# ---- design 1 ----
[src/rtl/board_ctrl.sv]
// board_ctrl: tic-tac-toe board controller on the responder end of the move interface.
// It validates moves, writes the 3x3 cell array, detects a win or a draw, and owns `turn`.
//
// Ports:
//   clk         system clock, rising edge
//   rst_n       asynchronous active-low reset
//   update_loc  target cell index 0..8, row-major
//   update_val  cell value to write (0 empty, 1 X, 2 O)
//   submit      move strobe (level; one event per rising level)
//   reset       synchronous new-game request
//   turn        side to move (0 player, 1 AI)
//   board       flat cell array, cell i at bits [2i+1:2i]
//   move_count  accepted moves this game, 0..9
//   ack         one-cycle pulse, move accepted
//   err         one-cycle pulse, move rejected
//   game_over   high from game end until reset
//   winner      winning mark, 0 on draw or while in play
module board_ctrl #(
    parameter logic        FIRST_TURN = 1'b0,
    parameter int unsigned CELLS      = 9
) (
    input  logic                 clk,
    input  logic                 rst_n,
    input  logic [3:0]           update_loc,
    input  logic [1:0]           update_val,
    input  logic                 submit,
    input  logic                 reset,
    output logic                 turn,
    output logic [2*CELLS-1:0]   board,
    output logic [3:0]           move_count,
    output logic                 ack,
    output logic                 err,
    output logic                 game_over,
    output logic [1:0]           winner
);

    typedef enum logic [1:0] {StIdle, StCheck, StOver} state_e;

    state_e             state_q, state_d;
    logic [2*CELLS-1:0] board_q, board_d;
    logic [3:0]         count_q, count_d;
    logic               turn_q, turn_d;
    logic               ack_q, ack_d;
    logic               err_q, err_d;
    logic               over_q, over_d;
    logic [1:0]         win_q, win_d;
    logic               submit_s_q, submit_q, reset_s_q;
    logic               submit_s_d;

    logic               sub_edge;
    logic [1:0]         cell_cur;
    logic [1:0]         exp_val;
    logic               move_ok;
    logic [1:0]         line_win;

    function automatic logic [1:0] line_val(input logic [1:0] a, input logic [1:0] b,
                                            input logic [1:0] c);
        return (a != 2'd0 && a == b && a == c) ? a : 2'd0;
    endfunction

    function automatic logic [1:0] find_winner(input logic [2*CELLS-1:0] b);
        logic [1:0] w;
        w = line_val(b[1:0], b[3:2], b[5:4]);
        if (w == 2'd0) w = line_val(b[7:6], b[9:8], b[11:10]);
        if (w == 2'd0) w = line_val(b[13:12], b[15:14], b[17:16]);
        if (w == 2'd0) w = line_val(b[1:0], b[7:6], b[13:12]);
        if (w == 2'd0) w = line_val(b[3:2], b[9:8], b[15:14]);
        if (w == 2'd0) w = line_val(b[5:4], b[11:10], b[17:16]);
        if (w == 2'd0) w = line_val(b[1:0], b[9:8], b[17:16]);
        if (w == 2'd0) w = line_val(b[5:4], b[9:8], b[13:12]);
        return w;
    endfunction

    // Unknown or floating submit counts as idle.
    assign submit_s_d = (submit === 1'b1);
    assign sub_edge   = submit_s_q & ~submit_q;
    assign exp_val    = (turn_q == 1'b0) ? 2'd1 : 2'd2;
    assign line_win   = find_winner(board_q);

    always_comb begin
        cell_cur = 2'd0;
        for (int i = 0; i < CELLS; i++) begin
            if (update_loc == i[3:0]) cell_cur = board_q[2*i +: 2];
        end
    end

    assign move_ok = (update_loc <= 4'd8) && (cell_cur == 2'd0) && (update_val == exp_val);

    always_comb begin
        state_d = state_q;
        board_d = board_q;
        count_d = count_q;
        turn_d  = turn_q;
        ack_d   = 1'b0;
        err_d   = 1'b0;
        over_d  = over_q;
        win_d   = win_q;
        if (reset_s_q) begin
            // New game wins over a coincident move event, which is dropped silently.
            state_d = StIdle;
            board_d = '0;
            count_d = 4'd0;
            turn_d  = FIRST_TURN;
            over_d  = 1'b0;
            win_d   = 2'd0;
        end else begin
            unique case (state_q)
                StIdle: begin
                    if (sub_edge) begin
                        if (move_ok) begin
                            for (int i = 0; i < CELLS; i++) begin
                                if (update_loc == i[3:0]) board_d[2*i +: 2] = update_val;
                            end
                            count_d = count_q + 4'd1;
                            ack_d   = 1'b1;
                            state_d = StCheck;
                        end else begin
                            err_d = 1'b1;
                        end
                    end
                end
                StCheck: begin
                    if (line_win != 2'd0) begin
                        win_d   = line_win;
                        over_d  = 1'b1;
                        state_d = StOver;
                    end else if (count_q == 4'd9) begin
                        over_d  = 1'b1;
                        state_d = StOver;
                    end else begin
                        turn_d  = ~turn_q;
                        state_d = StIdle;
                    end
                end
                StOver: begin
                    if (sub_edge) err_d = 1'b1;
                end
                default: state_d = StIdle;
            endcase
        end
    end

    always_ff @(posedge clk or negedge rst_n) begin
        if (!rst_n) begin
            state_q    <= StIdle;
            board_q    <= '0;
            count_q    <= 4'd0;
            turn_q     <= FIRST_TURN;
            ack_q      <= 1'b0;
            err_q      <= 1'b0;
            over_q     <= 1'b0;
            win_q      <= 2'd0;
            submit_s_q <= 1'b0;
            submit_q   <= 1'b0;
            reset_s_q  <= 1'b0;
        end else begin
            state_q    <= state_d;
            board_q    <= board_d;
            count_q    <= count_d;
            turn_q     <= turn_d;
            ack_q      <= ack_d;
            err_q      <= err_d;
            over_q     <= over_d;
            win_q      <= win_d;
            submit_s_q <= submit_s_d;
            submit_q   <= submit_s_q;
            reset_s_q  <= reset;
        end
    end

    assign turn       = turn_q;
    assign board      = board_q;
    assign move_count = count_q;
    assign ack        = ack_q;
    assign err        = err_q;
    assign game_over  = over_q;
    assign winner     = win_q;

endmodule

[config.mk]
export PLATFORM = sky130hd
export DESIGN_NAME = board_ctrl
export DESIGN_NICKNAME = d
export VERILOG_FILES = /design/src/rtl/board_ctrl.sv
export SDC_FILE = /design/constraint.sdc
export NUM_CORES = 1
export LEC_CHECK = 0
export ABC_CLOCK_PERIOD_IN_PS = 4300
export CORE_MARGIN = 2
export CORE_UTILIZATION = 47
export CTS_BUF_LIST = sky130_fd_sc_hd__clkbuf_4
export CTS_CLUSTER_DIAMETER = 100
export DETAILED_ROUTE_END_ITERATION = 12
export PLACE_DENSITY = 0.74
export REMOVE_ABC_BUFFERS = 1
export SLEW_MARGIN = 25
export SYNTH_ARGS = -nofsm -noshare
export SYNTH_HDL_FRONTEND = slang
export SYNTH_SLANG_ARGS = --single-unit
[constraint.sdc]
create_clock -name clk -period 4.3 [get_ports clk]
set_input_delay 1.29 -clock clk [delete_from_list [all_inputs] [get_ports clk]]
set_output_delay 1.29 -clock clk [all_outputs]
set_load 0.005 [all_outputs]
==> flow_metrics.rpt <==
RUN METRICS
----------------------------------------------------
[Worst setup path]
  Worst R2R Path Depth ........................ 6
  CP endpoint ........................ board[12]$_DFFE_PN0P_
  R2R Path End ........................ turn$_DFFE_PN0P_
  Launching point of the worst reg2reg path ........................ board[8]$_DFFE_PN0P_

[Finish]
  Final sequential cell count ........................ 33
  Inverter tally of the final layout excluding the clock network ........................ 20
  Seq/total area ........................ 30.5%
  Number of nets in the final layout ........................ about 290
  Number of fillers in the final layout ........................ 428

[Floorplan]
  Cell Rows ........................ 25
  Horizontal extent of the die ........................ roughly 73 µm
  Number of tap cells added at floorplan ........................ about 54

[Final timing]
  Final tally of setup violations ........................ 0
  TNS Setup ........................ 0 ns
  Headroom to the max-slew limit ........................ between 60% and 70%

[Power and ir drop]
  Part of the total power dissipated in the clock network ........................ around a third
  Leakage dissipation ........................ around 1.1 nW

[Global routing]
  Global routing met2 resource utilization ........................ roughly a third

[Run]
  Total of max-cap violations ........................ 0

[Logic synthesis]
  Top flip-flop cell by instance count after synthesis ........................ dfrtp_1
  Mux contribution to synthesized area ........................ around 2%
  Mapped Area ........................ roughly 0.0023 mm²
  Flops & latches, synth ........................ 33
  Proportion of synthesized flip-flops having asynchronous set or reset ........................ 100%
  Main logic family ........................ AND-OR/OR-AND gates
  Yosys Chip Area ........................ between 0.002 and 0.0025 mm²

[Placed design]
  Post-placement worst setup slack ........................ between 0.4 and 0.5 ns

[Outcome]
  Outcome ........................ completed

[Clock network]
  Cells resized by post-CTS repair ........................ 0
  Register clock-pin slew on the reported worst setup and hold paths ........................ roughly 0.1 ns
  Clock tree from TritonCTS ........................ done

----------------------------------------------------
## Yosys cell counts, types with 3 or more instances
cell	n	area share, %
nor2b_1	6	1.7
buf_2	4	0.88
nand2_1	8	1.3
a21oi_1	11	2.4
a211oi_1	4	1.3
nand2b_1	10	2.8
nor3_1	7	1.5
nand3_1	17	3.8
o32ai_2	6	4.3
o32ai_1	7	2.7
o22ai_1	4	1.1
or2_2	3	0.83
inv_1	20	3.3
buf_6	3	1.5
o211ai_1	3	0.99
a21o_1	3	0.99
dfrtp_1	33	36
or3_1	8	2.2
clkbuf_1	7	1.2
o22a_1	3	1.2
and3_1	6	1.7
nor2_1	25	4.1
## flip-flops by register name (all words and copies together), names as in the netlist
| name | cells |
|---|---|
| ack | 1 |
| board | 18 |
| err | 1 |
| game_over | 1 |
| move_count | 4 |
| reset_s_q | 1 |
| state_q | 2 |
| submit_q | 1 |
| submit_s_q | 1 |
| turn | 1 |
| winner | 2 |
## critical path, delay by kind of cell
kind | cells | cell delay [ns]
AOI/OAI and AO/OA | 5 | 1.43
buffers and inverters | 1 | 0.74
and+or+nand+nor | 1 | 0.25
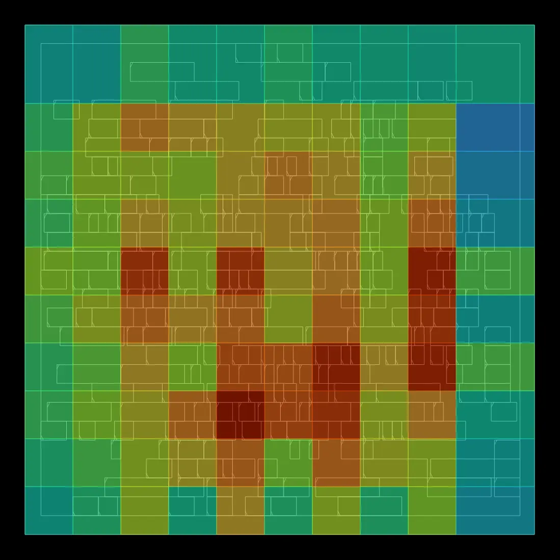
**Above:** design 1 (track usage over the die).
global routing usage summed across all routing layers: 23.1%
met3 layer usage reported by global route: 5.49%
global routing's busiest layer: met2

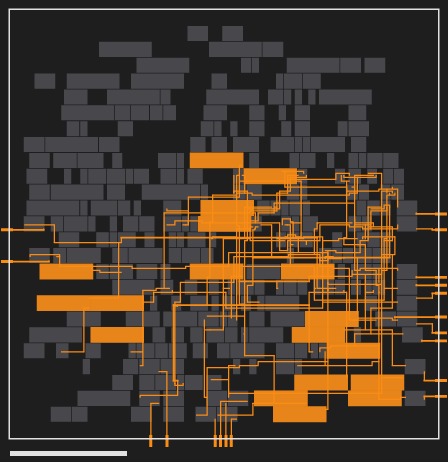
**Above:** design 1 (port wiring).
Scale bar: 20 µm.
legend:
  board:
    color: orange
    bits: 18
    direction: output
    edge: 10 right, 6 bottom, 2 left
    end_cells: 18
    buffers: 18
    wire: 1540 µm
IO Pins: 38
port buffer count: 37

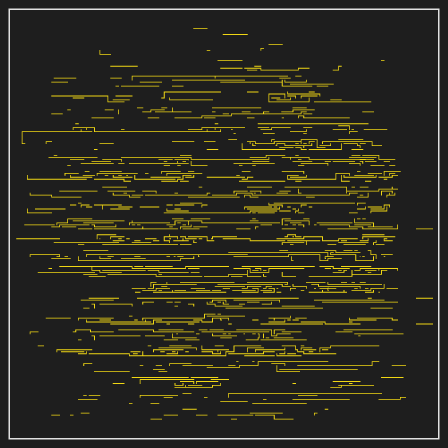
**Above:** design 1 (metal 1).
main direction: horizontal
wire length on this layer: 2540 µm
longest straight run: 27.6 µm
nets with wire on the layer: 254
share of all routed wire: 45%
final wirelength: 5650 µm
Global Route met1 Usage: 32.2%
count of vias placed by the detailed router: 2076


# ---- design 2 ----
**Design 2: port wiring**

Scale bar: 20 µm.
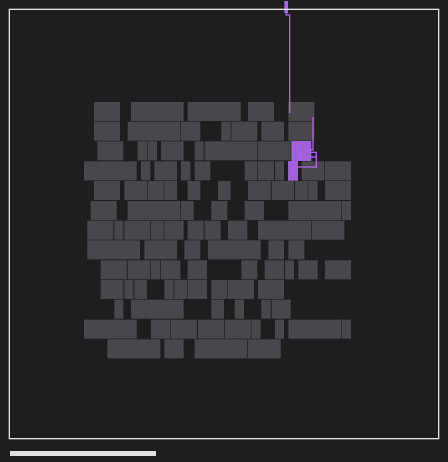
--- src/rtl/event_pulse_encoder.sv ---
// Turns single-cycle event strobes into pulses with guaranteed minimum high/low widths.
// Events arriving mid-pulse are queued in a saturating counter and replayed back-to-back.
module event_pulse_encoder #(
    parameter int HIGH_CYCLES = 4,
    parameter int LOW_CYCLES  = 4,
    parameter int MAX_PENDING = 3,
    parameter int PEND_W      = $clog2(MAX_PENDING + 1)
) (
    input  logic              clock,
    input  logic              rst,
    input  logic              evt,
    input  logic              clear,
    output logic              out_sig,
    output logic              busy,
    output logic [PEND_W-1:0] pending,
    output logic              overflow,
    output logic [7:0]        sent_count
);

    localparam int CNT_MAX = (HIGH_CYCLES > LOW_CYCLES) ? HIGH_CYCLES : LOW_CYCLES;
    localparam int CNT_W   = (CNT_MAX > 1) ? $clog2(CNT_MAX) : 1;

    localparam logic [CNT_W-1:0]  H_LOAD   = CNT_W'(HIGH_CYCLES - 1);
    localparam logic [CNT_W-1:0]  L_LOAD   = CNT_W'(LOW_CYCLES - 1);
    localparam logic [PEND_W-1:0] PEND_MAX = PEND_W'(MAX_PENDING);

    typedef enum logic [1:0] {
        S_IDLE,
        S_HIGH,
        S_LOW
    } state_t;

    state_t            state_q, state_d;
    logic [CNT_W-1:0]  cnt_q, cnt_d;
    logic [PEND_W-1:0] pending_q, pending_d;
    logic              overflow_q, overflow_d;
    logic [7:0]        sent_q, sent_d;

    logic              start;
    logic              consume;
    logic              direct;
    logic              queue_evt;
    logic              drop;
    logic [PEND_W-1:0] pend_base;

    always_comb begin
        start = (evt | (pending_q != '0)) &
                ((state_q == S_IDLE) | ((state_q == S_LOW) & (cnt_q == '0)));
        consume = start & (pending_q != '0);
        direct  = start & (pending_q == '0);

        // The event accepted with clear is applied on top of the cleared count.
        pend_base = clear ? '0 : (pending_q - PEND_W'(consume));
        queue_evt = evt & ~direct;
        drop      = queue_evt & (pend_base >= PEND_MAX);

        pending_d  = pend_base;
        if (queue_evt && !drop) begin
            pending_d = pend_base + PEND_W'(1);
        end
        overflow_d = (overflow_q & ~clear) | drop;

        sent_d  = start ? (sent_q + 8'd1) : sent_q;
        state_d = state_q;
        cnt_d   = cnt_q;

        unique case (state_q)
            S_IDLE: begin
                if (start) begin
                    state_d = S_HIGH;
                    cnt_d   = H_LOAD;
                end
            end
            S_HIGH: begin
                if (cnt_q == '0) begin
                    state_d = S_LOW;
                    cnt_d   = L_LOAD;
                end else begin
                    cnt_d = cnt_q - CNT_W'(1);
                end
            end
            S_LOW: begin
                if (start) begin
                    state_d = S_HIGH;
                    cnt_d   = H_LOAD;
                end else if (cnt_q == '0) begin
                    state_d = S_IDLE;
                end else begin
                    cnt_d = cnt_q - CNT_W'(1);
                end
            end
            default: begin
                state_d = S_IDLE;
                cnt_d   = '0;
            end
        endcase
    end

    always_ff @(posedge clock) begin
        if (rst) begin
            state_q    <= S_IDLE;
            cnt_q      <= '0;
            pending_q  <= '0;
            overflow_q <= 1'b0;
            sent_q     <= 8'd0;
        end else begin
            state_q    <= state_d;
            cnt_q      <= cnt_d;
            pending_q  <= pending_d;
            overflow_q <= overflow_d;
            sent_q     <= sent_d;
        end
    end

    assign out_sig    = (state_q == S_HIGH);
    assign busy       = (state_q != S_IDLE);
    assign pending    = pending_q;
    assign overflow   = overflow_q;
    assign sent_count = sent_q;

endmodule

--- config.mk ---
export PLATFORM = sky130hd
export DESIGN_NAME = event_pulse_encoder
export DESIGN_NICKNAME = d
export VERILOG_FILES = /design/src/rtl/event_pulse_encoder.sv
export SDC_FILE = /design/constraint.sdc
export NUM_CORES = 1
export LEC_CHECK = 0
export CAP_MARGIN = 20
export CORE_MARGIN = 10
export CORE_UTILIZATION = 51
export DETAILED_ROUTE_END_ITERATION = 16
export PLACE_DENSITY = 0.91
export RECOVER_POWER = 50
export SYNTH_ARGS = -nofsm -noshare
export SYNTH_HDL_FRONTEND = slang
export SYNTH_SLANG_ARGS = --single-unit
--- constraint.sdc ---
create_clock -name clock -period 4.68 [get_ports clock]
set_input_delay 0.936 -clock clock [delete_from_list [all_inputs] [get_ports clock]]
set_output_delay 0.936 -clock clock [all_outputs]
set_load 0.05 [all_outputs]
==> flow_metrics.rpt <==
RUN METRICS
----------------------------------------------------
[Worst setup path]
  Type of the worst setup path ........................ reg -> out
  R2R Path End ........................ pending[1]$_SDFF_PP0_
  Biggest fanout along the worst timing path ........................ 12

[Final timing]
  Share of the clock period used by the worst path ........................ between 50% and 60%
  Final Critical Period ........................ between 2 and 3 ns

[Finish]
  Final cell count without fillers ........................ about 120
  Number of fillers in the final layout ........................ about 120
  Final core utilization ........................ between 60% and 70%
  Diode insertion count for antenna repair ........................ 0

[Placed design]
  Port buffer count ........................ 16
  Post-place instance area ........................ a little over 900 µm²
  Cell Count Post-Placement ........................ ~120

[Clock network]
  Number of clock buffers inserted by TritonCTS ........................ 3

[Logic synthesis]
  Post-synth EDFFs ........................ 0
  Post-synth top area cell ........................ dfxtp_1
  List of most frequent post-synthesis cells ........................ dfxtp_1 (15), nor2_1 (15), xnor2_1 (5)
  Count of yosys warnings during synthesis ........................ 0
  Top cell type's share of synthesized area ........................ 39.1%

[Power and ir drop]
  Sw frac ........................ a little under half
  Internal power contribution ........................ a little under 300 µW

[Outcome]
  Outcome ........................ completed

----------------------------------------------------
## Picture notes: 'port wiring' of design 2
legend:
  clear:
    color: purple
    bits: 1
    direction: input
    edge: top
    end_cells: 3
    buffers: 1
    wire: 29.2 µm

power by group through the flow:
stage | sequential [mW] | clock, mW | combinational [mW]
after floorplan | 0.231 | 0 | 0.172
after global placement | 0.189 | 0 | 0.267
after detailed placement | 0.191 | 0 | 0.278
after CTS | 0.188 | 0.0776 | 0.279
after global routing | 0.194 | 0.0801 | 0.304
final | 0.188 | 0.0744 | 0.275
sequential cells by signal, indices dropped and copies added, names as in the netlist:
| signal | flops |
|---|---|
| sent_count | 8 |
| cnt_q | 2 |
| overflow | 1 |
| pending | 2 |
| state_q | 2 |
worst reg2reg max path: stages (launching register included):
cell and delay (ns):
dfxtp_1 0.31, inv_1 0.06, ha_1 0.25, nor2b_1 0.43, nor3_1 0.10, ha_1 0.22, xnor2_1 0.13, nor2_1 0.14
ha_1 0.19, nor2b_1 0.05, o41ai_1 0.11, mux2i_1 0.24, nor2_1 0.05
cell type report:
cell class / instances / share of cell area (%)
clock buffer: 4 / 2.79
inverter: 4 / 1.59
multi-input combinational: 65 / 44.8
sequential: 15 / 31.8
tap: 15 / 1.99
timing repair buffer: 16 / 17.0

# ---- design 3 ----
**Design 3: where the registers sit**

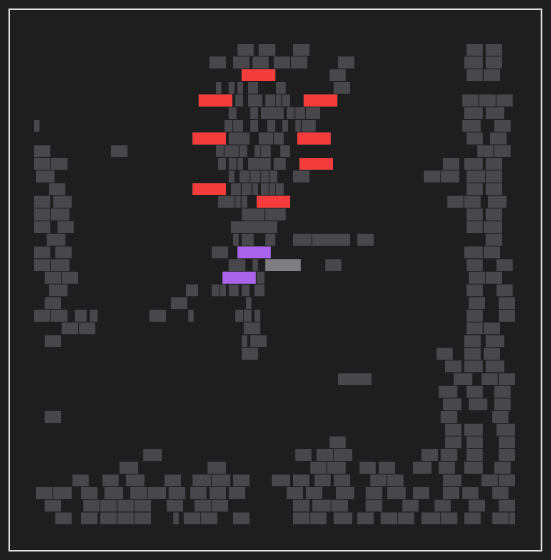
**Design 3: routed clock nets over the placement**

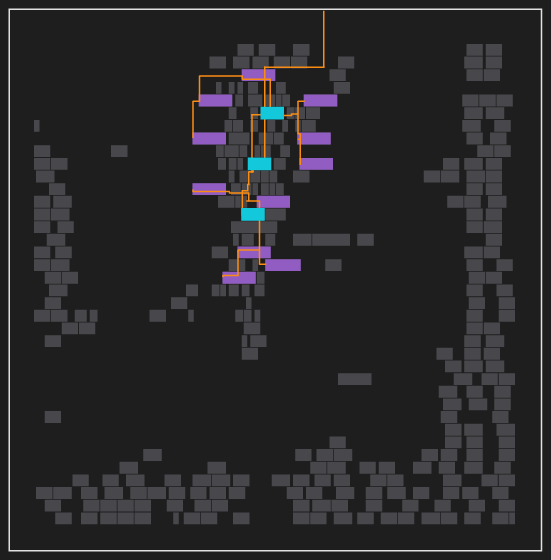
`config.mk`:
```
export PLATFORM = sky130hd
export DESIGN_NAME = axi4_rd_arbiter
export DESIGN_NICKNAME = d
export VERILOG_FILES = /design/src/rtl/axi4_pkg.sv /design/src/rtl/rr_arb2.sv /design/src/rtl/axi4_rd_arbiter.sv
export SDC_FILE = /design/constraint.sdc
export NUM_CORES = 1
export LEC_CHECK = 0
export CORE_AREA = 5 5 109 111
export DETAILED_ROUTE_END_ITERATION = 8
export DIE_AREA = 0 0 114 116
export PLACE_DENSITY = 0.64
export SETUP_SLACK_MARGIN = 0.02
export SLEW_MARGIN = 20
export SYNTH_ARGS = -nofsm -noshare
export SYNTH_HDL_FRONTEND = slang
export SYNTH_SLANG_ARGS = --single-unit
```
`constraint.sdc`:
```
create_clock -name ACLK -period 3.08 [get_ports ACLK]
set_input_delay 0.308 -clock ACLK [delete_from_list [all_inputs] [get_ports ACLK]]
set_output_delay 0.308 -clock ACLK [all_outputs]
set_load 0.005 [all_outputs]
```
`src/rtl/axi4_pkg.sv`:
```
// AXI4 shared definitions: read-channel bundles plus the read-arbiter FSM type.
//   ar_m : AR request (master -> slave)    ar_s : ARREADY (slave -> master)
//   r_m  : RREADY (master -> slave)        r_s  : R beat  (slave -> master)
package axi4_pkg;

    localparam int unsigned ID_W   = 4;
    localparam int unsigned ADDR_W = 32;
    localparam int unsigned DATA_W = 32;

    typedef struct packed {
        logic              ARVALID;
        logic [ID_W-1:0]   ARID;
        logic [ADDR_W-1:0] ARADDR;
        logic [7:0]        ARLEN;
        logic [2:0]        ARSIZE;
        logic [1:0]        ARBURST;
    } ar_m;

    typedef struct packed {
        logic ARREADY;
    } ar_s;

    typedef struct packed {
        logic RREADY;
    } r_m;

    typedef struct packed {
        logic              RVALID;
        logic [ID_W-1:0]   RID;
        logic [DATA_W-1:0] RDATA;
        logic [1:0]        RRESP;
        logic              RLAST;
    } r_s;

    localparam int unsigned RD_ARB_NREQ = 2;

    typedef enum logic [1:0] {
        IDLE,
        ADDR,
        DATA
    } rd_arb_state_e;

endpackage

```
`src/rtl/rr_arb2.sv`:
```
// Combinational two-way winner select for the AXI4 read arbiter.
// Build option: AXI4_RD_ARB_RR_EN selects round-robin (requester not equal to the
// last grant wins a tie); otherwise requester 0 has fixed priority.
//   req_i        : per-requester ARVALID
//   last_grant_i : currently registered grant
//   winner_o     : index of the winning requester (holds last grant when no request)
module rr_arb2
    import axi4_pkg::*;
(
    input  logic [RD_ARB_NREQ-1:0] req_i,
    input  logic                   last_grant_i,
    output logic                   winner_o
);

`ifdef AXI4_RD_ARB_RR_EN
    always_comb begin
        winner_o = last_grant_i;
        if (req_i == 2'b11) begin
            winner_o = ~last_grant_i;
        end else if (req_i[1]) begin
            winner_o = 1'b1;
        end else if (req_i[0]) begin
            winner_o = 1'b0;
        end
    end
`else
    always_comb begin
        winner_o = last_grant_i;
        if (req_i[0]) begin
            winner_o = 1'b0;
        end else if (req_i[1]) begin
            winner_o = 1'b1;
        end
    end
`endif

endmodule

```
`src/rtl/axi4_rd_arbiter.sv`:
```
// Two-requester AXI4 read arbiter: requester 0 (fetch) and requester 1 (load) share
// one AR+R port. One burst at a time; the grant is locked from AR acceptance to RLAST.
// Build option: AXI4_RD_ARB_RR_EN (round-robin tie-break, else fixed priority to 0).
//   ACLK, ARESET         : clock, synchronous active-high reset
//   m0_* / m1_*          : requester AR request/ready and R beat/ready
//   s_ar, s_ar_rdy       : AR to slave / slave ARREADY
//   s_r_rdy, s_r         : RREADY to slave / R beat from slave
//   grant, busy, beat_cnt: status (current/last grant, ADDR|DATA, beats this burst)
module axi4_rd_arbiter
    import axi4_pkg::*;
#(
    parameter int unsigned BEAT_W = 8
) (
    input  logic              ACLK,
    input  logic              ARESET,
    input  ar_m               m0_ar,
    output ar_s               m0_ar_rdy,
    input  r_m                m0_r_rdy,
    output r_s                m0_r,
    input  ar_m               m1_ar,
    output ar_s               m1_ar_rdy,
    input  r_m                m1_r_rdy,
    output r_s                m1_r,
    output ar_m               s_ar,
    input  ar_s               s_ar_rdy,
    output r_m                s_r_rdy,
    input  r_s                s_r,
    output logic              grant,
    output logic              busy,
    output logic [BEAT_W-1:0] beat_cnt
);

    rd_arb_state_e     state_q, state_d;
    logic              grant_q, grant_d;
    logic [BEAT_W-1:0] beat_cnt_q, beat_cnt_d;
    logic              winner;
    ar_m               gnt_ar;
    logic              gnt_rready;
    logic              ar_hs;
    logic              r_hs;

    rr_arb2 u_rr_arb2 (
        .req_i        ({m1_ar.ARVALID, m0_ar.ARVALID}),
        .last_grant_i (grant_q),
        .winner_o     (winner)
    );

    // Routing follows the registered grant only; RID is never inspected.
    always_comb begin
        gnt_ar     = grant_q ? m1_ar : m0_ar;
        gnt_rready = grant_q ? m1_r_rdy.RREADY : m0_r_rdy.RREADY;

        s_ar         = gnt_ar;
        s_ar.ARID    = ID_W'(grant_q);
        s_ar.ARVALID = (state_q == ADDR) && gnt_ar.ARVALID;
        ar_hs        = s_ar.ARVALID && s_ar_rdy.ARREADY;

        m0_ar_rdy.ARREADY = (state_q == ADDR) && !grant_q && s_ar_rdy.ARREADY;
        m1_ar_rdy.ARREADY = (state_q == ADDR) &&  grant_q && s_ar_rdy.ARREADY;

        s_r_rdy.RREADY = (state_q == DATA) && gnt_rready;
        r_hs           = s_r.RVALID && s_r_rdy.RREADY;

        m0_r        = s_r;
        m0_r.RVALID = (state_q == DATA) && !grant_q && s_r.RVALID;
        m1_r        = s_r;
        m1_r.RVALID = (state_q == DATA) &&  grant_q && s_r.RVALID;
    end

    always_comb begin
        state_d    = state_q;
        grant_d    = grant_q;
        beat_cnt_d = beat_cnt_q;
        unique case (state_q)
            IDLE: begin
                if (m0_ar.ARVALID || m1_ar.ARVALID) begin
                    grant_d    = winner;
                    beat_cnt_d = '0;
                    state_d    = ADDR;
                end
            end
            ADDR: begin
                if (ar_hs) begin
                    state_d = DATA;
                end
            end
            DATA: begin
                if (r_hs) begin
                    if (beat_cnt_q != '1) begin
                        beat_cnt_d = beat_cnt_q + BEAT_W'(1);
                    end
                    if (s_r.RLAST) begin
                        state_d = IDLE;
                    end
                end
            end
            default: state_d = IDLE;
        endcase
    end

    // Reset grant to 1 so requester 0 wins the first round-robin tie.
    always_ff @(posedge ACLK) begin
        if (ARESET) begin
            state_q    <= IDLE;
            grant_q    <= 1'b1;
            beat_cnt_q <= '0;
        end else begin
            state_q    <= state_d;
            grant_q    <= grant_d;
            beat_cnt_q <= beat_cnt_d;
        end
    end

    assign grant    = grant_q;
    assign busy     = (state_q != IDLE);
    assign beat_cnt = beat_cnt_q;

endmodule

```
==> flow_metrics.rpt <==
RUN METRICS
----------------------------------------------------
[Logic synthesis]
  Post-synth top area cell ........................ buf_4
  Fa+ha+maj area frac ........................ less than 1%
  Main logic family ........................ buffers and inverters
  XOR/XNOR Fraction of Synth Area ........................ 0%
  Mapped Area ........................ 0.00186 mm²

[Worst setup path]
  Launching point of the worst reg2reg path ........................ grant$_SDFFE_PP1P_
  R2R Path End ........................ beat_cnt[7]$_SDFFE_PP0P_
  Type of the worst setup path ........................ reg -> out

[Clock network]
  Buffers inserted by post-CTS timing repair ........................ 0
  Clock buffer depth ........................ 2
  CTS H-Tree Depth ........................ 1

[Final timing]
  Final Critical Period ........................ approximately 2.4 ns
  Final max-slew violation count ........................ 0

[Finish]
  Layout overhead on the synthesized area ........................ 64.9%
  Diode insertion count for antenna repair ........................ 0
  Post-layout instance area ........................ approximately 0.0031 mm²

[Floorplan]
  DIE HEIGHT ........................ 116 µm
  Core ar. ........................ 0.0107 mm²

[Min path]
  Origin of the worst min-delay path ........................ beat_cnt[1]$_SDFFE_PP0P_
  Worst hold stages ........................ 2

[Outcome]
  Outcome ........................ completed

[Routing]
  DRC violation total after the first TritonRoute iteration ........................ roughly 120

----------------------------------------------------
Notes on 'where the registers sit' of design 3 above:
legend:
  state_q:
    color: purple
    placed_flops: 2
  beat_cnt:
    color: red
    placed_flops: 8
    where: top middle
not colored: 1
Seq power: 166 µW
Seq/total area: 7.22%
area used by sequential logic in the layout: 221 µm²
final core utilization: 28.7%

Notes on 'routed clock nets over the placement' of design 3 above:
legend:
  clock drivers:
    color: cyan
    count: 3
  flip-flops:
    color: purple
    count: 11
  clock wires:
    color: orange
    length: 185 µm
routed clock nets: 4

## flip-flops by register name (all words and copies together) (netlist names)
name and flops:
grant 1, beat_cnt 8, state_q 2
## report_power, final
part / internal, mW / switching, mW / total [mW]
sequential: 0.146 / 0.0199 / 0.166
clock: 0.0909 / 0.0543 / 0.145
combinational: 0.291 / 0.107 / 0.398
total: 0.528 / 0.181 / 0.709
## final cells by class
| class | count | area (µm²) |
|---|---|---|
| flip-flops and latches | 11 | 221 |
| inverters | 2 | 7.51 |
| multi-input cells | 119 | 976 |
| fillers | 1146 | 7630 |
| repair buffers | 163 | 1640 |
| clock buffers | 4 | 45.0 |
| well taps | 140 | 175 |
## metal layers
metal	GRT usage [%]	part of all wire [%]	vias up
met1	9.32	34	774
met5	0	0	-
met3	4.60	16	20
met4	3.01	1.5	0
li1	-	-	841
met2	17.1	48	140
## per-stage QoR
step	utilization [%]	power (mW)
3_5_place_dp	28.2	0.571
6_report	28.7	0.709
5_1_grt	28.7	0.750
4_1_cts	28.7	0.719
3_3_place_gp	28.2	0.567
2_1_floorplan	-	0.381
## worst max-delay path, stage by stage (launching register included)
cell	delay, ns
dfxtp_2	0.78
buf_12	0.28
mux2_2	0.35
clkdlybuf4s50_1	0.46

# ---- design 4 ----
==> config.mk <==
export PLATFORM = sky130hd
export DESIGN_NAME = al_copy_initiator
export DESIGN_NICKNAME = d
export VERILOG_FILES = /design/src/rtl/al_pkg.sv /design/src/rtl/al_rdata_fifo.sv /design/src/rtl/al_copy_initiator.sv
export SDC_FILE = /design/constraint.sdc
export NUM_CORES = 1
export LEC_CHECK = 0
export CAP_MARGIN = 0
export CELL_PAD_IN_SITES_DETAIL_PLACEMENT = 1
export CELL_PAD_IN_SITES_GLOBAL_PLACEMENT = 1
export CORE_UTILIZATION = 30
export CTS_CLUSTER_SIZE = 12
export DETAILED_ROUTE_END_ITERATION = 6
export PLACE_DENSITY_LB_ADDON = 0.1
export SETUP_SLACK_MARGIN = 0.15
export SLEW_MARGIN = 10
export SYNTH_ARGS = -nofsm -noshare
export SYNTH_HDL_FRONTEND = slang
export SYNTH_HIERARCHICAL = 1
export SYNTH_SLANG_ARGS = --single-unit
==> constraint.sdc <==
create_clock -name clk -period 3.5 [get_ports clk]
set_clock_uncertainty 0.05 [all_clocks]
set_input_delay 0.35 -clock clk [delete_from_list [all_inputs] [get_ports clk]]
set_output_delay 0.35 -clock clk [all_outputs]
set_load 0.05 [all_outputs]
==> src/rtl/al_pkg.sv <==
// Shared definitions for the AL copy initiator: FSM encoding, credit sizing
// and wrap-around word-address arithmetic.
package al_pkg;

    typedef enum logic [1:0] {
        S_IDLE = 2'd0,
        S_RUN  = 2'd1,
        S_DONE = 2'd2
    } state_t;

    // Credits count 0..2^abits inclusive, so they need one extra bit.
    function automatic int unsigned credit_width(input int unsigned abits);
        return abits + 1;
    endfunction

    function automatic logic [31:0] word_addr_add(input logic [31:0] base,
                                                  input logic [31:0] off,
                                                  input int unsigned width);
        logic [31:0] mask;
        mask = (32'd1 << width) - 32'd1;
        return (base + off) & mask;
    endfunction

endpackage

==> src/rtl/al_rdata_fifo.sv <==
// Show-ahead read-data FIFO: head is valid whenever count != 0; push and pop
// may happen in the same cycle.
module al_rdata_fifo #(
    parameter int DATA_WIDTH = 32,
    parameter int ABITS      = 2
) (
    input  logic                  clk,
    input  logic                  rst,
    input  logic                  push,
    input  logic [DATA_WIDTH-1:0] wdata,
    input  logic                  pop,
    output logic [DATA_WIDTH-1:0] head,
    output logic [ABITS:0]        count
);
    localparam int CW = ABITS + 1;

    logic [DATA_WIDTH-1:0] mem [2**ABITS];
    logic [ABITS-1:0]      wptr;
    logic [ABITS-1:0]      rptr;

    always_ff @(posedge clk) begin
        if (push) begin
            mem[wptr] <= wdata;
        end
    end

    always_ff @(posedge clk) begin
        if (rst) begin
            wptr  <= '0;
            rptr  <= '0;
            count <= '0;
        end else begin
            if (push) wptr <= wptr + 1'b1;
            if (pop)  rptr <= rptr + 1'b1;
            count <= count + CW'(push) - CW'(pop);
        end
    end

    assign head = mem[rptr];

endmodule

==> src/rtl/al_copy_initiator.sv <==
// AL bus copy initiator: streams cfg_len words from cfg_src to cfg_dst, with
// reads running ahead of writes through a credit-bounded data FIFO.
module al_copy_initiator
    import al_pkg::*;
#(
    parameter int ADDR_WIDTH = 12,
    parameter int DATA_BITS  = 2,
    parameter int DATA_WIDTH = 8 << DATA_BITS,
    parameter int ID_WIDTH   = 1,
    parameter int LEN_WIDTH  = ADDR_WIDTH - DATA_BITS + 1,
    parameter int FIFO_ABITS = 2
) (
    input  logic                          clk,
    input  logic                          rst,
    input  logic [ADDR_WIDTH-1:DATA_BITS] cfg_src,
    input  logic [ADDR_WIDTH-1:DATA_BITS] cfg_dst,
    input  logic [LEN_WIDTH-1:0]          cfg_len,
    input  logic                          cfg_valid,
    output logic                          cfg_ready,
    output logic                          busy,
    output logic                          done,
    output logic                          err,
    output logic [ADDR_WIDTH-1:DATA_BITS] m_al_waddr,
    output logic                          m_al_wvalid,
    output logic [DATA_WIDTH-1:0]         m_al_wdata,
    input  logic                          m_al_wready,
    output logic [ADDR_WIDTH-1:DATA_BITS] m_al_araddr,
    output logic                          m_al_arvalid,
    output logic [ID_WIDTH-1:0]           m_al_arid,
    input  logic                          m_al_arready,
    input  logic [DATA_WIDTH-1:0]         m_al_rdata,
    input  logic                          m_al_rvalid,
    input  logic [ID_WIDTH-1:0]           m_al_rid,
    output logic                          m_al_rready
);
    localparam int AW = ADDR_WIDTH - DATA_BITS;
    localparam int CW = credit_width(FIFO_ABITS);
    localparam logic [CW-1:0] DEPTH = CW'(1 << FIFO_ABITS);

    state_t                state;
    logic                  up;
    logic [AW-1:0]         src;
    logic [AW-1:0]         dst;
    logic [LEN_WIDTH-1:0]  len;
    logic [LEN_WIDTH-1:0]  rd_cnt;
    logic [LEN_WIDTH-1:0]  rsp_cnt;
    logic [LEN_WIDTH-1:0]  wr_cnt;
    logic [CW-1:0]         in_flight;
    logic [CW-1:0]         fifo_count;
    logic [CW-1:0]         credit;
    logic [DATA_WIDTH-1:0] fifo_head;
    logic                  start;
    logic                  ar_fire;
    logic                  w_fire;
    logic                  rsp;
    logic                  last_w;
    logic                  id_bad;

    // Handshake: valid is raised independently of ready; while valid is high
    // and ready is low, address/data/ID are held, and valid only falls after
    // acceptance (or on rst). Credit only shrinks on ar acceptance, and the
    // counters feeding the addresses only move on acceptance, so this holds
    // by construction.
    assign credit  = DEPTH - fifo_count - in_flight;
    assign start   = cfg_valid && cfg_ready;
    assign ar_fire = m_al_arvalid && m_al_arready;
    assign w_fire  = m_al_wvalid && m_al_wready;
    assign rsp     = m_al_rvalid && m_al_rready;
    assign last_w  = w_fire && ((wr_cnt + LEN_WIDTH'(1)) == len);
    assign id_bad  = rsp && (m_al_rid != rsp_cnt[ID_WIDTH-1:0]);

    assign m_al_arvalid = (state == S_RUN) && (rd_cnt < len) && (credit != '0);
    assign m_al_araddr  = AW'(word_addr_add(32'(src), 32'(rd_cnt), AW));
    assign m_al_arid    = rd_cnt[ID_WIDTH-1:0];
    assign m_al_wvalid  = (fifo_count != '0);
    assign m_al_waddr   = AW'(word_addr_add(32'(dst), 32'(wr_cnt), AW));
    assign m_al_wdata   = fifo_head;
    assign m_al_rready  = up;

    assign cfg_ready = up && (state == S_IDLE);
    assign busy      = (state != S_IDLE);
    assign done      = (state == S_DONE);

    always_ff @(posedge clk) begin
        if (rst) begin
            state <= S_IDLE;
            up    <= 1'b0;
        end else begin
            up <= 1'b1;
            case (state)
                S_IDLE:  if (start) state <= (cfg_len == '0) ? S_DONE : S_RUN;
                S_RUN:   if (last_w) state <= S_DONE;
                S_DONE:  state <= S_IDLE;
                default: state <= S_IDLE;
            endcase
        end
    end

    always_ff @(posedge clk) begin
        if (rst) begin
            src       <= '0;
            dst       <= '0;
            len       <= '0;
            rd_cnt    <= '0;
            rsp_cnt   <= '0;
            wr_cnt    <= '0;
            in_flight <= '0;
            err       <= 1'b0;
        end else begin
            if (start) begin
                src     <= cfg_src;
                dst     <= cfg_dst;
                len     <= cfg_len;
                rd_cnt  <= '0;
                rsp_cnt <= '0;
                wr_cnt  <= '0;
                err     <= 1'b0;
            end else begin
                if (ar_fire) rd_cnt  <= rd_cnt + LEN_WIDTH'(1);
                if (rsp)     rsp_cnt <= rsp_cnt + LEN_WIDTH'(1);
                if (w_fire)  wr_cnt  <= wr_cnt + LEN_WIDTH'(1);
                if (id_bad)  err     <= 1'b1;
            end
            in_flight <= in_flight + CW'(ar_fire) - CW'(rsp);
        end
    end

    al_rdata_fifo #(
        .DATA_WIDTH(DATA_WIDTH),
        .ABITS     (FIFO_ABITS)
    ) u_fifo (
        .clk  (clk),
        .rst  (rst),
        .push (rsp),
        .wdata(m_al_rdata),
        .pop  (w_fire),
        .head (fifo_head),
        .count(fifo_count)
    );

endmodule

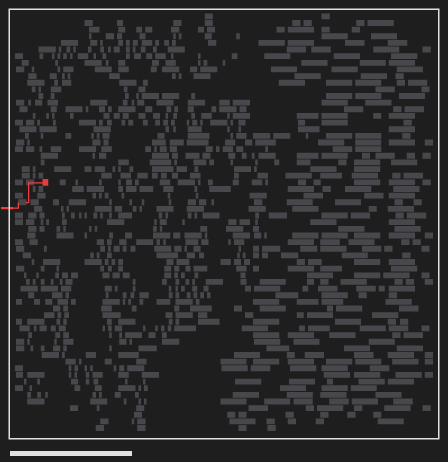
**Above:** design 4 (port wiring).
Scale bar: 50 µm.
legend:
  m_al_rvalid:
    color: red
    bits: 1
    direction: input
    edge: left
    end_cells: 1
    buffers: 1
    wire: 20.3 µm

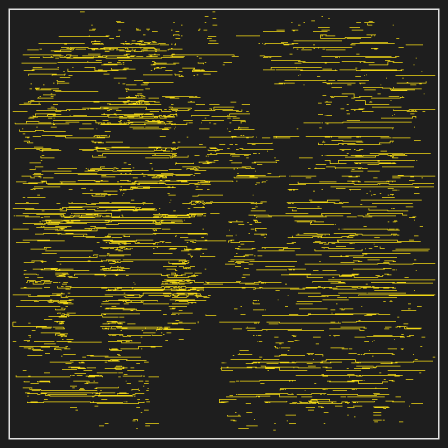
**Above:** design 4 (metal 1).
main direction: horizontal
share of all routed wire: 47%
nets with wire on the layer: 875

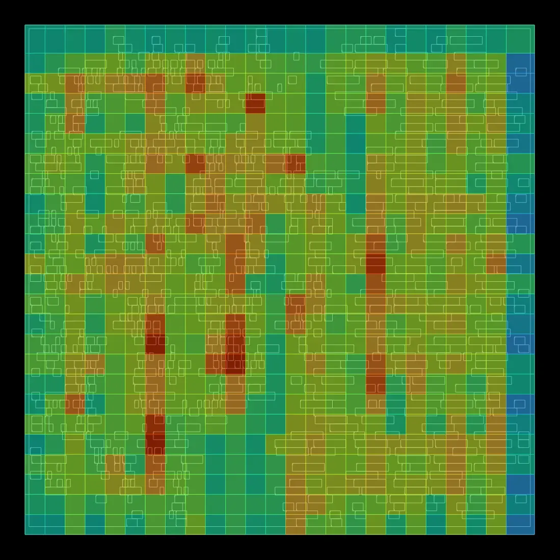
**Above:** design 4 (track usage over the die).
final core utilization: 38.5%
global routing's busiest layer: met2

==> flow_metrics.rpt <==
RUN METRICS
----------------------------------------------------
[Logic synthesis]
  Post-synthesis cell count ........................ 700
  Proportion of synthesized flip-flops having asynchronous set or reset ........................ 0%
  Top cell type's share of synthesized area ........................ between 40% and 50%
  Fa+ha+maj area frac ........................ roughly 6.6%
  Top flip-flop cell by instance count after synthesis ........................ edfxtp_1
  List of most frequent post-synthesis cells ........................ edfxtp_1 (128), nand2_1 (83), dfxtp_1 (70)
  Main logic family ........................ simple AND/OR/NAND/NOR gates
  Mux contribution to synthesized area ........................ between 8 and 9%

[Finish]
  Commonest Layout Cell ........................ edfxtp_1
  Multi-input combinational cell count ........................ 440
  Relative area of non-clock buffer cells in the final design ........................ 12.5%
  Layout overhead on the synthesized area ........................ 26.3%
  Non-CTS buffers ........................ roughly 150
  Largest contributor to cell area by class ........................ sequential cells

[Power and ir drop]
  Largest vdd supply drop ........................ 0.257 mV
  PwrDens ........................ approximately 570 mW/mm²
  Leakage dissipation ........................ 4.03 nW
  Part of the total power dissipated in the clock network ........................ between 30% and 40%

[Routing]
  Count of vias placed by the detailed router ........................ 5914

[Clock network]
  Clock buffer depth ........................ 2
  Number of clock buffers inserted by TritonCTS ........................ 17
  Clock insertion delay at the later pin of the skew report ........................ between 0.4 and 0.5 ns
  Register clock-pin slew on the reported worst setup and hold paths ........................ around 0.080 ns

[Worst setup path]
  Critical path, cell by cell ........................ ha_1 -> a21o_1 -> a21oi_1 -> o21ai_0 -> or4_1 -> and3_1 -> a211oi_2 -> buf_4
  Crit path capture type ........................ output port
  Data arrival, critical path ........................ 2.76 ns
  Family of cells with the greatest summed delay on the critical path ........................ AND-OR/OR-AND gates

[Global routing]
  Global routing usage summed across all routing layers ........................ 14.2%

[Final timing]
  Setup repair after global routing missed its margin ........................ yes

[Outcome]
  Outcome ........................ completed

----------------------------------------------------
-- path summary, 6_finish.rpt --
kind                             end  cells past startpoint                    start
max reg2reg  in_flight[2]$_SDFF_PP0_                     15  in_flight[1]$_SDFF_PP0_
max                  m_al_araddr[11]                      8   rd_cnt[1]$_SDFFE_PP0P_
min reg2reg      src[4]$_SDFFE_PP0P_                      2      src[4]$_SDFFE_PP0P_
min              m_al_rready$_DFF_P_                      2                      rst
-- per-layer routing --
layer  wire (µm)  vias up  track usage (%)  part of all wire [%]
li1            -     2841                -                     -
met2       10400      106             24.3                    49
met3         663       16             2.25                   3.1
met5           0        -                0                     0
met4         221        0             3.80                   1.0
met1        9950     2951             18.5                    47
-- sequential cells by signal (all words and copies together), names as in the netlist, 2 cells and up, named ones only --
register,count
dst,10
in_flight,3
len,11
rd_cnt,11
src,10
state,2
u_fifo/count,3
u_fifo/mem,128
u_fifo/rptr,2
u_fifo/wptr,2
wr_cnt,11
-- through the flow --
stage	power (mW)	util, %
2_1_floorplan	4.08	-
3_3_place_gp	4.61	36.4
3_5_place_dp	4.64	36.4
4_1_cts	6.65	38.4
5_1_grt	6.84	38.5
6_report	6.54	38.5

# ---- design 5 ----
**Design 5: track usage over the die**

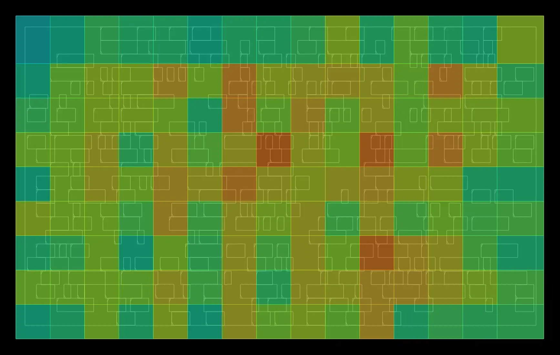
**Design 5: metal 1**

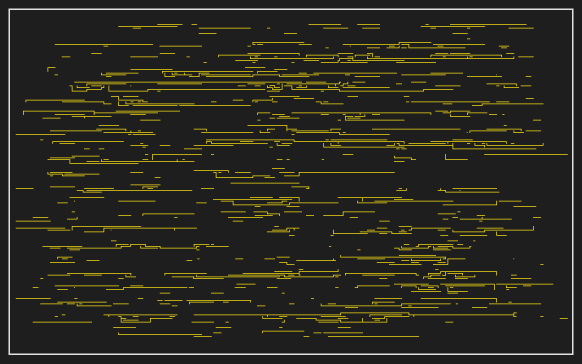
**Design 5: where the registers sit**

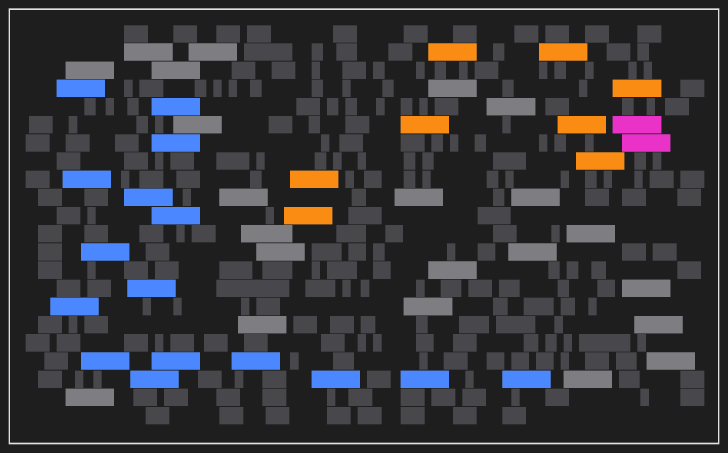
--- src/rtl/alu_sequencer.sv ---
// alu_sequencer: front-end controller for the combinational ALU.
// Accepts two operand beats (A then B) over a valid/ready stream, registers them
// onto the ALU inputs, captures the ALU result and flags one cycle later, and
// presents the captured result on a valid/ready output stream.
//
// Ports:
//   clk, rst                 clock, synchronous active-high reset
//   in_valid/in_ready        operand stream handshake
//   in_data, in_op           operand (A first, B second), opcode (B beat only)
//   in_invalid               invalid-data marker, OR-combined across both beats
//   alu_in1/2, alu_op        registered operands/opcode driven to the ALU
//   alu_invalid_data         registered invalid flag driven to the ALU
//   alu_out/zero/error       combinational ALU result and flags
//   res_valid/res_ready      result stream handshake
//   res_data/zero/error      captured ALU result and flags
//   busy                     high whenever the sequencer is not idle
//   err_count                saturating count of delivered error results
module alu_sequencer #(
   parameter int unsigned WIDTH = 8
) (
   input  logic               clk,
   input  logic               rst,
   input  logic               in_valid,
   output logic               in_ready,
   input  logic [WIDTH-1:0]   in_data,
   input  logic [1:0]         in_op,
   input  logic               in_invalid,
   output logic [WIDTH-1:0]   alu_in1,
   output logic [WIDTH-1:0]   alu_in2,
   output logic [1:0]         alu_op,
   output logic               alu_invalid_data,
   input  logic [2*WIDTH-1:0] alu_out,
   input  logic               alu_zero,
   input  logic               alu_error,
   output logic               res_valid,
   input  logic               res_ready,
   output logic [2*WIDTH-1:0] res_data,
   output logic               res_zero,
   output logic               res_error,
   output logic               busy,
   output logic [7:0]         err_count
);

   typedef enum logic [1:0] {
      StIdle,
      StWaitB,
      StExec,
      StDone
   } state_e;

   state_e             state_q, state_d;
   logic               inv_a_q, inv_a_d;
   logic [WIDTH-1:0]   alu_in1_q, alu_in1_d;
   logic [WIDTH-1:0]   alu_in2_q, alu_in2_d;
   logic [1:0]         alu_op_q, alu_op_d;
   logic               alu_inv_q, alu_inv_d;
   logic [2*WIDTH-1:0] res_data_q, res_data_d;
   logic               res_zero_q, res_zero_d;
   logic               res_error_q, res_error_d;
   logic [7:0]         err_count_q, err_count_d;

   always_comb begin
      state_d     = state_q;
      inv_a_d     = inv_a_q;
      alu_in1_d   = alu_in1_q;
      alu_in2_d   = alu_in2_q;
      alu_op_d    = alu_op_q;
      alu_inv_d   = alu_inv_q;
      res_data_d  = res_data_q;
      res_zero_d  = res_zero_q;
      res_error_d = res_error_q;
      err_count_d = err_count_q;

      unique case (state_q)
         StIdle: begin
            if (in_valid) begin
               alu_in1_d = in_data;
               inv_a_d   = in_invalid;
               state_d   = StWaitB;
            end
         end
         StWaitB: begin
            if (in_valid) begin
               alu_in2_d = in_data;
               alu_op_d  = in_op;
               alu_inv_d = inv_a_q | in_invalid;
               state_d   = StExec;
            end
         end
         StExec: begin
            // ALU inputs have been stable for the whole cycle; capture its outputs.
            res_data_d  = alu_out;
            res_zero_d  = alu_zero;
            res_error_d = alu_error;
            state_d     = StDone;
         end
         StDone: begin
            if (res_ready) begin
               if (res_error_q && (err_count_q != 8'hFF)) begin
                  err_count_d = err_count_q + 8'd1;
               end
               state_d = StIdle;
            end
         end
         default: state_d = StIdle;
      endcase
   end

   always_ff @(posedge clk) begin
      if (rst) begin
         state_q     <= StIdle;
         inv_a_q     <= 1'b0;
         alu_in1_q   <= '0;
         alu_in2_q   <= '0;
         alu_op_q    <= 2'b00;
         alu_inv_q   <= 1'b0;
         res_data_q  <= '0;
         res_zero_q  <= 1'b0;
         res_error_q <= 1'b0;
         err_count_q <= 8'd0;
      end else begin
         state_q     <= state_d;
         inv_a_q     <= inv_a_d;
         alu_in1_q   <= alu_in1_d;
         alu_in2_q   <= alu_in2_d;
         alu_op_q    <= alu_op_d;
         alu_inv_q   <= alu_inv_d;
         res_data_q  <= res_data_d;
         res_zero_q  <= res_zero_d;
         res_error_q <= res_error_d;
         err_count_q <= err_count_d;
      end
   end

   // Handshake outputs are pure decodes of the state register.
   assign in_ready         = (state_q == StIdle) || (state_q == StWaitB);
   assign res_valid        = (state_q == StDone);
   assign busy             = (state_q != StIdle);
   assign alu_in1          = alu_in1_q;
   assign alu_in2          = alu_in2_q;
   assign alu_op           = alu_op_q;
   assign alu_invalid_data = alu_inv_q;
   assign res_data         = res_data_q;
   assign res_zero         = res_zero_q;
   assign res_error        = res_error_q;
   assign err_count        = err_count_q;

endmodule

--- config.mk ---
export PLATFORM = sky130hd
export DESIGN_NAME = alu_sequencer
export DESIGN_NICKNAME = d
export VERILOG_FILES = /design/src/rtl/alu_sequencer.sv
export SDC_FILE = /design/constraint.sdc
export NUM_CORES = 1
export LEC_CHECK = 0
export CAP_MARGIN = 20
export CELL_PAD_IN_SITES_DETAIL_PLACEMENT = 1
export CELL_PAD_IN_SITES_GLOBAL_PLACEMENT = 1
export CORE_ASPECT_RATIO = 0.6
export CORE_MARGIN = 1.5
export CORE_UTILIZATION = 30
export DETAILED_ROUTE_END_ITERATION = 16
export PLACE_DENSITY_LB_ADDON = 0.1
export SYNTH_ARGS = -nofsm -noshare
export SYNTH_HDL_FRONTEND = slang
export SYNTH_SLANG_ARGS = --single-unit
--- constraint.sdc ---
create_clock -name clk -period 1.9 [get_ports clk]
set_input_delay 0.285 -clock clk [delete_from_list [all_inputs] [get_ports clk]]
set_output_delay 0.285 -clock clk [all_outputs]
set_load 0.01 [all_outputs]
==> flow_metrics.rpt <==
RUN METRICS
----------------------------------------------------
[Outcome]
  Outcome ........................ completed

[Power and ir drop]
  Largest vdd supply drop ........................ about 0.39 mV
  Power consumed by the clock network ........................ 723 µW
  Seq power ........................ 1.29 mW

[Worst setup path]
  CP max stage delay ........................ 0.57 ns
  Crit path capture type ........................ output port
  Critical-path cell with the highest stage delay ........................ clkdlybuf4s50_1
  Data arrival, critical path ........................ about 1.5 ns
  Type of the worst setup path ........................ reg -> out
  Data required time of the worst path ........................ about 1.6 ns
  Critical path, cell by cell ........................ ha_1 -> clkdlybuf4s50_1

[Final timing]
  Setup repair after global routing missed its margin ........................ no
  Achievable frequency ........................ approximately 0.57 GHz

[Floorplan]
  Core ar. ........................ between 0.006 and 0.007 mm²

[Finish]
  Number of fillers in the final layout ........................ 715
  Post-layout instance area ........................ about 0.0029 mm²
  Diode insertion count for antenna repair ........................ 0

[Global routing]
  Number of global-route vias before repair ........................ 1727
  Maximum number of pins on one net before global-route repair ........................ between 40 and 50

[Placed design]
  Port buffer count ........................ 80

[Clock network]
  TritonCTS sink count ........................ ~48

[Logic synthesis]
  Flops & latches, synth ........................ about 48
  List of most frequent post-synthesis cells ........................ dfxtp_1 (48), nand2_1 (34), nor2_1 (27)
  Fa+ha+maj area frac ........................ between 3 and 4%
  Top cell type's share of synthesized area ........................ between 50 and 60%

----------------------------------------------------
About 'track usage over the die' of design 5:
global routing's busiest layer: met2
met3 layer usage reported by global route: 5.53%
Global Route met1 Usage: 22.6%
per-cell routed wire length: 14.2 µm
global routing met2 resource utilization: 23.5%

About 'metal 1' of design 5:
main direction: horizontal
nets with wire on the layer: 291
longest straight run: 42.8 µm
wire length on this layer: 2690 µm
share of all routed wire: 51%

About 'where the registers sit' of design 5:
legend:
  alu_in2:
    color: orange
    placed_flops: 8
  res_data:
    color: blue
    placed_flops: 16
  alu_op:
    color: magenta
    placed_flops: 2

-- registers in the layout (all words and copies together), names as in the netlist --
name,count
res_data,16
alu_in1,8
alu_in2,8
err_count,8
alu_op,2
state_q,2
alu_invalid_data,1
inv_a_q,1
res_error,1
res_zero,1
-- cells by family after synthesis --
group           count (synthesis)
compound gates                 29
xor+xnor                        3
fa+ha+maj                       6
buf+inv                        17
flops                          48
mux                            21
simple gates                   85
-- cell type report --
type	count	area (µm²)	area share [%]
Clock buffer	5	68.8	2.36
Timing Repair Buffer	84	841	28.9
Multi-Input combinational cell	144	872	29.9
Inverter	6	22.5	0.773
Clock inverter	3	42.5	1.46
Sequential cell	48	962	33.0
Tap cell	84	105	3.61
-- worst max-delay path, delay by kind of cell, from the launching register on --
kind                       cells  cell delay (ns)
DFF                            1             0.38
adders and majority gates      1             0.23
buffers and inverters          1             0.57
-- repair_timing --
item                                    in CTS  in global routing
gates resized                                3                  0
endpoints found under the hold margin        0                  0
endpoints found under the setup margin       2                  0
-- routing by layer --
layer  GRT usage [%]  vias up
li1                -      856
met1            22.6      806
met2            23.5       52
met3            5.53        2
met4            5.41        0
met5               0        -

# ---- design 6 ----
File: config.mk
export PLATFORM = sky130hd
export DESIGN_NAME = accumulating_adder_tree
export DESIGN_NICKNAME = d
export VERILOG_FILES = /design/src/rtl/accumulating_adder_tree_pkg.sv /design/src/rtl/accumulating_adder_tree_stage.sv /design/src/rtl/accumulating_adder_tree.sv
export SDC_FILE = /design/constraint.sdc
export NUM_CORES = 2
export LEC_CHECK = 0
export ABC_AREA = 1
export CORE_AREA = 2 2 470 472
export DETAILED_ROUTE_END_ITERATION = 8
export DIE_AREA = 0 0 472 474
export HOLD_SLACK_MARGIN = 0.1
export PLACE_DENSITY_LB_ADDON = 0.12
export SLEW_MARGIN = 20
export SYNTH_ARGS = -nofsm -noshare
export SYNTH_HDL_FRONTEND = slang
export SYNTH_SLANG_ARGS = --single-unit
File: constraint.sdc
create_clock -name clk -period 61.6 [get_ports clk]
set_input_delay 9.24 -clock clk [delete_from_list [all_inputs] [get_ports clk]]
set_output_delay 9.24 -clock clk [all_outputs]
set_load 0.005 [all_outputs]
File: src/rtl/accumulating_adder_tree_pkg.sv
// Shared sizing helpers for the accumulating adder tree: stage counts,
// per-stage word widths and pipeline register placement.
package accumulating_adder_tree_pkg;

    // Number of pairwise reduction levels needed to bring n lanes to one word.
    function automatic int tree_stages(input int n);
        return $clog2(n);
    endfunction

    // Words produced by reduction level s (ceil(n / 2^(s+1))).
    function automatic int stage_count(input int n, input int s);
        return (n + (1 << (s + 1)) - 1) >> (s + 1);
    endfunction

    // Word width produced by reduction level s: one growth bit per level.
    function automatic int stage_width(input int w, input int s);
        return w + s + 1;
    endfunction

    // Pipeline registers in the tree: one every r levels, last level always.
    function automatic int num_pipe_regs(input int n, input int r);
        return (tree_stages(n) + r - 1) / r;
    endfunction

    // Whether level s of an nstages-deep tree carries a register.
    function automatic bit stage_registered(input int s, input int nstages, input int r);
        return (((s + 1) % r) == 0) || (s == nstages - 1);
    endfunction

    // Flat bus width large enough to carry any level of the tree.
    function automatic int flat_width(input int n, input int w);
        return n * (w + tree_stages(n));
    endfunction

endpackage

File: src/rtl/accumulating_adder_tree_stage.sv
// One reduction level: adds lane pairs with sign extension, passes an odd
// orphan through sign-extended, optionally registers the result.
module accumulating_adder_tree_stage
    import accumulating_adder_tree_pkg::*;
#(
    parameter int NUM_IN     = 2,
    parameter int IN_WIDTH   = 8,
    parameter bit REGISTERED = 1'b1,
    localparam int NUM_OUT   = stage_count(NUM_IN, 0),
    localparam int OUT_WIDTH = IN_WIDTH + 1
) (
    input  logic                         clk,
    input  logic                         arst_n,
    input  logic                         en,
    input  logic [NUM_IN*IN_WIDTH-1:0]   operands,
    input  logic                         op_valid,
    input  logic                         op_last,
    output logic [NUM_OUT*OUT_WIDTH-1:0] sums,
    output logic                         sum_valid,
    output logic                         sum_last
);

    logic [NUM_OUT*OUT_WIDTH-1:0] sum_c;

    for (genvar i = 0; i < NUM_OUT; i++) begin : g_word
        logic signed [IN_WIDTH-1:0] lo;
        assign lo = operands[2*i*IN_WIDTH +: IN_WIDTH];
        if (2 * i + 1 < NUM_IN) begin : g_pair
            logic signed [IN_WIDTH-1:0] hi;
            assign hi = operands[(2*i+1)*IN_WIDTH +: IN_WIDTH];
            assign sum_c[i*OUT_WIDTH +: OUT_WIDTH] = OUT_WIDTH'(lo) + OUT_WIDTH'(hi);
        end else begin : g_orphan
            assign sum_c[i*OUT_WIDTH +: OUT_WIDTH] = OUT_WIDTH'(lo);
        end
    end

    if (REGISTERED) begin : g_reg
        logic [NUM_OUT*OUT_WIDTH-1:0] sums_p1;
        logic                         vld_p1;
        logic                         last_p1;

        // ---- stage register boundary ----
        // Control bits: cleared by reset, advance only when the datapath is enabled.
        always_ff @(posedge clk or negedge arst_n) begin
            if (!arst_n) begin
                vld_p1  <= 1'b0;
                last_p1 <= 1'b0;
            end else if (en) begin
                vld_p1  <= op_valid;
                last_p1 <= op_last;
            end
        end

        // Data words: no reset, qualified by vld_p1 downstream.
        always_ff @(posedge clk) begin
            if (en) begin
                sums_p1 <= sum_c;
            end
        end

        assign sums      = sums_p1;
        assign sum_valid = vld_p1;
        assign sum_last  = last_p1;
    end else begin : g_comb
        logic unused_ctrl;
        assign unused_ctrl = ^{clk, arst_n, en};
        assign sums        = sum_c;
        assign sum_valid   = op_valid;
        assign sum_last    = op_last;
    end

endmodule

File: src/rtl/accumulating_adder_tree.sv
// Pipelined signed adder tree that reduces NUM_INPUTS lanes per beat and
// accumulates the beats of a packet (closed by in_last) into one sum.
// A single enable derived from the output handshake freezes everything.
module accumulating_adder_tree
    import accumulating_adder_tree_pkg::*;
#(
    parameter int NUM_INPUTS  = 36,
    parameter int INPUT_WIDTH = 32,
    parameter int REG_EVERY   = 1,
    parameter int MAX_BEATS   = 16,
    localparam int OUT_WIDTH  = INPUT_WIDTH + $clog2(NUM_INPUTS) + $clog2(MAX_BEATS),
    localparam int BEATS_W    = $clog2(MAX_BEATS + 1)
) (
    input  logic                                clk,
    input  logic                                arst_n_in,
    input  logic [NUM_INPUTS*INPUT_WIDTH-1:0]   in,
    input  logic                                in_valid,
    input  logic                                in_last,
    output logic                                in_ready,
    output logic signed [OUT_WIDTH-1:0]         out,
    output logic [BEATS_W-1:0]                  out_beats,
    output logic                                out_overflow,
    output logic                                out_valid,
    input  logic                                out_ready
);

    localparam int S      = tree_stages(NUM_INPUTS);
    localparam int TREE_W = stage_width(INPUT_WIDTH, S - 1);
    localparam int FLAT_W = flat_width(NUM_INPUTS, INPUT_WIDTH);

    // Beat counter step that sticks at MAX_BEATS.
    function automatic logic [BEATS_W-1:0] sat_inc(input logic [BEATS_W-1:0] c);
        return (c == BEATS_W'(MAX_BEATS)) ? c : c + BEATS_W'(1);
    endfunction

    logic en;
    assign en       = !(out_valid && !out_ready);
    assign in_ready = en;

    // Level k of the tree lives in the low bits of tree_data[k].
    logic [S:0][FLAT_W-1:0] tree_data;
    logic [S:0]             tree_valid;
    logic [S:0]             tree_last;

    assign tree_data[0]  = FLAT_W'(in);
    assign tree_valid[0] = in_valid;
    assign tree_last[0]  = in_last;

    for (genvar s = 0; s < S; s++) begin : g_stage
        localparam int NI = (s == 0) ? NUM_INPUTS : stage_count(NUM_INPUTS, s - 1);
        localparam int IW = INPUT_WIDTH + s;
        localparam int NO = stage_count(NUM_INPUTS, s);
        localparam int OW = stage_width(INPUT_WIDTH, s);

        logic [NO*OW-1:0] sums;

        accumulating_adder_tree_stage #(
            .NUM_IN     (NI),
            .IN_WIDTH   (IW),
            .REGISTERED (stage_registered(s, S, REG_EVERY))
        ) u_stage (
            .clk       (clk),
            .arst_n    (arst_n_in),
            .en        (en),
            .operands  (tree_data[s][NI*IW-1:0]),
            .op_valid  (tree_valid[s]),
            .op_last   (tree_last[s]),
            .sums      (sums),
            .sum_valid (tree_valid[s+1]),
            .sum_last  (tree_last[s+1])
        );

        assign tree_data[s+1] = FLAT_W'(sums);
    end

    logic unused_tree;
    assign unused_tree = ^tree_data;

    // ---- accumulator stage boundary ----
    logic signed [TREE_W-1:0]    beat_p;
    logic signed [OUT_WIDTH-1:0] beat_ext;
    logic signed [OUT_WIDTH-1:0] acc;
    logic signed [OUT_WIDTH-1:0] sum_c;
    logic [BEATS_W-1:0]          cnt;
    logic [BEATS_W-1:0]          cnt_c;
    logic                        ovf;
    logic                        ovf_c;
    logic                        first;

    assign beat_p = tree_data[S][TREE_W-1:0];

    // Next sum / count / overflow for the beat leaving the tree.
    always_comb begin
        beat_ext = OUT_WIDTH'(beat_p);
        sum_c    = beat_ext;
        cnt_c    = BEATS_W'(1);
        ovf_c    = 1'b0;
        if (!first) begin
            sum_c = acc + beat_ext;
            cnt_c = sat_inc(cnt);
            ovf_c = ovf || (cnt == BEATS_W'(MAX_BEATS));
        end
    end

    // Accumulate non-final beats; publish the packet result on the last beat.
    always_ff @(posedge clk or negedge arst_n_in) begin
        if (!arst_n_in) begin
            acc          <= '0;
            cnt          <= '0;
            ovf          <= 1'b0;
            first        <= 1'b1;
            out          <= '0;
            out_beats    <= '0;
            out_overflow <= 1'b0;
            out_valid    <= 1'b0;
        end else if (en) begin
            out_valid <= tree_valid[S] && tree_last[S];
            if (tree_valid[S]) begin
                if (tree_last[S]) begin
                    out          <= sum_c;
                    out_beats    <= cnt_c;
                    out_overflow <= ovf_c;
                    first        <= 1'b1;
                end else begin
                    acc   <= sum_c;
                    cnt   <= cnt_c;
                    ovf   <= ovf_c;
                    first <= 1'b0;
                end
            end
        end
    end

endmodule

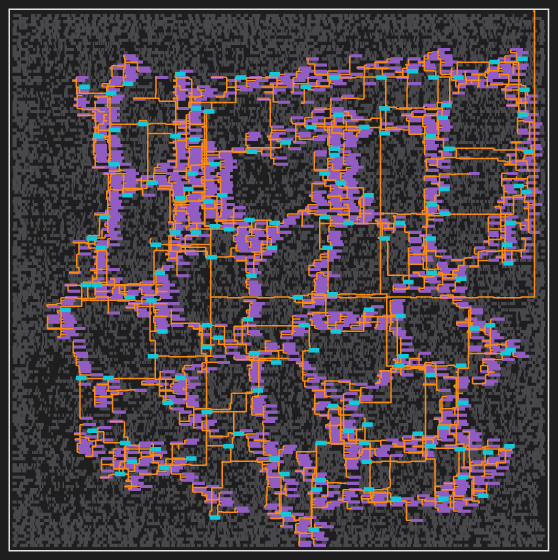
**Above:** design 6 (routed clock nets over the placement).
legend:
  flip-flops:
    color: purple
    count: 1399
  clock wires:
    color: orange
    length: 17300 µm
  clock drivers:
    color: cyan
    count: 149
routed clock nets: 150
power consumed by the clock network: 920 µW
clock insertion delay at the later pin of the skew report: 0.82 ns
clk_skew: 0.0286 ns
part of the total power dissipated in the clock network: 12.9%

==> flow_metrics.rpt <==
RUN METRICS
----------------------------------------------------
[Outcome]
  Outcome ........................ completed

[Worst setup path]
  Biggest fanout along the worst timing path ........................ roughly 98
  Family of cells with the greatest summed delay on the critical path ........................ buffers and inverters
  CP max stage delay ........................ approximately 0.75 ns
  Number of gates on the worst path with buffers counted ........................ 4

[Global routing]
  Global-route congestion overflow total ........................ 0
  Wire length of the first global-routing pass ........................ approximately 570000 µm
  Antenna violations before repair ........................ 18
  Global routing usage summed across all routing layers ........................ 32.8%

[Clock network]
  Cells resized by post-CTS repair ........................ 0
  Clock tree from TritonCTS ........................ done
  CTS H-Tree Depth ........................ 4

[Logic synthesis]
  Mapped Area ........................ approximately 0.11 mm²

[Routing]
  Count of vias placed by the detailed router ........................ about 100k

[Placed design]
  DP Wirelength ........................ approximately 320000 µm

[Final timing]
  Final max-slew violation count ........................ 0
  Achievable frequency ........................ approximately 0.048 GHz
  Worst Slack Setup Final ........................ around 41 ns
  Final hold violation count ........................ 0

[Power and ir drop]
  Largest vdd supply drop ........................ approximately 0.034 mV

----------------------------------------------------
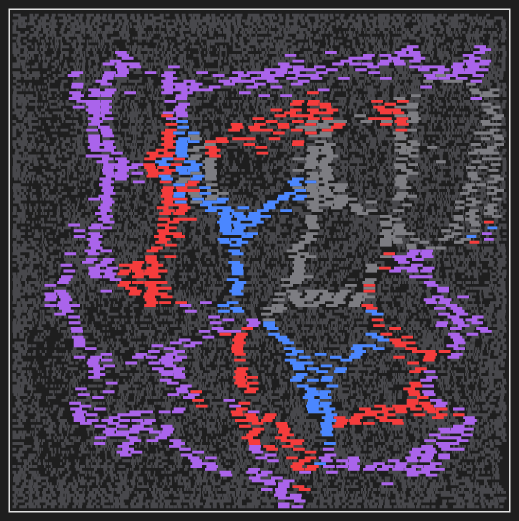
**Above:** design 6 (flops by top-level scope).
legend:
  g_stage[0]:
    color: purple
    placed_flops: 596
    where: all over the die
  g_stage[2]:
    color: blue
    placed_flops: 176
  g_stage[1]:
    color: red
    placed_flops: 308

## layer usage
metal | global-route usage, % | vias up
li1 | - | 51749
met1 | 44.6 | 47955
met2 | 52.9 | 3822
met3 | 4.28 | 526
met4 | 13.1 | 12
met5 | 0 | -
## cells by family (layout without fill, tap and decap cells)
group           after synthesis  count (layout)  share of synthesized area [%]
compound gates             3055            3055                           15.6
xor+xnor                    966             966                           7.41
fa+ha+maj                  1231            1231                           13.7
buf+inv                    1654            3122                           5.46
flops                      1399            1399                           36.3
other cells                   0               7                              0
simple gates               6036            6036                           21.5
## cell type report
class / count / area (µm²)
sequential: 1399 / 41500
fill: 19904 / 83800
clock buffer: 180 / 3960
timing repair buffer: 1231 / 12300
tap: 2871 / 3590
clock inverter: 89 / 1040
multi-input combinational: 11288 / 66500
antenna: 7 / 17.5
inverter: 1622 / 6100
## per-stage QoR
stage	cell area, µm²	utilization [%]	hold WS, ns
after global placement	130000	59.4	0.403
after detailed placement	130000	59.4	0.405
final	135000	61.7	0.416
after CTS	135000	61.7	0.415
after floorplan	114000	-	0.400
after global routing	135000	61.7	0.421

# ---- design 7 ----
**Design 7: port wiring**

Scale bar: 20 µm.
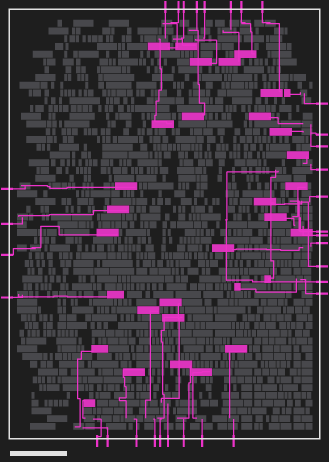
**Design 7: routed clock nets over the placement**

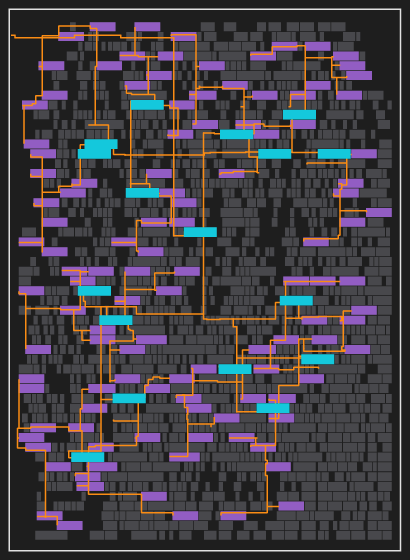
**Design 7: metal 1**

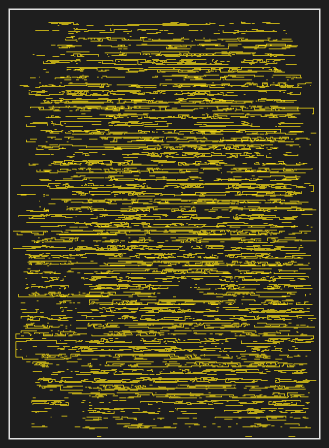
<file path="config.mk">
export PLATFORM = sky130hd
export DESIGN_NAME = timer_irq_source
export DESIGN_NICKNAME = d
export VERILOG_FILES = /design/src/rtl/timer_irq_source.sv
export SDC_FILE = /design/constraint.sdc
export NUM_CORES = 1
export LEC_CHECK = 0
export ABC_AREA = 1
export CORE_ASPECT_RATIO = 1.4
export CORE_MARGIN = 2
export CORE_UTILIZATION = 50
export DETAILED_ROUTE_END_ITERATION = 10
export GPL_TIMING_DRIVEN = 0
export PLACE_DENSITY = 0.71
export REMOVE_ABC_BUFFERS = 1
export SLEW_MARGIN = 40
export SYNTH_ARGS = -nofsm -noshare
export SYNTH_HDL_FRONTEND = slang
export SYNTH_SLANG_ARGS = --single-unit
</file>
<file path="constraint.sdc">
create_clock -name clk -period 2.15 [get_ports clk]
set_clock_uncertainty 0.15 [all_clocks]
set_input_delay 0.3225 -clock clk [delete_from_list [all_inputs] [get_ports clk]]
set_output_delay 0.3225 -clock clk [all_outputs]
set_load 0.05 [all_outputs]
</file>
<file path="src/rtl/timer_irq_source.sv">
// Memory-mapped timer peripheral on the single-cycle data bus.
// When TL overflows it raises a registered IRQ. The IRQ holds until software clears TCON[2].
module timer_irq_source #(
  parameter logic [31:0] BASE_ADDR = 32'h4000_0000,
  parameter int unsigned PRESCALE  = 1,
  parameter logic [31:0] TH_RESET  = 32'hFFFF_F000
) (
  input  logic        clk,
  input  logic        reset,
  input  logic        MemRead,
  input  logic        MemWrite,
  input  logic [31:0] Addr,
  input  logic [31:0] WriteData,
  output logic [31:0] ReadData,
  output logic        IRQ
);

  localparam logic [15:0] PRESCALE_MAX = 16'(PRESCALE - 1);

  localparam logic [2:0] SEL_TH      = 3'd0;
  localparam logic [2:0] SEL_TL      = 3'd1;
  localparam logic [2:0] SEL_TCON    = 3'd2;
  localparam logic [2:0] SEL_SYSTICK = 3'd5;

  logic [31:0] regTh;
  logic [31:0] regTl;
  logic [2:0]  regTcon;
  logic [31:0] sysTick;
  logic [15:0] prescaleCnt;

  logic        hit;
  logic [2:0]  wordSel;
  logic        wrTh;
  logic        wrTl;
  logic        wrTcon;
  logic        tick;
  logic        overflow;
  logic        setStatus;

  // A hit requires the 32-byte window to match and a word-aligned address.
  assign hit      = (Addr[31:5] == BASE_ADDR[31:5]) && (Addr[1:0] == 2'b00);
  assign wordSel  = Addr[4:2];
  assign wrTh     = MemWrite && hit && (wordSel == SEL_TH);
  assign wrTl     = MemWrite && hit && (wordSel == SEL_TL);
  assign wrTcon   = MemWrite && hit && (wordSel == SEL_TCON);

  assign tick      = regTcon[0] && (prescaleCnt == PRESCALE_MAX);
  assign overflow  = tick && (regTl == 32'hFFFF_FFFF);
  assign setStatus = overflow && regTcon[1];

  assign IRQ = regTcon[2];

  always_comb begin
    ReadData = 32'h0;
    if (MemRead && hit) begin
      case (wordSel)
        SEL_TH:      ReadData = regTh;
        SEL_TL:      ReadData = regTl;
        SEL_TCON:    ReadData = {29'b0, regTcon};
        SEL_SYSTICK: ReadData = sysTick;
        default:     ReadData = 32'h0;
      endcase
    end
  end

  // The prescaler freezes while TCON[0] is clear. Re-enabling resumes from the held count.
  always_ff @(posedge clk) begin
    if (reset) begin
      prescaleCnt <= 16'd0;
    end else if (regTcon[0]) begin
      prescaleCnt <= (prescaleCnt == PRESCALE_MAX) ? 16'd0 : prescaleCnt + 16'd1;
    end
  end

  always_ff @(posedge clk) begin
    if (reset) begin
      sysTick <= 32'h0;
    end else begin
      sysTick <= sysTick + 32'd1;
    end
  end

  // A software write to TL beats a tick in the same cycle. A reload uses TH as it was before any write in the same cycle.
  always_ff @(posedge clk) begin
    if (reset) begin
      regTh <= TH_RESET;
      regTl <= TH_RESET;
    end else begin
      if (wrTh) begin
        regTh <= WriteData;
      end
      if (wrTl) begin
        regTl <= WriteData;
      end else if (tick) begin
        regTl <= overflow ? regTh : regTl + 32'd1;
      end
    end
  end

  // An overflow that sets status outranks a software clear in the same cycle, so no interrupt is lost.
  always_ff @(posedge clk) begin
    if (reset) begin
      regTcon <= 3'b000;
    end else if (wrTcon) begin
      regTcon <= {WriteData[2] | setStatus, WriteData[1:0]};
    end else if (setStatus) begin
      regTcon[2] <= 1'b1;
    end
  end

endmodule

</file>
==> flow_metrics.rpt <==
RUN METRICS
----------------------------------------------------
[Global routing]
  Wire length of the first global-routing pass ........................ between 40000 and 50000 µm

[Final timing]
  Final Critical Period ........................ between 2 and 3 ns
  Final hold violation count ........................ 0
  Worst Slack Setup Final ........................ -0.449 ns
  Final tally of setup violations ........................ 98

[Clock network]
  Register clock-pin slew on the reported worst setup and hold paths ........................ around 0.050 ns

[Finish]
  Biggest registers after layout ........................ regTh: 32 flops, regTl: 32 flops, sysTick: 32 flops
  Area used by sequential logic in the layout ........................ around 0.0023 mm²

[Routing]
  Final wirelength ........................ ~31000 µm

[Power and ir drop]
  Largest vdd supply drop ........................ between 0.4 and 0.5 mV
  Seq power ........................ 2.14 mW

[Logic synthesis]
  Post-synthesis cell count ........................ 1201

[Worst setup path]
  Launching point of the worst reg2reg path ........................ regTl[1]$_SDFFE_PP0P_
  Worst R2R Path Depth ........................ 13
  Startpoint Class ........................ input pin

[Outcome]
  Violated checks ........................ negative setup slack
  Outcome ........................ finished, violations left

----------------------------------------------------
About 'port wiring' of design 7:
legend:
  ReadData:
    color: magenta
    bits: 32
    direction: output
    edge: 11 right, 9 bottom, 8 top, 4 left
    end_cells: 32
    buffers: 32
    wire: 1140 µm
port buffer count: 100
IO Pins: 101

About 'routed clock nets over the placement' of design 7:
legend:
  flip-flops:
    color: purple
    count: 115
  clock drivers:
    color: cyan
    count: 17
  clock wires:
    color: orange
    length: 1640 µm
flops lie: all over the die
clock insertion delay at the later pin of the skew report: 0.43 ns
part of the total power dissipated in the clock network: 54.4%

About 'metal 1' of design 7:
share of all routed wire: 36%
longest straight run: 45.1 µm
nets with wire on the layer: 1355
main direction: horizontal
wire length on this layer: 11200 µm

## metrics by stage
stage / setup TNS (ns) / total power [mW] / worst slack [ns] / cell area, µm² / cells
floorplan: -37.92 / 2.30 / -0.786 / 7380 / 1158
global placement: -270.12 / 2.49 / -2.68 / 8620 / 1450
detailed placement: -107.12 / 2.50 / -1.72 / 8720 / 1458
CTS: -5.71 / 5.80 / -0.280 / 10800 / 1587
global route: -25.92 / 5.99 / -0.533 / 11200 / 1590
finish: -20.99 / 5.85 / -0.449 / 11200 / 1590
## worst reg2reg max path: stages, from the launching register on
cell and delay [ns]:
dfxtp_4 0.37, ha_2 0.19, nand2_2 0.08, nor2_4 0.17, buf_6 0.14, nand2_4 0.07, nor2_4 0.13, nand2_4 0.10
nor2_8 0.14, buf_12 0.13, nand2_1 0.05, o21ai_0 0.08, a21oi_1 0.11, nor2_1 0.14
## kinds of logic after synthesis
logic type | after synthesis | synth area share [%]
buffers and inverters | 191 | 10.5
adders and majority gates | 4 | 0.656
DFF | 115 | 30.2
AOI/OAI and AO/OA | 193 | 16.1
xor gates and xnor gates | 28 | 3.21
and+or+nand+nor | 670 | 39.3

# ---- design 8 ----
**Design 8: metal 1**

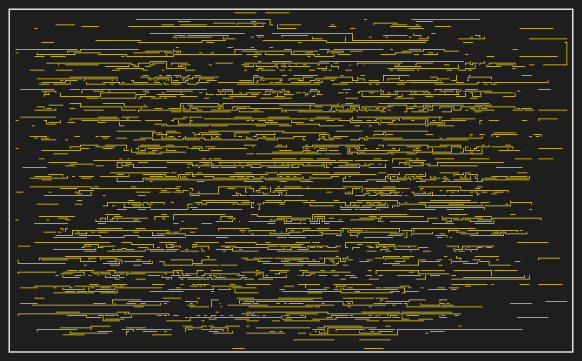
**Design 8: routed clock nets over the placement**

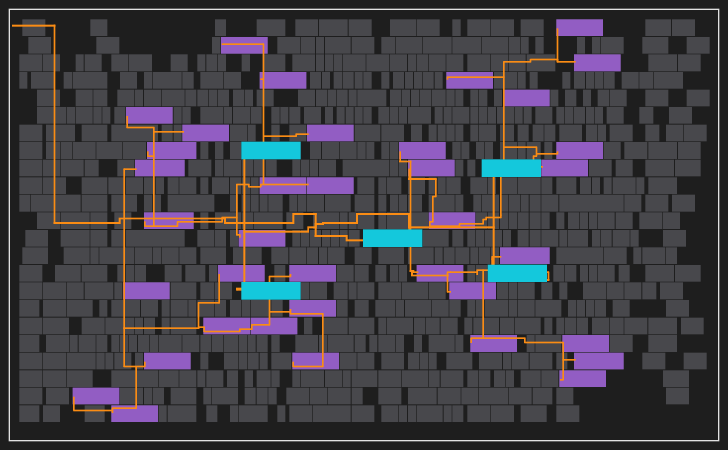
[src/rtl/pc_sequencer.sv]
// pc_sequencer
// Owns the RV32 program counter and sequences instruction fetch against an
// instruction memory that may insert wait states. Selects the next PC from
// PC+4, a branch/JAL target or a JALR target, honours stall and halt requests,
// and flags a fetch timeout.
//
// Optional feature: define MISALIGN_TRAP_EN to redirect misaligned branch/JALR
// targets to TRAP_VECTOR with a one-cycle misalign pulse. Without it, the low
// two bits of next_pc are silently cleared and misalign is held at 0.
//
// Ports:
//   clk           system clock, rising edge
//   rst           synchronous active-high reset
//   stall         hold the current PC and suppress retire
//   branch_taken  branch/JAL redirect this cycle
//   branch_target branch/JAL redirect address
//   jalr_en       JALR redirect this cycle
//   jalr_target   raw JALR sum (rs1+imm)
//   halt_req      stop after the current instruction retires
//   imem_ready    instruction memory has data for pc_data
//   imem_req      fetch request for address pc_data
//   pc_data       current PC (registered)
//   next_pc       selected next PC (combinational)
//   instr_valid   instruction retires this cycle
//   fetch_err     sticky fetch-timeout flag
//   halted        sequencer halted
//   misalign      one-cycle pulse when a misaligned redirect is trapped
//
// state   | meaning
// S_BOOT  | idle cycle after reset, no fetch
// S_FETCH | fetching pc_data, retire when imem_ready and not stalled
// S_HALT  | frozen after halt_req or fetch timeout, left only by rst
module pc_sequencer #(
  parameter logic [31:0] RESET_VECTOR = 32'h0000_0000,
  parameter logic [31:0] TRAP_VECTOR  = 32'h0000_0100,
  parameter int unsigned MAX_WAIT     = 8
) (
  input  logic        clk,
  input  logic        rst,
  input  logic        stall,
  input  logic        branch_taken,
  input  logic [31:0] branch_target,
  input  logic        jalr_en,
  input  logic [31:0] jalr_target,
  input  logic        halt_req,
  input  logic        imem_ready,
  output logic        imem_req,
  output logic [31:0] pc_data,
  output logic [31:0] next_pc,
  output logic        instr_valid,
  output logic        fetch_err,
  output logic        halted,
  output logic        misalign
);

  typedef enum logic [1:0] {S_BOOT, S_FETCH, S_HALT} state_t;

  localparam logic [3:0] WAIT_LAST = 4'(MAX_WAIT - 1);

  state_t      state, state_nxt;
  logic [31:0] pc_q;
  logic [3:0]  wait_cnt;
  logic        fetch_err_q;
  logic        retire;
  logic        timeout;
  logic        redirect;
  logic [31:0] redirect_target;
  logic [31:0] seq_pc;

  assign pc_data   = pc_q;
  assign fetch_err = fetch_err_q;

  assign retire  = (state == S_FETCH) && imem_ready && !stall;
  assign timeout = (state == S_FETCH) && !imem_ready && (wait_cnt == WAIT_LAST);

  // JALR clears bit 0 of the raw sum before selection.
  always_comb begin
    seq_pc          = pc_q + 32'd4;
    redirect        = jalr_en || branch_taken;
    redirect_target = jalr_en ? {jalr_target[31:1], 1'b0} : branch_target;
  end

`ifdef MISALIGN_TRAP_EN
  logic unused_jalr_lsb;
  assign unused_jalr_lsb = jalr_target[0];

  always_comb begin
    next_pc  = seq_pc;
    misalign = 1'b0;
    if (redirect) begin
      if (retire && (redirect_target[1:0] != 2'b00)) begin
        next_pc  = TRAP_VECTOR;
        misalign = 1'b1;
      end else begin
        next_pc = redirect_target;
      end
    end
  end
`else
  logic unused_inputs;
  assign unused_inputs = jalr_target[0] ^ (^TRAP_VECTOR);

  always_comb begin
    next_pc  = redirect ? {redirect_target[31:2], 2'b00} : {seq_pc[31:2], 2'b00};
    misalign = 1'b0;
  end
`endif

  always_comb begin
    state_nxt   = state;
    imem_req    = 1'b0;
    instr_valid = 1'b0;
    halted      = 1'b0;
    case (state)
      S_BOOT: state_nxt = S_FETCH;
      S_FETCH: begin
        imem_req    = 1'b1;
        instr_valid = retire;
        if ((retire && halt_req) || timeout) state_nxt = S_HALT;
      end
      S_HALT: halted = 1'b1;
      default: state_nxt = S_BOOT;
    endcase
  end

  always_ff @(posedge clk) begin
    if (rst) begin
      state       <= S_BOOT;
      pc_q        <= RESET_VECTOR;
      wait_cnt    <= 4'd0;
      fetch_err_q <= 1'b0;
    end else begin
      state <= state_nxt;
      if (retire) pc_q <= next_pc;
      if (state == S_FETCH) begin
        if (imem_ready)    wait_cnt <= 4'd0;
        else if (!timeout) wait_cnt <= wait_cnt + 4'd1;
      end
      if (timeout) fetch_err_q <= 1'b1;
    end
  end

endmodule
[config.mk]
export PLATFORM = sky130hd
export DESIGN_NAME = pc_sequencer
export DESIGN_NICKNAME = d
export VERILOG_FILES = /design/src/rtl/pc_sequencer.sv
export SDC_FILE = /design/constraint.sdc
export NUM_CORES = 1
export LEC_CHECK = 0
export ABC_AREA = 1
export CAP_MARGIN = 15
export CORE_ASPECT_RATIO = 0.6
export CORE_UTILIZATION = 41
export DETAILED_ROUTE_END_ITERATION = 7
export GPL_ROUTABILITY_DRIVEN = 0
export PLACE_DENSITY = 0.78
export SYNTH_ARGS = -nofsm -noshare
export SYNTH_HDL_FRONTEND = slang
export SYNTH_SLANG_ARGS = --single-unit
export TNS_END_PERCENT = 1
[constraint.sdc]
create_clock -name clk -period 2.05 [get_ports clk]
set_input_delay 0.615 -clock clk [delete_from_list [all_inputs] [get_ports clk]]
set_output_delay 0.615 -clock clk [all_outputs]
set_load 0.02 [all_outputs]
==> flow_metrics.rpt <==
RUN METRICS
----------------------------------------------------
[Worst setup path]
  Worst R2R Path Depth ........................ 16
  Crit-path most repeated cell ........................ nand2_4
  CP endpoint ........................ next_pc[18]
  Timing startpoint of the critical path ........................ pc_data[2]$_SDFFE_PP0N_
  Crit path capture type ........................ output port
  CP max stage delay ........................ approximately 0.37 ns
  Data required time of the worst path ........................ approximately 1.4 ns

[Finish]
  Largest register FFs ........................ 30
  Proportion of layout cells with a drive suffix above 1 ........................ a little over a third

[Routing]
  Post-route DRC ........................ 0
  Routed met1 length ........................ 5240 µm
  Post-route antenna net violation count ........................ 0
  Uppermost layer routed ........................ met4
  Per-cell routed wire length ........................ between 15 and 20 µm

[Global routing]
  Number of global-route vias before repair ........................ approximately 4.1k
  Wire length of the first global-routing pass ........................ approximately 19000 µm
  Antenna violations before repair ........................ 0

[Final timing]
  Final tally of setup violations ........................ 34
  Achievable frequency ........................ a little over 0.4 GHz
  Worst Slack Setup Final ........................ -0.414 ns
  Hold Worst Slack ........................ 0.477 ns

[Floorplan]
  Cell Rows ........................ 23
  IO Pins ........................ ~140
  Core ar. ........................ between 0.006 and 0.007 mm²
  Total die size ........................ ~0.0073 mm²

[Logic synthesis]
  Number of distinct standard cells referenced by the synthesized netlist ........................ 31
  Post-synthesis sequential area ratio ........................ ~26%
  Top cell type's share of synthesized area ........................ 25.9%
  Yosys Chip Area ........................ around 0.0029 mm²
  Top cells by area ........................ dfxtp_1 (26%), nand2_1 (17%), inv_1 (9.2%)

[Outcome]
  Violated checks ........................ negative setup slack
  Outcome ........................ finished, violations left

[Power and ir drop]
  Leakage dissipation ........................ roughly 2.7 nW
  Overall power consumption ........................ 2.49 mW

[Clock network]
  Number of clock buffers inserted by TritonCTS ........................ 5
  Library cell used as clock root buffer ........................ clkbuf_16
  Buffers inserted by post-CTS timing repair ........................ 14

[Placed design]
  Port buffer count ........................ approximately 130
  Cell Count Post-Placement ........................ a little under 800

[Min path]
  Origin of the worst min-delay path ........................ fetch_err$_SDFFE_PP0P_

----------------------------------------------------
## Picture notes: 'metal 1' of design 8
nets with wire on the layer: 687
main direction: horizontal
wire length on this layer: 5240 µm
longest straight run: 47.4 µm
share of all routed wire: 39%
final wirelength: 13400 µm
count of vias placed by the detailed router: 4394
Global Route met1 Usage: 41.1%

## Picture notes: 'routed clock nets over the placement' of design 8
legend:
  clock wires:
    color: orange
    length: 604 µm
  clock drivers:
    color: cyan
    count: 5
  flip-flops:
    color: purple
    count: 37
routed clock nets: 6
clock insertion delay at the later pin of the skew report: 0.29 ns
power consumed by the clock network: 771 µW

cell families after synthesis:
logic type / count (synthesis) / share of synthesized area, %
adder cells (fa/ha/maj): 2 / 0.876
XOR/XNOR: 1 / 0.307
AND/OR/NAND/NOR: 243 / 38.7
other: 1 / 0.131
buffers and inverters: 97 / 13.7
flip-flops: 37 / 25.9
AND-OR/OR-AND: 100 / 20.4
cell type report:
| class | count | area [µm²] | share of cell area (%) |
|---|---|---|---|
| tap | 87 | 109 | 1.95 |
| clock inverter | 2 | 10.0 | 0.179 |
| multi-input combinational | 351 | 2080 | 37.3 |
| timing repair buffer | 240 | 2230 | 39.8 |
| clock buffer | 6 | 129 | 2.30 |
| sequential | 37 | 747 | 13.4 |
| inverter | 74 | 288 | 5.15 |
where the power goes:
group          switching (mW)  internal [mW]
registers              0.0383          0.756
logic                   0.451          0.478
clock network           0.324          0.447
per-stage QoR:
stage	util [%]	TNS, ns	setup slack [ns]	cell area, µm²
finish	83.4	-10.06	-0.414	5590
global route	83.4	-11.31	-0.452	5590
CTS	80.7	-7.57	-0.337	5410
detailed placement	73.1	-31.59	-1.02	4900
global placement	73.1	-29.42	-0.986	4900
floorplan	-	-0.299	-0.0622	2880

# ---- design 9 ----
**Design 9: port wiring**

Scale bar: 20 µm.
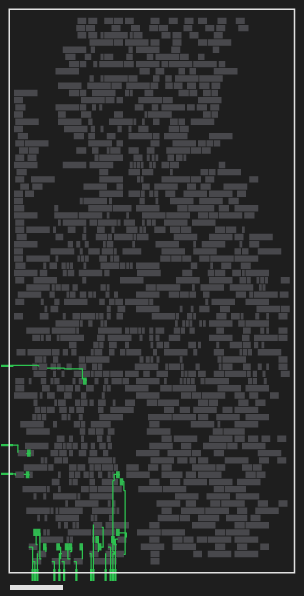
**Design 9: routed clock nets over the placement**

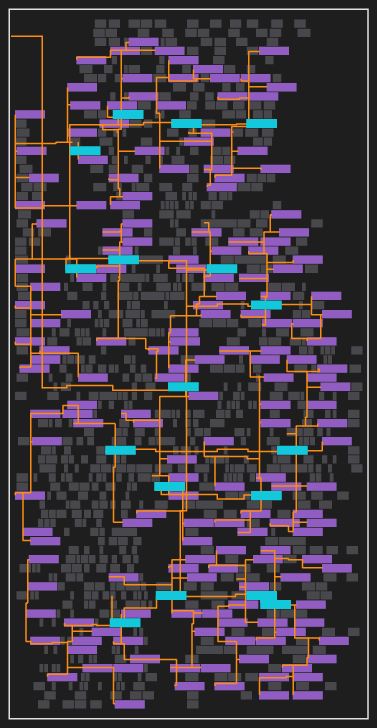
**Design 9: where the registers sit**

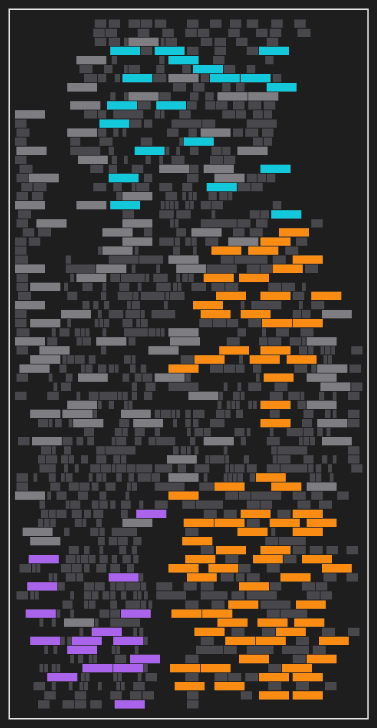
==> src/rtl/conv_3x3_ctrl_pkg.sv <==
// Shared constants for the 3x3 convolution controller: state encoding,
// tap count and output FIFO geometry.
package conv_3x3_ctrl_pkg;

    localparam int unsigned N_TAP      = 9;
    localparam int unsigned TAP_BW     = 4;
    localparam int unsigned FIFO_DEPTH = 2;
    localparam int unsigned CNT_BW     = 2;
    localparam int unsigned ST_BW      = 3;

    typedef logic [ST_BW-1:0] state_t;

    localparam logic [ST_BW-1:0] ST_IDLE   = 3'd0;
    localparam logic [ST_BW-1:0] ST_LOAD_W = 3'd1;
    localparam logic [ST_BW-1:0] ST_RUN    = 3'd2;
    localparam logic [ST_BW-1:0] ST_DRAIN  = 3'd3;
    localparam logic [ST_BW-1:0] ST_DONE   = 3'd4;

    localparam logic [TAP_BW-1:0] LAST_TAP = TAP_BW'(N_TAP - 1);

endpackage

==> src/rtl/conv_3x3_ctrl_fifo.sv <==
// Two-entry result FIFO. Entry 0 is always the head, so the head data and
// the not-empty flag come straight from flops.
module conv_3x3_ctrl_fifo
    import conv_3x3_ctrl_pkg::*;
#(
    parameter int unsigned O_BW = 19
) (
    input  logic              clk,
    input  logic              rst,
    input  logic              push,
    input  logic [O_BW-1:0]   din,
    input  logic              pop,
    output logic [O_BW-1:0]   head,
    output logic              not_empty,
    output logic [CNT_BW-1:0] count
);

    logic [O_BW-1:0] data0;
    logic [O_BW-1:0] data1;
    logic            valid0;
    logic            valid1;
    logic            pop_ok;

    assign pop_ok = pop & valid0;

    // Entries shift toward slot 0 on pop; push lands in the first free slot.
    always_ff @(posedge clk or posedge rst) begin
        if (rst) begin
            data0  <= '0;
            data1  <= '0;
            valid0 <= 1'b0;
            valid1 <= 1'b0;
        end else begin
            case ({push, pop_ok})
                2'b11: begin
                    if (valid1) begin
                        data0 <= data1;
                        data1 <= din;
                    end else begin
                        data0 <= din;
                    end
                end
                2'b01: begin
                    data0  <= data1;
                    valid0 <= valid1;
                    valid1 <= 1'b0;
                end
                2'b10: begin
                    if (!valid0) begin
                        data0  <= din;
                        valid0 <= 1'b1;
                    end else if (!valid1) begin
                        data1  <= din;
                        valid1 <= 1'b1;
                    end
                end
                default: ;
            endcase
        end
    end

    assign head      = data0;
    assign not_empty = valid0;
    assign count     = CNT_BW'(valid0) + CNT_BW'(valid1);

endmodule

==> src/rtl/conv_3x3_ctrl.sv <==
// 3x3 convolution sequencer: loads 9 weights, streams activations to an
// external MAC datapath and collects one result per window into a FIFO.
module conv_3x3_ctrl
    import conv_3x3_ctrl_pkg::*;
#(
    parameter int unsigned X_BW  = 8,
    parameter int unsigned W_BW  = 8,
    parameter int unsigned O_BW  = 19,
    parameter int unsigned LAT   = 5,
    parameter int unsigned NW_BW = 16
) (
    input  logic                   i_clk,
    input  logic                   i_rst,
    input  logic                   i_start,
    input  logic [NW_BW-1:0]       i_num_win,
    input  logic                   i_w_valid,
    output logic                   o_w_ready,
    input  logic signed [W_BW-1:0] i_w,
    input  logic                   i_x_valid,
    output logic                   o_x_ready,
    input  logic signed [X_BW-1:0] i_x,
    output logic                   o_pe_valid,
    output logic                   o_pe_first,
    output logic signed [X_BW-1:0] o_pe_x,
    output logic signed [W_BW-1:0] o_pe_w,
    input  logic signed [O_BW-1:0] i_pe_y,
    output logic                   o_y_valid,
    input  logic                   i_y_ready,
    output logic signed [O_BW-1:0] o_y,
    output logic                   o_busy,
    output logic                   o_done
);

    localparam int unsigned INF_BW = $clog2(LAT + 2) + 1;

    state_t                 state;
    state_t                 state_nxt;
    logic [TAP_BW-1:0]      tap;
    logic [TAP_BW-1:0]      tap_nxt;
    logic [NW_BW-1:0]       win_cnt;
    logic [NW_BW-1:0]       win_cnt_nxt;
    logic [NW_BW-1:0]       num_win;
    logic [NW_BW-1:0]       num_win_nxt;
    logic signed [W_BW-1:0] w [N_TAP];
    logic [LAT-1:0]         sr;
    logic [LAT-1:0]         sr_nxt;
    logic                   pe_last;
    logic                   pe_last_nxt;
    logic                   w_hs;
    logic                   x_hs;
    logic                   w_load;
    logic                   y_push;
    logic                   y_pop;
    logic [CNT_BW-1:0]      fifo_cnt;
    logic [INF_BW-1:0]      infl_nxt;
    logic [INF_BW-1:0]      fifo_nxt;
    logic                   x_ready_nxt;
    logic                   w_ready_nxt;
    logic                   busy_nxt;
    logic                   done_nxt;

    always_ff @(posedge i_clk or posedge i_rst) begin
        if (i_rst) begin
            state <= ST_IDLE;
        end else begin
            state <= state_nxt;
        end
    end

    // Next-state, counters and next-cycle handshake/status flags.
    always_comb begin
        state_nxt   = state;
        tap_nxt     = tap;
        win_cnt_nxt = win_cnt;
        num_win_nxt = num_win;
        pe_last_nxt = 1'b0;
        w_load      = 1'b0;
        w_hs        = o_w_ready & i_w_valid;
        x_hs        = o_x_ready & i_x_valid;

        case (state)
            ST_IDLE: begin
                if (i_start) begin
                    state_nxt   = ST_LOAD_W;
                    num_win_nxt = i_num_win;
                    tap_nxt     = '0;
                    win_cnt_nxt = '0;
                end
            end
            ST_LOAD_W: begin
                if (w_hs) begin
                    w_load = 1'b1;
                    if (tap == LAST_TAP) begin
                        tap_nxt   = '0;
                        state_nxt = ST_RUN;
                    end else begin
                        tap_nxt = tap + TAP_BW'(1);
                    end
                end
            end
            ST_RUN: begin
                if (num_win == '0) begin
                    state_nxt = ST_DRAIN;
                end else if (x_hs) begin
                    if (tap == LAST_TAP) begin
                        tap_nxt     = '0;
                        win_cnt_nxt = win_cnt + NW_BW'(1);
                        pe_last_nxt = 1'b1;
                        if (win_cnt == num_win - NW_BW'(1)) begin
                            state_nxt = ST_DRAIN;
                        end
                    end else begin
                        tap_nxt = tap + TAP_BW'(1);
                    end
                end
            end
            ST_DRAIN: begin
                if (!o_pe_valid && (sr == '0) && (fifo_cnt == '0)) begin
                    state_nxt = ST_DONE;
                end
            end
            ST_DONE: begin
                state_nxt = ST_IDLE;
            end
            default: begin
                state_nxt = ST_IDLE;
            end
        endcase

        sr_nxt    = sr << 1;
        sr_nxt[0] = pe_last;
        y_push    = sr[LAT-1];
        y_pop     = o_y_valid & i_y_ready;

        // Credit: windows that will occupy a FIFO slot once they retire.
        infl_nxt = INF_BW'(pe_last_nxt);
        for (int unsigned i = 0; i < LAT; i++) begin
            infl_nxt = infl_nxt + INF_BW'(sr_nxt[i]);
        end
        fifo_nxt = INF_BW'(fifo_cnt) + INF_BW'(y_push) - INF_BW'(y_pop);

        x_ready_nxt = (state_nxt == ST_RUN) && (num_win_nxt != '0)
                      && ((infl_nxt + fifo_nxt) < INF_BW'(FIFO_DEPTH));
        w_ready_nxt = (state_nxt == ST_LOAD_W);
        busy_nxt    = (state_nxt != ST_IDLE);
        done_nxt    = (state_nxt == ST_DONE);
    end

    always_ff @(posedge i_clk or posedge i_rst) begin
        if (i_rst) begin
            tap        <= '0;
            win_cnt    <= '0;
            num_win    <= '0;
            sr         <= '0;
            pe_last    <= 1'b0;
            o_pe_valid <= 1'b0;
            o_pe_first <= 1'b0;
            o_pe_x     <= '0;
            o_pe_w     <= '0;
            o_w_ready  <= 1'b0;
            o_x_ready  <= 1'b0;
            o_busy     <= 1'b0;
            o_done     <= 1'b0;
            for (int unsigned i = 0; i < N_TAP; i++) begin
                w[i] <= '0;
            end
        end else begin
            tap        <= tap_nxt;
            win_cnt    <= win_cnt_nxt;
            num_win    <= num_win_nxt;
            sr         <= sr_nxt;
            pe_last    <= pe_last_nxt;
            o_w_ready  <= w_ready_nxt;
            o_x_ready  <= x_ready_nxt;
            o_busy     <= busy_nxt;
            o_done     <= done_nxt;
            o_pe_valid <= x_hs;
            if (w_load) begin
                w[tap] <= i_w;
            end
            if (x_hs) begin
                o_pe_x     <= i_x;
                o_pe_w     <= w[tap];
                o_pe_first <= (tap == '0);
            end
        end
    end

    conv_3x3_ctrl_fifo #(
        .O_BW (O_BW)
    ) u_fifo (
        .clk       (i_clk),
        .rst       (i_rst),
        .push      (y_push),
        .din       (i_pe_y),
        .pop       (y_pop),
        .head      (o_y),
        .not_empty (o_y_valid),
        .count     (fifo_cnt)
    );

endmodule
==> config.mk <==
export PLATFORM = sky130hd
export DESIGN_NAME = conv_3x3_ctrl
export DESIGN_NICKNAME = d
export VERILOG_FILES = /design/src/rtl/conv_3x3_ctrl_pkg.sv /design/src/rtl/conv_3x3_ctrl_fifo.sv /design/src/rtl/conv_3x3_ctrl.sv
export SDC_FILE = /design/constraint.sdc
export NUM_CORES = 1
export LEC_CHECK = 0
export ABC_CLOCK_PERIOD_IN_PS = 7100
export CAP_MARGIN = 20
export CORE_ASPECT_RATIO = 2
export CORE_UTILIZATION = 40
export CTS_CLUSTER_DIAMETER = 150
export DETAILED_ROUTE_END_ITERATION = 16
export GPL_TIMING_DRIVEN = 0
export SETUP_SLACK_MARGIN = 0.4
export SLEW_MARGIN = 25
export SYNTH_ARGS = -nofsm -noshare
export SYNTH_HDL_FRONTEND = slang
export SYNTH_SLANG_ARGS = --single-unit
==> constraint.sdc <==
create_clock -name i_clk -period 7.1 [get_ports i_clk]
set_clock_uncertainty 0.15 [all_clocks]
set_input_delay 1.42 -clock i_clk [delete_from_list [all_inputs] [get_ports i_clk]]
set_output_delay 1.42 -clock i_clk [all_outputs]
set_load 0.02 [all_outputs]
==> flow_metrics.rpt <==
RUN METRICS
----------------------------------------------------
[Global routing]
  Global Route met1 Usage ........................ a little over a fifth
  Global routing met2 resource utilization ........................ around two fifths
  Number of global-route vias before repair ........................ just under 7k
  Maximum number of pins on one net before global-route repair ........................ slightly above 90

[Floorplan]
  Starting Density ........................ roughly two fifths

[Finish]
  Non-CTS buffers ........................ ~140
  Comb/total area ........................ between 30% and 40%
  Clock buffer cells ........................ 19
  Area used by sequential logic in the layout ........................ approximately 0.0045 mm²
  Multi-input combinational cell count ........................ ~530

[Power and ir drop]
  Combinational cell power ........................ around 1.6 mW
  Largest vdd supply drop ........................ about 0.2 mV
  Power group with the highest consumption ........................ combinational logic
  Combinational cell fraction of total power ........................ 39.3%

[Logic synthesis]
  And+or+nand+nor area frac ........................ around 12%
  Post-synth EDFFs ........................ 0
  Count of yosys warnings during synthesis ........................ 0
  Post-Synth AOI/OAI Area ........................ approximately a tenth
  Number of distinct standard cells referenced by the synthesized netlist ........................ around 50
  Mean cell area of the mapped netlist ........................ about 11 µm²
  Cell count in the Yosys report ........................ just under 800
  Post-synthesis sequential area ratio ........................ 50.7%
  Proportion of synthesized flip-flops having asynchronous set or reset ........................ 100%
  Flops & latches, synth ........................ roughly 180

[Outcome]
  Outcome ........................ completed

[Routing]
  DRC violation total after the first TritonRoute iteration ........................ 196

[Worst setup path]
  Biggest fanout along the worst timing path ........................ 10
  CP endpoint ........................ o_x_ready$_DFF_PP0_
  Launching point of the worst reg2reg path ........................ tap[0]$_DFFE_PP0P_

[Final timing]
  Final max-slew violation count ........................ 0

[Min path]
  Origin of the worst min-delay path ........................ pe_last$_DFF_PP0_

[Clock network]
  CTS H-Tree Depth ........................ 4

----------------------------------------------------
Notes on 'port wiring' of design 9 above:
legend:
  i_num_win:
    color: green
    bits: 16
    direction: input
    edge: 13 bottom, 3 left
    end_cells: 16
    buffers: 16
    wire: 263 µm
IO Pins: 99
port buffer count: 98

Notes on 'routed clock nets over the placement' of design 9 above:
legend:
  flip-flops:
    color: purple
    count: 179
  clock drivers:
    color: cyan
    count: 17
  clock wires:
    color: orange
    length: 2330 µm
flops lie: all over the die
routed clock nets: 18
clock insertion delay at the later pin of the skew report: 0.43 ns
part of the total power dissipated in the clock network: 22.1%

Notes on 'where the registers sit' of design 9 above:
legend:
  num_win:
    color: purple
    placed_flops: 16
    where: bottom left
  u_fifo.head:
    color: cyan
    placed_flops: 19
    where: top middle
  w:
    color: orange
    placed_flops: 72

-- metal layers --
layer | vias to the layer above | part of all wire (%)
met1 | 3210 | 37
met4 | 0 | 4.7
met3 | 52 | 2.4
li1 | 3017 | -
met2 | 117 | 56
met5 | - | 0
-- stage by stage --
step	setup WS, ns	std cells	utilization, %	setup TNS (ns)
finish	1.95	1178	49.9	0
global route	1.53	1178	49.9	0
detailed placement	1.49	1147	47.3	0
global placement	-1.94	1145	47.1	-342.78
CTS	1.82	1178	49.9	0
floorplan	0.671	774	-	0
-- state kept, by name, summed over array words and instances (netlist names), 3 cells and up --
name	flops
o_pe_x	8
state	3
num_win	16
win_cnt	16
tap	4
u_fifo.head	19
sr	5
u_fifo.data1	19
w	72
o_pe_w	8
-- kinds of logic after synthesis --
family,after synthesis
flip-flops,179
buffers and inverters,70
multiplexers,136
AND/OR/NAND/NOR,205
adder cells (fa/ha/maj),21
AND-OR/OR-AND,126
XOR/XNOR,37

# ---- design 10 ----
[src/rtl/uart_rx_fifo.sv]
// Receive FIFO between the UART receiver and the host read port. Each entry holds
// a character plus its framing/parity error tag. Occupancy and sticky error flags are status outputs.
module uart_rx_fifo #(
    parameter int DATA_BITS    = 8,
    parameter int ADDR_BITS    = 4,
    parameter int AFULL_THRESH = 8
) (
    input  logic                 clk,
    input  logic                 rst,
    input  logic                 push,
    input  logic [DATA_BITS-1:0] push_data,
    input  logic                 push_err,
    input  logic                 pop,
    output logic [DATA_BITS-1:0] rd_data,
    output logic                 rd_err,
    output logic                 rd_valid,
    input  logic                 flush,
    input  logic                 clr_flags,
    input  logic                 bist_mode,
    output logic [ADDR_BITS:0]   count,
    output logic                 empty,
    output logic                 full,
    output logic                 almost_full,
    output logic                 overflow,
    output logic                 underflow
);
    localparam int DEPTH = 1 << ADDR_BITS;
    localparam logic [ADDR_BITS:0] FULL_LVL  = (ADDR_BITS + 1)'(DEPTH);
    localparam logic [ADDR_BITS:0] AFULL_LVL = (ADDR_BITS + 1)'(AFULL_THRESH);

    logic [DATA_BITS:0]   mem [DEPTH];
    logic [ADDR_BITS-1:0] wptr;
    logic [ADDR_BITS-1:0] rptr;

    logic active;
    logic is_empty;
    logic is_full;
    logic do_push;
    logic do_pop;
    logic push_rej;
    logic pop_rej;

    // At full, a concurrent pop frees a slot on the same edge, so the push is accepted.
    always_comb begin
        active   = !flush && !bist_mode;
        is_empty = (count == '0);
        is_full  = (count == FULL_LVL);
        do_pop   = active && pop && !is_empty;
        do_push  = active && push && (!is_full || pop);
        push_rej = active && push && is_full && !pop;
        pop_rej  = active && pop && is_empty;
    end

    assign empty       = is_empty;
    assign full        = is_full;
    assign almost_full = (count >= AFULL_LVL);

    // NOTE: storage has no reset; valid entries are tracked solely by the pointers and count.
    always_ff @(posedge clk) begin
        if (!rst && do_push) begin
            mem[wptr] <= {push_err, push_data};
        end
    end

    // NOTE: all state uses non-blocking assignments so every register samples pre-edge values.
    always_ff @(posedge clk) begin
        if (rst) begin
            wptr      <= '0;
            rptr      <= '0;
            count     <= '0;
            rd_data   <= '0;
            rd_err    <= 1'b0;
            rd_valid  <= 1'b0;
            overflow  <= 1'b0;
            underflow <= 1'b0;
        end else begin
            rd_valid <= 1'b0;

            // Clear first so a same-cycle error event below takes precedence.
            if (clr_flags) begin
                overflow  <= 1'b0;
                underflow <= 1'b0;
            end
            if (push_rej) overflow  <= 1'b1;
            if (pop_rej)  underflow <= 1'b1;

            if (flush) begin
                wptr  <= '0;
                rptr  <= '0;
                count <= '0;
            end else begin
                if (do_push) wptr <= wptr + 1'b1;
                if (do_pop) begin
                    {rd_err, rd_data} <= mem[rptr];
                    rd_valid          <= 1'b1;
                    rptr              <= rptr + 1'b1;
                end
                case ({do_push, do_pop})
                    2'b10:   count <= count + 1'b1;
                    2'b01:   count <= count - 1'b1;
                    default: count <= count;
                endcase
            end
        end
    end
endmodule

[config.mk]
export PLATFORM = sky130hd
export DESIGN_NAME = uart_rx_fifo
export DESIGN_NICKNAME = d
export VERILOG_FILES = /design/src/rtl/uart_rx_fifo.sv
export SDC_FILE = /design/constraint.sdc
export NUM_CORES = 1
export LEC_CHECK = 0
export ABC_AREA = 1
export CAP_MARGIN = 20
export CORE_MARGIN = 2
export CORE_UTILIZATION = 55
export CTS_CLUSTER_DIAMETER = 30
export DETAILED_ROUTE_END_ITERATION = 12
export PLACE_DENSITY = 0.74
export SYNTH_ARGS = -nofsm -noshare
export SYNTH_HDL_FRONTEND = slang
export SYNTH_SLANG_ARGS = --single-unit
export TNS_END_PERCENT = 5
[constraint.sdc]
create_clock -name clk -period 2.25 [get_ports clk]
set_input_delay 0.3375 -clock clk [delete_from_list [all_inputs] [get_ports clk]]
set_output_delay 0.3375 -clock clk [all_outputs]
set_load 0.03 [all_outputs]
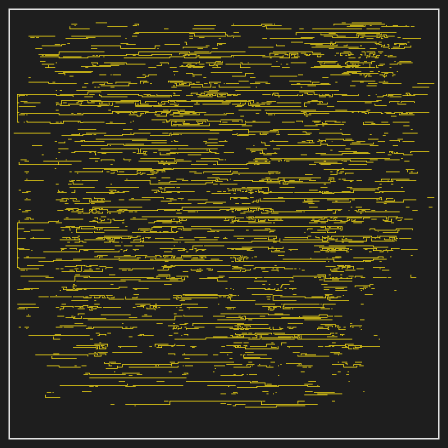
**Above:** design 10 (metal 1).
main direction: horizontal
nets with wire on the layer: 780
share of all routed wire: 40%
wire length on this layer: 6630 µm

==> flow_metrics.rpt <==
RUN METRICS
----------------------------------------------------
[Floorplan]
  IO Pins ........................ 36
  Core ar. ........................ 0.0132 mm²
  Total die size ........................ 0.0144 mm²
  Cell Rows ........................ 42

[Logic synthesis]
  Mux contribution to synthesized area ........................ 0%
  And+or+nand+nor area frac ........................ a little under a quarter
  Mean cell area of the mapped netlist ........................ around 9.8 µm²
  Flops & latches, synth ........................ 169
  Library cell with the highest instance count after synthesis ........................ nand2_1
  Mapped Area ........................ 0.00741 mm²

[Finish]
  Seq/total area ........................ between 50% and 60%
  Clock buffer cells ........................ 27
  Comb/total area ........................ 23.5%
  Final cell count without fillers ........................ between 1k and 1.5k

[Worst setup path]
  Type of the worst setup path ........................ reg -> reg
  Timing startpoint of the critical path ........................ count[1]$_SDFFE_PP0P_
  CP max stage delay ........................ about 0.37 ns
  Launching point of the worst reg2reg path ........................ count[1]$_SDFFE_PP0P_
  Setup slack of the worst register-to-register path ........................ around 0.14 ns

[Min path]
  Type of the worst min-delay path ........................ reg -> reg
  Origin of the worst min-delay path ........................ underflow$_SDFFE_PP0P_

[Global routing]
  Global routing usage summed across all routing layers ........................ roughly a quarter
  Global routing met2 resource utilization ........................ 41.4%
  Global Route met1 Usage ........................ between 30% and 40%

[Routing]
  Uppermost layer routed ........................ met4
  Pre-antenna DRT Iters ........................ 5
  Post-route DRC ........................ 0
  Count of vias placed by the detailed router ........................ 5324

[Final timing]
  Worst Slack Setup Final ........................ between 0.1 and 0.15 ns
  Headroom to the max-slew limit ........................ between 50% and 60%
  Share of the clock period used by the worst path ........................ 93.7%
  Final Critical Period ........................ roughly 2.1 ns

[Run]
  Count of tool warnings ........................ 30

[Clock network]
  Cells resized by post-CTS repair ........................ 1

[Power and ir drop]
  PwrDens ........................ 738 mW/mm²
  Overall power consumption ........................ 6.43 mW

[Placed design]
  Post-placement worst setup slack ........................ -0.251 ns

[Outcome]
  Outcome ........................ completed

----------------------------------------------------
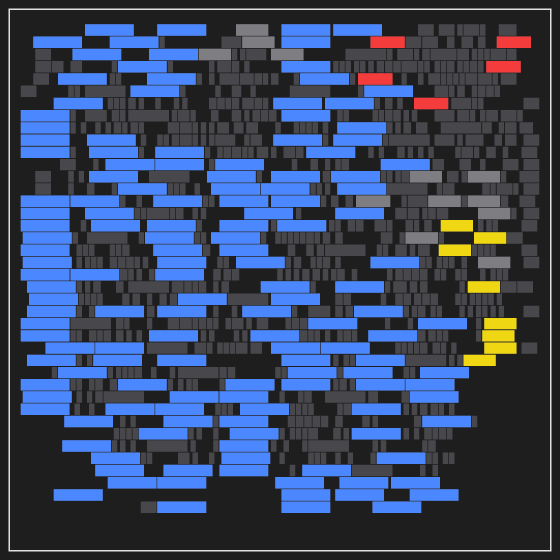
**Above:** design 10 (where the registers sit).
legend:
  mem:
    color: blue
    placed_flops: 144
    where: all over the die
  rd_data:
    color: yellow
    placed_flops: 8
    where: right middle
  count:
    color: red
    placed_flops: 5
    where: top right
not colored: 12

==> cell usage in the layout, fill, tap and decap left out, drive strengths merged <==
master / instances
edfxtp: 144
nor3: 1
a211oi: 1
inv: 107
a21oi: 14
dfxtp: 25
nand4: 1
buf: 36
nand3: 112
nand3b: 1
o21ai: 5
dlymetal6s2s: 1
clkdlybuf4s50: 33
a21boi: 1
xor2: 5
nor2: 39
nand2: 260
clkbuf: 27
dlygate4sd2: 1
o21bai: 1
clkinv: 6
xnor2: 1
nor3b: 1
ha: 9
==> flip-flops by register name, summed over array words and instances, names as in the netlist <==
register / count
rd_err: 1
rd_data: 8
wptr: 4
count: 5
overflow: 1
rd_valid: 1
underflow: 1
mem: 144
rptr: 4
==> report_power, final <==
group	internal [mW]	switching, mW
sequential	3.40	0.00611
clock	1.71	1.11
combinational	0.0684	0.133
==> worst min path at each step <==
stage,slack [ns],to
after floorplan,0.44,mem[0][0]$_DFFE_PP_
final,0.46,underflow$_SDFFE_PP0P_
after CTS,0.47,overflow$_SDFFE_PP0P_
after global routing,0.50,overflow$_SDFFE_PP0P_
after global placement,0.45,underflow$_SDFFE_PP0P_
after detailed placement,0.46,overflow$_SDFFE_PP0P_

# ---- design 11 ----
`config.mk`:
```
export PLATFORM = sky130hd
export DESIGN_NAME = tree_classifier_arbiter
export DESIGN_NICKNAME = d
export VERILOG_FILES = /design/src/rtl/tree_classifier_arbiter.sv
export SDC_FILE = /design/constraint.sdc
export NUM_CORES = 1
export LEC_CHECK = 0
export ABC_AREA = 1
export CORE_AREA = 2 2 321 323
export DETAILED_ROUTE_END_ITERATION = 8
export DIE_AREA = 0 0 323 325
export PLACE_DENSITY_LB_ADDON = 0.15
export SLEW_MARGIN = 0
export SYNTH_ARGS = -nofsm -noshare
export SYNTH_HDL_FRONTEND = slang
export SYNTH_SLANG_ARGS = --single-unit
```
`constraint.sdc`:
```
create_clock -name clk -period 5.9 [get_ports clk]
set_input_delay 1.18 -clock clk [delete_from_list [all_inputs] [get_ports clk]]
set_output_delay 1.18 -clock clk [all_outputs]
set_load 0.005 [all_outputs]
```
`src/rtl/tree_classifier_arbiter.sv`:
```
`default_nettype none
// ============================================================================
//  Module      : tree_classifier_arbiter
//  Description : Round-robin front end that shares one decision-tree
//                classifier core among NREQ feature-frame requesters. It
//                latches the winner's five features, issues a single-cycle
//                start, waits for the core's result (with a watchdog) and
//                returns the class to the winner with a one-cycle done.
//  Revision    : 1.0 - initial release
// ============================================================================
module tree_classifier_arbiter #(
  parameter int NREQ    = 4,
  parameter int TIMEOUT = 63
) (
  input  logic                      clk,
  input  logic                      rst,
  input  logic [NREQ-1:0]           req,
  input  logic [NREQ*160-1:0]       req_feat,
  output logic [NREQ-1:0]           done,
  output logic [2:0]                class_out,
  output logic                      class_err,
  output logic [$clog2(NREQ)-1:0]   grant_idx,
  output logic                      busy,
  output logic                      dt_start,
  output logic [31:0]               dt_in1,
  output logic [31:0]               dt_in2,
  output logic [31:0]               dt_in3,
  output logic [31:0]               dt_in4,
  output logic [31:0]               dt_in5,
  input  logic                      dt_busy,
  input  logic                      dt_valid,
  input  logic [2:0]                dt_class
);

  localparam int c_idx_w  = $clog2(NREQ);
  localparam int c_wdog_w = $clog2(TIMEOUT + 1);

  typedef enum logic [1:0] {
    S_IDLE  = 2'd0,
    S_ISSUE = 2'd1,
    S_WAIT  = 2'd2,
    S_RESP  = 2'd3
  } state_t;

  state_t               r_state;
  state_t               w_state_next;

  logic [c_idx_w-1:0]   r_ptr;
  logic [c_idx_w-1:0]   r_grant;
  logic [c_idx_w-1:0]   w_pick_idx;
  logic [159:0]         r_feat;
  logic [c_wdog_w-1:0]  r_wdog;
  logic [c_wdog_w-1:0]  w_wdog_inc;
  logic                 w_wdog_expired;
  logic [2:0]           r_class;
  logic                 r_class_err;

  // w_wdog_inc is the number of WAIT cycles spent including the current one;
  // the request is abandoned once that count reaches TIMEOUT, so done lands
  // TIMEOUT+1 cycles after the start pulse.
  assign w_wdog_inc     = r_wdog + 1'b1;
  assign w_wdog_expired = (w_wdog_inc == c_wdog_w'(TIMEOUT));

  // Round-robin pick: first set request scanning upward from ptr+1 with wrap.
  // Iterating from the farthest candidate down leaves the nearest one as the
  // final assignment, which is the winner.
  always_comb begin
    w_pick_idx = '0;
    for (int k = NREQ; k >= 1; k--) begin
      if (req[(int'(r_ptr) + k) % NREQ]) begin
        w_pick_idx = c_idx_w'((int'(r_ptr) + k) % NREQ);
      end
    end
  end

  // State register.
  always_ff @(posedge clk or negedge rst) begin
    if (!rst) begin
      r_state <= S_IDLE;
    end else begin
      r_state <= w_state_next;
    end
  end

  // Next-state logic; req is only looked at while idle.
  always_comb begin
    w_state_next = r_state;
    case (r_state)
      S_IDLE:  if (|req)                       w_state_next = S_ISSUE;
      S_ISSUE: if (!dt_busy)                   w_state_next = S_WAIT;
      S_WAIT:  if (dt_valid || w_wdog_expired) w_state_next = S_RESP;
      S_RESP:                                  w_state_next = S_IDLE;
      default:                                 w_state_next = S_IDLE;
    endcase
  end

  // Datapath: grant/feature latch, watchdog, result capture and pointer update.
  always_ff @(posedge clk or negedge rst) begin
    if (!rst) begin
      r_ptr       <= c_idx_w'(NREQ - 1);
      r_grant     <= '0;
      r_feat      <= '0;
      r_wdog      <= '0;
      r_class     <= '0;
      r_class_err <= 1'b0;
    end else begin
      case (r_state)
        S_IDLE: begin
          if (|req) begin
            r_grant <= w_pick_idx;
            r_feat  <= req_feat[int'(w_pick_idx)*160 +: 160];
          end
        end
        S_ISSUE: begin
          if (!dt_busy) begin
            r_wdog <= '0;
          end
        end
        S_WAIT: begin
          r_wdog <= w_wdog_inc;
          // A genuine answer beats a simultaneous watchdog expiry.
          if (dt_valid) begin
            r_class     <= dt_class;
            r_class_err <= 1'b0;
          end else if (w_wdog_expired) begin
            r_class     <= 3'b111;
            r_class_err <= 1'b1;
          end
        end
        S_RESP: begin
          r_ptr <= r_grant;
        end
        default: begin
          r_ptr <= r_ptr;
        end
      endcase
    end
  end

  // One-hot completion strobe towards the served requester.
  for (genvar i = 0; i < NREQ; i++) begin : g_done
    assign done[i] = (r_state == S_RESP) && (r_grant == c_idx_w'(i));
  end

  assign dt_start  = (r_state == S_ISSUE) && !dt_busy;
  assign busy      = (r_state != S_IDLE);
  assign grant_idx = r_grant;
  assign class_out = r_class;
  assign class_err = r_class_err;
  assign dt_in1    = r_feat[31:0];
  assign dt_in2    = r_feat[63:32];
  assign dt_in3    = r_feat[95:64];
  assign dt_in4    = r_feat[127:96];
  assign dt_in5    = r_feat[159:128];

endmodule
`default_nettype wire

```
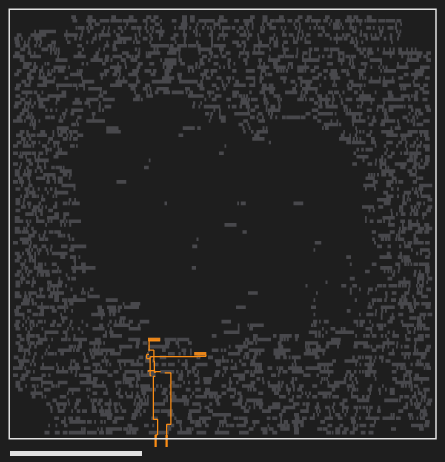
**Above:** design 11 (port wiring).
Scale bar: 100 µm.
legend:
  grant_idx:
    color: orange
    bits: 2
    direction: output
    edge: bottom
    end_cells: 2
    buffers: 2
    wire: 223 µm
port buffer count: 822
IO Pins: 823

==> flow_metrics.rpt <==
RUN METRICS
----------------------------------------------------
[Logic synthesis]
  Mux contribution to synthesized area ........................ 0%
  Yosys Chip Area ........................ 0.0149 mm²
  Synth Net Count ........................ between 3k and 4k
  Top cell type's share of synthesized area ........................ 29.2%
  Library cell with the highest instance count after synthesis ........................ nand2_1
  Post-synth EDFFs ........................ 0
  Post-Synth AOI/OAI Area ........................ 1.29%
  Main logic family ........................ simple AND/OR/NAND/NOR gates
  Proportion of synthesized flip-flops having asynchronous set or reset ........................ 100%
  Count of yosys warnings during synthesis ........................ 0

[Outcome]
  Outcome ........................ completed

[Final timing]
  Final tally of setup violations ........................ 0
  Achievable frequency ........................ about 0.26 GHz
  TNS Setup ........................ 0 ns
  Final hold violation count ........................ 0
  Slew of the pin with the lowest slew margin ........................ 1.08 ns
  Share of the clock period used by the worst path ........................ 65.0%

[Run]
  Total of max-cap violations ........................ 0

[Routing]
  Post-route DRC ........................ 0
  Routed met1 length ........................ approximately 35000 µm

[Finish]
  Proportion of layout cells with a drive suffix above 1 ........................ roughly 2.3%
  Register with the most flip-flops ........................ r_feat

[Global routing]
  Antenna violations before repair ........................ 19
  Maximum number of pins on one net before global-route repair ........................ between 100 and 150
  Met3 layer usage reported by global route ........................ 4.96%
  Wire length of the first global-routing pass ........................ 123000 µm

[Clock network]
  CTS H-Tree Depth ........................ 4
  Hold buffers post-CTS ........................ 0
  Clock tree from TritonCTS ........................ done

[Placed design]
  Final GP Congestion ........................ 0.814

[Floorplan]
  DIE HEIGHT ........................ around 330 µm
  Total die size ........................ roughly 0.10 mm²

[Worst setup path]
  Worst R2R Path Depth ........................ 15

[Power and ir drop]
  PwrDens ........................ between 500 and 600 mW/mm²

[Min path]
  Type of the worst min-delay path ........................ reg -> reg

----------------------------------------------------
metrics by stage:
stage | total power, mW | area [µm²] | std cells | utilization, % | hold slack, ns
after global placement | 13.0 | 24400 | 4702 | 24.1 | 0.463
after global routing | 15.5 | 25000 | 4739 | 24.6 | 0.498
after CTS | 14.4 | 24900 | 4734 | 24.6 | 0.485
final | 13.9 | 25000 | 4741 | 24.6 | 0.479
after detailed placement | 13.0 | 24400 | 4702 | 24.1 | 0.464
after floorplan | 8.70 | 14900 | 2653 | - | 0.472
logic make-up (layout without fill, tap and decap cells):
logic type,Yosys count,after routing
AND/OR/NAND/NOR,1625,1625
buffers and inverters,812,1525
flip-flops,176,176
AND-OR/OR-AND,31,31
adder cells (fa/ha/maj),6,6
XOR/XNOR,3,3
other,0,7
area by class of cell:
cell class	count	area (µm²)
multi-input combinational	1665	7290
inverter	642	2420
antenna	7	17.5
fill	11685	76300
tap	1368	1710
sequential	176	4410
timing repair buffer	851	8560
clock buffer	24	472
clock inverter	8	81.3
power by group through the flow:
stage	sequential, mW	combinational, mW	clock, mW
finish	2.23	10.5	1.22
global route	2.31	11.9	1.33
CTS	2.23	10.8	1.30
detailed placement	2.24	10.8	0
global placement	2.25	10.8	0
floorplan	2.21	6.49	0

# ---- design 12 ----
**Design 12: metal 1**

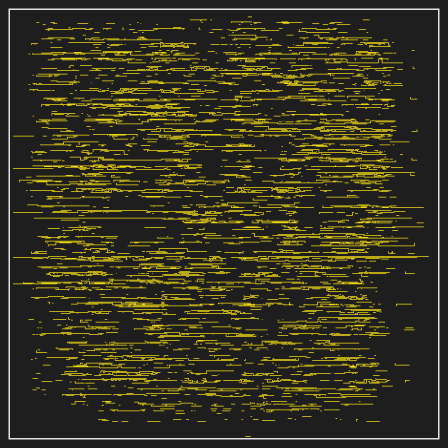
**Design 12: where the registers sit**

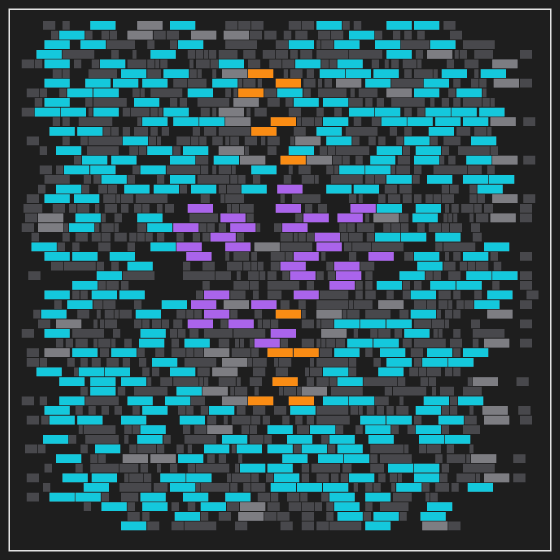
**src/rtl/mipi_tx_pkg.sv**
```systemverilog
// Shared defaults, configuration FSM encoding and delay clamp for the MIPI TX lane deskew.
package mipi_tx_pkg;
    localparam int LANES_DEF   = 4;
    localparam int DW_DEF      = 8;
    localparam int MAX_DLY_DEF = 7;
    localparam int DLY_W_DEF   = 3;

    typedef enum logic [1:0] {
        IDLE  = 2'd0,
        PEND  = 2'd1,
        APPLY = 2'd2
    } cfg_state_e;

    function automatic int unsigned clamp_dly(input int unsigned d, input int unsigned max_d);
        return (d > max_d) ? max_d : d;
    endfunction
endpackage

```
**src/rtl/mipi_tx_lane_deskew_if.sv**
```systemverilog
// Lane data and delay-configuration bundle between lane distribution and the deskew block.
interface mipi_tx_lane_deskew_if
    import mipi_tx_pkg::*;
#(
    parameter int LANES = LANES_DEF,
    parameter int DW    = DW_DEF,
    parameter int DLY_W = DLY_W_DEF
);
    logic [LANES-1:0]            i_valid;
    logic [LANES-1:0][DW-1:0]    i_data;
    logic [LANES-1:0][DLY_W-1:0] cfg_dly;
    logic                        cfg_load;
    logic                        cfg_ack;
    logic                        cfg_pending;
    logic [LANES-1:0]            o_valid;
    logic [LANES-1:0][DW-1:0]    o_data;
    logic                        o_busy;

    modport master (
        output i_valid, i_data, cfg_dly, cfg_load,
        input  cfg_ack, cfg_pending, o_valid, o_data, o_busy
    );
    modport slave (
        input  i_valid, i_data, cfg_dly, cfg_load,
        output cfg_ack, cfg_pending, o_valid, o_data, o_busy
    );
endinterface

```
**src/rtl/mipi_tx_lane_dly.sv**
```systemverilog
// One lane: MAX_DLY+1 stage {valid,data} shift register, delay tap mux and output register.
module mipi_tx_lane_dly
    import mipi_tx_pkg::*;
#(
    parameter int DW      = DW_DEF,
    parameter int MAX_DLY = MAX_DLY_DEF,
    parameter int DLY_W   = DLY_W_DEF
) (
    input  logic             clk,
    input  logic             rst,
    input  logic             in_valid,
    input  logic [DW-1:0]    in_data,
    input  logic [DLY_W-1:0] dly,
    output logic             out_valid,
    output logic [DW-1:0]    out_data,
    output logic             busy
);
    logic [MAX_DLY:0]         vld_pipe;
    logic [MAX_DLY:0][DW-1:0] data_pipe;
    logic                     tap_vld;
    logic [DW-1:0]            tap_data;

    always_ff @(posedge clk) begin
        if (rst) begin
            vld_pipe  <= '0;
            data_pipe <= '0;
            out_valid <= 1'b0;
            out_data  <= '0;
        end else begin
            vld_pipe  <= {vld_pipe[MAX_DLY-1:0], in_valid};
            data_pipe <= {data_pipe[MAX_DLY-1:0], in_data};
            out_valid <= tap_vld;
            out_data  <= tap_data;
        end
    end

    // dly is clamped upstream, so exactly one tap matches
    always_comb begin
        tap_vld  = 1'b0;
        tap_data = '0;
        for (int n = 0; n <= MAX_DLY; n++) begin
            if (dly == DLY_W'(n)) begin
                tap_vld  = vld_pipe[n];
                tap_data = data_pipe[n];
            end
        end
    end

    assign busy = |vld_pipe;
endmodule

```
**src/rtl/mipi_tx_lane_deskew.sv**
```systemverilog
// Per-lane programmable TX pre-skew; delay changes are held pending until every lane drains.
module mipi_tx_lane_deskew
    import mipi_tx_pkg::*;
#(
    parameter int LANES   = LANES_DEF,
    parameter int DW      = DW_DEF,
    parameter int MAX_DLY = MAX_DLY_DEF,
    parameter int DLY_W   = DLY_W_DEF
) (
    input  logic                 clk,
    input  logic                 rst,
    mipi_tx_lane_deskew_if.slave bus
);
    cfg_state_e                  state, state_nxt;
    logic [LANES-1:0][DLY_W-1:0] act_dly, pend_dly, cfg_clamped;
    logic [LANES-1:0]            lane_busy, lane_ovld;
    logic [LANES-1:0][DW-1:0]    lane_odata;
    logic                        idle_ok, ack;

    always_comb begin
        cfg_clamped = '0;
        for (int k = 0; k < LANES; k++)
            cfg_clamped[k] = DLY_W'(clamp_dly(32'(bus.cfg_dly[k]), 32'(MAX_DLY)));
    end

    for (genvar k = 0; k < LANES; k++) begin : g_lane
        mipi_tx_lane_dly #(.DW(DW), .MAX_DLY(MAX_DLY), .DLY_W(DLY_W)) u_lane (
            .clk      (clk),
            .rst      (rst),
            .in_valid (bus.i_valid[k]),
            .in_data  (bus.i_data[k]),
            .dly      (act_dly[k]),
            .out_valid(lane_ovld[k]),
            .out_data (lane_odata[k]),
            .busy     (lane_busy[k])
        );
    end

    // nothing in flight and nothing arriving: safe to swap taps
    assign idle_ok = !(|lane_busy) && !(|bus.i_valid);

    always_ff @(posedge clk) begin
        if (rst) begin
            state    <= IDLE;
            act_dly  <= '0;
            pend_dly <= '0;
        end else begin
            state <= state_nxt;
            if (bus.cfg_load)   pend_dly <= cfg_clamped;
            if (state == APPLY) act_dly  <= pend_dly;
        end
    end

    always_comb begin
        state_nxt = state;
        ack       = 1'b0;
        case (state)
            IDLE:    if (bus.cfg_load) state_nxt = PEND;
            PEND:    if (!bus.cfg_load && idle_ok) state_nxt = APPLY;
            APPLY: begin
                ack       = 1'b1;
                state_nxt = bus.cfg_load ? PEND : IDLE;
            end
            default: state_nxt = IDLE;
        endcase
    end

    assign bus.cfg_ack     = ack;
    assign bus.cfg_pending = (state == PEND) || (state == APPLY);
    assign bus.o_valid     = lane_ovld;
    assign bus.o_data      = lane_odata;
    assign bus.o_busy      = |lane_busy;
endmodule

```
**src/flat_wrapper.sv**
```systemverilog
// flat-port wrapper written by rule: the top's interface ports become plain ports
module mipi_tx_lane_deskew_flat import mipi_tx_pkg::*;
#(
    parameter int LANES   = LANES_DEF,
    parameter int DW      = DW_DEF,
    parameter int MAX_DLY = MAX_DLY_DEF,
    parameter int DLY_W   = DLY_W_DEF
)
  (clk, rst, bus_i_valid, bus_i_data, bus_cfg_dly, bus_cfg_load, bus_cfg_ack, bus_cfg_pending, bus_o_valid, bus_o_data, bus_o_busy);
  mipi_tx_lane_deskew_if #(.LANES(LANES), .DW(DW), .DLY_W(DLY_W)) bus_i ();
  input  logic clk;
  input  logic rst;
  input wire logic [$bits(bus_i.i_valid)-1:0] bus_i_valid;
  input wire logic [$bits(bus_i.i_data)-1:0] bus_i_data;
  input wire logic [$bits(bus_i.cfg_dly)-1:0] bus_cfg_dly;
  input wire logic [$bits(bus_i.cfg_load)-1:0] bus_cfg_load;
  output wire logic [$bits(bus_i.cfg_ack)-1:0] bus_cfg_ack;
  output wire logic [$bits(bus_i.cfg_pending)-1:0] bus_cfg_pending;
  output wire logic [$bits(bus_i.o_valid)-1:0] bus_o_valid;
  output wire logic [$bits(bus_i.o_data)-1:0] bus_o_data;
  output wire logic [$bits(bus_i.o_busy)-1:0] bus_o_busy;
  assign bus_i.i_valid = bus_i_valid;
  assign bus_i.i_data = bus_i_data;
  assign bus_i.cfg_dly = bus_cfg_dly;
  assign bus_i.cfg_load = bus_cfg_load;
  assign bus_cfg_ack = bus_i.cfg_ack;
  assign bus_cfg_pending = bus_i.cfg_pending;
  assign bus_o_valid = bus_i.o_valid;
  assign bus_o_data = bus_i.o_data;
  assign bus_o_busy = bus_i.o_busy;
  mipi_tx_lane_deskew #(.LANES(LANES), .DW(DW), .MAX_DLY(MAX_DLY), .DLY_W(DLY_W)) u_core (.clk(clk), .rst(rst), .bus(bus_i));
endmodule
```
**config.mk**
```make
export PLATFORM = sky130hd
export DESIGN_NAME = mipi_tx_lane_deskew_flat
export DESIGN_NICKNAME = d
export VERILOG_FILES = /design/src/rtl/mipi_tx_pkg.sv /design/src/rtl/mipi_tx_lane_deskew_if.sv /design/src/rtl/mipi_tx_lane_dly.sv /design/src/rtl/mipi_tx_lane_deskew.sv /design/src/flat_wrapper.sv
export SDC_FILE = /design/constraint.sdc
export NUM_CORES = 1
export LEC_CHECK = 0
export CORE_MARGIN = 3
export CORE_UTILIZATION = 58
export DETAILED_ROUTE_END_ITERATION = 8
export PLACE_DENSITY = 0.79
export SKIP_CTS_REPAIR_TIMING = 1
export SLEW_MARGIN = 20
export SYNTH_ARGS = -nofsm -noshare
export SYNTH_HDL_FRONTEND = slang
export SYNTH_HIERARCHICAL = 1
export SYNTH_SLANG_ARGS = --single-unit
```
**constraint.sdc**
```tcl
create_clock -name clk -period 2.95 [get_ports clk]
set_clock_uncertainty 0.15 [all_clocks]
set_input_delay 0.295 -clock clk [delete_from_list [all_inputs] [get_ports clk]]
set_output_delay 0.295 -clock clk [all_outputs]
set_load 0.005 [all_outputs]
```
==> flow_metrics.rpt <==
RUN METRICS
----------------------------------------------------
[Clock network]
  Clock insertion delay at the later pin of the skew report ........................ approximately 0.50 ns
  Library cell used as clock root buffer ........................ clkbuf_16
  Number of clock buffers inserted by TritonCTS ........................ 36
  Clock buffer depth ........................ 3

[Run]
  Count of tool warnings ........................ 32

[Finish]
  Number of nets in the final layout ........................ about 1.2k
  Proportion of layout cells with a drive suffix above 1 ........................ 12.3%
  Final core utilization ........................ 68.6%

[Routing]
  Post-route antenna net violation count ........................ 0
  Uppermost layer routed ........................ met4
  Routed met1 length ........................ just over 10000 µm

[Final timing]
  Final tally of setup violations ........................ 0
  Hold Worst Slack ........................ about 0.18 ns
  TNS Setup ........................ 0 ns

[Worst setup path]
  Number of gates on the worst path with buffers counted ........................ 4
  Startpoint Class ........................ flip-flop
  Critical path, cell by cell ........................ nor4_1 -> nand2_1 -> or4_4 -> clkdlybuf4s50_1
  CP max stage delay ........................ between 0.5 and 0.6 ns
  Crit path capture type ........................ output port

[Logic synthesis]
  Post-synthesis cell count ........................ 1067
  Post-synth top area cell ........................ dfxtp_1
  Proportion of synthesized flip-flops having asynchronous set or reset ........................ 0%
  Top flip-flop cell by instance count after synthesis ........................ dfxtp_1

[Floorplan]
  Number of tap cells added at floorplan ........................ 275
  Core ar. ........................ 0.0211 mm²
  DIE HEIGHT ........................ roughly 150 µm

[Global routing]
  Met3 layer usage reported by global route ........................ around 3.9%
  Wire length of the first global-routing pass ........................ about 36000 µm

[Outcome]
  Outcome ........................ completed

[Min path]
  Worst Hold End ........................ u_core/g_lane[3].u_lane/data_pipe[0]$_SDFF_PP0_
  Worst hold stages ........................ 2
  Origin of the worst min-delay path ........................ rst

[Placed design]
  Port buffer count ........................ just under 90

----------------------------------------------------
## Picture notes: 'metal 1' of design 12
nets with wire on the layer: 1126
longest straight run: 57.0 µm
count of vias placed by the detailed router: 7392
Global Route met1 Usage: 24.9%
final wirelength: 21700 µm

## Picture notes: 'where the registers sit' of design 12
legend:
  u_core/g_lane.u_lane/data_pipe:
    color: cyan
    placed_flops: 256
    where: all over the die
  u_core/pend_dly:
    color: orange
    placed_flops: 12
  u_core/g_lane.u_lane/vld_pipe:
    color: purple
    placed_flops: 32
    where: middle
not colored: 50

==> logic make-up after synthesis <==
kind of cell               after synthesis
AOI/OAI and AO/OA                       86
and+or+nand+nor                        440
muxes                                  105
adders and majority gates                5
DFF                                    350
buffers and inverters                   81
==> through the flow <==
step                cells  power (mW)
floorplan            1067        5.50
global placement     1379        5.76
detailed placement   1379        5.77
CTS                  1441        9.91
global route         1441        10.2
finish               1441        9.80
==> report_power, final <==
group	switching (mW)	internal (mW)
combinational	0.317	0.387
clock	1.68	2.46
sequential	0.0895	4.87
total	2.08	7.72
==> layout by cell type, fill, tap and decap left out, drive strengths merged, types with 2 or more instances in the layout <==
cell type,netlist,final
a21oi,3,3
or4,3,3
inv,2,2
nand2,20,20
o21ai,2,2
o22ai,28,28
mux4,28,28
clkbuf,45,59
clkinv,0,3
dfxtp,350,350
o211ai,8,8
a2111oi,28,28
nor3b,8,8
nand3,4,4
nor2,84,84
buf,34,28
clkdlybuf4s50,0,88
nor4,8,8
ha,5,5
nand3b,8,8
nor2b,292,292
a31oi,8,8
mux2,29,29
nand2b,12,12
a41o,8,8
mux2i,48,48

# ---- design 13 ----
**Design 13: port wiring**

Scale bar: 50 µm.
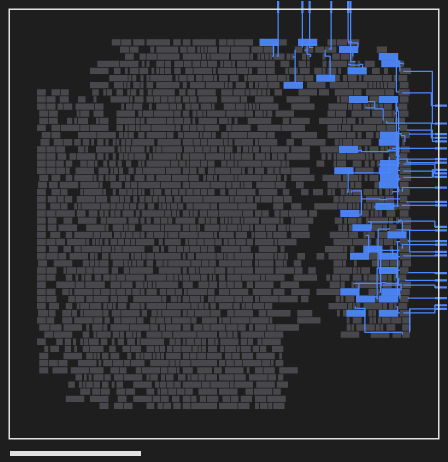
**Design 13: metal 1**

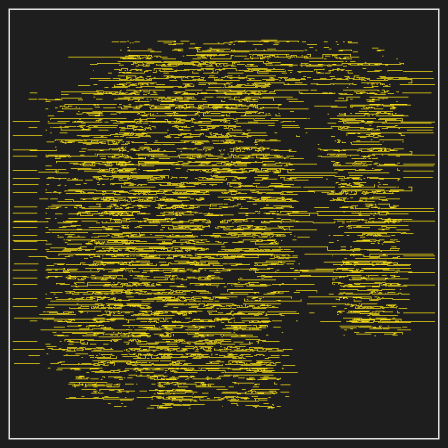
==> src/rtl/if_stage.sv <==
// Instruction-fetch stage with IF/ID pipeline register, req/ack imem port,
// decode redirects and a one-entry skid buffer for responses arriving under stall.
module if_stage #(
    parameter logic [31:0] RESET_PC  = 32'h0000_0000,
    parameter logic [31:0] NOP_INSTR = 32'h0000_0000
) (
    input  logic        clk,
    input  logic        rst,
    input  logic        stall,
    input  logic        branch_taken,
    input  logic [31:0] branch_addr,
    input  logic        jump,
    input  logic [25:0] jAddr,
    input  logic [31:0] id_next_addr,
    output logic        imem_req,
    output logic [31:0] imem_addr,
    input  logic        imem_ack,
    input  logic [31:0] imem_rdata,
    output logic [31:0] next_addr,
    output logic [31:0] instr,
    output logic        instr_valid
);

    localparam int unsigned XW = 32;

    typedef enum logic {
        FETCH   = 1'b0,
        DISCARD = 1'b1
    } state_e;

    state_e        state_q, state_d;
    logic [XW-1:0] pc_q, pc_d;
    logic [XW-1:0] redir_pc_q, redir_pc_d;
    logic          skid_valid_q, skid_valid_d;
    logic [XW-1:0] skid_instr_q, skid_instr_d;
    logic [XW-1:0] skid_addr_q, skid_addr_d;
    logic [XW-1:0] next_addr_q, next_addr_d;
    logic [XW-1:0] instr_q, instr_d;
    logic          valid_q, valid_d;

    logic          redirect;
    logic [XW-1:0] target;
    logic          ack_fire;
    logic          good_rsp;
    logic [XW-1:0] pc_plus4;
    logic          unused_id_bits;

    assign unused_id_bits = ^id_next_addr[27:0];

    assign imem_req    = !rst && !skid_valid_q;
    assign imem_addr   = pc_q;
    assign next_addr   = next_addr_q;
    assign instr       = instr_q;
    assign instr_valid = valid_q;

    assign redirect = (branch_taken || jump) && !stall;
    assign target   = jump ? {id_next_addr[31:28], jAddr, 2'b00} : branch_addr;
    assign ack_fire = imem_req && imem_ack;
    assign good_rsp = (state_q == FETCH) && ack_fire && !redirect;
    assign pc_plus4 = pc_q + XW'(4);

    // Next-state for PC / redirect FSM, skid buffer and IF/ID register.
    always_comb begin
        state_d      = state_q;
        pc_d         = pc_q;
        redir_pc_d   = redir_pc_q;
        skid_valid_d = skid_valid_q;
        skid_instr_d = skid_instr_q;
        skid_addr_d  = skid_addr_q;
        next_addr_d  = next_addr_q;
        instr_d      = instr_q;
        valid_d      = valid_q;

        unique case (state_q)
            FETCH: begin
                if (redirect) begin
                    // A request still waiting for its ack must keep its address.
                    if (imem_req && !imem_ack) begin
                        redir_pc_d = target;
                        state_d    = DISCARD;
                    end else begin
                        pc_d = target;
                    end
                end else if (good_rsp) begin
                    pc_d = pc_plus4;
                end
            end
            DISCARD: begin
                if (redirect) begin
                    redir_pc_d = target;
                end
                if (ack_fire) begin
                    pc_d    = redirect ? target : redir_pc_q;
                    state_d = FETCH;
                end
            end
            default: state_d = FETCH;
        endcase

        if (!stall) begin
            if (redirect) begin
                instr_d      = NOP_INSTR;
                valid_d      = 1'b0;
                skid_valid_d = 1'b0;
            end else if (skid_valid_q) begin
                next_addr_d  = skid_addr_q;
                instr_d      = skid_instr_q;
                valid_d      = 1'b1;
                skid_valid_d = 1'b0;
            end else if (good_rsp) begin
                next_addr_d = pc_plus4;
                instr_d     = imem_rdata;
                valid_d     = 1'b1;
            end else begin
                instr_d = NOP_INSTR;
                valid_d = 1'b0;
            end
        end else if (good_rsp) begin
            // Request is gated while the skid is full, so it is empty here.
            skid_valid_d = 1'b1;
            skid_instr_d = imem_rdata;
            skid_addr_d  = pc_plus4;
        end
    end

    always_ff @(posedge clk) begin
        if (rst) begin
            state_q      <= FETCH;
            pc_q         <= RESET_PC;
            redir_pc_q   <= RESET_PC;
            skid_valid_q <= 1'b0;
            skid_instr_q <= NOP_INSTR;
            skid_addr_q  <= '0;
            next_addr_q  <= '0;
            instr_q      <= NOP_INSTR;
            valid_q      <= 1'b0;
        end else begin
            state_q      <= state_d;
            pc_q         <= pc_d;
            redir_pc_q   <= redir_pc_d;
            skid_valid_q <= skid_valid_d;
            skid_instr_q <= skid_instr_d;
            skid_addr_q  <= skid_addr_d;
            next_addr_q  <= next_addr_d;
            instr_q      <= instr_d;
            valid_q      <= valid_d;
        end
    end

endmodule

==> config.mk <==
export PLATFORM = sky130hd
export DESIGN_NAME = if_stage
export DESIGN_NICKNAME = d
export VERILOG_FILES = /design/src/rtl/if_stage.sv
export SDC_FILE = /design/constraint.sdc
export NUM_CORES = 1
export LEC_CHECK = 0
export CORE_MARGIN = 10
export CORE_UTILIZATION = 45
export DETAILED_ROUTE_END_ITERATION = 8
export PLACE_DENSITY = 0.83
export SYNTH_ARGS = -nofsm -noshare
export SYNTH_HDL_FRONTEND = slang
export SYNTH_SLANG_ARGS = --single-unit
==> constraint.sdc <==
create_clock -name clk -period 1.85 [get_ports clk]
set_clock_uncertainty 0.1 [all_clocks]
set_input_delay 0.2775 -clock clk [delete_from_list [all_inputs] [get_ports clk]]
set_output_delay 0.2775 -clock clk [all_outputs]
set_load 0.03 [all_outputs]
==> flow_metrics.rpt <==
RUN METRICS
----------------------------------------------------
[Outcome]
  Outcome ........................ finished, violations left
  Violated checks ........................ negative setup slack

[Routing]
  Post-route DRC ........................ 0
  Final wirelength ........................ 38300 µm
  Per-cell routed wire length ........................ 22.0 µm
  Pre-antenna DRT Iters ........................ 6

[Logic synthesis]
  List of most frequent post-synthesis cells ........................ dfxtp_1 (195), nand2_1 (156), nor2_1 (123)
  Post-synth top area cell ........................ dfxtp_1
  Library cell with the highest instance count after synthesis ........................ dfxtp_1
  Post-synthesis cell count ........................ 1110
  Main logic family ........................ AND-OR/OR-AND gates
  Flops & latches, synth ........................ a little under 200
  Mux contribution to synthesized area ........................ about 9.7%
  Post-Synth AOI/OAI Area ........................ between 10% and 20%
  Top flip-flop cell by instance count after synthesis ........................ dfxtp_1

[Min path]
  Worst Hold End ........................ state_q$_SDFF_PP0_
  Type of the worst min-delay path ........................ in -> reg
  Worst hold stages ........................ 3

[Run]
  Count of tool warnings ........................ approximately 57

[Finish]
  Proportion of layout cells with a drive suffix above 1 ........................ around 34%
  Multi-input combinational cell count ........................ roughly 800
  Post-layout instance area ........................ about 0.015 mm²
  Seq/total area ........................ between 20% and 30%
  Layout overhead on the synthesized area ........................ 64.6%
  Final sequential cell count ........................ 195
  Relative area of non-clock buffer cells in the final design ........................ between 20 and 30%
  Number of nets in the final layout ........................ ~1.6k

[Worst setup path]
  R2R Path End ........................ imem_addr[28]$_SDFFE_PP0P_
  Timing startpoint of the critical path ........................ imem_addr[3]$_SDFFE_PP0P_
  Worst R2R Path Depth ........................ 8

[Final timing]
  Worst Slack Setup Final ........................ -0.280 ns
  Final hold violation count ........................ 0
  Final Critical Period ........................ 2.13 ns
  Final tally of setup violations ........................ ~120
  Achievable frequency ........................ between 0.4 and 0.5 GHz

[Placed design]
  Cell Count Post-Placement ........................ approximately 1.6k

[Power and ir drop]
  Relative contribution of sequential cells to total power ........................ 42.0%
  Internal power contribution ........................ between 7 and 8 mW
  Seq power ........................ ~4.6 mW
  Power consumed by the clock network ........................ ~3.8 mW
  Combinational cell fraction of total power ........................ around 23%

[Clock network]
  Clock insertion delay at the later pin of the skew report ........................ around 0.44 ns

[Floorplan]
  IO Pins ........................ ~230
  Core ar. ........................ 0.0202 mm²

----------------------------------------------------
## Picture notes: 'port wiring' of design 13
legend:
  instr:
    color: blue
    bits: 32
    direction: output
    edge: 26 right, 6 top
    end_cells: 32
    buffers: 32
    wire: 969 µm

## Picture notes: 'metal 1' of design 13
longest straight run: 37.3 µm
share of all routed wire: 38%
main direction: horizontal

==> layer usage <==
layer	share of wire, %	track usage [%]	vias to the layer above
li1	-	-	4663
met1	38	27.9	4992
met2	47	36.8	767
met3	9.8	5.91	201
met4	5.8	7.38	0
met5	0	0	-
==> what timing repair did <==
item,in CTS,in global routing
setup buffers,23,29
gates resized,119,264
cloned,2,19
setup endpoints to repair,183,175
pin swaps,36,103
hold buffers,0,0
hold endpoints to repair,0,0
==> stage by stage <==
stage	TNS (ns)	util, %	worst slack [ns]	hold slack (ns)
after detailed placement	-67.85	62.2	-0.518	0.336
after floorplan	-0.642	-	-0.119	0.313
after global placement	-58.51	62.2	-0.450	0.331
after CTS	-0.956	67.1	-0.103	0.104
after global routing	-15.58	75.2	-0.316	0.126
final	-11.17	75.2	-0.280	0.127
==> critical path, stage by stage (launching register included) <==
cell and delay (ns):
dfxtp_4 0.38, ha_4 0.14, nand4_1 0.20, buf_4 0.22, nor4_4 0.17, buf_6 0.18, nand4_1 0.18, o21ai_1 0.22
o2bb2a_2 0.23

# ---- design 14 ----
**Design 14: routed clock nets over the placement**

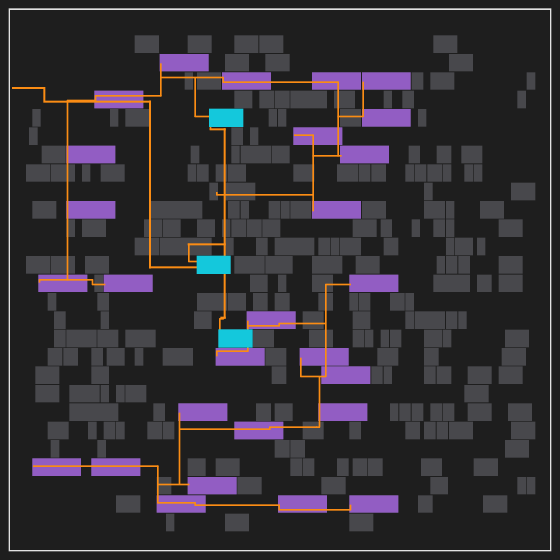
**Design 14: track usage over the die**

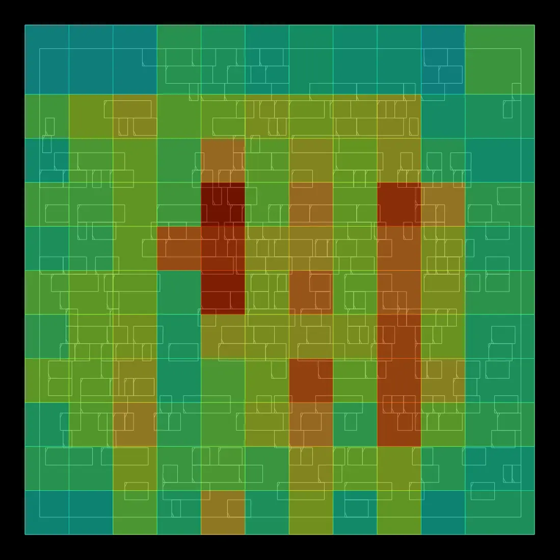
File: config.mk
export PLATFORM = sky130hd
export DESIGN_NAME = axi_ost_slot_alloc
export DESIGN_NICKNAME = d
export VERILOG_FILES = /design/src/rtl/axi_ost_slot_alloc.sv
export SDC_FILE = /design/constraint.sdc
export NUM_CORES = 1
export LEC_CHECK = 0
export CORE_MARGIN = 2
export CORE_UTILIZATION = 31
export DETAILED_ROUTE_END_ITERATION = 12
export PLACE_DENSITY_LB_ADDON = 0.05
export SKIP_LAST_GASP = 1
export SLEW_MARGIN = 0
export SYNTH_ARGS = -nofsm -noshare
export SYNTH_HDL_FRONTEND = slang
export SYNTH_SLANG_ARGS = --single-unit
File: constraint.sdc
create_clock -name clk -period 5.19 [get_ports clk]
set_clock_uncertainty 0.05 [all_clocks]
set_input_delay 1.038 -clock clk [delete_from_list [all_inputs] [get_ports clk]]
set_output_delay 1.038 -clock clk [all_outputs]
set_load 0.01 [all_outputs]
File: src/rtl/axi_ost_slot_alloc.sv
// axi_ost_slot_alloc: grants the lowest free outstanding-read slot and frees it on the last response beat.
// Latency: alloc handshake -> slot_busy set 1 cycle; freeing beat -> free_valid 1 cycle; alloc_ready/alloc_ptr are combinational from registered state.
// Backpressure: alloc_ready drops while every slot is busy (no same-cycle bypass); response beats count only on resp_valid&&resp_ready.
// Optional build macro AXI_OST_LEN_CHECK_EN adds per-slot burst length tracking reported on err_valid/err_ptr.
module axi_ost_slot_alloc #(
  parameter int OST_DEPTH = 16,
  parameter int LEN_WIDTH = 8,
  localparam int PTR_WIDTH = $clog2(OST_DEPTH + 1)
) (
  input  logic                 clk,
  input  logic                 rst,
  input  logic                 alloc_valid,
  input  logic [LEN_WIDTH-1:0] alloc_len,
  output logic                 alloc_ready,
  output logic [PTR_WIDTH-1:0] alloc_ptr,
  input  logic                 resp_valid,
  input  logic                 resp_ready,
  input  logic [PTR_WIDTH-1:0] resp_ptr,
  input  logic                 resp_last,
  output logic [OST_DEPTH-1:0] slot_busy,
  output logic [PTR_WIDTH-1:0] ost_cnt,
  output logic                 free_valid,
  output logic [PTR_WIDTH-1:0] free_ptr,
  output logic                 err_valid,
  output logic [PTR_WIDTH-1:0] err_ptr
);

  logic [OST_DEPTH-1:0] slot_busy_q, slot_busy_d;
  logic [PTR_WIDTH-1:0] ost_cnt_q, ost_cnt_d;
  logic                 free_valid_q;
  logic [PTR_WIDTH-1:0] free_ptr_q;
  logic                 alloc_fire, resp_fire, resp_hit, free_fire;
  logic [OST_DEPTH-1:0] alloc_mask, resp_sel, free_mask;

  // Lowest free slot: scan downward so the lowest zero bit is the last assignment.
  always_comb begin
    alloc_ptr = '0;
    for (int i = OST_DEPTH - 1; i >= 0; i--) begin
      if (!slot_busy_q[i]) alloc_ptr = PTR_WIDTH'(i);
    end
  end

  assign alloc_ready = ~&slot_busy_q;
  assign alloc_fire  = alloc_valid & alloc_ready;
  assign resp_fire   = resp_valid & resp_ready;

  // One-hot decodes; an out-of-range resp_ptr decodes to all zeros and touches nothing.
  always_comb begin
    alloc_mask = '0;
    resp_sel   = '0;
    for (int i = 0; i < OST_DEPTH; i++) begin
      alloc_mask[i] = alloc_fire && (alloc_ptr == PTR_WIDTH'(i));
      resp_sel[i]   = (resp_ptr == PTR_WIDTH'(i));
    end
  end

  assign resp_hit  = |(resp_sel & slot_busy_q);
  assign free_fire = resp_fire & resp_last & resp_hit;
  assign free_mask = free_fire ? resp_sel : '0;

  // Next occupancy; alloc and free always hit different slots, so the order of set/clear is irrelevant.
  always_comb begin
    slot_busy_d = (slot_busy_q | alloc_mask) & ~free_mask;
    ost_cnt_d   = ost_cnt_q;
    case ({alloc_fire, free_fire})
      2'b10:   ost_cnt_d = ost_cnt_q + PTR_WIDTH'(1);
      2'b01:   ost_cnt_d = ost_cnt_q - PTR_WIDTH'(1);
      default: ost_cnt_d = ost_cnt_q;
    endcase
  end

  // Occupancy state and the registered free notification; reset drops slots silently.
  always_ff @(posedge clk) begin
    if (rst) begin
      slot_busy_q  <= '0;
      ost_cnt_q    <= '0;
      free_valid_q <= 1'b0;
      free_ptr_q   <= '0;
    end else begin
      slot_busy_q  <= slot_busy_d;
      ost_cnt_q    <= ost_cnt_d;
      free_valid_q <= free_fire;
      if (free_fire) free_ptr_q <= resp_ptr;
    end
  end

  assign slot_busy  = slot_busy_q;
  assign ost_cnt    = ost_cnt_q;
  assign free_valid = free_valid_q;
  assign free_ptr   = free_ptr_q;

`ifdef AXI_OST_LEN_CHECK_EN
  logic [LEN_WIDTH-1:0] len_q [OST_DEPTH];
  logic [LEN_WIDTH-1:0] cnt_q [OST_DEPTH];
  logic [LEN_WIDTH-1:0] sel_len, sel_cnt;
  logic                 err_d;
  logic                 err_valid_q;
  logic [PTR_WIDTH-1:0] err_ptr_q;

  // Stored length and beats-seen count of the slot addressed by the current beat.
  always_comb begin
    sel_len = '0;
    sel_cnt = '0;
    for (int i = 0; i < OST_DEPTH; i++) begin
      if (resp_sel[i]) begin
        sel_len = len_q[i];
        sel_cnt = cnt_q[i];
      end
    end
  end

  // Count holds beats already seen, so the last beat is legal exactly when count == len.
  assign err_d = resp_fire &&
                 (!resp_hit ||
                  ( resp_last && (sel_cnt != sel_len)) ||
                  (!resp_last && (sel_cnt == sel_len)));

  // Per-slot length capture on grant and beat counting that saturates at the stored length.
  always_ff @(posedge clk) begin
    if (rst) begin
      for (int i = 0; i < OST_DEPTH; i++) begin
        len_q[i] <= '0;
        cnt_q[i] <= '0;
      end
      err_valid_q <= 1'b0;
      err_ptr_q   <= '0;
    end else begin
      for (int i = 0; i < OST_DEPTH; i++) begin
        if (alloc_mask[i]) begin
          len_q[i] <= alloc_len;
          cnt_q[i] <= '0;
        end else if (resp_fire && resp_sel[i] && slot_busy_q[i] && (cnt_q[i] != len_q[i])) begin
          cnt_q[i] <= cnt_q[i] + LEN_WIDTH'(1);
        end
      end
      err_valid_q <= err_d;
      if (err_d) err_ptr_q <= resp_ptr;
    end
  end

  assign err_valid = err_valid_q;
  assign err_ptr   = err_ptr_q;
`else
  // Without length tracking the request length is not needed.
  logic unused_len;
  assign unused_len = ^alloc_len;
  assign err_valid  = 1'b0;
  assign err_ptr    = '0;
`endif

endmodule

==> flow_metrics.rpt <==
RUN METRICS
----------------------------------------------------
[Outcome]
  Outcome ........................ completed

[Worst setup path]
  Worst R2R Path Depth ........................ 13
  Startpoint Class ........................ input pin
  Data arrival, critical path ........................ roughly 4.3 ns
  Data required time of the worst path ........................ ~5.3 ns
  Launching point of the worst reg2reg path ........................ slot_busy[0]$_SDFF_PP0_
  R2R Path End ........................ ost_cnt[4]$_SDFFE_PP0P_

[Logic synthesis]
  Number of distinct standard cells referenced by the synthesized netlist ........................ between 50 and 60
  Mux contribution to synthesized area ........................ between 3 and 4%
  And+or+nand+nor area frac ........................ between 20% and 30%
  Top flip-flop cell by instance count after synthesis ........................ dfxtp_1
  Mapped Area ........................ around 0.0018 mm²
  Post-synthesis sequential area ratio ........................ a little under a third
  Post-Synth AOI/OAI Area ........................ 25.9%
  Flops & latches, synth ........................ 27
  Proportion of synthesized flip-flops having asynchronous set or reset ........................ 0%
  Fa+ha+maj area frac ........................ between 3 and 4%
  Mean cell area of the mapped netlist ........................ 8.30 µm²

[Clock network]
  Clock tree from TritonCTS ........................ done
  Library cell used as clock root buffer ........................ clkbuf_8

[Final timing]
  Setup repair after global routing missed its margin ........................ no
  Hold Worst Slack ........................ 0.434 ns

[Global routing]
  Met3 layer usage reported by global route ........................ 1.70%
  Global Route met1 Usage ........................ 23.6%

[Routing]
  Post-route antenna net violation count ........................ 0
  Total length of routed met3 wires ........................ ~280 µm
  Uppermost layer routed ........................ met4

[Min path]
  Worst Hold End ........................ free_ptr[4]$_SDFFE_PP0N_

[Placed design]
  Port buffer count ........................ about 42
  Final GP Congestion ........................ 0.807

[Finish]
  Number of fillers in the final layout ........................ approximately 600
  Seq/total area ........................ 23.7%
  Layout overhead on the synthesized area ........................ 28.1%
  Comb/total area ........................ approximately half

[Floorplan]
  Horizontal extent of the die ........................ roughly 80 µm

----------------------------------------------------
Notes on 'routed clock nets over the placement' of design 14 above:
legend:
  clock wires:
    color: orange
    length: 396 µm
  flip-flops:
    color: purple
    count: 27
  clock drivers:
    color: cyan
    count: 3
routed clock nets: 4
part of the total power dissipated in the clock network: 31.2%
power consumed by the clock network: 124 µW
clock insertion delay at the later pin of the skew report: 0.28 ns

Notes on 'track usage over the die' of design 14 above:
final core utilization: 41.2%
global routing met2 resource utilization: 27.2%
global routing usage summed across all routing layers: 16.7%

## cell families (layout without fill, tap and decap cells)
logic type / after synthesis / after routing
fa+ha+maj: 5 / 5
simple gates: 87 / 87
compound gates: 57 / 57
flops: 27 / 27
xor+xnor: 3 / 3
buf+inv: 28 / 62
mux: 7 / 7
other cells: 1 / 7
## placed cells by master (no fill, tap or decap), drive strengths merged, types with 2 or more instances in the layout
cell type and instances:
inv 11, nand2 14, nor2 23, nor2b 8, o21ai 5, a21o 2, a21boi 2, and2 2
nor3 13, clkdlybuf4s50 42, a21oi 14, buf 5, mux2i 7, nand3 8, a31oi 7, and3 8
nor3b 4, ha 4, a31o 2, a311oi 11, clkbuf 4, a211oi 3, conb 7, nand3b 3
dfxtp 27, xor2 2
## worst max-delay path: cells and delay by family
family                     cells  cell delay, ns
AOI/OAI and AO/OA              5            1.10
xor gates and xnor gates       1            0.08
adders and majority gates      2            0.59
buffers and inverters          2            0.85
and+or+nand+nor                4            0.66
## sequential cells by signal (all words and copies together) (netlist names)
register	cells
slot_busy	16
ost_cnt	5
free_ptr	5
free_valid	1
## report_power, final
part	switching [mW]	internal (mW)
clock	0.0687	0.0552
combinational	0.0322	0.0257
sequential	0.00494	0.210

# ---- design 15 ----
File: src/rtl/spi_engine_pkg.sv
// Shared definitions for the SPI master engine: register map, CTRL/STATUS
// bit positions and the transfer state encoding.
package spi_engine_pkg;

    localparam logic [1:0] REG_DATA   = 2'd0;
    localparam logic [1:0] REG_CTRL   = 2'd1;
    localparam logic [1:0] REG_DIV    = 2'd2;
    localparam logic [1:0] REG_STATUS = 2'd3;

    localparam int CTRL_CPOL     = 7;
    localparam int CTRL_CPHA     = 6;
    localparam int CTRL_LSBF     = 5;
    localparam int CTRL_SSEN     = 4;
    localparam int CTRL_SSEL_LSB = 0;
    localparam int CTRL_SSEL_W   = 4;

    localparam int ST_BUSY = 0;
    localparam int ST_DONE = 1;
    localparam int ST_OVR  = 2;

    typedef enum logic [1:0] {
        IDLE  = 2'd0,
        SHIFT = 2'd1,
        GUARD = 2'd2
    } state_e;

    // Field order mirrors the CTRL bit positions above (bit7 down to bit0).
    typedef struct packed {
        logic       cpol;
        logic       cpha;
        logic       lsbf;
        logic       ssen;
        logic [3:0] ssel;
    } ctrl_t;

endpackage

File: src/rtl/spi_master_engine_if.sv
// Register-bus interface of the SPI master engine (host side = master).
interface spi_master_engine_if #(parameter int DW = 8);
    logic          WR;
    logic [1:0]    ADDR;
    logic [DW-1:0] WDATA;
    logic [DW-1:0] RDATA;
    logic          BUSY;

    modport master (output WR, ADDR, WDATA, input RDATA, BUSY);
    modport slave  (input WR, ADDR, WDATA, output RDATA, BUSY);
endinterface

File: src/rtl/spi_master_engine_clkgen.sv
// SCK timing for the SPI engine: half-period divider plus edge counter,
// producing single-cycle pulses in the cycle before each SCK edge.
module spi_engine_clkgen #(
    parameter int DW   = 8,
    parameter int DIVW = 4
) (
    input  logic            clk,
    input  logic            rst_n,
    input  logic            start,
    input  logic            run,
    input  logic [DIVW-1:0] div,
    output logic            lead,
    output logic            trail,
    output logic            last,
    output logic            fin
);
    localparam int EW = $clog2(2 * DW + 1);
    localparam logic [EW-1:0] NEDGE = EW'(2 * DW);

    logic [DIVW-1:0] cnt_q;
    logic [EW-1:0]   ecnt_q;
    logic            tick;

    // ecnt_q counts completed edges; the tick after edge 2*DW closes the guard.
    assign tick  = run && (cnt_q == div);
    assign lead  = tick && (ecnt_q < NEDGE) && !ecnt_q[0];
    assign trail = tick && (ecnt_q < NEDGE) && ecnt_q[0];
    assign last  = trail && (ecnt_q == NEDGE - EW'(1));
    assign fin   = tick && (ecnt_q == NEDGE);

    always_ff @(posedge clk or negedge rst_n) begin
        if (!rst_n) begin
            cnt_q  <= '0;
            ecnt_q <= '0;
        end else if (start) begin
            cnt_q  <= '0;
            ecnt_q <= '0;
        end else if (tick) begin
            cnt_q  <= '0;
            ecnt_q <= ecnt_q + EW'(1);
        end else if (run) begin
            cnt_q  <= cnt_q + DIVW'(1);
        end
    end

endmodule

File: src/rtl/spi_master_engine.sv
// SPI master shift engine behind a 4-register bus: DATA/CTRL/DIV/STATUS.
// One DATA write clocks a full word out on MOSI and assembles RX from MISO.
module spi_master_engine
    import spi_engine_pkg::*;
#(
    parameter int NSS  = 4,
    parameter int DW   = 8,
    parameter int DIVW = 4
) (
    input  logic                CLK,
    input  logic                nRESET,
    spi_master_engine_if.slave  bus,
    output logic                SCK,
    output logic                MOSI,
    input  logic [NSS-1:0]      MISO,
    output logic [NSS-1:0]      nSS
);
    localparam int SW = (NSS > 1) ? $clog2(NSS) : 1;

    state_e          state_q, state_d;
    ctrl_t           ctrl_q;
    logic [DIVW-1:0] div_q;
    logic [DW-1:0]   tx_q, sh_q, rx_q, tx_shl, wd_shl;
    logic            done_q, ovr_q, sck_ph_q, mosi_q;
    logic [NSS-1:0]  nss_q, sel_dec;
    logic            lead, trail, last, fin;
    logic            wr_data, wr_ctrl, wr_div, wr_stat;
    logic            busy, load, drop, sample, shift, lane, outbit, firstbit;

    assign busy    = (state_q != IDLE);
    assign wr_data = bus.WR && (bus.ADDR == REG_DATA);
    assign wr_ctrl = bus.WR && (bus.ADDR == REG_CTRL);
    assign wr_div  = bus.WR && (bus.ADDR == REG_DIV);
    assign wr_stat = bus.WR && (bus.ADDR == REG_STATUS);
    assign drop    = busy && (wr_data || wr_ctrl || wr_div);

    spi_engine_clkgen #(.DW(DW), .DIVW(DIVW)) u_clkgen (
        .clk   (CLK),
        .rst_n (nRESET),
        .start (load),
        .run   (busy),
        .div   (div_q),
        .lead  (lead),
        .trail (trail),
        .last  (last),
        .fin   (fin)
    );

    always_ff @(posedge CLK or negedge nRESET) begin
        if (!nRESET) state_q <= IDLE;
        else         state_q <= state_d;
    end

    always_comb begin
        state_d = state_q;
        load    = 1'b0;
        case (state_q)
            IDLE:    if (wr_data) begin
                         load    = 1'b1;
                         state_d = SHIFT;
                     end
            SHIFT:   if (last) state_d = GUARD;
            GUARD:   if (fin)  state_d = IDLE;
            default: state_d = IDLE;
        endcase
    end

    // CPHA picks which half of each SCK period samples and which shifts;
    // in mode 0/2 the final trailing edge has nothing left to shift.
    assign sample   = ctrl_q.cpha ? trail : lead;
    assign shift    = ctrl_q.cpha ? lead : (trail && !last);
    assign outbit   = ctrl_q.lsbf ? tx_q[0] : tx_q[DW-1];
    assign firstbit = ctrl_q.lsbf ? bus.WDATA[0] : bus.WDATA[DW-1];
    assign tx_shl   = ctrl_q.lsbf ? (tx_q >> 1) : (tx_q << 1);
    assign wd_shl   = ctrl_q.lsbf ? (bus.WDATA >> 1) : (bus.WDATA << 1);
    assign lane     = (int'(ctrl_q.ssel) < NSS) ? MISO[ctrl_q.ssel[SW-1:0]] : 1'b0;

    for (genvar i = 0; i < NSS; i++) begin : g_lane
        assign sel_dec[i] = ctrl_q.ssen && (int'(ctrl_q.ssel) == i);
    end

    always_ff @(posedge CLK or negedge nRESET) begin
        if (!nRESET) begin
            ctrl_q   <= '0;
            div_q    <= '1;
            tx_q     <= '0;
            sh_q     <= '0;
            rx_q     <= '0;
            done_q   <= 1'b0;
            ovr_q    <= 1'b0;
            sck_ph_q <= 1'b0;
            mosi_q   <= 1'b0;
            nss_q    <= '1;
        end else begin
            nss_q <= ~sel_dec;
            if (!busy && wr_ctrl) ctrl_q <= ctrl_t'(bus.WDATA[7:0]);
            if (!busy && wr_div)  div_q  <= bus.WDATA[DIVW-1:0];
            if (load) begin
                if (ctrl_q.cpha) begin
                    tx_q <= bus.WDATA;
                end else begin
                    tx_q   <= wd_shl;
                    mosi_q <= firstbit;
                end
            end
            if (shift) begin
                tx_q   <= tx_shl;
                mosi_q <= outbit;
            end
            if (sample)
                sh_q <= ctrl_q.lsbf ? {lane, sh_q[DW-1:1]} : {sh_q[DW-2:0], lane};
            if (lead || trail) sck_ph_q <= !sck_ph_q;
            if (fin) rx_q <= sh_q;
            // Clear first so a coincident set takes priority.
            if (wr_stat && bus.WDATA[ST_DONE-1]) done_q <= 1'b0;
            if (fin) done_q <= 1'b1;
            if (wr_stat && bus.WDATA[ST_OVR-1]) ovr_q <= 1'b0;
            if (drop) ovr_q <= 1'b1;
        end
    end

    always_comb begin
        bus.RDATA = '0;
        case (bus.ADDR)
            REG_DATA: bus.RDATA = rx_q;
            REG_CTRL: bus.RDATA[7:0] = ctrl_q;
            REG_DIV:  bus.RDATA[DIVW-1:0] = div_q;
            default:  begin
                bus.RDATA[ST_BUSY] = busy;
                bus.RDATA[ST_DONE] = done_q;
                bus.RDATA[ST_OVR]  = ovr_q;
            end
        endcase
    end

    assign bus.BUSY = busy;
    assign SCK      = sck_ph_q ^ ctrl_q.cpol;
    assign MOSI     = mosi_q;
    assign nSS      = nss_q;

endmodule

File: src/flat_wrapper.sv
// flat-port wrapper written by rule: the top's interface ports become plain ports
module spi_master_engine_flat import spi_engine_pkg::*;
#(
    parameter int NSS  = 4,
    parameter int DW   = 8,
    parameter int DIVW = 4
)
  (CLK, nRESET, SCK, MOSI, MISO, nSS, bus_WR, bus_ADDR, bus_WDATA, bus_RDATA, bus_BUSY);
  spi_master_engine_if #(.DW(DW)) bus_i ();
  input  logic CLK;
  input  logic nRESET;
  output logic SCK;
  output logic MOSI;
  input  logic [NSS-1:0] MISO;
  output logic [NSS-1:0] nSS;
  input wire logic [$bits(bus_i.WR)-1:0] bus_WR;
  input wire logic [$bits(bus_i.ADDR)-1:0] bus_ADDR;
  input wire logic [$bits(bus_i.WDATA)-1:0] bus_WDATA;
  output wire logic [$bits(bus_i.RDATA)-1:0] bus_RDATA;
  output wire logic [$bits(bus_i.BUSY)-1:0] bus_BUSY;
  assign bus_i.WR = bus_WR;
  assign bus_i.ADDR = bus_ADDR;
  assign bus_i.WDATA = bus_WDATA;
  assign bus_RDATA = bus_i.RDATA;
  assign bus_BUSY = bus_i.BUSY;
  spi_master_engine #(.NSS(NSS), .DW(DW), .DIVW(DIVW)) u_core (.CLK(CLK), .nRESET(nRESET), .bus(bus_i), .SCK(SCK), .MOSI(MOSI), .MISO(MISO), .nSS(nSS));
endmodule
File: config.mk
export PLATFORM = sky130hd
export DESIGN_NAME = spi_master_engine_flat
export DESIGN_NICKNAME = d
export VERILOG_FILES = /design/src/rtl/spi_engine_pkg.sv /design/src/rtl/spi_master_engine_if.sv /design/src/rtl/spi_master_engine_clkgen.sv /design/src/rtl/spi_master_engine.sv /design/src/flat_wrapper.sv
export SDC_FILE = /design/constraint.sdc
export NUM_CORES = 1
export LEC_CHECK = 0
export CORE_MARGIN = 3
export CORE_UTILIZATION = 45
export DETAILED_ROUTE_END_ITERATION = 7
export PLACE_DENSITY = 0.76
export RECOVER_POWER = 50
export SLEW_MARGIN = 5
export SYNTH_ARGS = -nofsm -noshare
export SYNTH_HDL_FRONTEND = slang
export SYNTH_SLANG_ARGS = --single-unit
File: constraint.sdc
create_clock -name CLK -period 4.6 [get_ports CLK]
set_clock_uncertainty 0.1 [all_clocks]
set_input_delay 0.46 -clock CLK [delete_from_list [all_inputs] [get_ports CLK]]
set_output_delay 0.46 -clock CLK [all_outputs]
set_load 0.01 [all_outputs]
==> flow_metrics.rpt <==
RUN METRICS
----------------------------------------------------
[Outcome]
  Outcome ........................ finished, violations left
  Violated checks ........................ max-capacitance violations, max-slew violations

[Worst setup path]
  Launching point of the worst reg2reg path ........................ u_core.u_clkgen.ecnt_q[0]$_DFFE_PN0P_
  Biggest fanout along the worst timing path ........................ 14
  Worst R2R Path Depth ........................ 8
  Critical-path cell with the highest stage delay ........................ dlygate4sd3_1
  Data arrival, critical path ........................ ~2.5 ns

[Final timing]
  Final max-slew violation count ........................ roughly 56
  TNS Setup ........................ 0 ns
  Final Critical Period ........................ between 3 and 4 ns
  Share of the clock period used by the worst path ........................ about two thirds

[Min path]
  Type of the worst min-delay path ........................ reg -> reg
  Origin of the worst min-delay path ........................ u_core.sck_ph_q$_DFFE_PN0P_

[Floorplan]
  Horizontal extent of the die ........................ a little under 90 µm

[Global routing]
  Global-route congestion overflow total ........................ 0
  Global Route met1 Usage ........................ between 20% and 30%
  Number of global-route vias before repair ........................ 2020

[Run]
  Total of max-cap violations ........................ 1

[Logic synthesis]
  Top cell type's share of synthesized area ........................ approximately 40%
  Post-synthesis sequential area ratio ........................ a little under half
  Top cells by area ........................ dfrtp_1 (40%), mux2_2 (15%), dfstp_2 (7.2%)

[Finish]
  Final core utilization ........................ about 55%

[Routing]
  Per-cell routed wire length ........................ approximately 16 µm
  Count of vias placed by the detailed router ........................ between 2k and 2.5k

[Clock network]
  Library cell used as clock root buffer ........................ clkbuf_8

----------------------------------------------------
metrics by stage:
stage	hold WS, ns	total power, mW	setup slack (ns)
after floorplan	0.0644	1.58	2.43
after CTS	0.181	2.11	1.62
after global placement	0.371	1.80	1.64
final	0.401	2.10	1.59
after global routing	0.414	2.27	1.18
after detailed placement	0.380	1.83	1.62
Yosys cell counts, types with 4 or more instances:
library cell	count
a221o_1	7
mux2i_1	17
nor2_1	28
mux4_2	4
ha_1	4
xor2_1	5
inv_1	7
nor2b_1	4
nand2_1	11
dfrtp_1	47
mux2_2	40
o21ai_0	8
clkbuf_1	8
nand3_1	8
xnor2_1	5
dfstp_2	8
a21oi_1	14
power by group through the flow:
stage          Clock, mW  Sequential [mW]  Combinational (mW)
2_1_floorplan          0            0.826               0.756
3_3_place_gp           0            0.943               0.859
3_5_place_dp           0            0.952               0.881
4_1_cts            0.285            0.944               0.885
5_1_grt            0.303            0.987               0.975
6_report           0.278            0.946               0.874
area by class of cell:
type	instances	share of cell area, %
clock inverter	1	0.148
inverter	7	0.780
sequential	55	41.1
timing repair buffer	32	9.17
tap	75	2.78
multi-input combinational	184	43.4
clock buffer	7	2.56
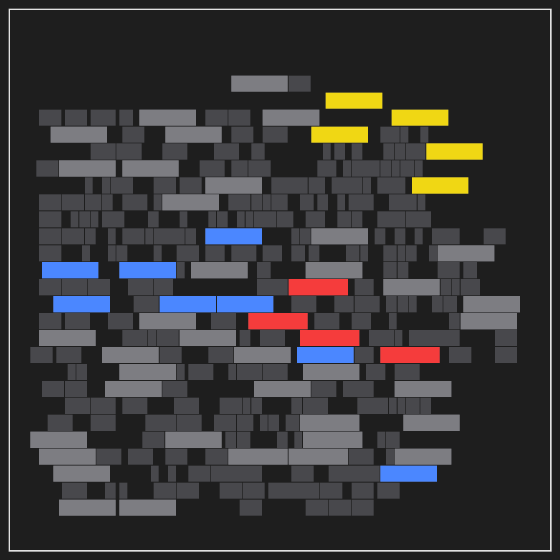
**Above:** design 15 (where the registers sit).
legend:
  u_core.ctrl_q:
    color: blue
    placed_flops: 8
  u_core.u_clkgen.ecnt_q:
    color: yellow
    placed_flops: 5
    where: top right
  u_core.div_q:
    color: red
    placed_flops: 4
    where: middle


# ---- design 16 ----
<file path="src/rtl/types_pkg.sv">
// Shared types and constants for the instruction-fetch path.
package types_pkg;

  localparam int unsigned DATA_BUS    = 32;
  localparam int unsigned INSTR_BYTES = 4;

  typedef enum logic [1:0] {
    IDLE,
    REQ,
    DISCARD
  } fetch_state_t;

  typedef struct packed {
    logic [DATA_BUS-1:0] instr;
    logic [31:0]         pc;
  } fetch_entry_t;

endpackage

</file>
<file path="src/rtl/fetch_unit_if.sv">
// Fetch unit bus bundle: instruction-memory req/ack side plus decode valid/ready/redirect side.
// fetch_misalign exists only when FETCH_MISALIGN_TRAP_EN is defined.
interface fetch_unit_if #(
  parameter int unsigned ADDR_WIDTH = 32
);
  import types_pkg::*;

  logic                  mem_req;
  logic [ADDR_WIDTH-1:0] mem_addr;
  logic                  mem_ack;
  logic [DATA_BUS-1:0]   mem_rdata;
  logic                  instr_valid;
  logic [DATA_BUS-1:0]   instr;
  logic [ADDR_WIDTH-1:0] instr_pc;
  logic                  instr_ready;
  logic                  PCsrc;
  logic [31:0]           ImmOp;
`ifdef FETCH_MISALIGN_TRAP_EN
  logic                  fetch_misalign;
`endif

  modport master (
`ifdef FETCH_MISALIGN_TRAP_EN
    output fetch_misalign,
`endif
    output mem_req, mem_addr, instr_valid, instr, instr_pc,
    input  mem_ack, mem_rdata, instr_ready, PCsrc, ImmOp
  );

  modport slave (
`ifdef FETCH_MISALIGN_TRAP_EN
    input  fetch_misalign,
`endif
    input  mem_req, mem_addr, instr_valid, instr, instr_pc,
    output mem_ack, mem_rdata, instr_ready, PCsrc, ImmOp
  );

endinterface

</file>
<file path="src/rtl/fetch_buffer.sv">
// Synchronous FIFO with push/pop/flush; Depth must be a power of two.
// Head data is read straight from the storage registers.
module fetch_buffer #(
  parameter int unsigned Width = 64,
  parameter int unsigned Depth = 2,
  localparam int unsigned PtrW = (Depth > 1) ? $clog2(Depth) : 1
) (
  input  logic             clk_i,
  input  logic             rst_i,
  input  logic             push_i,
  input  logic [Width-1:0] data_i,
  input  logic             pop_i,
  input  logic             flush_i,
  output logic [Width-1:0] data_o,
  output logic             full_o,
  output logic             empty_o,
  output logic [PtrW:0]    count_o
);

  logic [Width-1:0] mem_q [Depth];
  logic [PtrW-1:0]  rd_q, wr_q;
  logic [PtrW:0]    cnt_q;
  logic             push_en, pop_en;

  assign empty_o = (cnt_q == '0);
  assign full_o  = (cnt_q == (PtrW + 1)'(Depth));
  assign count_o = cnt_q;
  assign data_o  = mem_q[rd_q];

  // Pop on empty is dropped; a push into a full buffer is only taken alongside a pop.
  assign pop_en  = pop_i && !empty_o;
  assign push_en = push_i && (!full_o || pop_en);

  always_ff @(posedge clk_i or posedge rst_i) begin
    if (rst_i) begin
      rd_q  <= '0;
      wr_q  <= '0;
      cnt_q <= '0;
      for (int i = 0; i < int'(Depth); i++) mem_q[i] <= '0;
    end else if (flush_i) begin
      rd_q  <= '0;
      wr_q  <= '0;
      cnt_q <= '0;
    end else begin
      if (push_en) begin
        mem_q[wr_q] <= data_i;
        wr_q        <= wr_q + 1'b1;
      end
      if (pop_en) rd_q <= rd_q + 1'b1;
      cnt_q <= cnt_q + (PtrW + 1)'(push_en) - (PtrW + 1)'(pop_en);
    end
  end

endmodule

</file>
<file path="src/rtl/fetch_unit.sv">
// Instruction-fetch stage: owns the PC, one outstanding memory read, buffered output to decode.
// Define FETCH_MISALIGN_TRAP_EN to trap (rather than align down) misaligned redirect targets.
module fetch_unit
  import types_pkg::*;
#(
  parameter int unsigned           ADDR_WIDTH = 32,
  parameter logic [ADDR_WIDTH-1:0] RESET_PC   = '0,
  parameter int unsigned           BUF_DEPTH  = 2
) (
  input logic          clk,
  input logic          rst,
  fetch_unit_if.master bus
);

  localparam int unsigned EntryW = DATA_BUS + ADDR_WIDTH;
  localparam int unsigned CntW   = $clog2(BUF_DEPTH) + 1;

  fetch_state_t          state_q, state_d;
  logic [ADDR_WIDTH-1:0] pc_q, pc_d, tgt_q, tgt_d;
  logic [ADDR_WIDTH-1:0] imm_ext, target_raw, target;
  logic                  pop, redirect, push, full, empty, space_after, trap, mem_req;
  logic [CntW-1:0]       count;
  logic [EntryW-1:0]     head;

  assign pop        = !empty && bus.instr_ready;
  assign redirect   = pop && bus.PCsrc;
  assign imm_ext    = ADDR_WIDTH'($signed(bus.ImmOp));
  assign target_raw = bus.instr_pc + imm_ext;
  assign push       = (state_q == REQ) && bus.mem_ack && !redirect;
  // A redirect flushes the buffer, so there is always room afterwards.
  assign space_after = redirect ||
                       ((int'(count) + int'(push) - int'(pop)) < int'(BUF_DEPTH));

`ifdef FETCH_MISALIGN_TRAP_EN
  logic misalign_q, misalign_now;

  assign target       = target_raw;
  assign misalign_now = redirect && (target_raw[1:0] != 2'b00);
  assign trap         = misalign_q || misalign_now;

  always_ff @(posedge clk or posedge rst) begin
    if (rst) misalign_q <= 1'b0;
    else if (misalign_now) misalign_q <= 1'b1;
  end

  assign bus.fetch_misalign = misalign_q;
`else
  assign target = target_raw & ~ADDR_WIDTH'(INSTR_BYTES - 1);
  assign trap   = 1'b0;
`endif

  always_comb begin
    state_d = state_q;
    pc_d    = pc_q;
    tgt_d   = tgt_q;
    mem_req = 1'b0;
    unique case (state_q)
      IDLE: begin
        if (redirect) pc_d = target;
        if ((!full || pop) && !trap) state_d = REQ;
      end
      REQ: begin
        mem_req = 1'b1;
        if (bus.mem_ack) begin
          pc_d    = redirect ? target : pc_q + ADDR_WIDTH'(INSTR_BYTES);
          state_d = (space_after && !trap) ? REQ : IDLE;
        end else if (redirect) begin
          // Request cannot be retracted: keep it up and drop its data when it lands.
          tgt_d   = target;
          state_d = DISCARD;
        end
      end
      DISCARD: begin
        mem_req = 1'b1;
        if (bus.mem_ack) begin
          pc_d    = tgt_q;
          state_d = trap ? IDLE : REQ;
        end
      end
      default: state_d = IDLE;
    endcase
  end

  always_ff @(posedge clk or posedge rst) begin
    if (rst) begin
      state_q <= IDLE;
      pc_q    <= RESET_PC;
      tgt_q   <= RESET_PC;
    end else begin
      state_q <= state_d;
      pc_q    <= pc_d;
      tgt_q   <= tgt_d;
    end
  end

  fetch_buffer #(
    .Width(EntryW),
    .Depth(BUF_DEPTH)
  ) u_buffer (
    .clk_i  (clk),
    .rst_i  (rst),
    .push_i (push),
    .data_i ({bus.mem_rdata, pc_q}),
    .pop_i  (pop),
    .flush_i(redirect),
    .data_o (head),
    .full_o (full),
    .empty_o(empty),
    .count_o(count)
  );

  assign bus.mem_req     = mem_req;
  assign bus.mem_addr    = pc_q;
  assign bus.instr_valid = !empty;
  assign {bus.instr, bus.instr_pc} = head;

endmodule
</file>
<file path="src/flat_wrapper.sv">
// flat-port wrapper written by rule: the top's interface ports become plain ports
module fetch_unit_flat import types_pkg::*;
#(
  parameter int unsigned           ADDR_WIDTH = 32,
  parameter logic [ADDR_WIDTH-1:0] RESET_PC   = '0,
  parameter int unsigned           BUF_DEPTH  = 2
)
  (clk, rst, bus_mem_req, bus_mem_addr, bus_instr_valid, bus_instr, bus_instr_pc, bus_mem_ack, bus_mem_rdata, bus_instr_ready, bus_PCsrc, bus_ImmOp);
  fetch_unit_if #(.ADDR_WIDTH(ADDR_WIDTH)) bus_i ();
  input logic clk;
  input logic rst;
  output wire logic [$bits(bus_i.mem_req)-1:0] bus_mem_req;
  output wire logic [$bits(bus_i.mem_addr)-1:0] bus_mem_addr;
  output wire logic [$bits(bus_i.instr_valid)-1:0] bus_instr_valid;
  output wire logic [$bits(bus_i.instr)-1:0] bus_instr;
  output wire logic [$bits(bus_i.instr_pc)-1:0] bus_instr_pc;
  input wire logic [$bits(bus_i.mem_ack)-1:0] bus_mem_ack;
  input wire logic [$bits(bus_i.mem_rdata)-1:0] bus_mem_rdata;
  input wire logic [$bits(bus_i.instr_ready)-1:0] bus_instr_ready;
  input wire logic [$bits(bus_i.PCsrc)-1:0] bus_PCsrc;
  input wire logic [$bits(bus_i.ImmOp)-1:0] bus_ImmOp;
  assign bus_mem_req = bus_i.mem_req;
  assign bus_mem_addr = bus_i.mem_addr;
  assign bus_instr_valid = bus_i.instr_valid;
  assign bus_instr = bus_i.instr;
  assign bus_instr_pc = bus_i.instr_pc;
  assign bus_i.mem_ack = bus_mem_ack;
  assign bus_i.mem_rdata = bus_mem_rdata;
  assign bus_i.instr_ready = bus_instr_ready;
  assign bus_i.PCsrc = bus_PCsrc;
  assign bus_i.ImmOp = bus_ImmOp;
  fetch_unit #(.ADDR_WIDTH(ADDR_WIDTH), .RESET_PC(RESET_PC), .BUF_DEPTH(BUF_DEPTH)) u_core (.clk(clk), .rst(rst), .bus(bus_i));
endmodule
</file>
<file path="config.mk">
export PLATFORM = sky130hd
export DESIGN_NAME = fetch_unit_flat
export DESIGN_NICKNAME = d
export VERILOG_FILES = /design/src/rtl/types_pkg.sv /design/src/rtl/fetch_unit_if.sv /design/src/rtl/fetch_buffer.sv /design/src/rtl/fetch_unit.sv /design/src/flat_wrapper.sv
export SDC_FILE = /design/constraint.sdc
export NUM_CORES = 1
export LEC_CHECK = 0
export CAP_MARGIN = 5
export CORE_ASPECT_RATIO = 1.5
export CORE_MARGIN = 2
export CORE_UTILIZATION = 50
export CTS_CLUSTER_DIAMETER = 40
export DETAILED_ROUTE_END_ITERATION = 12
export MAX_ROUTING_LAYER = met4
export PLACE_DENSITY = 0.77
export REMOVE_ABC_BUFFERS = 1
export SLEW_MARGIN = 20
export SYNTH_ARGS = -nofsm -noshare
export SYNTH_HDL_FRONTEND = slang
export SYNTH_HIERARCHICAL = 1
export SYNTH_SLANG_ARGS = --single-unit
</file>
<file path="constraint.sdc">
create_clock -name clk -period 4.2 [get_ports clk]
set_input_delay 0.84 -clock clk [delete_from_list [all_inputs] [get_ports clk]]
set_output_delay 0.84 -clock clk [all_outputs]
set_load 0.02 [all_outputs]
</file>
==> flow_metrics.rpt <==
RUN METRICS
----------------------------------------------------
[Clock network]
  Cells resized by post-CTS repair ........................ 0

[Finish]
  Proportion of layout cells with a drive suffix above 1 ........................ a little under a quarter
  Post-layout instance area ........................ ~0.014 mm²

[Placed design]
  Post-place instance area ........................ 0.0133 mm²

[Final timing]
  Setup repair after global routing missed its margin ........................ no
  Achievable frequency ........................ between 0.2 and 0.3 GHz
  Headroom to the max-slew limit ........................ 32.3%

[Floorplan]
  Horizontal extent of the die ........................ 127 µm
  DIE HEIGHT ........................ between 150 and 200 µm

[Global routing]
  Antenna violations before repair ........................ 0
  Global-route congestion overflow total ........................ 0

[Logic synthesis]
  Mapped Area ........................ approximately 0.011 mm²
  Main logic family ........................ multiplexers
  Top cell type's share of synthesized area ........................ a little over two fifths
  Post-synth EDFFs ........................ 0

[Outcome]
  Outcome ........................ completed

[Routing]
  DRC violation total after the first TritonRoute iteration ........................ 568

----------------------------------------------------
==> sequential cells by signal, summed over array words and instances (netlist names) <==
| name | flops |
|---|---|
| u_core/u_buffer/rd_q | 1 |
| u_core/u_buffer/count_o | 2 |
| u_core/tgt_q | 30 |
| u_core/state_q | 2 |
| u_core/u_buffer/mem_q | 128 |
| u_core/u_buffer/wr_q | 1 |
| u_core/bus.mem_addr | 30 |
==> per-layer routing <==
metal	track usage [%]	vias up	share of wire, %
met1	30.0	4337	39
met4	11.3	0	3.2
met2	44.0	302	53
met3	4.31	60	5.0
met5	-	-	0
li1	-	4032	-
==> cell type report <==
type / instances / area share [%]
Tap cell: 276 / 2.48
Clock inverter: 9 / 1.01
Timing Repair Buffer: 190 / 13.6
Sequential cell: 194 / 34.8
Inverter: 23 / 0.638
Clock buffer: 23 / 3.65
Multi-Input combinational cell: 764 / 43.8
==> power by group <==
part | switching (mW) | internal, mW | leakage (nW) | total, mW
clock network | 0.739 | 1.04 | 0.313 | 1.78
logic | 3.89 | 3.67 | 3.39 | 7.56
registers | 0.732 | 2.79 | 2.39 | 3.52
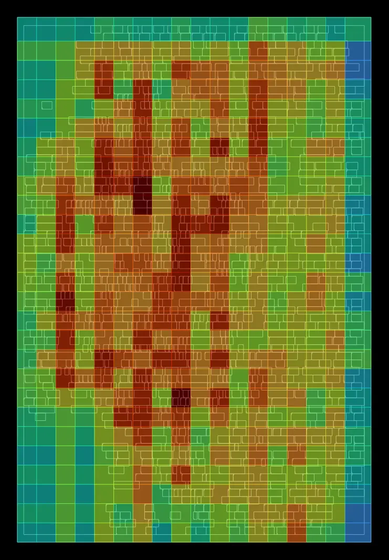
**Above:** design 16 (track usage over the die).
global routing usage summed across all routing layers: 25.9%
global routing met2 resource utilization: 44.0%

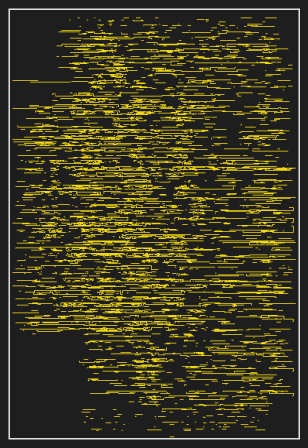
**Above:** design 16 (metal 1).
nets with wire on the layer: 1183
share of all routed wire: 39%
main direction: horizontal
wire length on this layer: 11600 µm
longest straight run: 33.1 µm


# ---- design 17 ----
## config.mk

```make
export PLATFORM = sky130hd
export DESIGN_NAME = ifetch_queue
export DESIGN_NICKNAME = d
export VERILOG_FILES = /design/src/rtl/ifetch_queue.sv
export SDC_FILE = /design/constraint.sdc
export NUM_CORES = 1
export LEC_CHECK = 0
export CORE_ASPECT_RATIO = 1.1
export CORE_MARGIN = 2
export CORE_UTILIZATION = 52
export CTS_CLUSTER_SIZE = 14
export DETAILED_ROUTE_END_ITERATION = 7
export GPL_ROUTABILITY_DRIVEN = 0
export PLACE_DENSITY = 0.75
export SYNTH_ARGS = -nofsm -noshare
export SYNTH_HDL_FRONTEND = slang
export SYNTH_SLANG_ARGS = --single-unit
```

## constraint.sdc

```tcl
create_clock -name clock -period 3.49 [get_ports clock]
set_input_delay 1.047 -clock clock [delete_from_list [all_inputs] [get_ports clock]]
set_output_delay 1.047 -clock clock [all_outputs]
set_load 0.01 [all_outputs]
```

## src/rtl/ifetch_queue.sv

```systemverilog
// Instruction-fetch stage: owns the fetch PC, talks to a variable-latency imem,
// buffers returned words in a small prefetch queue and feeds the IF/ID register.
module ifetch_queue #(
   parameter int          DEPTH    = 4,
   parameter logic [31:0] RESET_PC = 32'h0000_0000,
   parameter logic [31:0] NOOP     = 32'h0000_0000
) (
   input  logic                      clock,
   input  logic                      reset_n,
   output logic                      imem_req,
   output logic [31:0]               imem_addr,
   input  logic                      imem_ack,
   input  logic [31:0]               imem_rdata,
   input  logic                      stall,
   input  logic                      redirect,
   input  logic [31:0]               redirect_pc,
   output logic [31:0]               ifid_ir,
   output logic [31:0]               ifid_pc,
   output logic                      ifid_valid,
   output logic [$clog2(DEPTH):0]    q_count
);

   localparam int AW = $clog2(DEPTH);
   localparam int CW = AW + 1;
   localparam logic [CW-1:0] DEPTH_C = CW'(DEPTH);

   typedef enum logic [1:0] {IDLE, WAIT, DROP} state_t;

   state_t          state, state_nx;
   logic [31:0]     fetch_pc, fetch_pc_nx;
   logic            imem_req_nx;
   logic [31:0]     imem_addr_nx;
   logic [31:0]     rpc;

   logic [AW-1:0]   wr_ptr, rd_ptr;
   logic [31:0]     q_ir [DEPTH];
   logic [31:0]     q_pc [DEPTH];

   logic            ack_ok, pop, bypass, push;
   logic            has_room, room_after_push;
   logic [CW-1:0]   fill_after_push;

   assign rpc = redirect_pc & 32'hFFFF_FFFC;

   // Queue/bypass decisions; redirect overrides everything this cycle
   always_comb begin
      ack_ok          = (state == WAIT) && imem_ack && !redirect;
      pop             = !redirect && !stall && (q_count != '0);
      bypass          = !redirect && !stall && (q_count == '0) && ack_ok;
      push            = ack_ok && !bypass;
      has_room        = q_count < DEPTH_C;
      fill_after_push = q_count + {{AW{1'b0}}, push};
      room_after_push = fill_after_push < DEPTH_C;
   end

   // Fetch FSM next state; no credit is taken for a same-cycle pop
   always_comb begin
      state_nx     = state;
      fetch_pc_nx  = fetch_pc;
      imem_req_nx  = imem_req;
      imem_addr_nx = imem_addr;
      unique case (state)
         IDLE: begin
            imem_req_nx = 1'b0;
            if (redirect) begin
               fetch_pc_nx = rpc;
            end else if (has_room) begin
               imem_req_nx  = 1'b1;
               imem_addr_nx = fetch_pc;
               state_nx     = WAIT;
            end
         end
         WAIT: begin
            if (redirect) begin
               fetch_pc_nx = rpc;
               if (imem_ack) imem_addr_nx = rpc;
               else          state_nx     = DROP;
            end else if (imem_ack) begin
               fetch_pc_nx = imem_addr + 32'd4;
               if (room_after_push) begin
                  imem_addr_nx = imem_addr + 32'd4;
               end else begin
                  imem_req_nx = 1'b0;
                  state_nx    = IDLE;
               end
            end
         end
         DROP: begin
            // The in-flight wrong-path word is swallowed when it returns
            if (redirect) fetch_pc_nx = rpc;
            if (imem_ack) begin
               imem_addr_nx = redirect ? rpc : fetch_pc;
               state_nx     = WAIT;
            end
         end
         default: state_nx = IDLE;
      endcase
   end

   always_ff @(posedge clock or negedge reset_n) begin
      if (!reset_n) begin
         state     <= IDLE;
         fetch_pc  <= RESET_PC;
         imem_req  <= 1'b0;
         imem_addr <= RESET_PC;
      end else begin
         state     <= state_nx;
         fetch_pc  <= fetch_pc_nx;
         imem_req  <= imem_req_nx;
         imem_addr <= imem_addr_nx;
      end
   end

   always_ff @(posedge clock or negedge reset_n) begin
      if (!reset_n) begin
         q_count <= '0;
         wr_ptr  <= '0;
         rd_ptr  <= '0;
      end else if (redirect) begin
         q_count <= '0;
         wr_ptr  <= '0;
         rd_ptr  <= '0;
      end else begin
         if (push) wr_ptr <= wr_ptr + AW'(1);
         if (pop)  rd_ptr <= rd_ptr + AW'(1);
         case ({push, pop})
            2'b10:   q_count <= q_count + CW'(1);
            2'b01:   q_count <= q_count - CW'(1);
            default: q_count <= q_count;
         endcase
      end
   end

   // Queue storage carries no reset; occupancy alone says what is live
   always_ff @(posedge clock) begin
      if (push) begin
         q_ir[wr_ptr] <= imem_rdata;
         q_pc[wr_ptr] <= imem_addr;
      end
   end

   // IF/ID register
   always_ff @(posedge clock or negedge reset_n) begin
      if (!reset_n) begin
         ifid_ir    <= NOOP;
         ifid_pc    <= 32'h0000_0000;
         ifid_valid <= 1'b0;
      end else if (redirect) begin
         ifid_ir    <= NOOP;
         ifid_valid <= 1'b0;
      end else if (!stall) begin
         if (pop) begin
            ifid_ir    <= q_ir[rd_ptr];
            ifid_pc    <= q_pc[rd_ptr];
            ifid_valid <= 1'b1;
         end else if (bypass) begin
            ifid_ir    <= imem_rdata;
            ifid_pc    <= imem_addr;
            ifid_valid <= 1'b1;
         end else begin
            ifid_ir    <= NOOP;
            ifid_valid <= 1'b0;
         end
      end
   end

endmodule
```

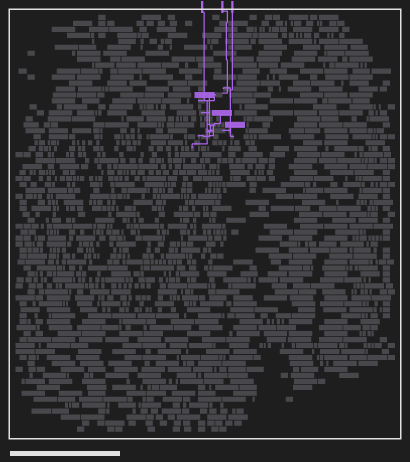
**Above:** design 17 (port wiring).
Scale bar: 50 µm.
legend:
  q_count:
    color: purple
    bits: 3
    direction: output
    edge: top
    end_cells: 3
    buffers: 3
    wire: 257 µm

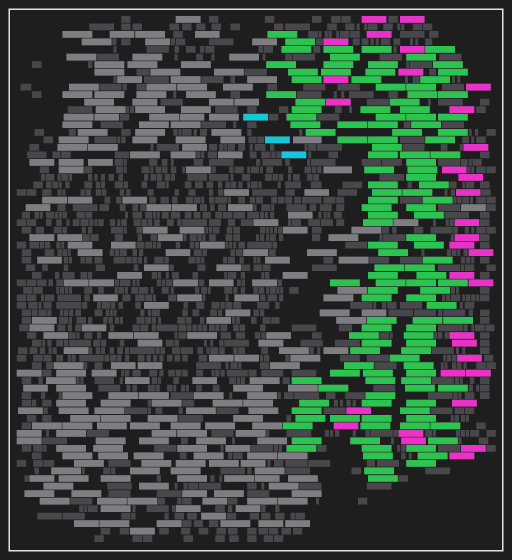
**Above:** design 17 (where the registers sit).
legend:
  ifid_ir:
    color: magenta
    placed_flops: 32
  q_ir:
    color: green
    placed_flops: 128
  q_count:
    color: cyan
    placed_flops: 3

## placed cells by master, fill, tap and decap left out, drive strengths merged, types with 48 or more instances in the layout
master and instances:
edfxtp 256, buf 56, clkbuf 48, a21oi 78
nand2 129, mux4 64, o21ai 116, clkdlybuf4s50 165
nor2 68, dfrtp 139
## synth_stat cells (6+ instances only)
cell / count
xor2_1: 14
mux2i_1: 43
ha_1: 9
inv_1: 13
a22o_1: 6
and2_1: 7
xnor2_1: 15
nor2_1: 68
a32oi_1: 7
o21ai_1: 13
o21ai_0: 103
buf_2: 35
nand4_1: 10
nand3_1: 12
o22ai_1: 34
edfxtp_1: 256
a21oi_1: 77
nand2b_1: 6
a22oi_1: 30
nor3_1: 14
dfrtp_1: 139
clkbuf_1: 49
and3_1: 9
nand2_1: 129
mux4_2: 64
## flip-flops by register name, indices dropped and copies added (netlist names)
name	flops
q_count	3
fetch_pc	32
ifid_ir	32
ifid_pc	32
q_ir	128
rd_ptr	2
wr_ptr	2
imem_req	1
ifid_valid	1
q_pc	128
state	2
imem_addr	32
## per-layer routing
metal  up-vias  share of wire [%]
met2       609                 49
li1       5189                  -
met3       103                7.6
met4         0                2.4
met1      6019                 41
met5         -                  0
==> flow_metrics.rpt <==
RUN METRICS
----------------------------------------------------
[Outcome]
  Outcome ........................ completed

[Routing]
  DRC violation total after the first TritonRoute iteration ........................ 1375

[Logic synthesis]
  Post-synthesis sequential area ratio ........................ between 60% and 70%
  Cell count in the Yosys report ........................ around 1.3k
  Post-Synth AOI/OAI Area ........................ about 12%

[Final timing]
  Final hold violation count ........................ 0
  Hold Worst Slack ........................ about 0.47 ns
  Slew of the pin with the lowest slew margin ........................ ~1.1 ns

[Worst setup path]
  Worst R2R Path Depth ........................ 8
  Timing startpoint of the critical path ........................ imem_addr[6]$_DFFE_PN0P_
  Data required time of the worst path ........................ about 2.4 ns

[Placed design]
  Cell Count Post-Placement ........................ 1827
  Port buffer count ........................ ~170
  Post-place instance area ........................ 0.0197 mm²

[Finish]
  Comb/total area ........................ 27.1%
  Non-CTS buffers ........................ ~220
  Multi-input combinational cell count ........................ around 760
  Number of nets in the final layout ........................ 1517
  Relative area of non-clock buffer cells in the final design ........................ 10.6%

[Power and ir drop]
  Power consumed by the clock network ........................ 4.13 mW
  Combinational cell power ........................ ~6.2 mW
  Total net switching power ........................ ~6.3 mW

[Clock network]
  Hold buffers post-CTS ........................ 0
  Clock tree from TritonCTS ........................ done
  TritonCTS sink count ........................ a little under 400

[Floorplan]
  DIE HEIGHT ........................ 195 µm
  Horizontal extent of the die ........................ between 150 and 200 µm
  Cell Rows ........................ 70

[Run]
  Count of tool warnings ........................ 34

[Global routing]
  Maximum number of pins on one net before global-route repair ........................ approximately 100

----------------------------------------------------

# ---- design 18 ----
**Design 18: metal 1**

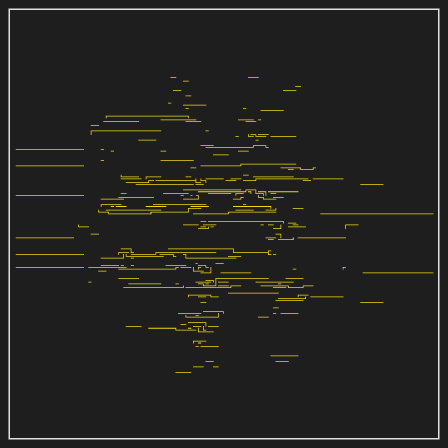
**Design 18: where the registers sit**

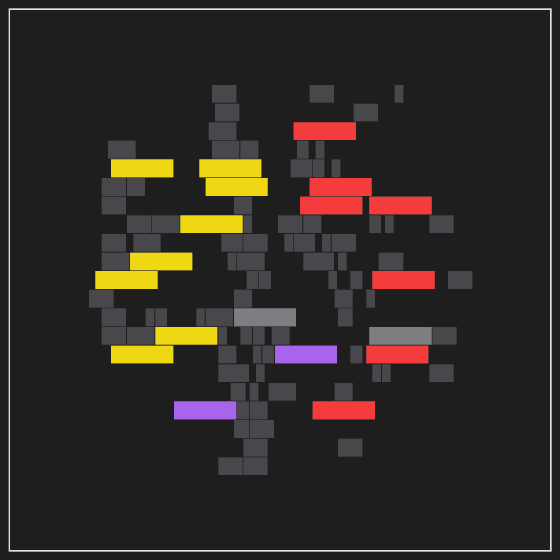
--- src/rtl/num_to_tx.sv ---
// Latches a binary value on start and streams it to the UART TX FIFO as uppercase ASCII hex, MS digit first.
// Define APPEND_CRLF_EN to follow the digits with a CR/LF terminator.
module num_to_tx #(
  parameter int NDIGITS = 2
) (
  input  logic                   clk,
  input  logic                   rst_n,
  input  logic                   start,
  input  logic [4*NDIGITS-1:0]   value,
  input  logic                   tx_full,
  output logic [7:0]             tx_data,
  output logic                   tx_wr,
  output logic                   busy,
  output logic                   done
);

  localparam int CW = (NDIGITS > 1) ? $clog2(NDIGITS) : 1;

  typedef enum logic [2:0] {
    IDLE,
    SEND,
    GAP,
`ifdef APPEND_CRLF_EN
    SEND_CR,
    GAP_CR,
    SEND_LF,
    GAP_LF,
`endif
    FIN
  } state_e;

  state_e               state_q, state_d;
  logic [4*NDIGITS-1:0] valueLat_q, valueLat_d;
  logic [CW-1:0]        digitCnt_q, digitCnt_d;
  logic [7:0]           txData_q, txData_d;
  logic                 txWr_q, txWr_d;
  logic [3:0]           curNibble;

  function automatic logic [7:0] toAscii(input logic [3:0] n);
    return (n < 4'd10) ? (8'h30 + {4'h0, n}) : (8'h37 + {4'h0, n});
  endfunction

  always_comb begin
    curNibble = 4'h0;
    for (int i = 0; i < NDIGITS; i++) begin
      if (digitCnt_q == CW'(i)) curNibble = valueLat_q[4*i +: 4];
    end
  end

  // Each write state stalls on tx_full; each write is followed by a GAP so the full flag can settle.
  always_comb begin
    state_d    = state_q;
    valueLat_d = valueLat_q;
    digitCnt_d = digitCnt_q;
    txData_d   = txData_q;
    txWr_d     = 1'b0;
    case (state_q)
      IDLE: begin
        if (start) begin
          valueLat_d = value;
          digitCnt_d = CW'(NDIGITS - 1);
          state_d    = SEND;
        end
      end
      SEND: begin
        if (!tx_full) begin
          txData_d = toAscii(curNibble);
          txWr_d   = 1'b1;
          state_d  = GAP;
        end
      end
      GAP: begin
        if (digitCnt_q != '0) begin
          digitCnt_d = digitCnt_q - CW'(1);
          state_d    = SEND;
        end else begin
`ifdef APPEND_CRLF_EN
          state_d = SEND_CR;
`else
          state_d = FIN;
`endif
        end
      end
`ifdef APPEND_CRLF_EN
      SEND_CR: begin
        if (!tx_full) begin
          txData_d = 8'h0D;
          txWr_d   = 1'b1;
          state_d  = GAP_CR;
        end
      end
      GAP_CR: state_d = SEND_LF;
      SEND_LF: begin
        if (!tx_full) begin
          txData_d = 8'h0A;
          txWr_d   = 1'b1;
          state_d  = GAP_LF;
        end
      end
      GAP_LF: state_d = FIN;
`endif
      FIN:     state_d = IDLE;
      default: state_d = IDLE;
    endcase
  end

  always_ff @(posedge clk or negedge rst_n) begin
    if (!rst_n) begin
      state_q    <= IDLE;
      valueLat_q <= '0;
      digitCnt_q <= '0;
      txData_q   <= 8'h00;
      txWr_q     <= 1'b0;
    end else begin
      state_q    <= state_d;
      valueLat_q <= valueLat_d;
      digitCnt_q <= digitCnt_d;
      txData_q   <= txData_d;
      txWr_q     <= txWr_d;
    end
  end

  assign tx_data = txData_q;
  assign tx_wr   = txWr_q;
  assign busy    = (state_q != IDLE);
  assign done    = (state_q == FIN);

endmodule
--- config.mk ---
export PLATFORM = sky130hd
export DESIGN_NAME = num_to_tx
export DESIGN_NICKNAME = d
export VERILOG_FILES = /design/src/rtl/num_to_tx.sv
export SDC_FILE = /design/constraint.sdc
export NUM_CORES = 1
export LEC_CHECK = 0
export ABC_CLOCK_PERIOD_IN_PS = 2180
export CAP_MARGIN = 20
export CORE_MARGIN = 10
export CORE_UTILIZATION = 25
export CTS_BUF_LIST = sky130_fd_sc_hd__clkbuf_4
export DETAILED_ROUTE_END_ITERATION = 7
export GPL_ROUTABILITY_DRIVEN = 0
export PLACE_DENSITY = 0.51
export SYNTH_ARGS = -nofsm -noshare
export SYNTH_HDL_FRONTEND = slang
export SYNTH_SLANG_ARGS = --single-unit
export TNS_END_PERCENT = 10
--- constraint.sdc ---
create_clock -name clk -period 2.18 [get_ports clk]
set_input_delay 0.327 -clock clk [delete_from_list [all_inputs] [get_ports clk]]
set_output_delay 0.327 -clock clk [all_outputs]
set_load 0.02 [all_outputs]
==> flow_metrics.rpt <==
RUN METRICS
----------------------------------------------------
[Worst setup path]
  Family of cells with the greatest summed delay on the critical path ........................ buffers and inverters
  Worst R2R Path Depth ........................ 4
  Crit path capture type ........................ output port
  Biggest fanout along the worst timing path ........................ 8
  Data arrival, critical path ........................ 1.61 ns
  CP max stage delay ........................ 0.55 ns
  Critical-path cell with the highest stage delay ........................ clkdlybuf4s50_1

[Logic synthesis]
  XOR/XNOR Fraction of Synth Area ........................ about 1%
  Post-synthesis sequential area ratio ........................ 54.8%
  Post-Synth AOI/OAI Area ........................ between 10% and 20%
  Cell count in the Yosys report ........................ slightly below 80
  Post-synthesis cell count ........................ roughly 78
  Top cell type's share of synthesized area ........................ a little over half
  Library cell with the highest instance count after synthesis ........................ dfrtp_1
  Number of distinct standard cells referenced by the synthesized netlist ........................ 27
  Yosys Chip Area ........................ ~870 µm²
  Post-synth top area cell ........................ dfrtp_1

[Placed design]
  Post-placement worst setup slack ........................ between 0.4 and 0.5 ns
  Post-place instance area ........................ between 0.001 and 0.0015 mm²
  Port buffer count ........................ 21

[Routing]
  Post-route antenna net violation count ........................ 0
  DRC violation total after the first TritonRoute iteration ........................ 21
  Count of vias placed by the detailed router ........................ just over 600
  Vias per std cell ........................ about 4.2

[Clock network]
  Number of clock buffers inserted by TritonCTS ........................ 3
  TritonCTS sink count ........................ 19

[Power and ir drop]
  Combinational cell fraction of total power ........................ 48.9%
  Combinational cell power ........................ between 800 and 900 µW
  Relative contribution of sequential cells to total power ........................ roughly two fifths
  Internal power contribution ........................ 1.02 mW
  Sw frac ........................ 38.5%

[Min path]
  Type of the worst min-delay path ........................ in -> async

[Run]
  Total of max-cap violations ........................ 0

[Finish]
  Post-layout instance area ........................ between 0.001 and 0.0015 mm²
  Proportion of layout cells with a drive suffix above 1 ........................ roughly a fifth
  Largest register FFs ........................ 8
  Final cell count without fillers ........................ between 100 and 150

[Global routing]
  Global-route congestion overflow total ........................ 0
  Global routing usage summed across all routing layers ........................ between 5 and 6%
  Global Route met1 Usage ........................ approximately 6.7%

[Final timing]
  Final max-slew violation count ........................ 0
  Clk_skew ........................ slightly below 0.0008 ns
  Setup repair after global routing missed its margin ........................ no

[Floorplan]
  DIE HEIGHT ........................ slightly below 80 µm

[Outcome]
  Outcome ........................ completed

----------------------------------------------------
Notes on 'metal 1' of design 18 above:
longest straight run: 20.7 µm
main direction: horizontal

Notes on 'where the registers sit' of design 18 above:
legend:
  valueLat_q:
    color: yellow
    placed_flops: 8
  state_q:
    color: purple
    placed_flops: 2
  tx_data:
    color: red
    placed_flops: 7
not colored: 2
Seq/total area: 40.9%
area used by sequential logic in the layout: 475 µm²
Seq power: 661 µW
final core utilization: 34.8%

-- layout make-up --
cell class | count | area (µm²)
Multi-Input combinational cell | 53 | 362
Inverter | 3 | 12.5
Tap cell | 46 | 57.6
Fill cell | 356 | 2170
Sequential cell | 19 | 475
Clock buffer | 4 | 30.0
Timing Repair Buffer | 23 | 225
-- final timing paths --
kind / startpoint / endpoint / slack, ns
max: state_q[1]$_DFFE_PN0P_ / busy / 0.24
min: rst_n / valueLat_q[5]$_DFFE_PN0P_ / 0.35
max reg2reg: digitCnt_q$_DFFE_PN0P_ / tx_data[1]$_DFFE_PN0P_ / 0.52
min reg2reg: tx_data[6]$_DFFE_PN0P_ / tx_data[6]$_DFFE_PN0P_ / 0.48
max in group asynchronous: rst_n / state_q[1]$_DFFE_PN0P_ / 1.63
min in group clk: tx_data[6]$_DFFE_PN0P_ / tx_data[6]$_DFFE_PN0P_ / 0.48
-- routing by layer --
metal,wire (µm),share of wire (%),up-vias
met3,96,5.6,2
met1,834,48,289
met4,9,0.52,0
li1,-,-,315
met5,0,0,-
met2,782,45,17

# ---- design 19 ----
**Design 19: where the registers sit**

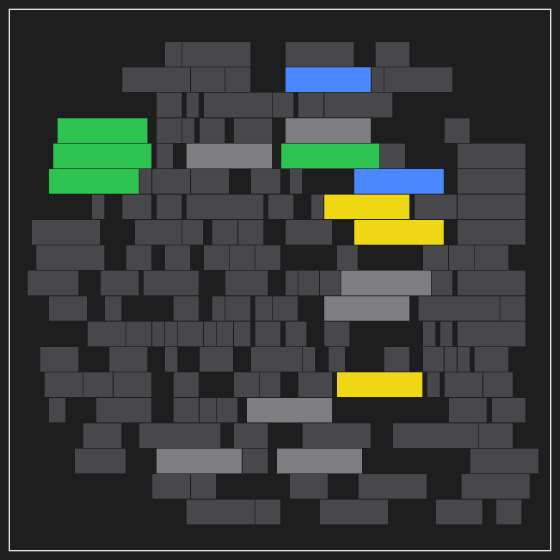
**Design 19: track usage over the die**

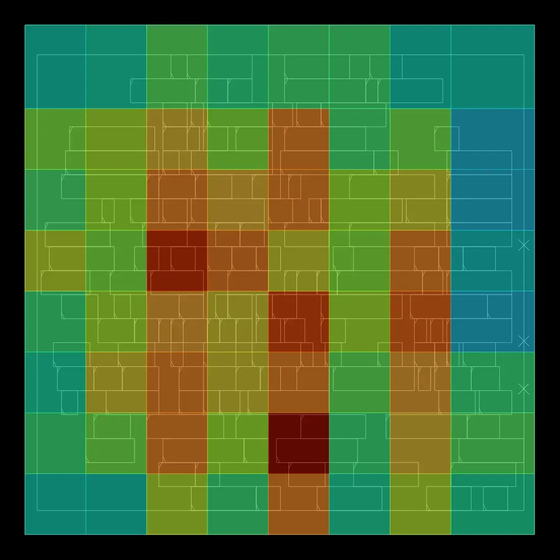
## config.mk

```make
export PLATFORM = sky130hd
export DESIGN_NAME = multicycle_control
export DESIGN_NICKNAME = d
export VERILOG_FILES = /design/src/rtl/multicycle_control.sv
export SDC_FILE = /design/constraint.sdc
export NUM_CORES = 1
export LEC_CHECK = 0
export ABC_AREA = 0
export CORE_UTILIZATION = 30
export DETAILED_ROUTE_END_ITERATION = 12
export HOLD_SLACK_MARGIN = 0.1
export PLACE_DENSITY_LB_ADDON = 0.25
export SLEW_MARGIN = 40
export SYNTH_ARGS = -nofsm -noshare
export SYNTH_HDL_FRONTEND = slang
export SYNTH_SLANG_ARGS = --single-unit
```

## constraint.sdc

```tcl
create_clock -name clk -period 1.9 [get_ports clk]
set_clock_uncertainty 0.2 [all_clocks]
set_input_delay 0.38 -clock clk [delete_from_list [all_inputs] [get_ports clk]]
set_output_delay 0.38 -clock clk [all_outputs]
set_load 0.1 [all_outputs]
```

## src/rtl/multicycle_control.sv

```systemverilog
// Multicycle RISC-V control unit: Moore FSM sequencing fetch, decode,
// execute and writeback. The per-state controls are registered together
// with the state. ALUControl, ImmSrc and PCWrite are decoded combinationally.
module multicycle_control (
   input  logic       clk,
   input  logic       rst,
   input  logic [6:0] op,
   input  logic [2:0] funct3,
   input  logic       funct7b5,
   input  logic       Zero,
   output logic [2:0] ALUControl,
   output logic [1:0] ALUSrcA,
   output logic [1:0] ALUSrcB,
   output logic [1:0] ResultSrc,
   output logic [1:0] ImmSrc,
   output logic       AdrSrc,
   output logic       IRWrite,
   output logic       MemWrite,
   output logic       RegWrite,
   output logic       PCWrite,
   output logic [3:0] state
);

   typedef enum logic [3:0] {
      S_FETCH    = 4'd0,
      S_DECODE   = 4'd1,
      S_MEMADR   = 4'd2,
      S_MEMREAD  = 4'd3,
      S_MEMWB    = 4'd4,
      S_MEMWRITE = 4'd5,
      S_EXECUTER = 4'd6,
      S_EXECUTEI = 4'd7,
      S_ALUWB    = 4'd8,
      S_BEQ      = 4'd9,
      S_JAL      = 4'd10
   } state_t;

   typedef struct packed {
      logic [1:0] src_a;
      logic [1:0] src_b;
      logic [1:0] alu_op;
      logic [1:0] result_src;
      logic       adr_src;
      logic       ir_write;
      logic       mem_write;
      logic       reg_write;
      logic       pc_update;
      logic       branch;
   } ctrl_t;

   localparam logic [6:0] OP_LOAD   = 7'b0000011;
   localparam logic [6:0] OP_STORE  = 7'b0100011;
   localparam logic [6:0] OP_RTYPE  = 7'b0110011;
   localparam logic [6:0] OP_ITYPE  = 7'b0010011;
   localparam logic [6:0] OP_BRANCH = 7'b1100011;
   localparam logic [6:0] OP_JAL    = 7'b1101111;

   state_t state_q;
   state_t state_d;
   ctrl_t  ctrl_q;

   // Control word for a given state; unlisted fields and unused codes stay 0.
   function automatic ctrl_t ctrl_of(input state_t s);
      ctrl_t c;
      c = '0;
      case (s)
         S_FETCH:    begin c.ir_write = 1'b1; c.src_b = 2'b10; c.result_src = 2'b10; c.pc_update = 1'b1; end
         S_DECODE:   begin c.src_a = 2'b01; c.src_b = 2'b01; end
         S_MEMADR:   begin c.src_a = 2'b10; c.src_b = 2'b01; end
         S_MEMREAD:  c.adr_src = 1'b1;
         S_MEMWB:    begin c.result_src = 2'b01; c.reg_write = 1'b1; end
         S_MEMWRITE: begin c.adr_src = 1'b1; c.mem_write = 1'b1; end
         S_EXECUTER: begin c.src_a = 2'b10; c.alu_op = 2'b10; end
         S_EXECUTEI: begin c.src_a = 2'b10; c.src_b = 2'b01; c.alu_op = 2'b10; end
         S_ALUWB:    c.reg_write = 1'b1;
         S_BEQ:      begin c.src_a = 2'b10; c.alu_op = 2'b01; c.branch = 1'b1; end
         S_JAL:      begin c.src_a = 2'b01; c.src_b = 2'b10; c.pc_update = 1'b1; end
         default:    c = '0;
      endcase
      return c;
   endfunction

   // Next-state selection from the current state and the held opcode.
   always_comb begin
      // NOTE: every always_comb output gets a default first, so no path can infer a latch.
      state_d = S_FETCH;
      case (state_q)
         S_FETCH:  state_d = S_DECODE;
         S_DECODE: begin
            case (op)
               OP_LOAD, OP_STORE: state_d = S_MEMADR;
               OP_RTYPE:          state_d = S_EXECUTER;
               OP_ITYPE:          state_d = S_EXECUTEI;
               OP_BRANCH:         state_d = S_BEQ;
               OP_JAL:            state_d = S_JAL;
               default:           state_d = S_FETCH;
            endcase
         end
         S_MEMADR:   state_d = (op == OP_LOAD) ? S_MEMREAD : S_MEMWRITE;
         S_MEMREAD:  state_d = S_MEMWB;
         S_EXECUTER: state_d = S_ALUWB;
         S_EXECUTEI: state_d = S_ALUWB;
         S_JAL:      state_d = S_ALUWB;
         default:    state_d = S_FETCH;
      endcase
   end

   // State and its registered Moore controls; reset forces FETCH immediately.
   always_ff @(posedge clk or posedge rst) begin
      // NOTE: sequential state uses non-blocking assignments so every register samples pre-edge values.
      if (rst) begin
         state_q <= S_FETCH;
         ctrl_q  <= ctrl_of(S_FETCH);
      end else begin
         state_q <= state_d;
         ctrl_q  <= ctrl_of(state_d);
      end
   end

   // ALU operation from ALUOp, with funct3/funct7b5 refining the execute step.
   always_comb begin
      ALUControl = 3'b000;
      case (ctrl_q.alu_op)
         2'b01: ALUControl = 3'b001;
         2'b10: begin
            case (funct3)
               3'b000:  ALUControl = (op[5] & funct7b5) ? 3'b001 : 3'b000;
               3'b010:  ALUControl = 3'b101;
               3'b110:  ALUControl = 3'b011;
               3'b111:  ALUControl = 3'b010;
               default: ALUControl = 3'b000;
            endcase
         end
         default: ALUControl = 3'b000;
      endcase
   end

   // Immediate format depends only on the opcode.
   always_comb begin
      ImmSrc = 2'b00;
      case (op)
         OP_STORE:  ImmSrc = 2'b01;
         OP_BRANCH: ImmSrc = 2'b10;
         OP_JAL:    ImmSrc = 2'b11;
         default:   ImmSrc = 2'b00;
      endcase
   end

   assign ALUSrcA   = ctrl_q.src_a;
   assign ALUSrcB   = ctrl_q.src_b;
   assign ResultSrc = ctrl_q.result_src;
   assign AdrSrc    = ctrl_q.adr_src;
   assign IRWrite   = ctrl_q.ir_write;
   assign MemWrite  = ctrl_q.mem_write;
   assign RegWrite  = ctrl_q.reg_write;
   assign PCWrite   = ctrl_q.pc_update | (ctrl_q.branch & Zero);
   assign state     = state_q;

endmodule

```

==> flow_metrics.rpt <==
RUN METRICS
----------------------------------------------------
[Clock network]
  Cells resized by post-CTS repair ........................ 27
  Library cell used as clock root buffer ........................ clkbuf_4

[Final timing]
  Worst Slack Setup Final ........................ -0.215 ns
  Headroom to the max-slew limit ........................ roughly three quarters
  TNS Setup ........................ -0.465 ns
  Final tally of setup violations ........................ 5

[Routing]
  Final wirelength ........................ 2540 µm
  DRC violation total after the first TritonRoute iteration ........................ 23
  Post-route DRC ........................ 3

[Power and ir drop]
  Leakage dissipation ........................ between 0.8 and 0.9 nW

[Worst setup path]
  Type of the worst setup path ........................ reg -> out
  Timing startpoint of the critical path ........................ ctrl_q[8]$_DFF_PP0_
  Startpoint Class ........................ flip-flop

[Logic synthesis]
  Post-synth EDFFs ........................ 0
  Mapped Area ........................ roughly 930 µm²
  Yosys Chip Area ........................ slightly above 900 µm²
  Flops & latches, synth ........................ 16

[Global routing]
  Number of global-route vias before repair ........................ 1038

[Finish]
  Diode insertion count for antenna repair ........................ 0
  Number of fillers in the final layout ........................ about 250

[Placed design]
  Final GP Congestion ........................ roughly 0.77
  Post-place instance area ........................ roughly 0.0017 mm²

[Outcome]
  Violated checks ........................ design-rule violations, negative setup slack
  Outcome ........................ finished, violations left

[Run]
  Count of tool warnings ........................ 30

----------------------------------------------------
## Picture notes: 'where the registers sit' of design 19
legend:
  state:
    color: green
    placed_flops: 4
    where: top left
  ctrl_q:
    color: yellow
    placed_flops: 3
  ResultSrc:
    color: blue
    placed_flops: 2
not colored: 7

## Picture notes: 'track usage over the die' of design 19
global routing met2 resource utilization: 32.4%
per-cell routed wire length: 14.0 µm
Global Route met1 Usage: 18.4%
global routing's busiest layer: met2

==> cells in the mapped netlist, types with 3 or more instances <==
master / count
inv_1: 11
and3_1: 3
nor2_1: 9
buf_4: 7
o21ai_0: 3
dfrtp_1: 13
dfstp_2: 3
==> report_power, final <==
| part | internal [mW] | switching [mW] | leakage [nW] |
|---|---|---|---|
| combinational | 0.509 | 0.797 | 0.637 |
| clock | 0.117 | 0.111 | 0.0210 |
| sequential | 0.442 | 0.0773 | 0.200 |
==> critical path, cell delays in order (launching register included) <==
cell,delay (ns)
dfrtp_1,0.41
inv_2,0.07
ha_4,0.14
nand2b_4,0.06
nor4b_4,0.34
buf_12,0.22
==> layout make-up <==
| cell class | count | area share, % |
|---|---|---|
| clock buffers | 4 | 1.99 |
| inverters | 11 | 2.47 |
| multi-input cells | 56 | 27.8 |
| flip-flops and latches | 16 | 22.7 |
| well taps | 31 | 2.13 |
| repair buffers | 63 | 42.8 |
==> kinds of logic after synthesis <==
family	Yosys count	synth area share, %
simple gates	36	26.8
buf+inv	19	10.9
compound gates	17	15.4
flops	16	43.3
fa+ha+maj	2	2.68
xor+xnor	1	0.939

# ---- design 20 ----
**Design 20: where the registers sit**

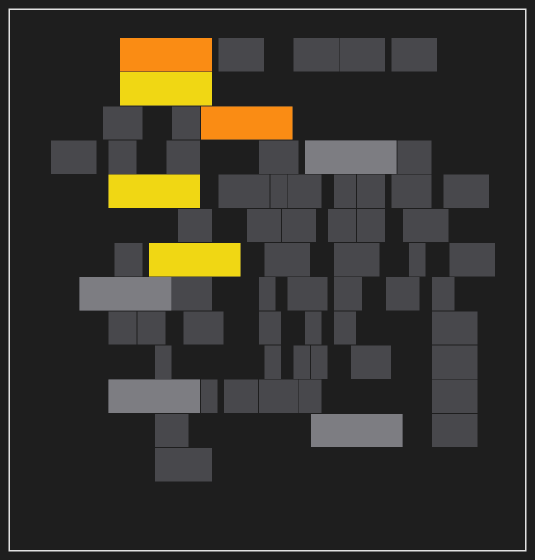
**Design 20: port wiring**

Scale bar: 10 µm.
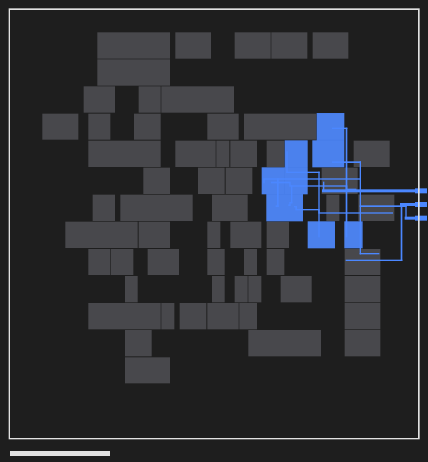
===== config.mk =====
export PLATFORM = sky130hd
export DESIGN_NAME = ring_scan_scheduler_flat
export DESIGN_NICKNAME = d
export VERILOG_FILES = /design/src/rtl/ring_scan_pkg.sv /design/src/rtl/ring_scan_scheduler_if.sv /design/src/rtl/ring_scan_scheduler_next_picker.sv /design/src/rtl/ring_scan_scheduler.sv /design/src/flat_wrapper.sv
export SDC_FILE = /design/constraint.sdc
export NUM_CORES = 1
export LEC_CHECK = 0
export CAP_MARGIN = 20
export CORE_AREA = 2 2 39 41
export CTS_CLUSTER_SIZE = 8
export DETAILED_ROUTE_END_ITERATION = 7
export DIE_AREA = 0 0 41 43
export PLACE_DENSITY = 0.68
export SLEW_MARGIN = 30
export SYNTH_ARGS = -nofsm -noshare
export SYNTH_HDL_FRONTEND = slang
export SYNTH_HIERARCHICAL = 1
export SYNTH_SLANG_ARGS = --single-unit

===== constraint.sdc =====
create_clock -name clock -period 4.5 [get_ports clock]
set_input_delay 0.9 -clock clock [delete_from_list [all_inputs] [get_ports clock]]
set_output_delay 0.9 -clock clock [all_outputs]
set_load 0.05 [all_outputs]

===== src/rtl/ring_scan_pkg.sv =====
// Shared types and helpers for the ring scan scheduler.
// Pure declarations: no timing, no flow control.
// Not applicable: no backpressure.
package ring_scan_pkg;

    typedef enum logic {
        IDLE = 1'b0,
        SCAN = 1'b1
    } state_t;

    localparam int DEF_N_CHANNELS = 3;

    // Index of the lowest set bit; 0 for an all-zero input.
    function automatic int onehot_to_index(input logic [31:0] oh);
        int idx;
        idx = 0;
        for (int i = 31; i >= 0; i--) begin
            if (oh[i]) begin
                idx = i;
            end
        end
        return idx;
    endfunction

endpackage


===== src/rtl/ring_scan_scheduler_if.sv =====
// Configuration and select bundle between channel control and the mux select consumers.
// Wires only: no latency. RING_SCAN_LOCK_EN adds lock / lock_channel.
// No backpressure: consumers must accept the select every cycle.
interface ring_scan_if #(
    parameter int N_CHANNELS = 3
);
    localparam int IW = $clog2(N_CHANNELS);

    logic [N_CHANNELS-1:0] channel_en;
    logic                  hold;
    logic [N_CHANNELS-1:0] ring_counter;
    logic [IW-1:0]         slot_index;
    logic                  slot_start;
    logic                  scanning;
`ifdef RING_SCAN_LOCK_EN
    logic                  lock;
    logic [IW-1:0]         lock_channel;

    modport master (output channel_en, hold, lock, lock_channel,
                    input  ring_counter, slot_index, slot_start, scanning);
    modport slave  (input  channel_en, hold, lock, lock_channel,
                    output ring_counter, slot_index, slot_start, scanning);
`else
    modport master (output channel_en, hold,
                    input  ring_counter, slot_index, slot_start, scanning);
    modport slave  (input  channel_en, hold,
                    output ring_counter, slot_index, slot_start, scanning);
`endif
endinterface


===== src/rtl/ring_scan_scheduler_next_picker.sv =====
// Picks the next enabled channel strictly above the current one-hot, wrapping to the lowest.
// Combinational, zero latency. No backpressure.
// Current all-zero yields the lowest enabled channel; only-current-enabled yields current.
module ring_next_picker
    import ring_scan_pkg::*;
#(
    parameter int N_CHANNELS = DEF_N_CHANNELS
) (
    input  logic [N_CHANNELS-1:0] channel_en,
    input  logic [N_CHANNELS-1:0] cur,
    output logic [N_CHANNELS-1:0] nxt
);
    always_comb begin
        int                    base;
        logic                  have_above;
        logic [N_CHANNELS-1:0] above;
        logic [N_CHANNELS-1:0] lowest;
        base       = (|cur) ? onehot_to_index(32'(cur)) : -1;
        have_above = 1'b0;
        above      = '0;
        lowest     = '0;
        // Descending scan so the last hit is the lowest qualifying channel.
        for (int i = N_CHANNELS - 1; i >= 0; i--) begin
            if (channel_en[i] && (i > base)) begin
                above      = '0;
                above[i]   = 1'b1;
                have_above = 1'b1;
            end
            if (channel_en[i]) begin
                lowest    = '0;
                lowest[i] = 1'b1;
            end
        end
        nxt = have_above ? above : lowest;
    end
endmodule


===== src/rtl/ring_scan_scheduler.sv =====
// Round-robin one-hot select sequencer: each enabled channel dwells DWELL_CYCLES clocks.
// All outputs registered, one clock from inputs. No backpressure; hold freezes the rotation.
// Optional RING_SCAN_LOCK_EN pins the select to lock_channel while lock is high.
module ring_scan_scheduler
    import ring_scan_pkg::*;
#(
    parameter int N_CHANNELS   = DEF_N_CHANNELS,
    parameter int DWELL_CYCLES = 4
) (
    input  logic        clock,
    input  logic        reset_n,
    ring_scan_if.slave  sif
);
    localparam int IW = $clog2(N_CHANNELS);
    localparam int CW = (DWELL_CYCLES > 1) ? $clog2(DWELL_CYCLES) : 1;
    localparam logic [CW-1:0] CNT_LAST = CW'(DWELL_CYCLES - 1);

    state_t                state_q, state_d;
    logic [CW-1:0]         cnt_q, cnt_d;
    logic [N_CHANNELS-1:0] ring_q, ring_d;
    logic [IW-1:0]         idx_q, idx_d;
    logic                  start_q, start_d;

    logic [N_CHANNELS-1:0] pick;
    logic [N_CHANNELS-1:0] lock_oh;
    logic                  lock_ok;
    logic                  cur_en;

    ring_next_picker #(.N_CHANNELS(N_CHANNELS)) u_picker (
        .channel_en (sif.channel_en),
        .cur        (ring_q),
        .nxt        (pick)
    );

`ifdef RING_SCAN_LOCK_EN
    always_comb begin
        lock_oh = '0;
        for (int i = 0; i < N_CHANNELS; i++) begin
            if (sif.lock_channel == IW'(i)) begin
                lock_oh[i] = 1'b1;
            end
        end
        // Out-of-range or disabled lock targets are ignored.
        lock_ok = sif.lock && |(lock_oh & sif.channel_en);
    end
`else
    assign lock_oh = '0;
    assign lock_ok = 1'b0;
`endif

    assign cur_en = |(ring_q & sif.channel_en);

    always_comb begin
        state_d = state_q;
        cnt_d   = cnt_q;
        ring_d  = ring_q;
        start_d = 1'b0;
        unique case (state_q)
            IDLE: begin
                if (lock_ok) begin
                    state_d = SCAN;
                    ring_d  = lock_oh;
                    cnt_d   = '0;
                    start_d = 1'b1;
                end else if (|sif.channel_en && !sif.hold) begin
                    state_d = SCAN;
                    ring_d  = pick;
                    cnt_d   = '0;
                    start_d = 1'b1;
                end
            end
            SCAN: begin
                if (~|sif.channel_en) begin
                    state_d = IDLE;
                    ring_d  = '0;
                    cnt_d   = '0;
                end else if (!cur_en) begin
                    // A dropped channel is left immediately, even under hold or lock.
                    ring_d  = pick;
                    cnt_d   = '0;
                    start_d = 1'b1;
                end else if (lock_ok) begin
                    ring_d  = lock_oh;
                    cnt_d   = '0;
                    start_d = (lock_oh != ring_q);
                end else if (sif.hold) begin
                    cnt_d   = cnt_q;
                end else if (cnt_q == CNT_LAST) begin
                    ring_d  = pick;
                    cnt_d   = '0;
                    start_d = 1'b1;
                end else begin
                    cnt_d   = cnt_q + CW'(1);
                end
            end
            default: begin
                state_d = IDLE;
                ring_d  = '0;
                cnt_d   = '0;
            end
        endcase
        idx_d = IW'(onehot_to_index(32'(ring_d)));
    end

    always_ff @(posedge clock) begin
        if (!reset_n) begin
            state_q <= IDLE;
            cnt_q   <= '0;
            ring_q  <= '0;
            idx_q   <= '0;
            start_q <= 1'b0;
        end else begin
            state_q <= state_d;
            cnt_q   <= cnt_d;
            ring_q  <= ring_d;
            idx_q   <= idx_d;
            start_q <= start_d;
        end
    end

    assign sif.ring_counter = ring_q;
    assign sif.slot_index   = idx_q;
    assign sif.slot_start   = start_q;
    assign sif.scanning     = (state_q == SCAN);

endmodule


===== src/flat_wrapper.sv =====
// flat-port wrapper written by rule: the top's interface ports become plain ports
module ring_scan_scheduler_flat import ring_scan_pkg::*;
#(
    parameter int N_CHANNELS   = DEF_N_CHANNELS,
    parameter int DWELL_CYCLES = 4
)
  (clock, reset_n, sif_channel_en, sif_hold, sif_ring_counter, sif_slot_index, sif_slot_start, sif_scanning);
  ring_scan_if #(.N_CHANNELS(N_CHANNELS)) sif_i ();
  input  logic clock;
  input  logic reset_n;
  input wire logic [$bits(sif_i.channel_en)-1:0] sif_channel_en;
  input wire logic [$bits(sif_i.hold)-1:0] sif_hold;
  output wire logic [$bits(sif_i.ring_counter)-1:0] sif_ring_counter;
  output wire logic [$bits(sif_i.slot_index)-1:0] sif_slot_index;
  output wire logic [$bits(sif_i.slot_start)-1:0] sif_slot_start;
  output wire logic [$bits(sif_i.scanning)-1:0] sif_scanning;
  assign sif_i.channel_en = sif_channel_en;
  assign sif_i.hold = sif_hold;
  assign sif_ring_counter = sif_i.ring_counter;
  assign sif_slot_index = sif_i.slot_index;
  assign sif_slot_start = sif_i.slot_start;
  assign sif_scanning = sif_i.scanning;
  ring_scan_scheduler #(.N_CHANNELS(N_CHANNELS), .DWELL_CYCLES(DWELL_CYCLES)) u_core (.clock(clock), .reset_n(reset_n), .sif(sif_i));
endmodule

==> flow_metrics.rpt <==
RUN METRICS
----------------------------------------------------
[Outcome]
  Outcome ........................ completed

[Clock network]
  Buffers inserted by post-CTS timing repair ........................ 0
  Cells resized by post-CTS repair ........................ 0
  Clock buffer depth ........................ 2
  TritonCTS sink count ........................ 9

[Final timing]
  Clk_skew ........................ about 0.00054 ns
  Final hold violation count ........................ 0

[Power and ir drop]
  Leakage dissipation ........................ approximately 0.25 nW
  Power group with the highest consumption ........................ sequential cells
  PwrDens ........................ ~320 mW/mm²
  Seq power ........................ 88.2 µW

[Logic synthesis]
  Fa+ha+maj area frac ........................ under 10%
  Mux contribution to synthesized area ........................ 0%
  Count of yosys warnings during synthesis ........................ 6
  Top cell type's share of synthesized area ........................ between 30% and 40%

[Finish]
  Final cell count without fillers ........................ ~81
  Largest contributor to cell area by class ........................ combinational gates
  Clock buf/inv share ........................ approximately 4.3%

[Routing]
  Count of vias placed by the detailed router ........................ roughly 420

[Worst setup path]
  Worst R2R Path Depth ........................ 5
  Timing startpoint of the critical path ........................ sif_channel_en[0]
  Setup slack of the worst register-to-register path ........................ around 2.6 ns
  Worst path bufs/invs ........................ 1
  Type of the worst setup path ........................ in -> reg
  Data required time of the worst path ........................ between 4 and 5 ns
  Crit path capture type ........................ flip-flop

[Floorplan]
  IO Pins ........................ 13

[Global routing]
  Maximum number of pins on one net before global-route repair ........................ 9

[Placed design]
  Port buffer count ........................ 12
  Final GP Congestion ........................ 0.771

[Run]
  Total of max-cap violations ........................ 0

----------------------------------------------------
About 'where the registers sit' of design 20:
legend:
  u_core/sif.slot_index:
    color: orange
    placed_flops: 2
  u_core/sif.ring_counter:
    color: yellow
    placed_flops: 3
not colored: 4

About 'port wiring' of design 20:
legend:
  sif_channel_en:
    color: blue
    bits: 3
    direction: input
    edge: right
    end_cells: 8
    buffers: 3
    wire: 102 µm

-- per-layer routing --
layer	GRT usage, %	part of all wire [%]	up-vias	wire length (µm)
li1	-	-	218	-
met4	10.0	1.4	0	14
met1	16.6	50	188	501
met5	0	0	-	0
met3	3.14	3.5	2	35
met2	19.4	45	10	447
-- placed cells by master, fill, tap and decap left out --
cell	n
a21oi_1	2
a21boi_1	1
or2b_2	1
and3b_1	2
a22o_2	1
o21ai_0	1
nor3_1	1
dfxtp_1	9
nor2_1	2
a32oi_1	3
nand4_1	1
o2111ai_1	1
nand2b_1	1
clkbuf_4	3
and3_2	1
a222oi_1	1
ha_1	1
nand3b_1	1
nand2_1	3
o21a_1	1
clkbuf_1	1
a311oi_1	1
o21ai_1	1
a32o_2	1
clkdlybuf4s50_1	12
and2b_1	1
inv_1	3
or3_1	1
nor2b_1	5
and3_1	1
and2_2	1
-- worst min-delay path: cells and delay by family, from the launching register on --
kind / cells / cell delay, ns
flip-flops: 1 / 0.34
AND-OR/OR-AND: 1 / 0.09
AND/OR/NAND/NOR: 1 / 0.10

# ---- design 21 ----
==> config.mk <==
export PLATFORM = sky130hd
export DESIGN_NAME = seq_multiplier
export DESIGN_NICKNAME = d
export VERILOG_FILES = /design/src/rtl/mult_pkg.sv /design/src/rtl/add_nbit.sv /design/src/rtl/seq_multiplier.sv
export SDC_FILE = /design/constraint.sdc
export NUM_CORES = 1
export LEC_CHECK = 0
export CAP_MARGIN = 0
export CELL_PAD_IN_SITES_DETAIL_PLACEMENT = 1
export CELL_PAD_IN_SITES_GLOBAL_PLACEMENT = 1
export CORE_MARGIN = 4
export CORE_UTILIZATION = 40
export DETAILED_ROUTE_END_ITERATION = 6
export GPL_TIMING_DRIVEN = 0
export MAX_ROUTING_LAYER = met4
export PLACE_DENSITY = 0.8
export SLEW_MARGIN = 40
export SYNTH_ARGS = -nofsm -noshare
export SYNTH_HDL_FRONTEND = slang
export SYNTH_SLANG_ARGS = --single-unit
==> constraint.sdc <==
create_clock -name clock -period 4.64 [get_ports clock]
set_clock_uncertainty 0.15 [all_clocks]
set_input_delay 0.928 -clock clock [delete_from_list [all_inputs] [get_ports clock]]
set_output_delay 0.928 -clock clock [all_outputs]
set_load 0.005 [all_outputs]
==> src/rtl/mult_pkg.sv <==
// Shared types for the sequential shift-add multiplier: FSM state encoding and default operand width.
package mult_pkg;

  typedef enum logic [1:0] {
    IDLE = 2'd0,
    RUN  = 2'd1,
    DONE = 2'd2
  } state_t;

  localparam int DEFAULT_WIDTH = 4;

endpackage

==> src/rtl/add_nbit.sv <==
// Combinational N-bit adder with carry-in and carry-out; used with N=WIDTH+1 for the multiply step.
module add_nbit #(
  parameter int N = 5
) (
  input  logic [N-1:0] a,
  input  logic [N-1:0] b,
  input  logic         cin,
  output logic [N-1:0] sum,
  output logic         cout
);

  assign {cout, sum} = {1'b0, a} + {1'b0, b} + {{N{1'b0}}, cin};

endmodule

==> src/rtl/seq_multiplier.sv <==
// Shift-add multiplier: WIDTH+1 edges accept-to-result, product held until out_ready; one op in flight.
// SEQ_MULT_SIGNED_EN selects two's-complement operands (final step subtracts), otherwise unsigned.
module seq_multiplier
  import mult_pkg::*;
#(
  parameter int WIDTH = DEFAULT_WIDTH
) (
  input  logic                 clock,
  input  logic                 reset_n,
  input  logic                 in_valid,
  output logic                 in_ready,
  input  logic [WIDTH-1:0]     in_a,
  input  logic [WIDTH-1:0]     in_b,
  output logic                 out_valid,
  input  logic                 out_ready,
  output logic [2*WIDTH-1:0]   product
);

  localparam int CW = (WIDTH > 1) ? $clog2(WIDTH) : 1;

  state_t               state_q;
  logic [WIDTH-1:0]     a_q;
  logic [WIDTH-1:0]     b_q;
  logic [2*WIDTH-1:0]   acc_q;
  logic [2*WIDTH-1:0]   acc_d;
  logic [CW-1:0]        count_q;

  logic                 last_iter;
  logic                 sub;
  logic [WIDTH:0]       upper_x;
  logic [WIDTH:0]       mcand_x;
  logic [WIDTH:0]       addend;
  logic [WIDTH:0]       sum;
  logic                 unused_co;

  assign last_iter = (count_q == CW'(WIDTH - 1));

`ifdef SEQ_MULT_SIGNED_EN
  assign upper_x = {acc_q[2*WIDTH-1], acc_q[2*WIDTH-1:WIDTH]};
  assign mcand_x = {a_q[WIDTH-1], a_q};
  // The multiplier's sign bit carries weight -2^(WIDTH-1), so its partial product is subtracted.
  assign sub     = last_iter & b_q[0];
`else
  assign upper_x = {1'b0, acc_q[2*WIDTH-1:WIDTH]};
  assign mcand_x = {1'b0, a_q};
  assign sub     = 1'b0;
`endif

  assign addend = b_q[0] ? (sub ? ~mcand_x : mcand_x) : '0;

  add_nbit #(.N(WIDTH + 1)) u_add (
    .a    (upper_x),
    .b    (addend),
    .cin  (sub),
    .sum  (sum),
    .cout (unused_co)
  );

  assign acc_d = {sum, acc_q[WIDTH-1:1]};

  always_ff @(posedge clock or negedge reset_n) begin
    if (!reset_n) begin
      state_q <= IDLE;
      a_q     <= '0;
      b_q     <= '0;
      acc_q   <= '0;
      count_q <= '0;
    end else begin
      case (state_q)
        IDLE: begin
          if (in_valid) begin
            a_q     <= in_a;
            b_q     <= in_b;
            acc_q   <= '0;
            count_q <= '0;
            state_q <= RUN;
          end
        end
        RUN: begin
          acc_q   <= acc_d;
          b_q     <= b_q >> 1;
          count_q <= count_q + 1'b1;
          if (last_iter) state_q <= DONE;
        end
        DONE: begin
          if (out_ready) state_q <= IDLE;
        end
        default: state_q <= IDLE;
      endcase
    end
  end

  assign in_ready  = (state_q == IDLE);
  assign out_valid = (state_q == DONE);
  assign product   = acc_q;

endmodule
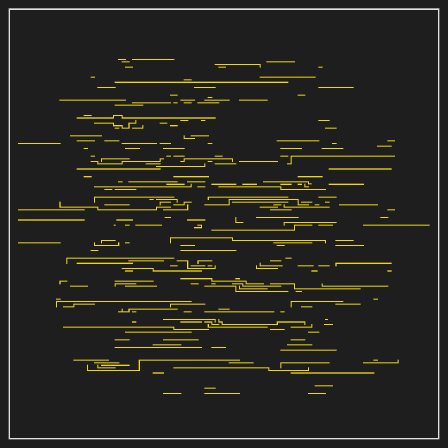
**Above:** design 21 (metal 1).
nets with wire on the layer: 114
wire length on this layer: 955 µm
main direction: horizontal
share of all routed wire: 43%
longest straight run: 23.0 µm

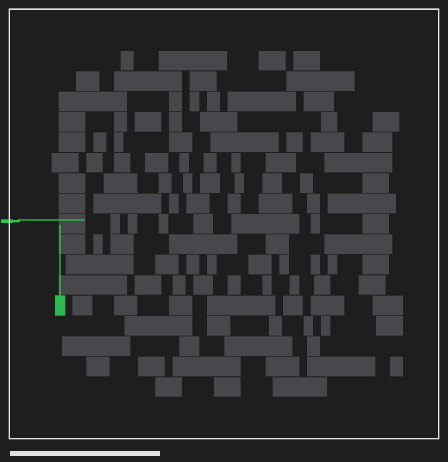
**Above:** design 21 (port wiring).
Scale bar: 20 µm.
legend:
  out_valid:
    color: green
    bits: 1
    direction: output
    edge: left
    end_cells: 1
    buffers: 1
    wire: 19.9 µm

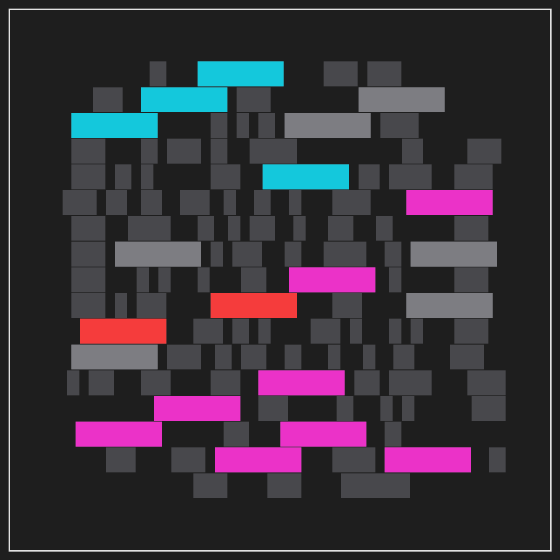
**Above:** design 21 (where the registers sit).
legend:
  b_q:
    color: cyan
    placed_flops: 4
  count_q:
    color: red
    placed_flops: 2
  product:
    color: magenta
    placed_flops: 8
not colored: 6
Seq/total area: 40.4%
final core utilization: 55.0%
area used by sequential logic in the layout: 500 µm²

==> flow_metrics.rpt <==
RUN METRICS
----------------------------------------------------
[Outcome]
  Outcome ........................ completed

[Worst setup path]
  Worst path bufs/invs ........................ 2
  Crit path capture type ........................ output port
  CP max stage delay ........................ 0.51 ns
  Timing startpoint of the critical path ........................ state_q[1]$_DFFE_PN0P_

[Placed design]
  Port buffer count ........................ 21
  Post-placement worst setup slack ........................ 2.21 ns

[Final timing]
  Achievable frequency ........................ 0.373 GHz
  Setup repair after global routing missed its margin ........................ no

[Power and ir drop]
  Sw frac ........................ between 30% and 40%
  Combinational cell power ........................ 302 µW

[Floorplan]
  Cell Rows ........................ 17

[Clock network]
  Cells resized by post-CTS repair ........................ 0
  Buffers inserted by post-CTS timing repair ........................ 0

[Finish]
  Clock buf/inv share ........................ approximately 3%
  Number of nets in the final layout ........................ 133
  Proportion of layout cells with a drive suffix above 1 ........................ around 8%

[Routing]
  Post-route DRC ........................ 0

----------------------------------------------------
cells by family after synthesis:
kind of cell | count (synthesis) | share of synthesized area [%]
flip-flops | 20 | 51.9
AND-OR/OR-AND | 24 | 15.7
XOR/XNOR | 2 | 1.82
AND/OR/NAND/NOR | 24 | 12.9
buffers and inverters | 8 | 3.38
multiplexers | 5 | 5.71
adder cells (fa/ha/maj) | 6 | 8.57
placed cells by master (no fill, tap or decap), drive strengths merged:
cell type / instances
a21o: 2
a21oi: 5
a22o: 5
a31oi: 1
and2: 4
and2b: 1
and3b: 3
buf: 3
clkbuf: 4
clkdlybuf4s50: 20
dfrtp: 20
fa: 1
ha: 5
inv: 6
mux2: 4
mux2i: 1
nand2: 12
nor2: 3
nor2b: 1
o21ai: 10
o31ai: 1
xor2: 2
sequential cells by signal, summed over array words and instances (netlist names):
register / flops
product: 8
count_q: 2
state_q: 2
a_q: 4
b_q: 4
metrics by stage:
stage | cells | cell area [µm²]
finish | 142 | 1240
global route | 142 | 1240
CTS | 142 | 1240
detailed placement | 138 | 1200
global placement | 138 | 1210
floorplan | 89 | 963
per-layer routing:
metal,part of all wire [%],global-route usage (%)
met3,3.8,2.26
met2,52,25.9
met4,0.59,3.97
met1,43,18.1
met5,0,-

# ---- design 22 ----
**Design 22: track usage over the die**

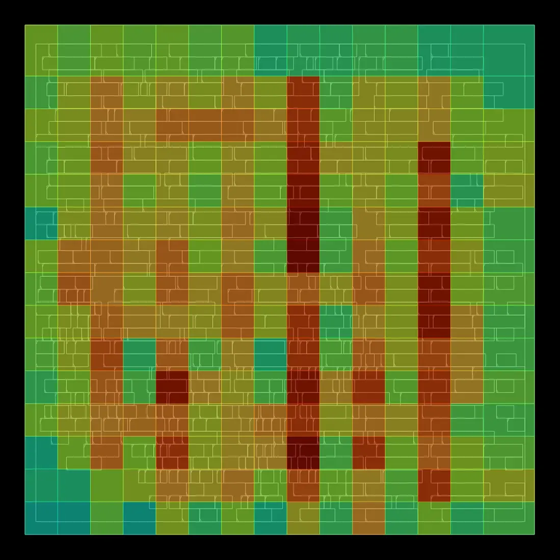
**Design 22: metal 1**

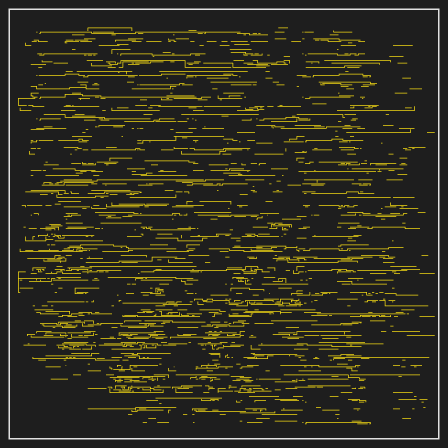
**src/rtl/spi_burst_ctrl.sv**
```systemverilog
// spi_burst_ctrl: upstream sequencer for the SPI master core.
// Buffers outgoing {last, data} words in a TX FIFO and issues one core start
// per word. Each received word is captured into an RX FIFO. The active-low chip
// select stays low across a burst, which is closed by a word tagged as last.
module spi_burst_ctrl #(
   parameter int unsigned WordLength   = 8,
   parameter int unsigned Depth        = 8,
   parameter int unsigned CsIdleCycles = 2
) (
   input  logic                  clk_i,
   input  logic                  rst_i,
   input  logic [WordLength-1:0] tx_data_i,
   input  logic                  tx_last_i,
   input  logic                  tx_valid_i,
   output logic                  tx_ready_o,
   output logic [WordLength-1:0] rx_data_o,
   output logic                  rx_valid_o,
   input  logic                  rx_ready_i,
   output logic [WordLength-1:0] core_din_o,
   output logic                  core_start_o,
   input  logic                  core_ready_i,
   input  logic [WordLength-1:0] core_dout_i,
   input  logic                  core_done_tick_i,
   output logic                  ss_n_o,
   output logic                  busy_o
);

   localparam int unsigned AW = $clog2(Depth);
   localparam int unsigned CW = $clog2(CsIdleCycles) + 1;
   localparam logic [AW:0]   FifoFull = (AW+1)'(Depth);
   localparam logic [CW-1:0] CntLast  = CW'(CsIdleCycles - 1);

   typedef enum logic [2:0] {
      IDLE,
      CS_SETUP,
      ISSUE,
      WAIT,
      CS_HOLD
   } state_e;

   // ---------------- TX FIFO ----------------
   logic [WordLength:0]   tx_mem_q [Depth];
   logic [AW-1:0]         tx_wr_q, tx_rd_q;
   logic [AW:0]           tx_cnt_q;
   logic                  tx_full, tx_empty, tx_push, tx_pop;
   logic [WordLength-1:0] tx_head_data;
   logic                  tx_head_last;

   assign tx_full    = (tx_cnt_q == FifoFull);
   assign tx_empty   = (tx_cnt_q == '0);
   assign tx_ready_o = ~tx_full;
   assign tx_push    = tx_valid_i & ~tx_full;
   assign {tx_head_last, tx_head_data} = tx_mem_q[tx_rd_q];

   // TX storage write; contents need no reset since the count gates reads
   always_ff @(posedge clk_i) begin
      if (tx_push) begin
         tx_mem_q[tx_wr_q] <= {tx_last_i, tx_data_i};
      end
   end

   // TX pointers and occupancy
   always_ff @(posedge clk_i) begin
      if (rst_i) begin
         tx_wr_q  <= '0;
         tx_rd_q  <= '0;
         tx_cnt_q <= '0;
      end else begin
         if (tx_push) tx_wr_q <= tx_wr_q + AW'(1);
         if (tx_pop)  tx_rd_q <= tx_rd_q + AW'(1);
         case ({tx_push, tx_pop})
            2'b10:   tx_cnt_q <= tx_cnt_q + (AW+1)'(1);
            2'b01:   tx_cnt_q <= tx_cnt_q - (AW+1)'(1);
            default: tx_cnt_q <= tx_cnt_q;
         endcase
      end
   end

   // ---------------- RX FIFO ----------------
   logic [WordLength-1:0] rx_mem_q [Depth];
   logic [AW-1:0]         rx_wr_q, rx_rd_q;
   logic [AW:0]           rx_cnt_q;
   logic                  rx_free, rx_push, rx_pop;

   state_e state_q, state_d;

   assign rx_free    = (rx_cnt_q != FifoFull);
   assign rx_valid_o = (rx_cnt_q != '0);
   assign rx_data_o  = rx_mem_q[rx_rd_q];
   assign rx_push    = (state_q == WAIT) & core_done_tick_i;
   assign rx_pop     = rx_valid_o & rx_ready_i;

   // RX storage write
   always_ff @(posedge clk_i) begin
      if (rx_push) begin
         rx_mem_q[rx_wr_q] <= core_dout_i;
      end
   end

   // RX pointers and occupancy
   always_ff @(posedge clk_i) begin
      if (rst_i) begin
         rx_wr_q  <= '0;
         rx_rd_q  <= '0;
         rx_cnt_q <= '0;
      end else begin
         if (rx_push) rx_wr_q <= rx_wr_q + AW'(1);
         if (rx_pop)  rx_rd_q <= rx_rd_q + AW'(1);
         case ({rx_push, rx_pop})
            2'b10:   rx_cnt_q <= rx_cnt_q + (AW+1)'(1);
            2'b01:   rx_cnt_q <= rx_cnt_q - (AW+1)'(1);
            default: rx_cnt_q <= rx_cnt_q;
         endcase
      end
   end

   // ---------------- Sequencer FSM ----------------
   logic [CW-1:0]         cnt_q, cnt_d;
   logic                  ss_n_q, ss_n_d;
   logic                  start_q, start_d;
   logic [WordLength-1:0] din_q, din_d;
   logic                  last_q, last_d;

   assign ss_n_o       = ss_n_q;
   assign core_start_o = start_q;
   assign core_din_o   = din_q;
   assign busy_o       = (state_q != IDLE);

   // State and registered outputs
   always_ff @(posedge clk_i) begin
      if (rst_i) begin
         state_q <= IDLE;
         cnt_q   <= '0;
         ss_n_q  <= 1'b1;
         start_q <= 1'b0;
         din_q   <= '0;
         last_q  <= 1'b0;
      end else begin
         state_q <= state_d;
         cnt_q   <= cnt_d;
         ss_n_q  <= ss_n_d;
         start_q <= start_d;
         din_q   <= din_d;
         last_q  <= last_d;
      end
   end

   // Next-state logic; the RX slot for the in-flight word is reserved at ISSUE
   // because nothing else can push RX until that word completes.
   always_comb begin
      state_d = state_q;
      cnt_d   = cnt_q;
      ss_n_d  = ss_n_q;
      start_d = 1'b0;
      din_d   = din_q;
      last_d  = last_q;
      tx_pop  = 1'b0;
      case (state_q)
         IDLE: begin
            if (!tx_empty) begin
               state_d = CS_SETUP;
               ss_n_d  = 1'b0;
               cnt_d   = '0;
            end
         end
         CS_SETUP: begin
            if (cnt_q == CntLast) begin
               state_d = ISSUE;
            end else begin
               cnt_d = cnt_q + CW'(1);
            end
         end
         ISSUE: begin
            if (core_ready_i && !tx_empty && rx_free) begin
               start_d = 1'b1;
               din_d   = tx_head_data;
               last_d  = tx_head_last;
               tx_pop  = 1'b1;
               state_d = WAIT;
            end
         end
         WAIT: begin
            if (core_done_tick_i) begin
               if (last_q) begin
                  state_d = CS_HOLD;
                  cnt_d   = '0;
               end else begin
                  state_d = ISSUE;
               end
            end
         end
         CS_HOLD: begin
            if (cnt_q == CntLast) begin
               ss_n_d  = 1'b1;
               state_d = IDLE;
            end else begin
               cnt_d = cnt_q + CW'(1);
            end
         end
         default: state_d = IDLE;
      endcase
   end

endmodule

```
**config.mk**
```make
export PLATFORM = sky130hd
export DESIGN_NAME = spi_burst_ctrl
export DESIGN_NICKNAME = d
export VERILOG_FILES = /design/src/rtl/spi_burst_ctrl.sv
export SDC_FILE = /design/constraint.sdc
export NUM_CORES = 1
export LEC_CHECK = 0
export CORE_MARGIN = 2
export CORE_UTILIZATION = 66
export CTS_BUF_LIST = sky130_fd_sc_hd__clkbuf_4 sky130_fd_sc_hd__clkbuf_8
export CTS_CLUSTER_SIZE = 16
export DETAILED_ROUTE_END_ITERATION = 10
export PLACE_DENSITY = 0.84
export SYNTH_ARGS = -nofsm -noshare
export SYNTH_HDL_FRONTEND = slang
export SYNTH_SLANG_ARGS = --single-unit
export TNS_END_PERCENT = 10
```
**constraint.sdc**
```tcl
create_clock -name clk_i -period 5.46 [get_ports clk_i]
set_clock_uncertainty 0.15 [all_clocks]
set_input_delay 0.819 -clock clk_i [delete_from_list [all_inputs] [get_ports clk_i]]
set_output_delay 0.819 -clock clk_i [all_outputs]
set_load 0.01 [all_outputs]
```
==> flow_metrics.rpt <==
RUN METRICS
----------------------------------------------------
[Finish]
  Comb/total area ........................ roughly a quarter
  Layout overhead on the synthesized area ........................ 13.2%
  Number of nets in the final layout ........................ around 500
  Diode insertion count for antenna repair ........................ 0
  Post-layout instance area ........................ ~0.008 mm²
  Inverter tally of the final layout excluding the clock network ........................ 7
  Largest register FFs ........................ roughly 70
  Proportion of layout cells with a drive suffix above 1 ........................ roughly a fifth
  Multi-input combinational cell count ........................ approximately 210
  Number of fillers in the final layout ........................ between 500 and 600

[Outcome]
  Outcome ........................ completed

[Power and ir drop]
  Sw frac ........................ between 20% and 30%
  Power group with the highest consumption ........................ sequential cells
  Overall power consumption ........................ between 2 and 2.5 mW
  Power consumed by the clock network ........................ between 800 and 900 µW
  Seq power ........................ 1.47 mW
  PwrDens ........................ roughly 310 mW/mm²
  Internal power contribution ........................ about 1.9 mW

[Placed design]
  Post-placement worst setup slack ........................ approximately 2 ns

[Routing]
  Vias per std cell ........................ between 6 and 7
  Total length of routed met3 wires ........................ between 700 and 800 µm

[Logic synthesis]
  Flops & latches, synth ........................ roughly 180
  And+or+nand+nor area frac ........................ between 6 and 7%
  Post-Synth AOI/OAI Area ........................ about 4.3%
  Post-synthesis cell count ........................ about 420
  Top flip-flop cell by instance count after synthesis ........................ edfxtp_1
  Fa+ha+maj area frac ........................ 2.38%

[Clock network]
  Hold buffers post-CTS ........................ 0
  Register clock-pin slew on the reported worst setup and hold paths ........................ ~0.090 ns
  Number of clock buffers inserted by TritonCTS ........................ 17

[Floorplan]
  Starting Density ........................ between 60% and 70%
  Core ar. ........................ between 0.01 and 0.015 mm²

[Final timing]
  Achievable frequency ........................ approximately 0.26 GHz
  Worst Slack Setup Final ........................ around 1.6 ns
  Share of the clock period used by the worst path ........................ between 70% and 80%

[Min path]
  Origin of the worst min-delay path ........................ rx_rd_q[1]$_SDFFE_PP0P_
  Worst hold stages ........................ 2

[Worst setup path]
  Data required time of the worst path ........................ roughly 4.5 ns
  Launching point of the worst reg2reg path ........................ tx_cnt_q[0]$_SDFFE_PP0P_

[Global routing]
  Met3 layer usage reported by global route ........................ under 10%

----------------------------------------------------
Notes on 'track usage over the die' of design 22 above:
global routing's busiest layer: met2
global routing met2 resource utilization: 39.5%
final core utilization: 77.0%

Notes on 'metal 1' of design 22 above:
share of all routed wire: 40%
main direction: horizontal
wire length on this layer: 4830 µm
final wirelength: 12200 µm
count of vias placed by the detailed router: 3683
Global Route met1 Usage: 28.8%

## cell usage after synthesis, drive strengths merged, types with 2 or more instances
library cell	count	share of area [%]
a211oi	9	1.6
a21oi	19	1.3
and4	2	0.25
buf	13	1.3
clkbuf	11	0.59
dfxtp	39	11
edfxtp	136	58
ha	11	2.0
inv	7	0.37
mux2	8	1.3
mux2i	11	1.6
mux4	34	11
nand2	15	0.83
nand2b	7	0.62
nand3	7	0.50
nand4b	2	0.25
nor2	38	2.0
nor2b	2	0.18
nor3	6	0.43
nor4	3	0.27
o21ai	3	0.21
o31ai	2	0.21
or4	4	0.48
or4b	2	0.28
xnor2	2	0.25
xor2	10	1.2
## cell usage in the layout, fill, tap and decap left out, drive strengths merged, types with 2 or more instances in the layout
master,instances
mux2i,11
mux2,8
nand3,7
o31ai,2
and4,2
nor3,6
xnor2,2
a21oi,19
buf,6
nand2,15
xor2,10
or4,4
o21ai,3
nor4,3
nand4b,2
clkinv,5
a211oi,9
nor2,38
dfxtp,39
clkinvlp,2
edfxtp,136
nand2b,7
clkbuf,18
ha,11
or4b,2
inv,12
mux4,34
bufinv,2
clkdlybuf4s50,43
nor2b,2


## Gallery

Port wiring.
Scale bar: 20 µm.
image #1
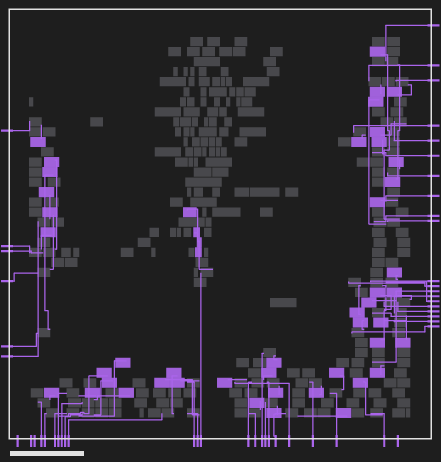
image #2
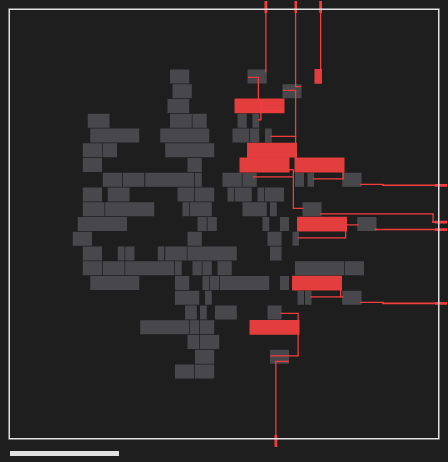
image #3
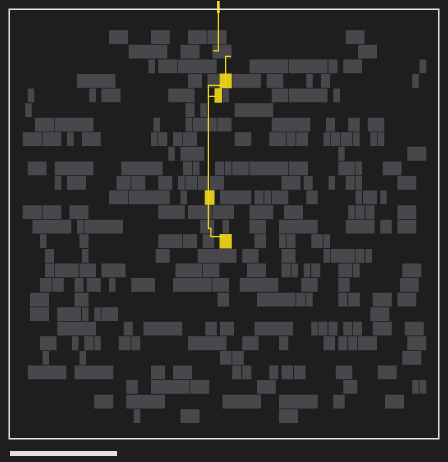
image #4
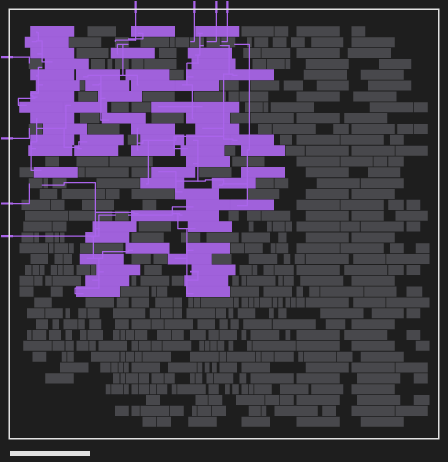
image #5
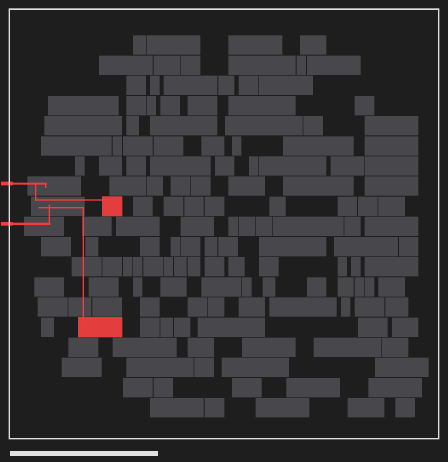
image #6
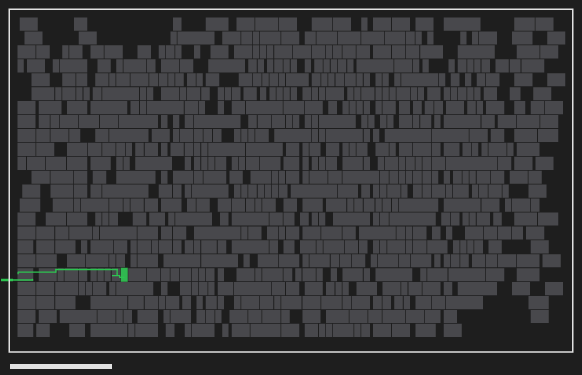
image #5: design 19
image #3: design 14
image #1: design 3
image #6: design 8
image #2: design 18
image #4: design 22
- fewest cells: image #2


==> gallery <==
Metal 1.
panel A
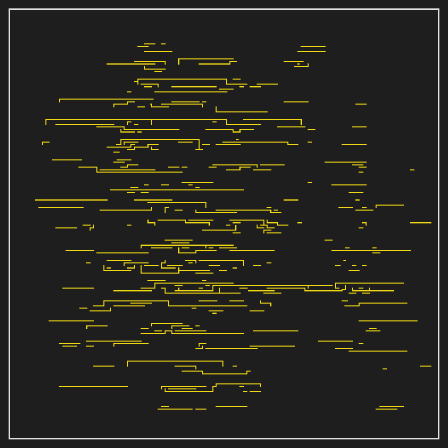
panel B
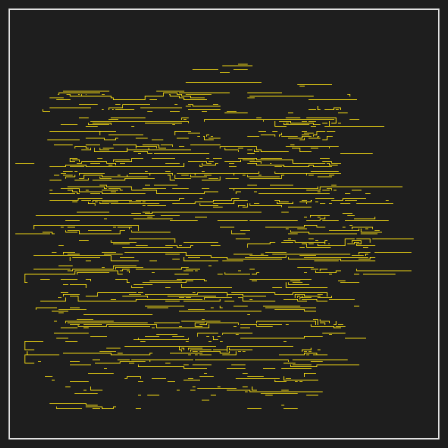
panel C
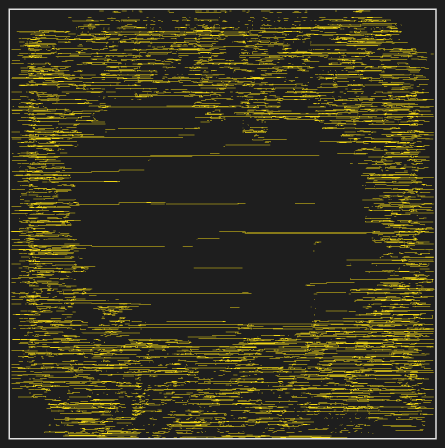
panel D
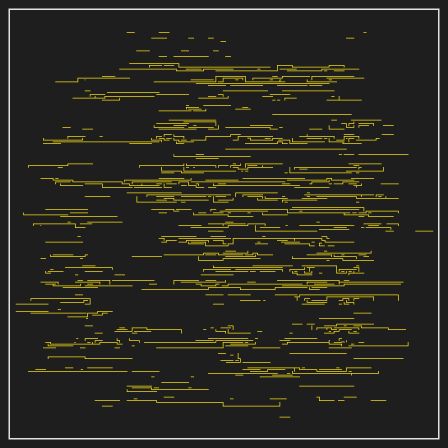
panel E
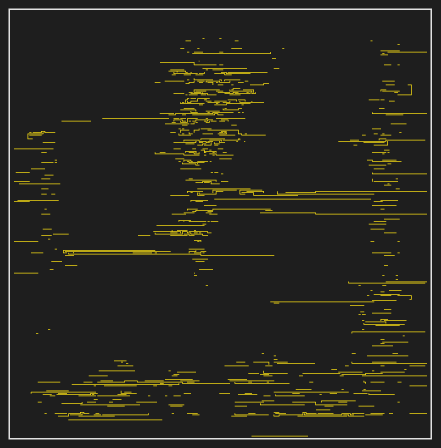
panel F
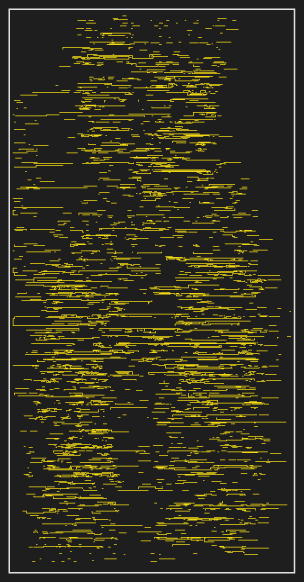
design 19 -> panel A
design 15 -> panel B
design 9 -> panel F
design 11 -> panel C
design 3 -> panel E
design 14 -> panel D

Key to panel D:
wire length on this layer: 2430 µm
longest straight run: 24.8 µm
share of all routed wire: 48%

No activity file was given, so power comes from the tool's default toggle rates.
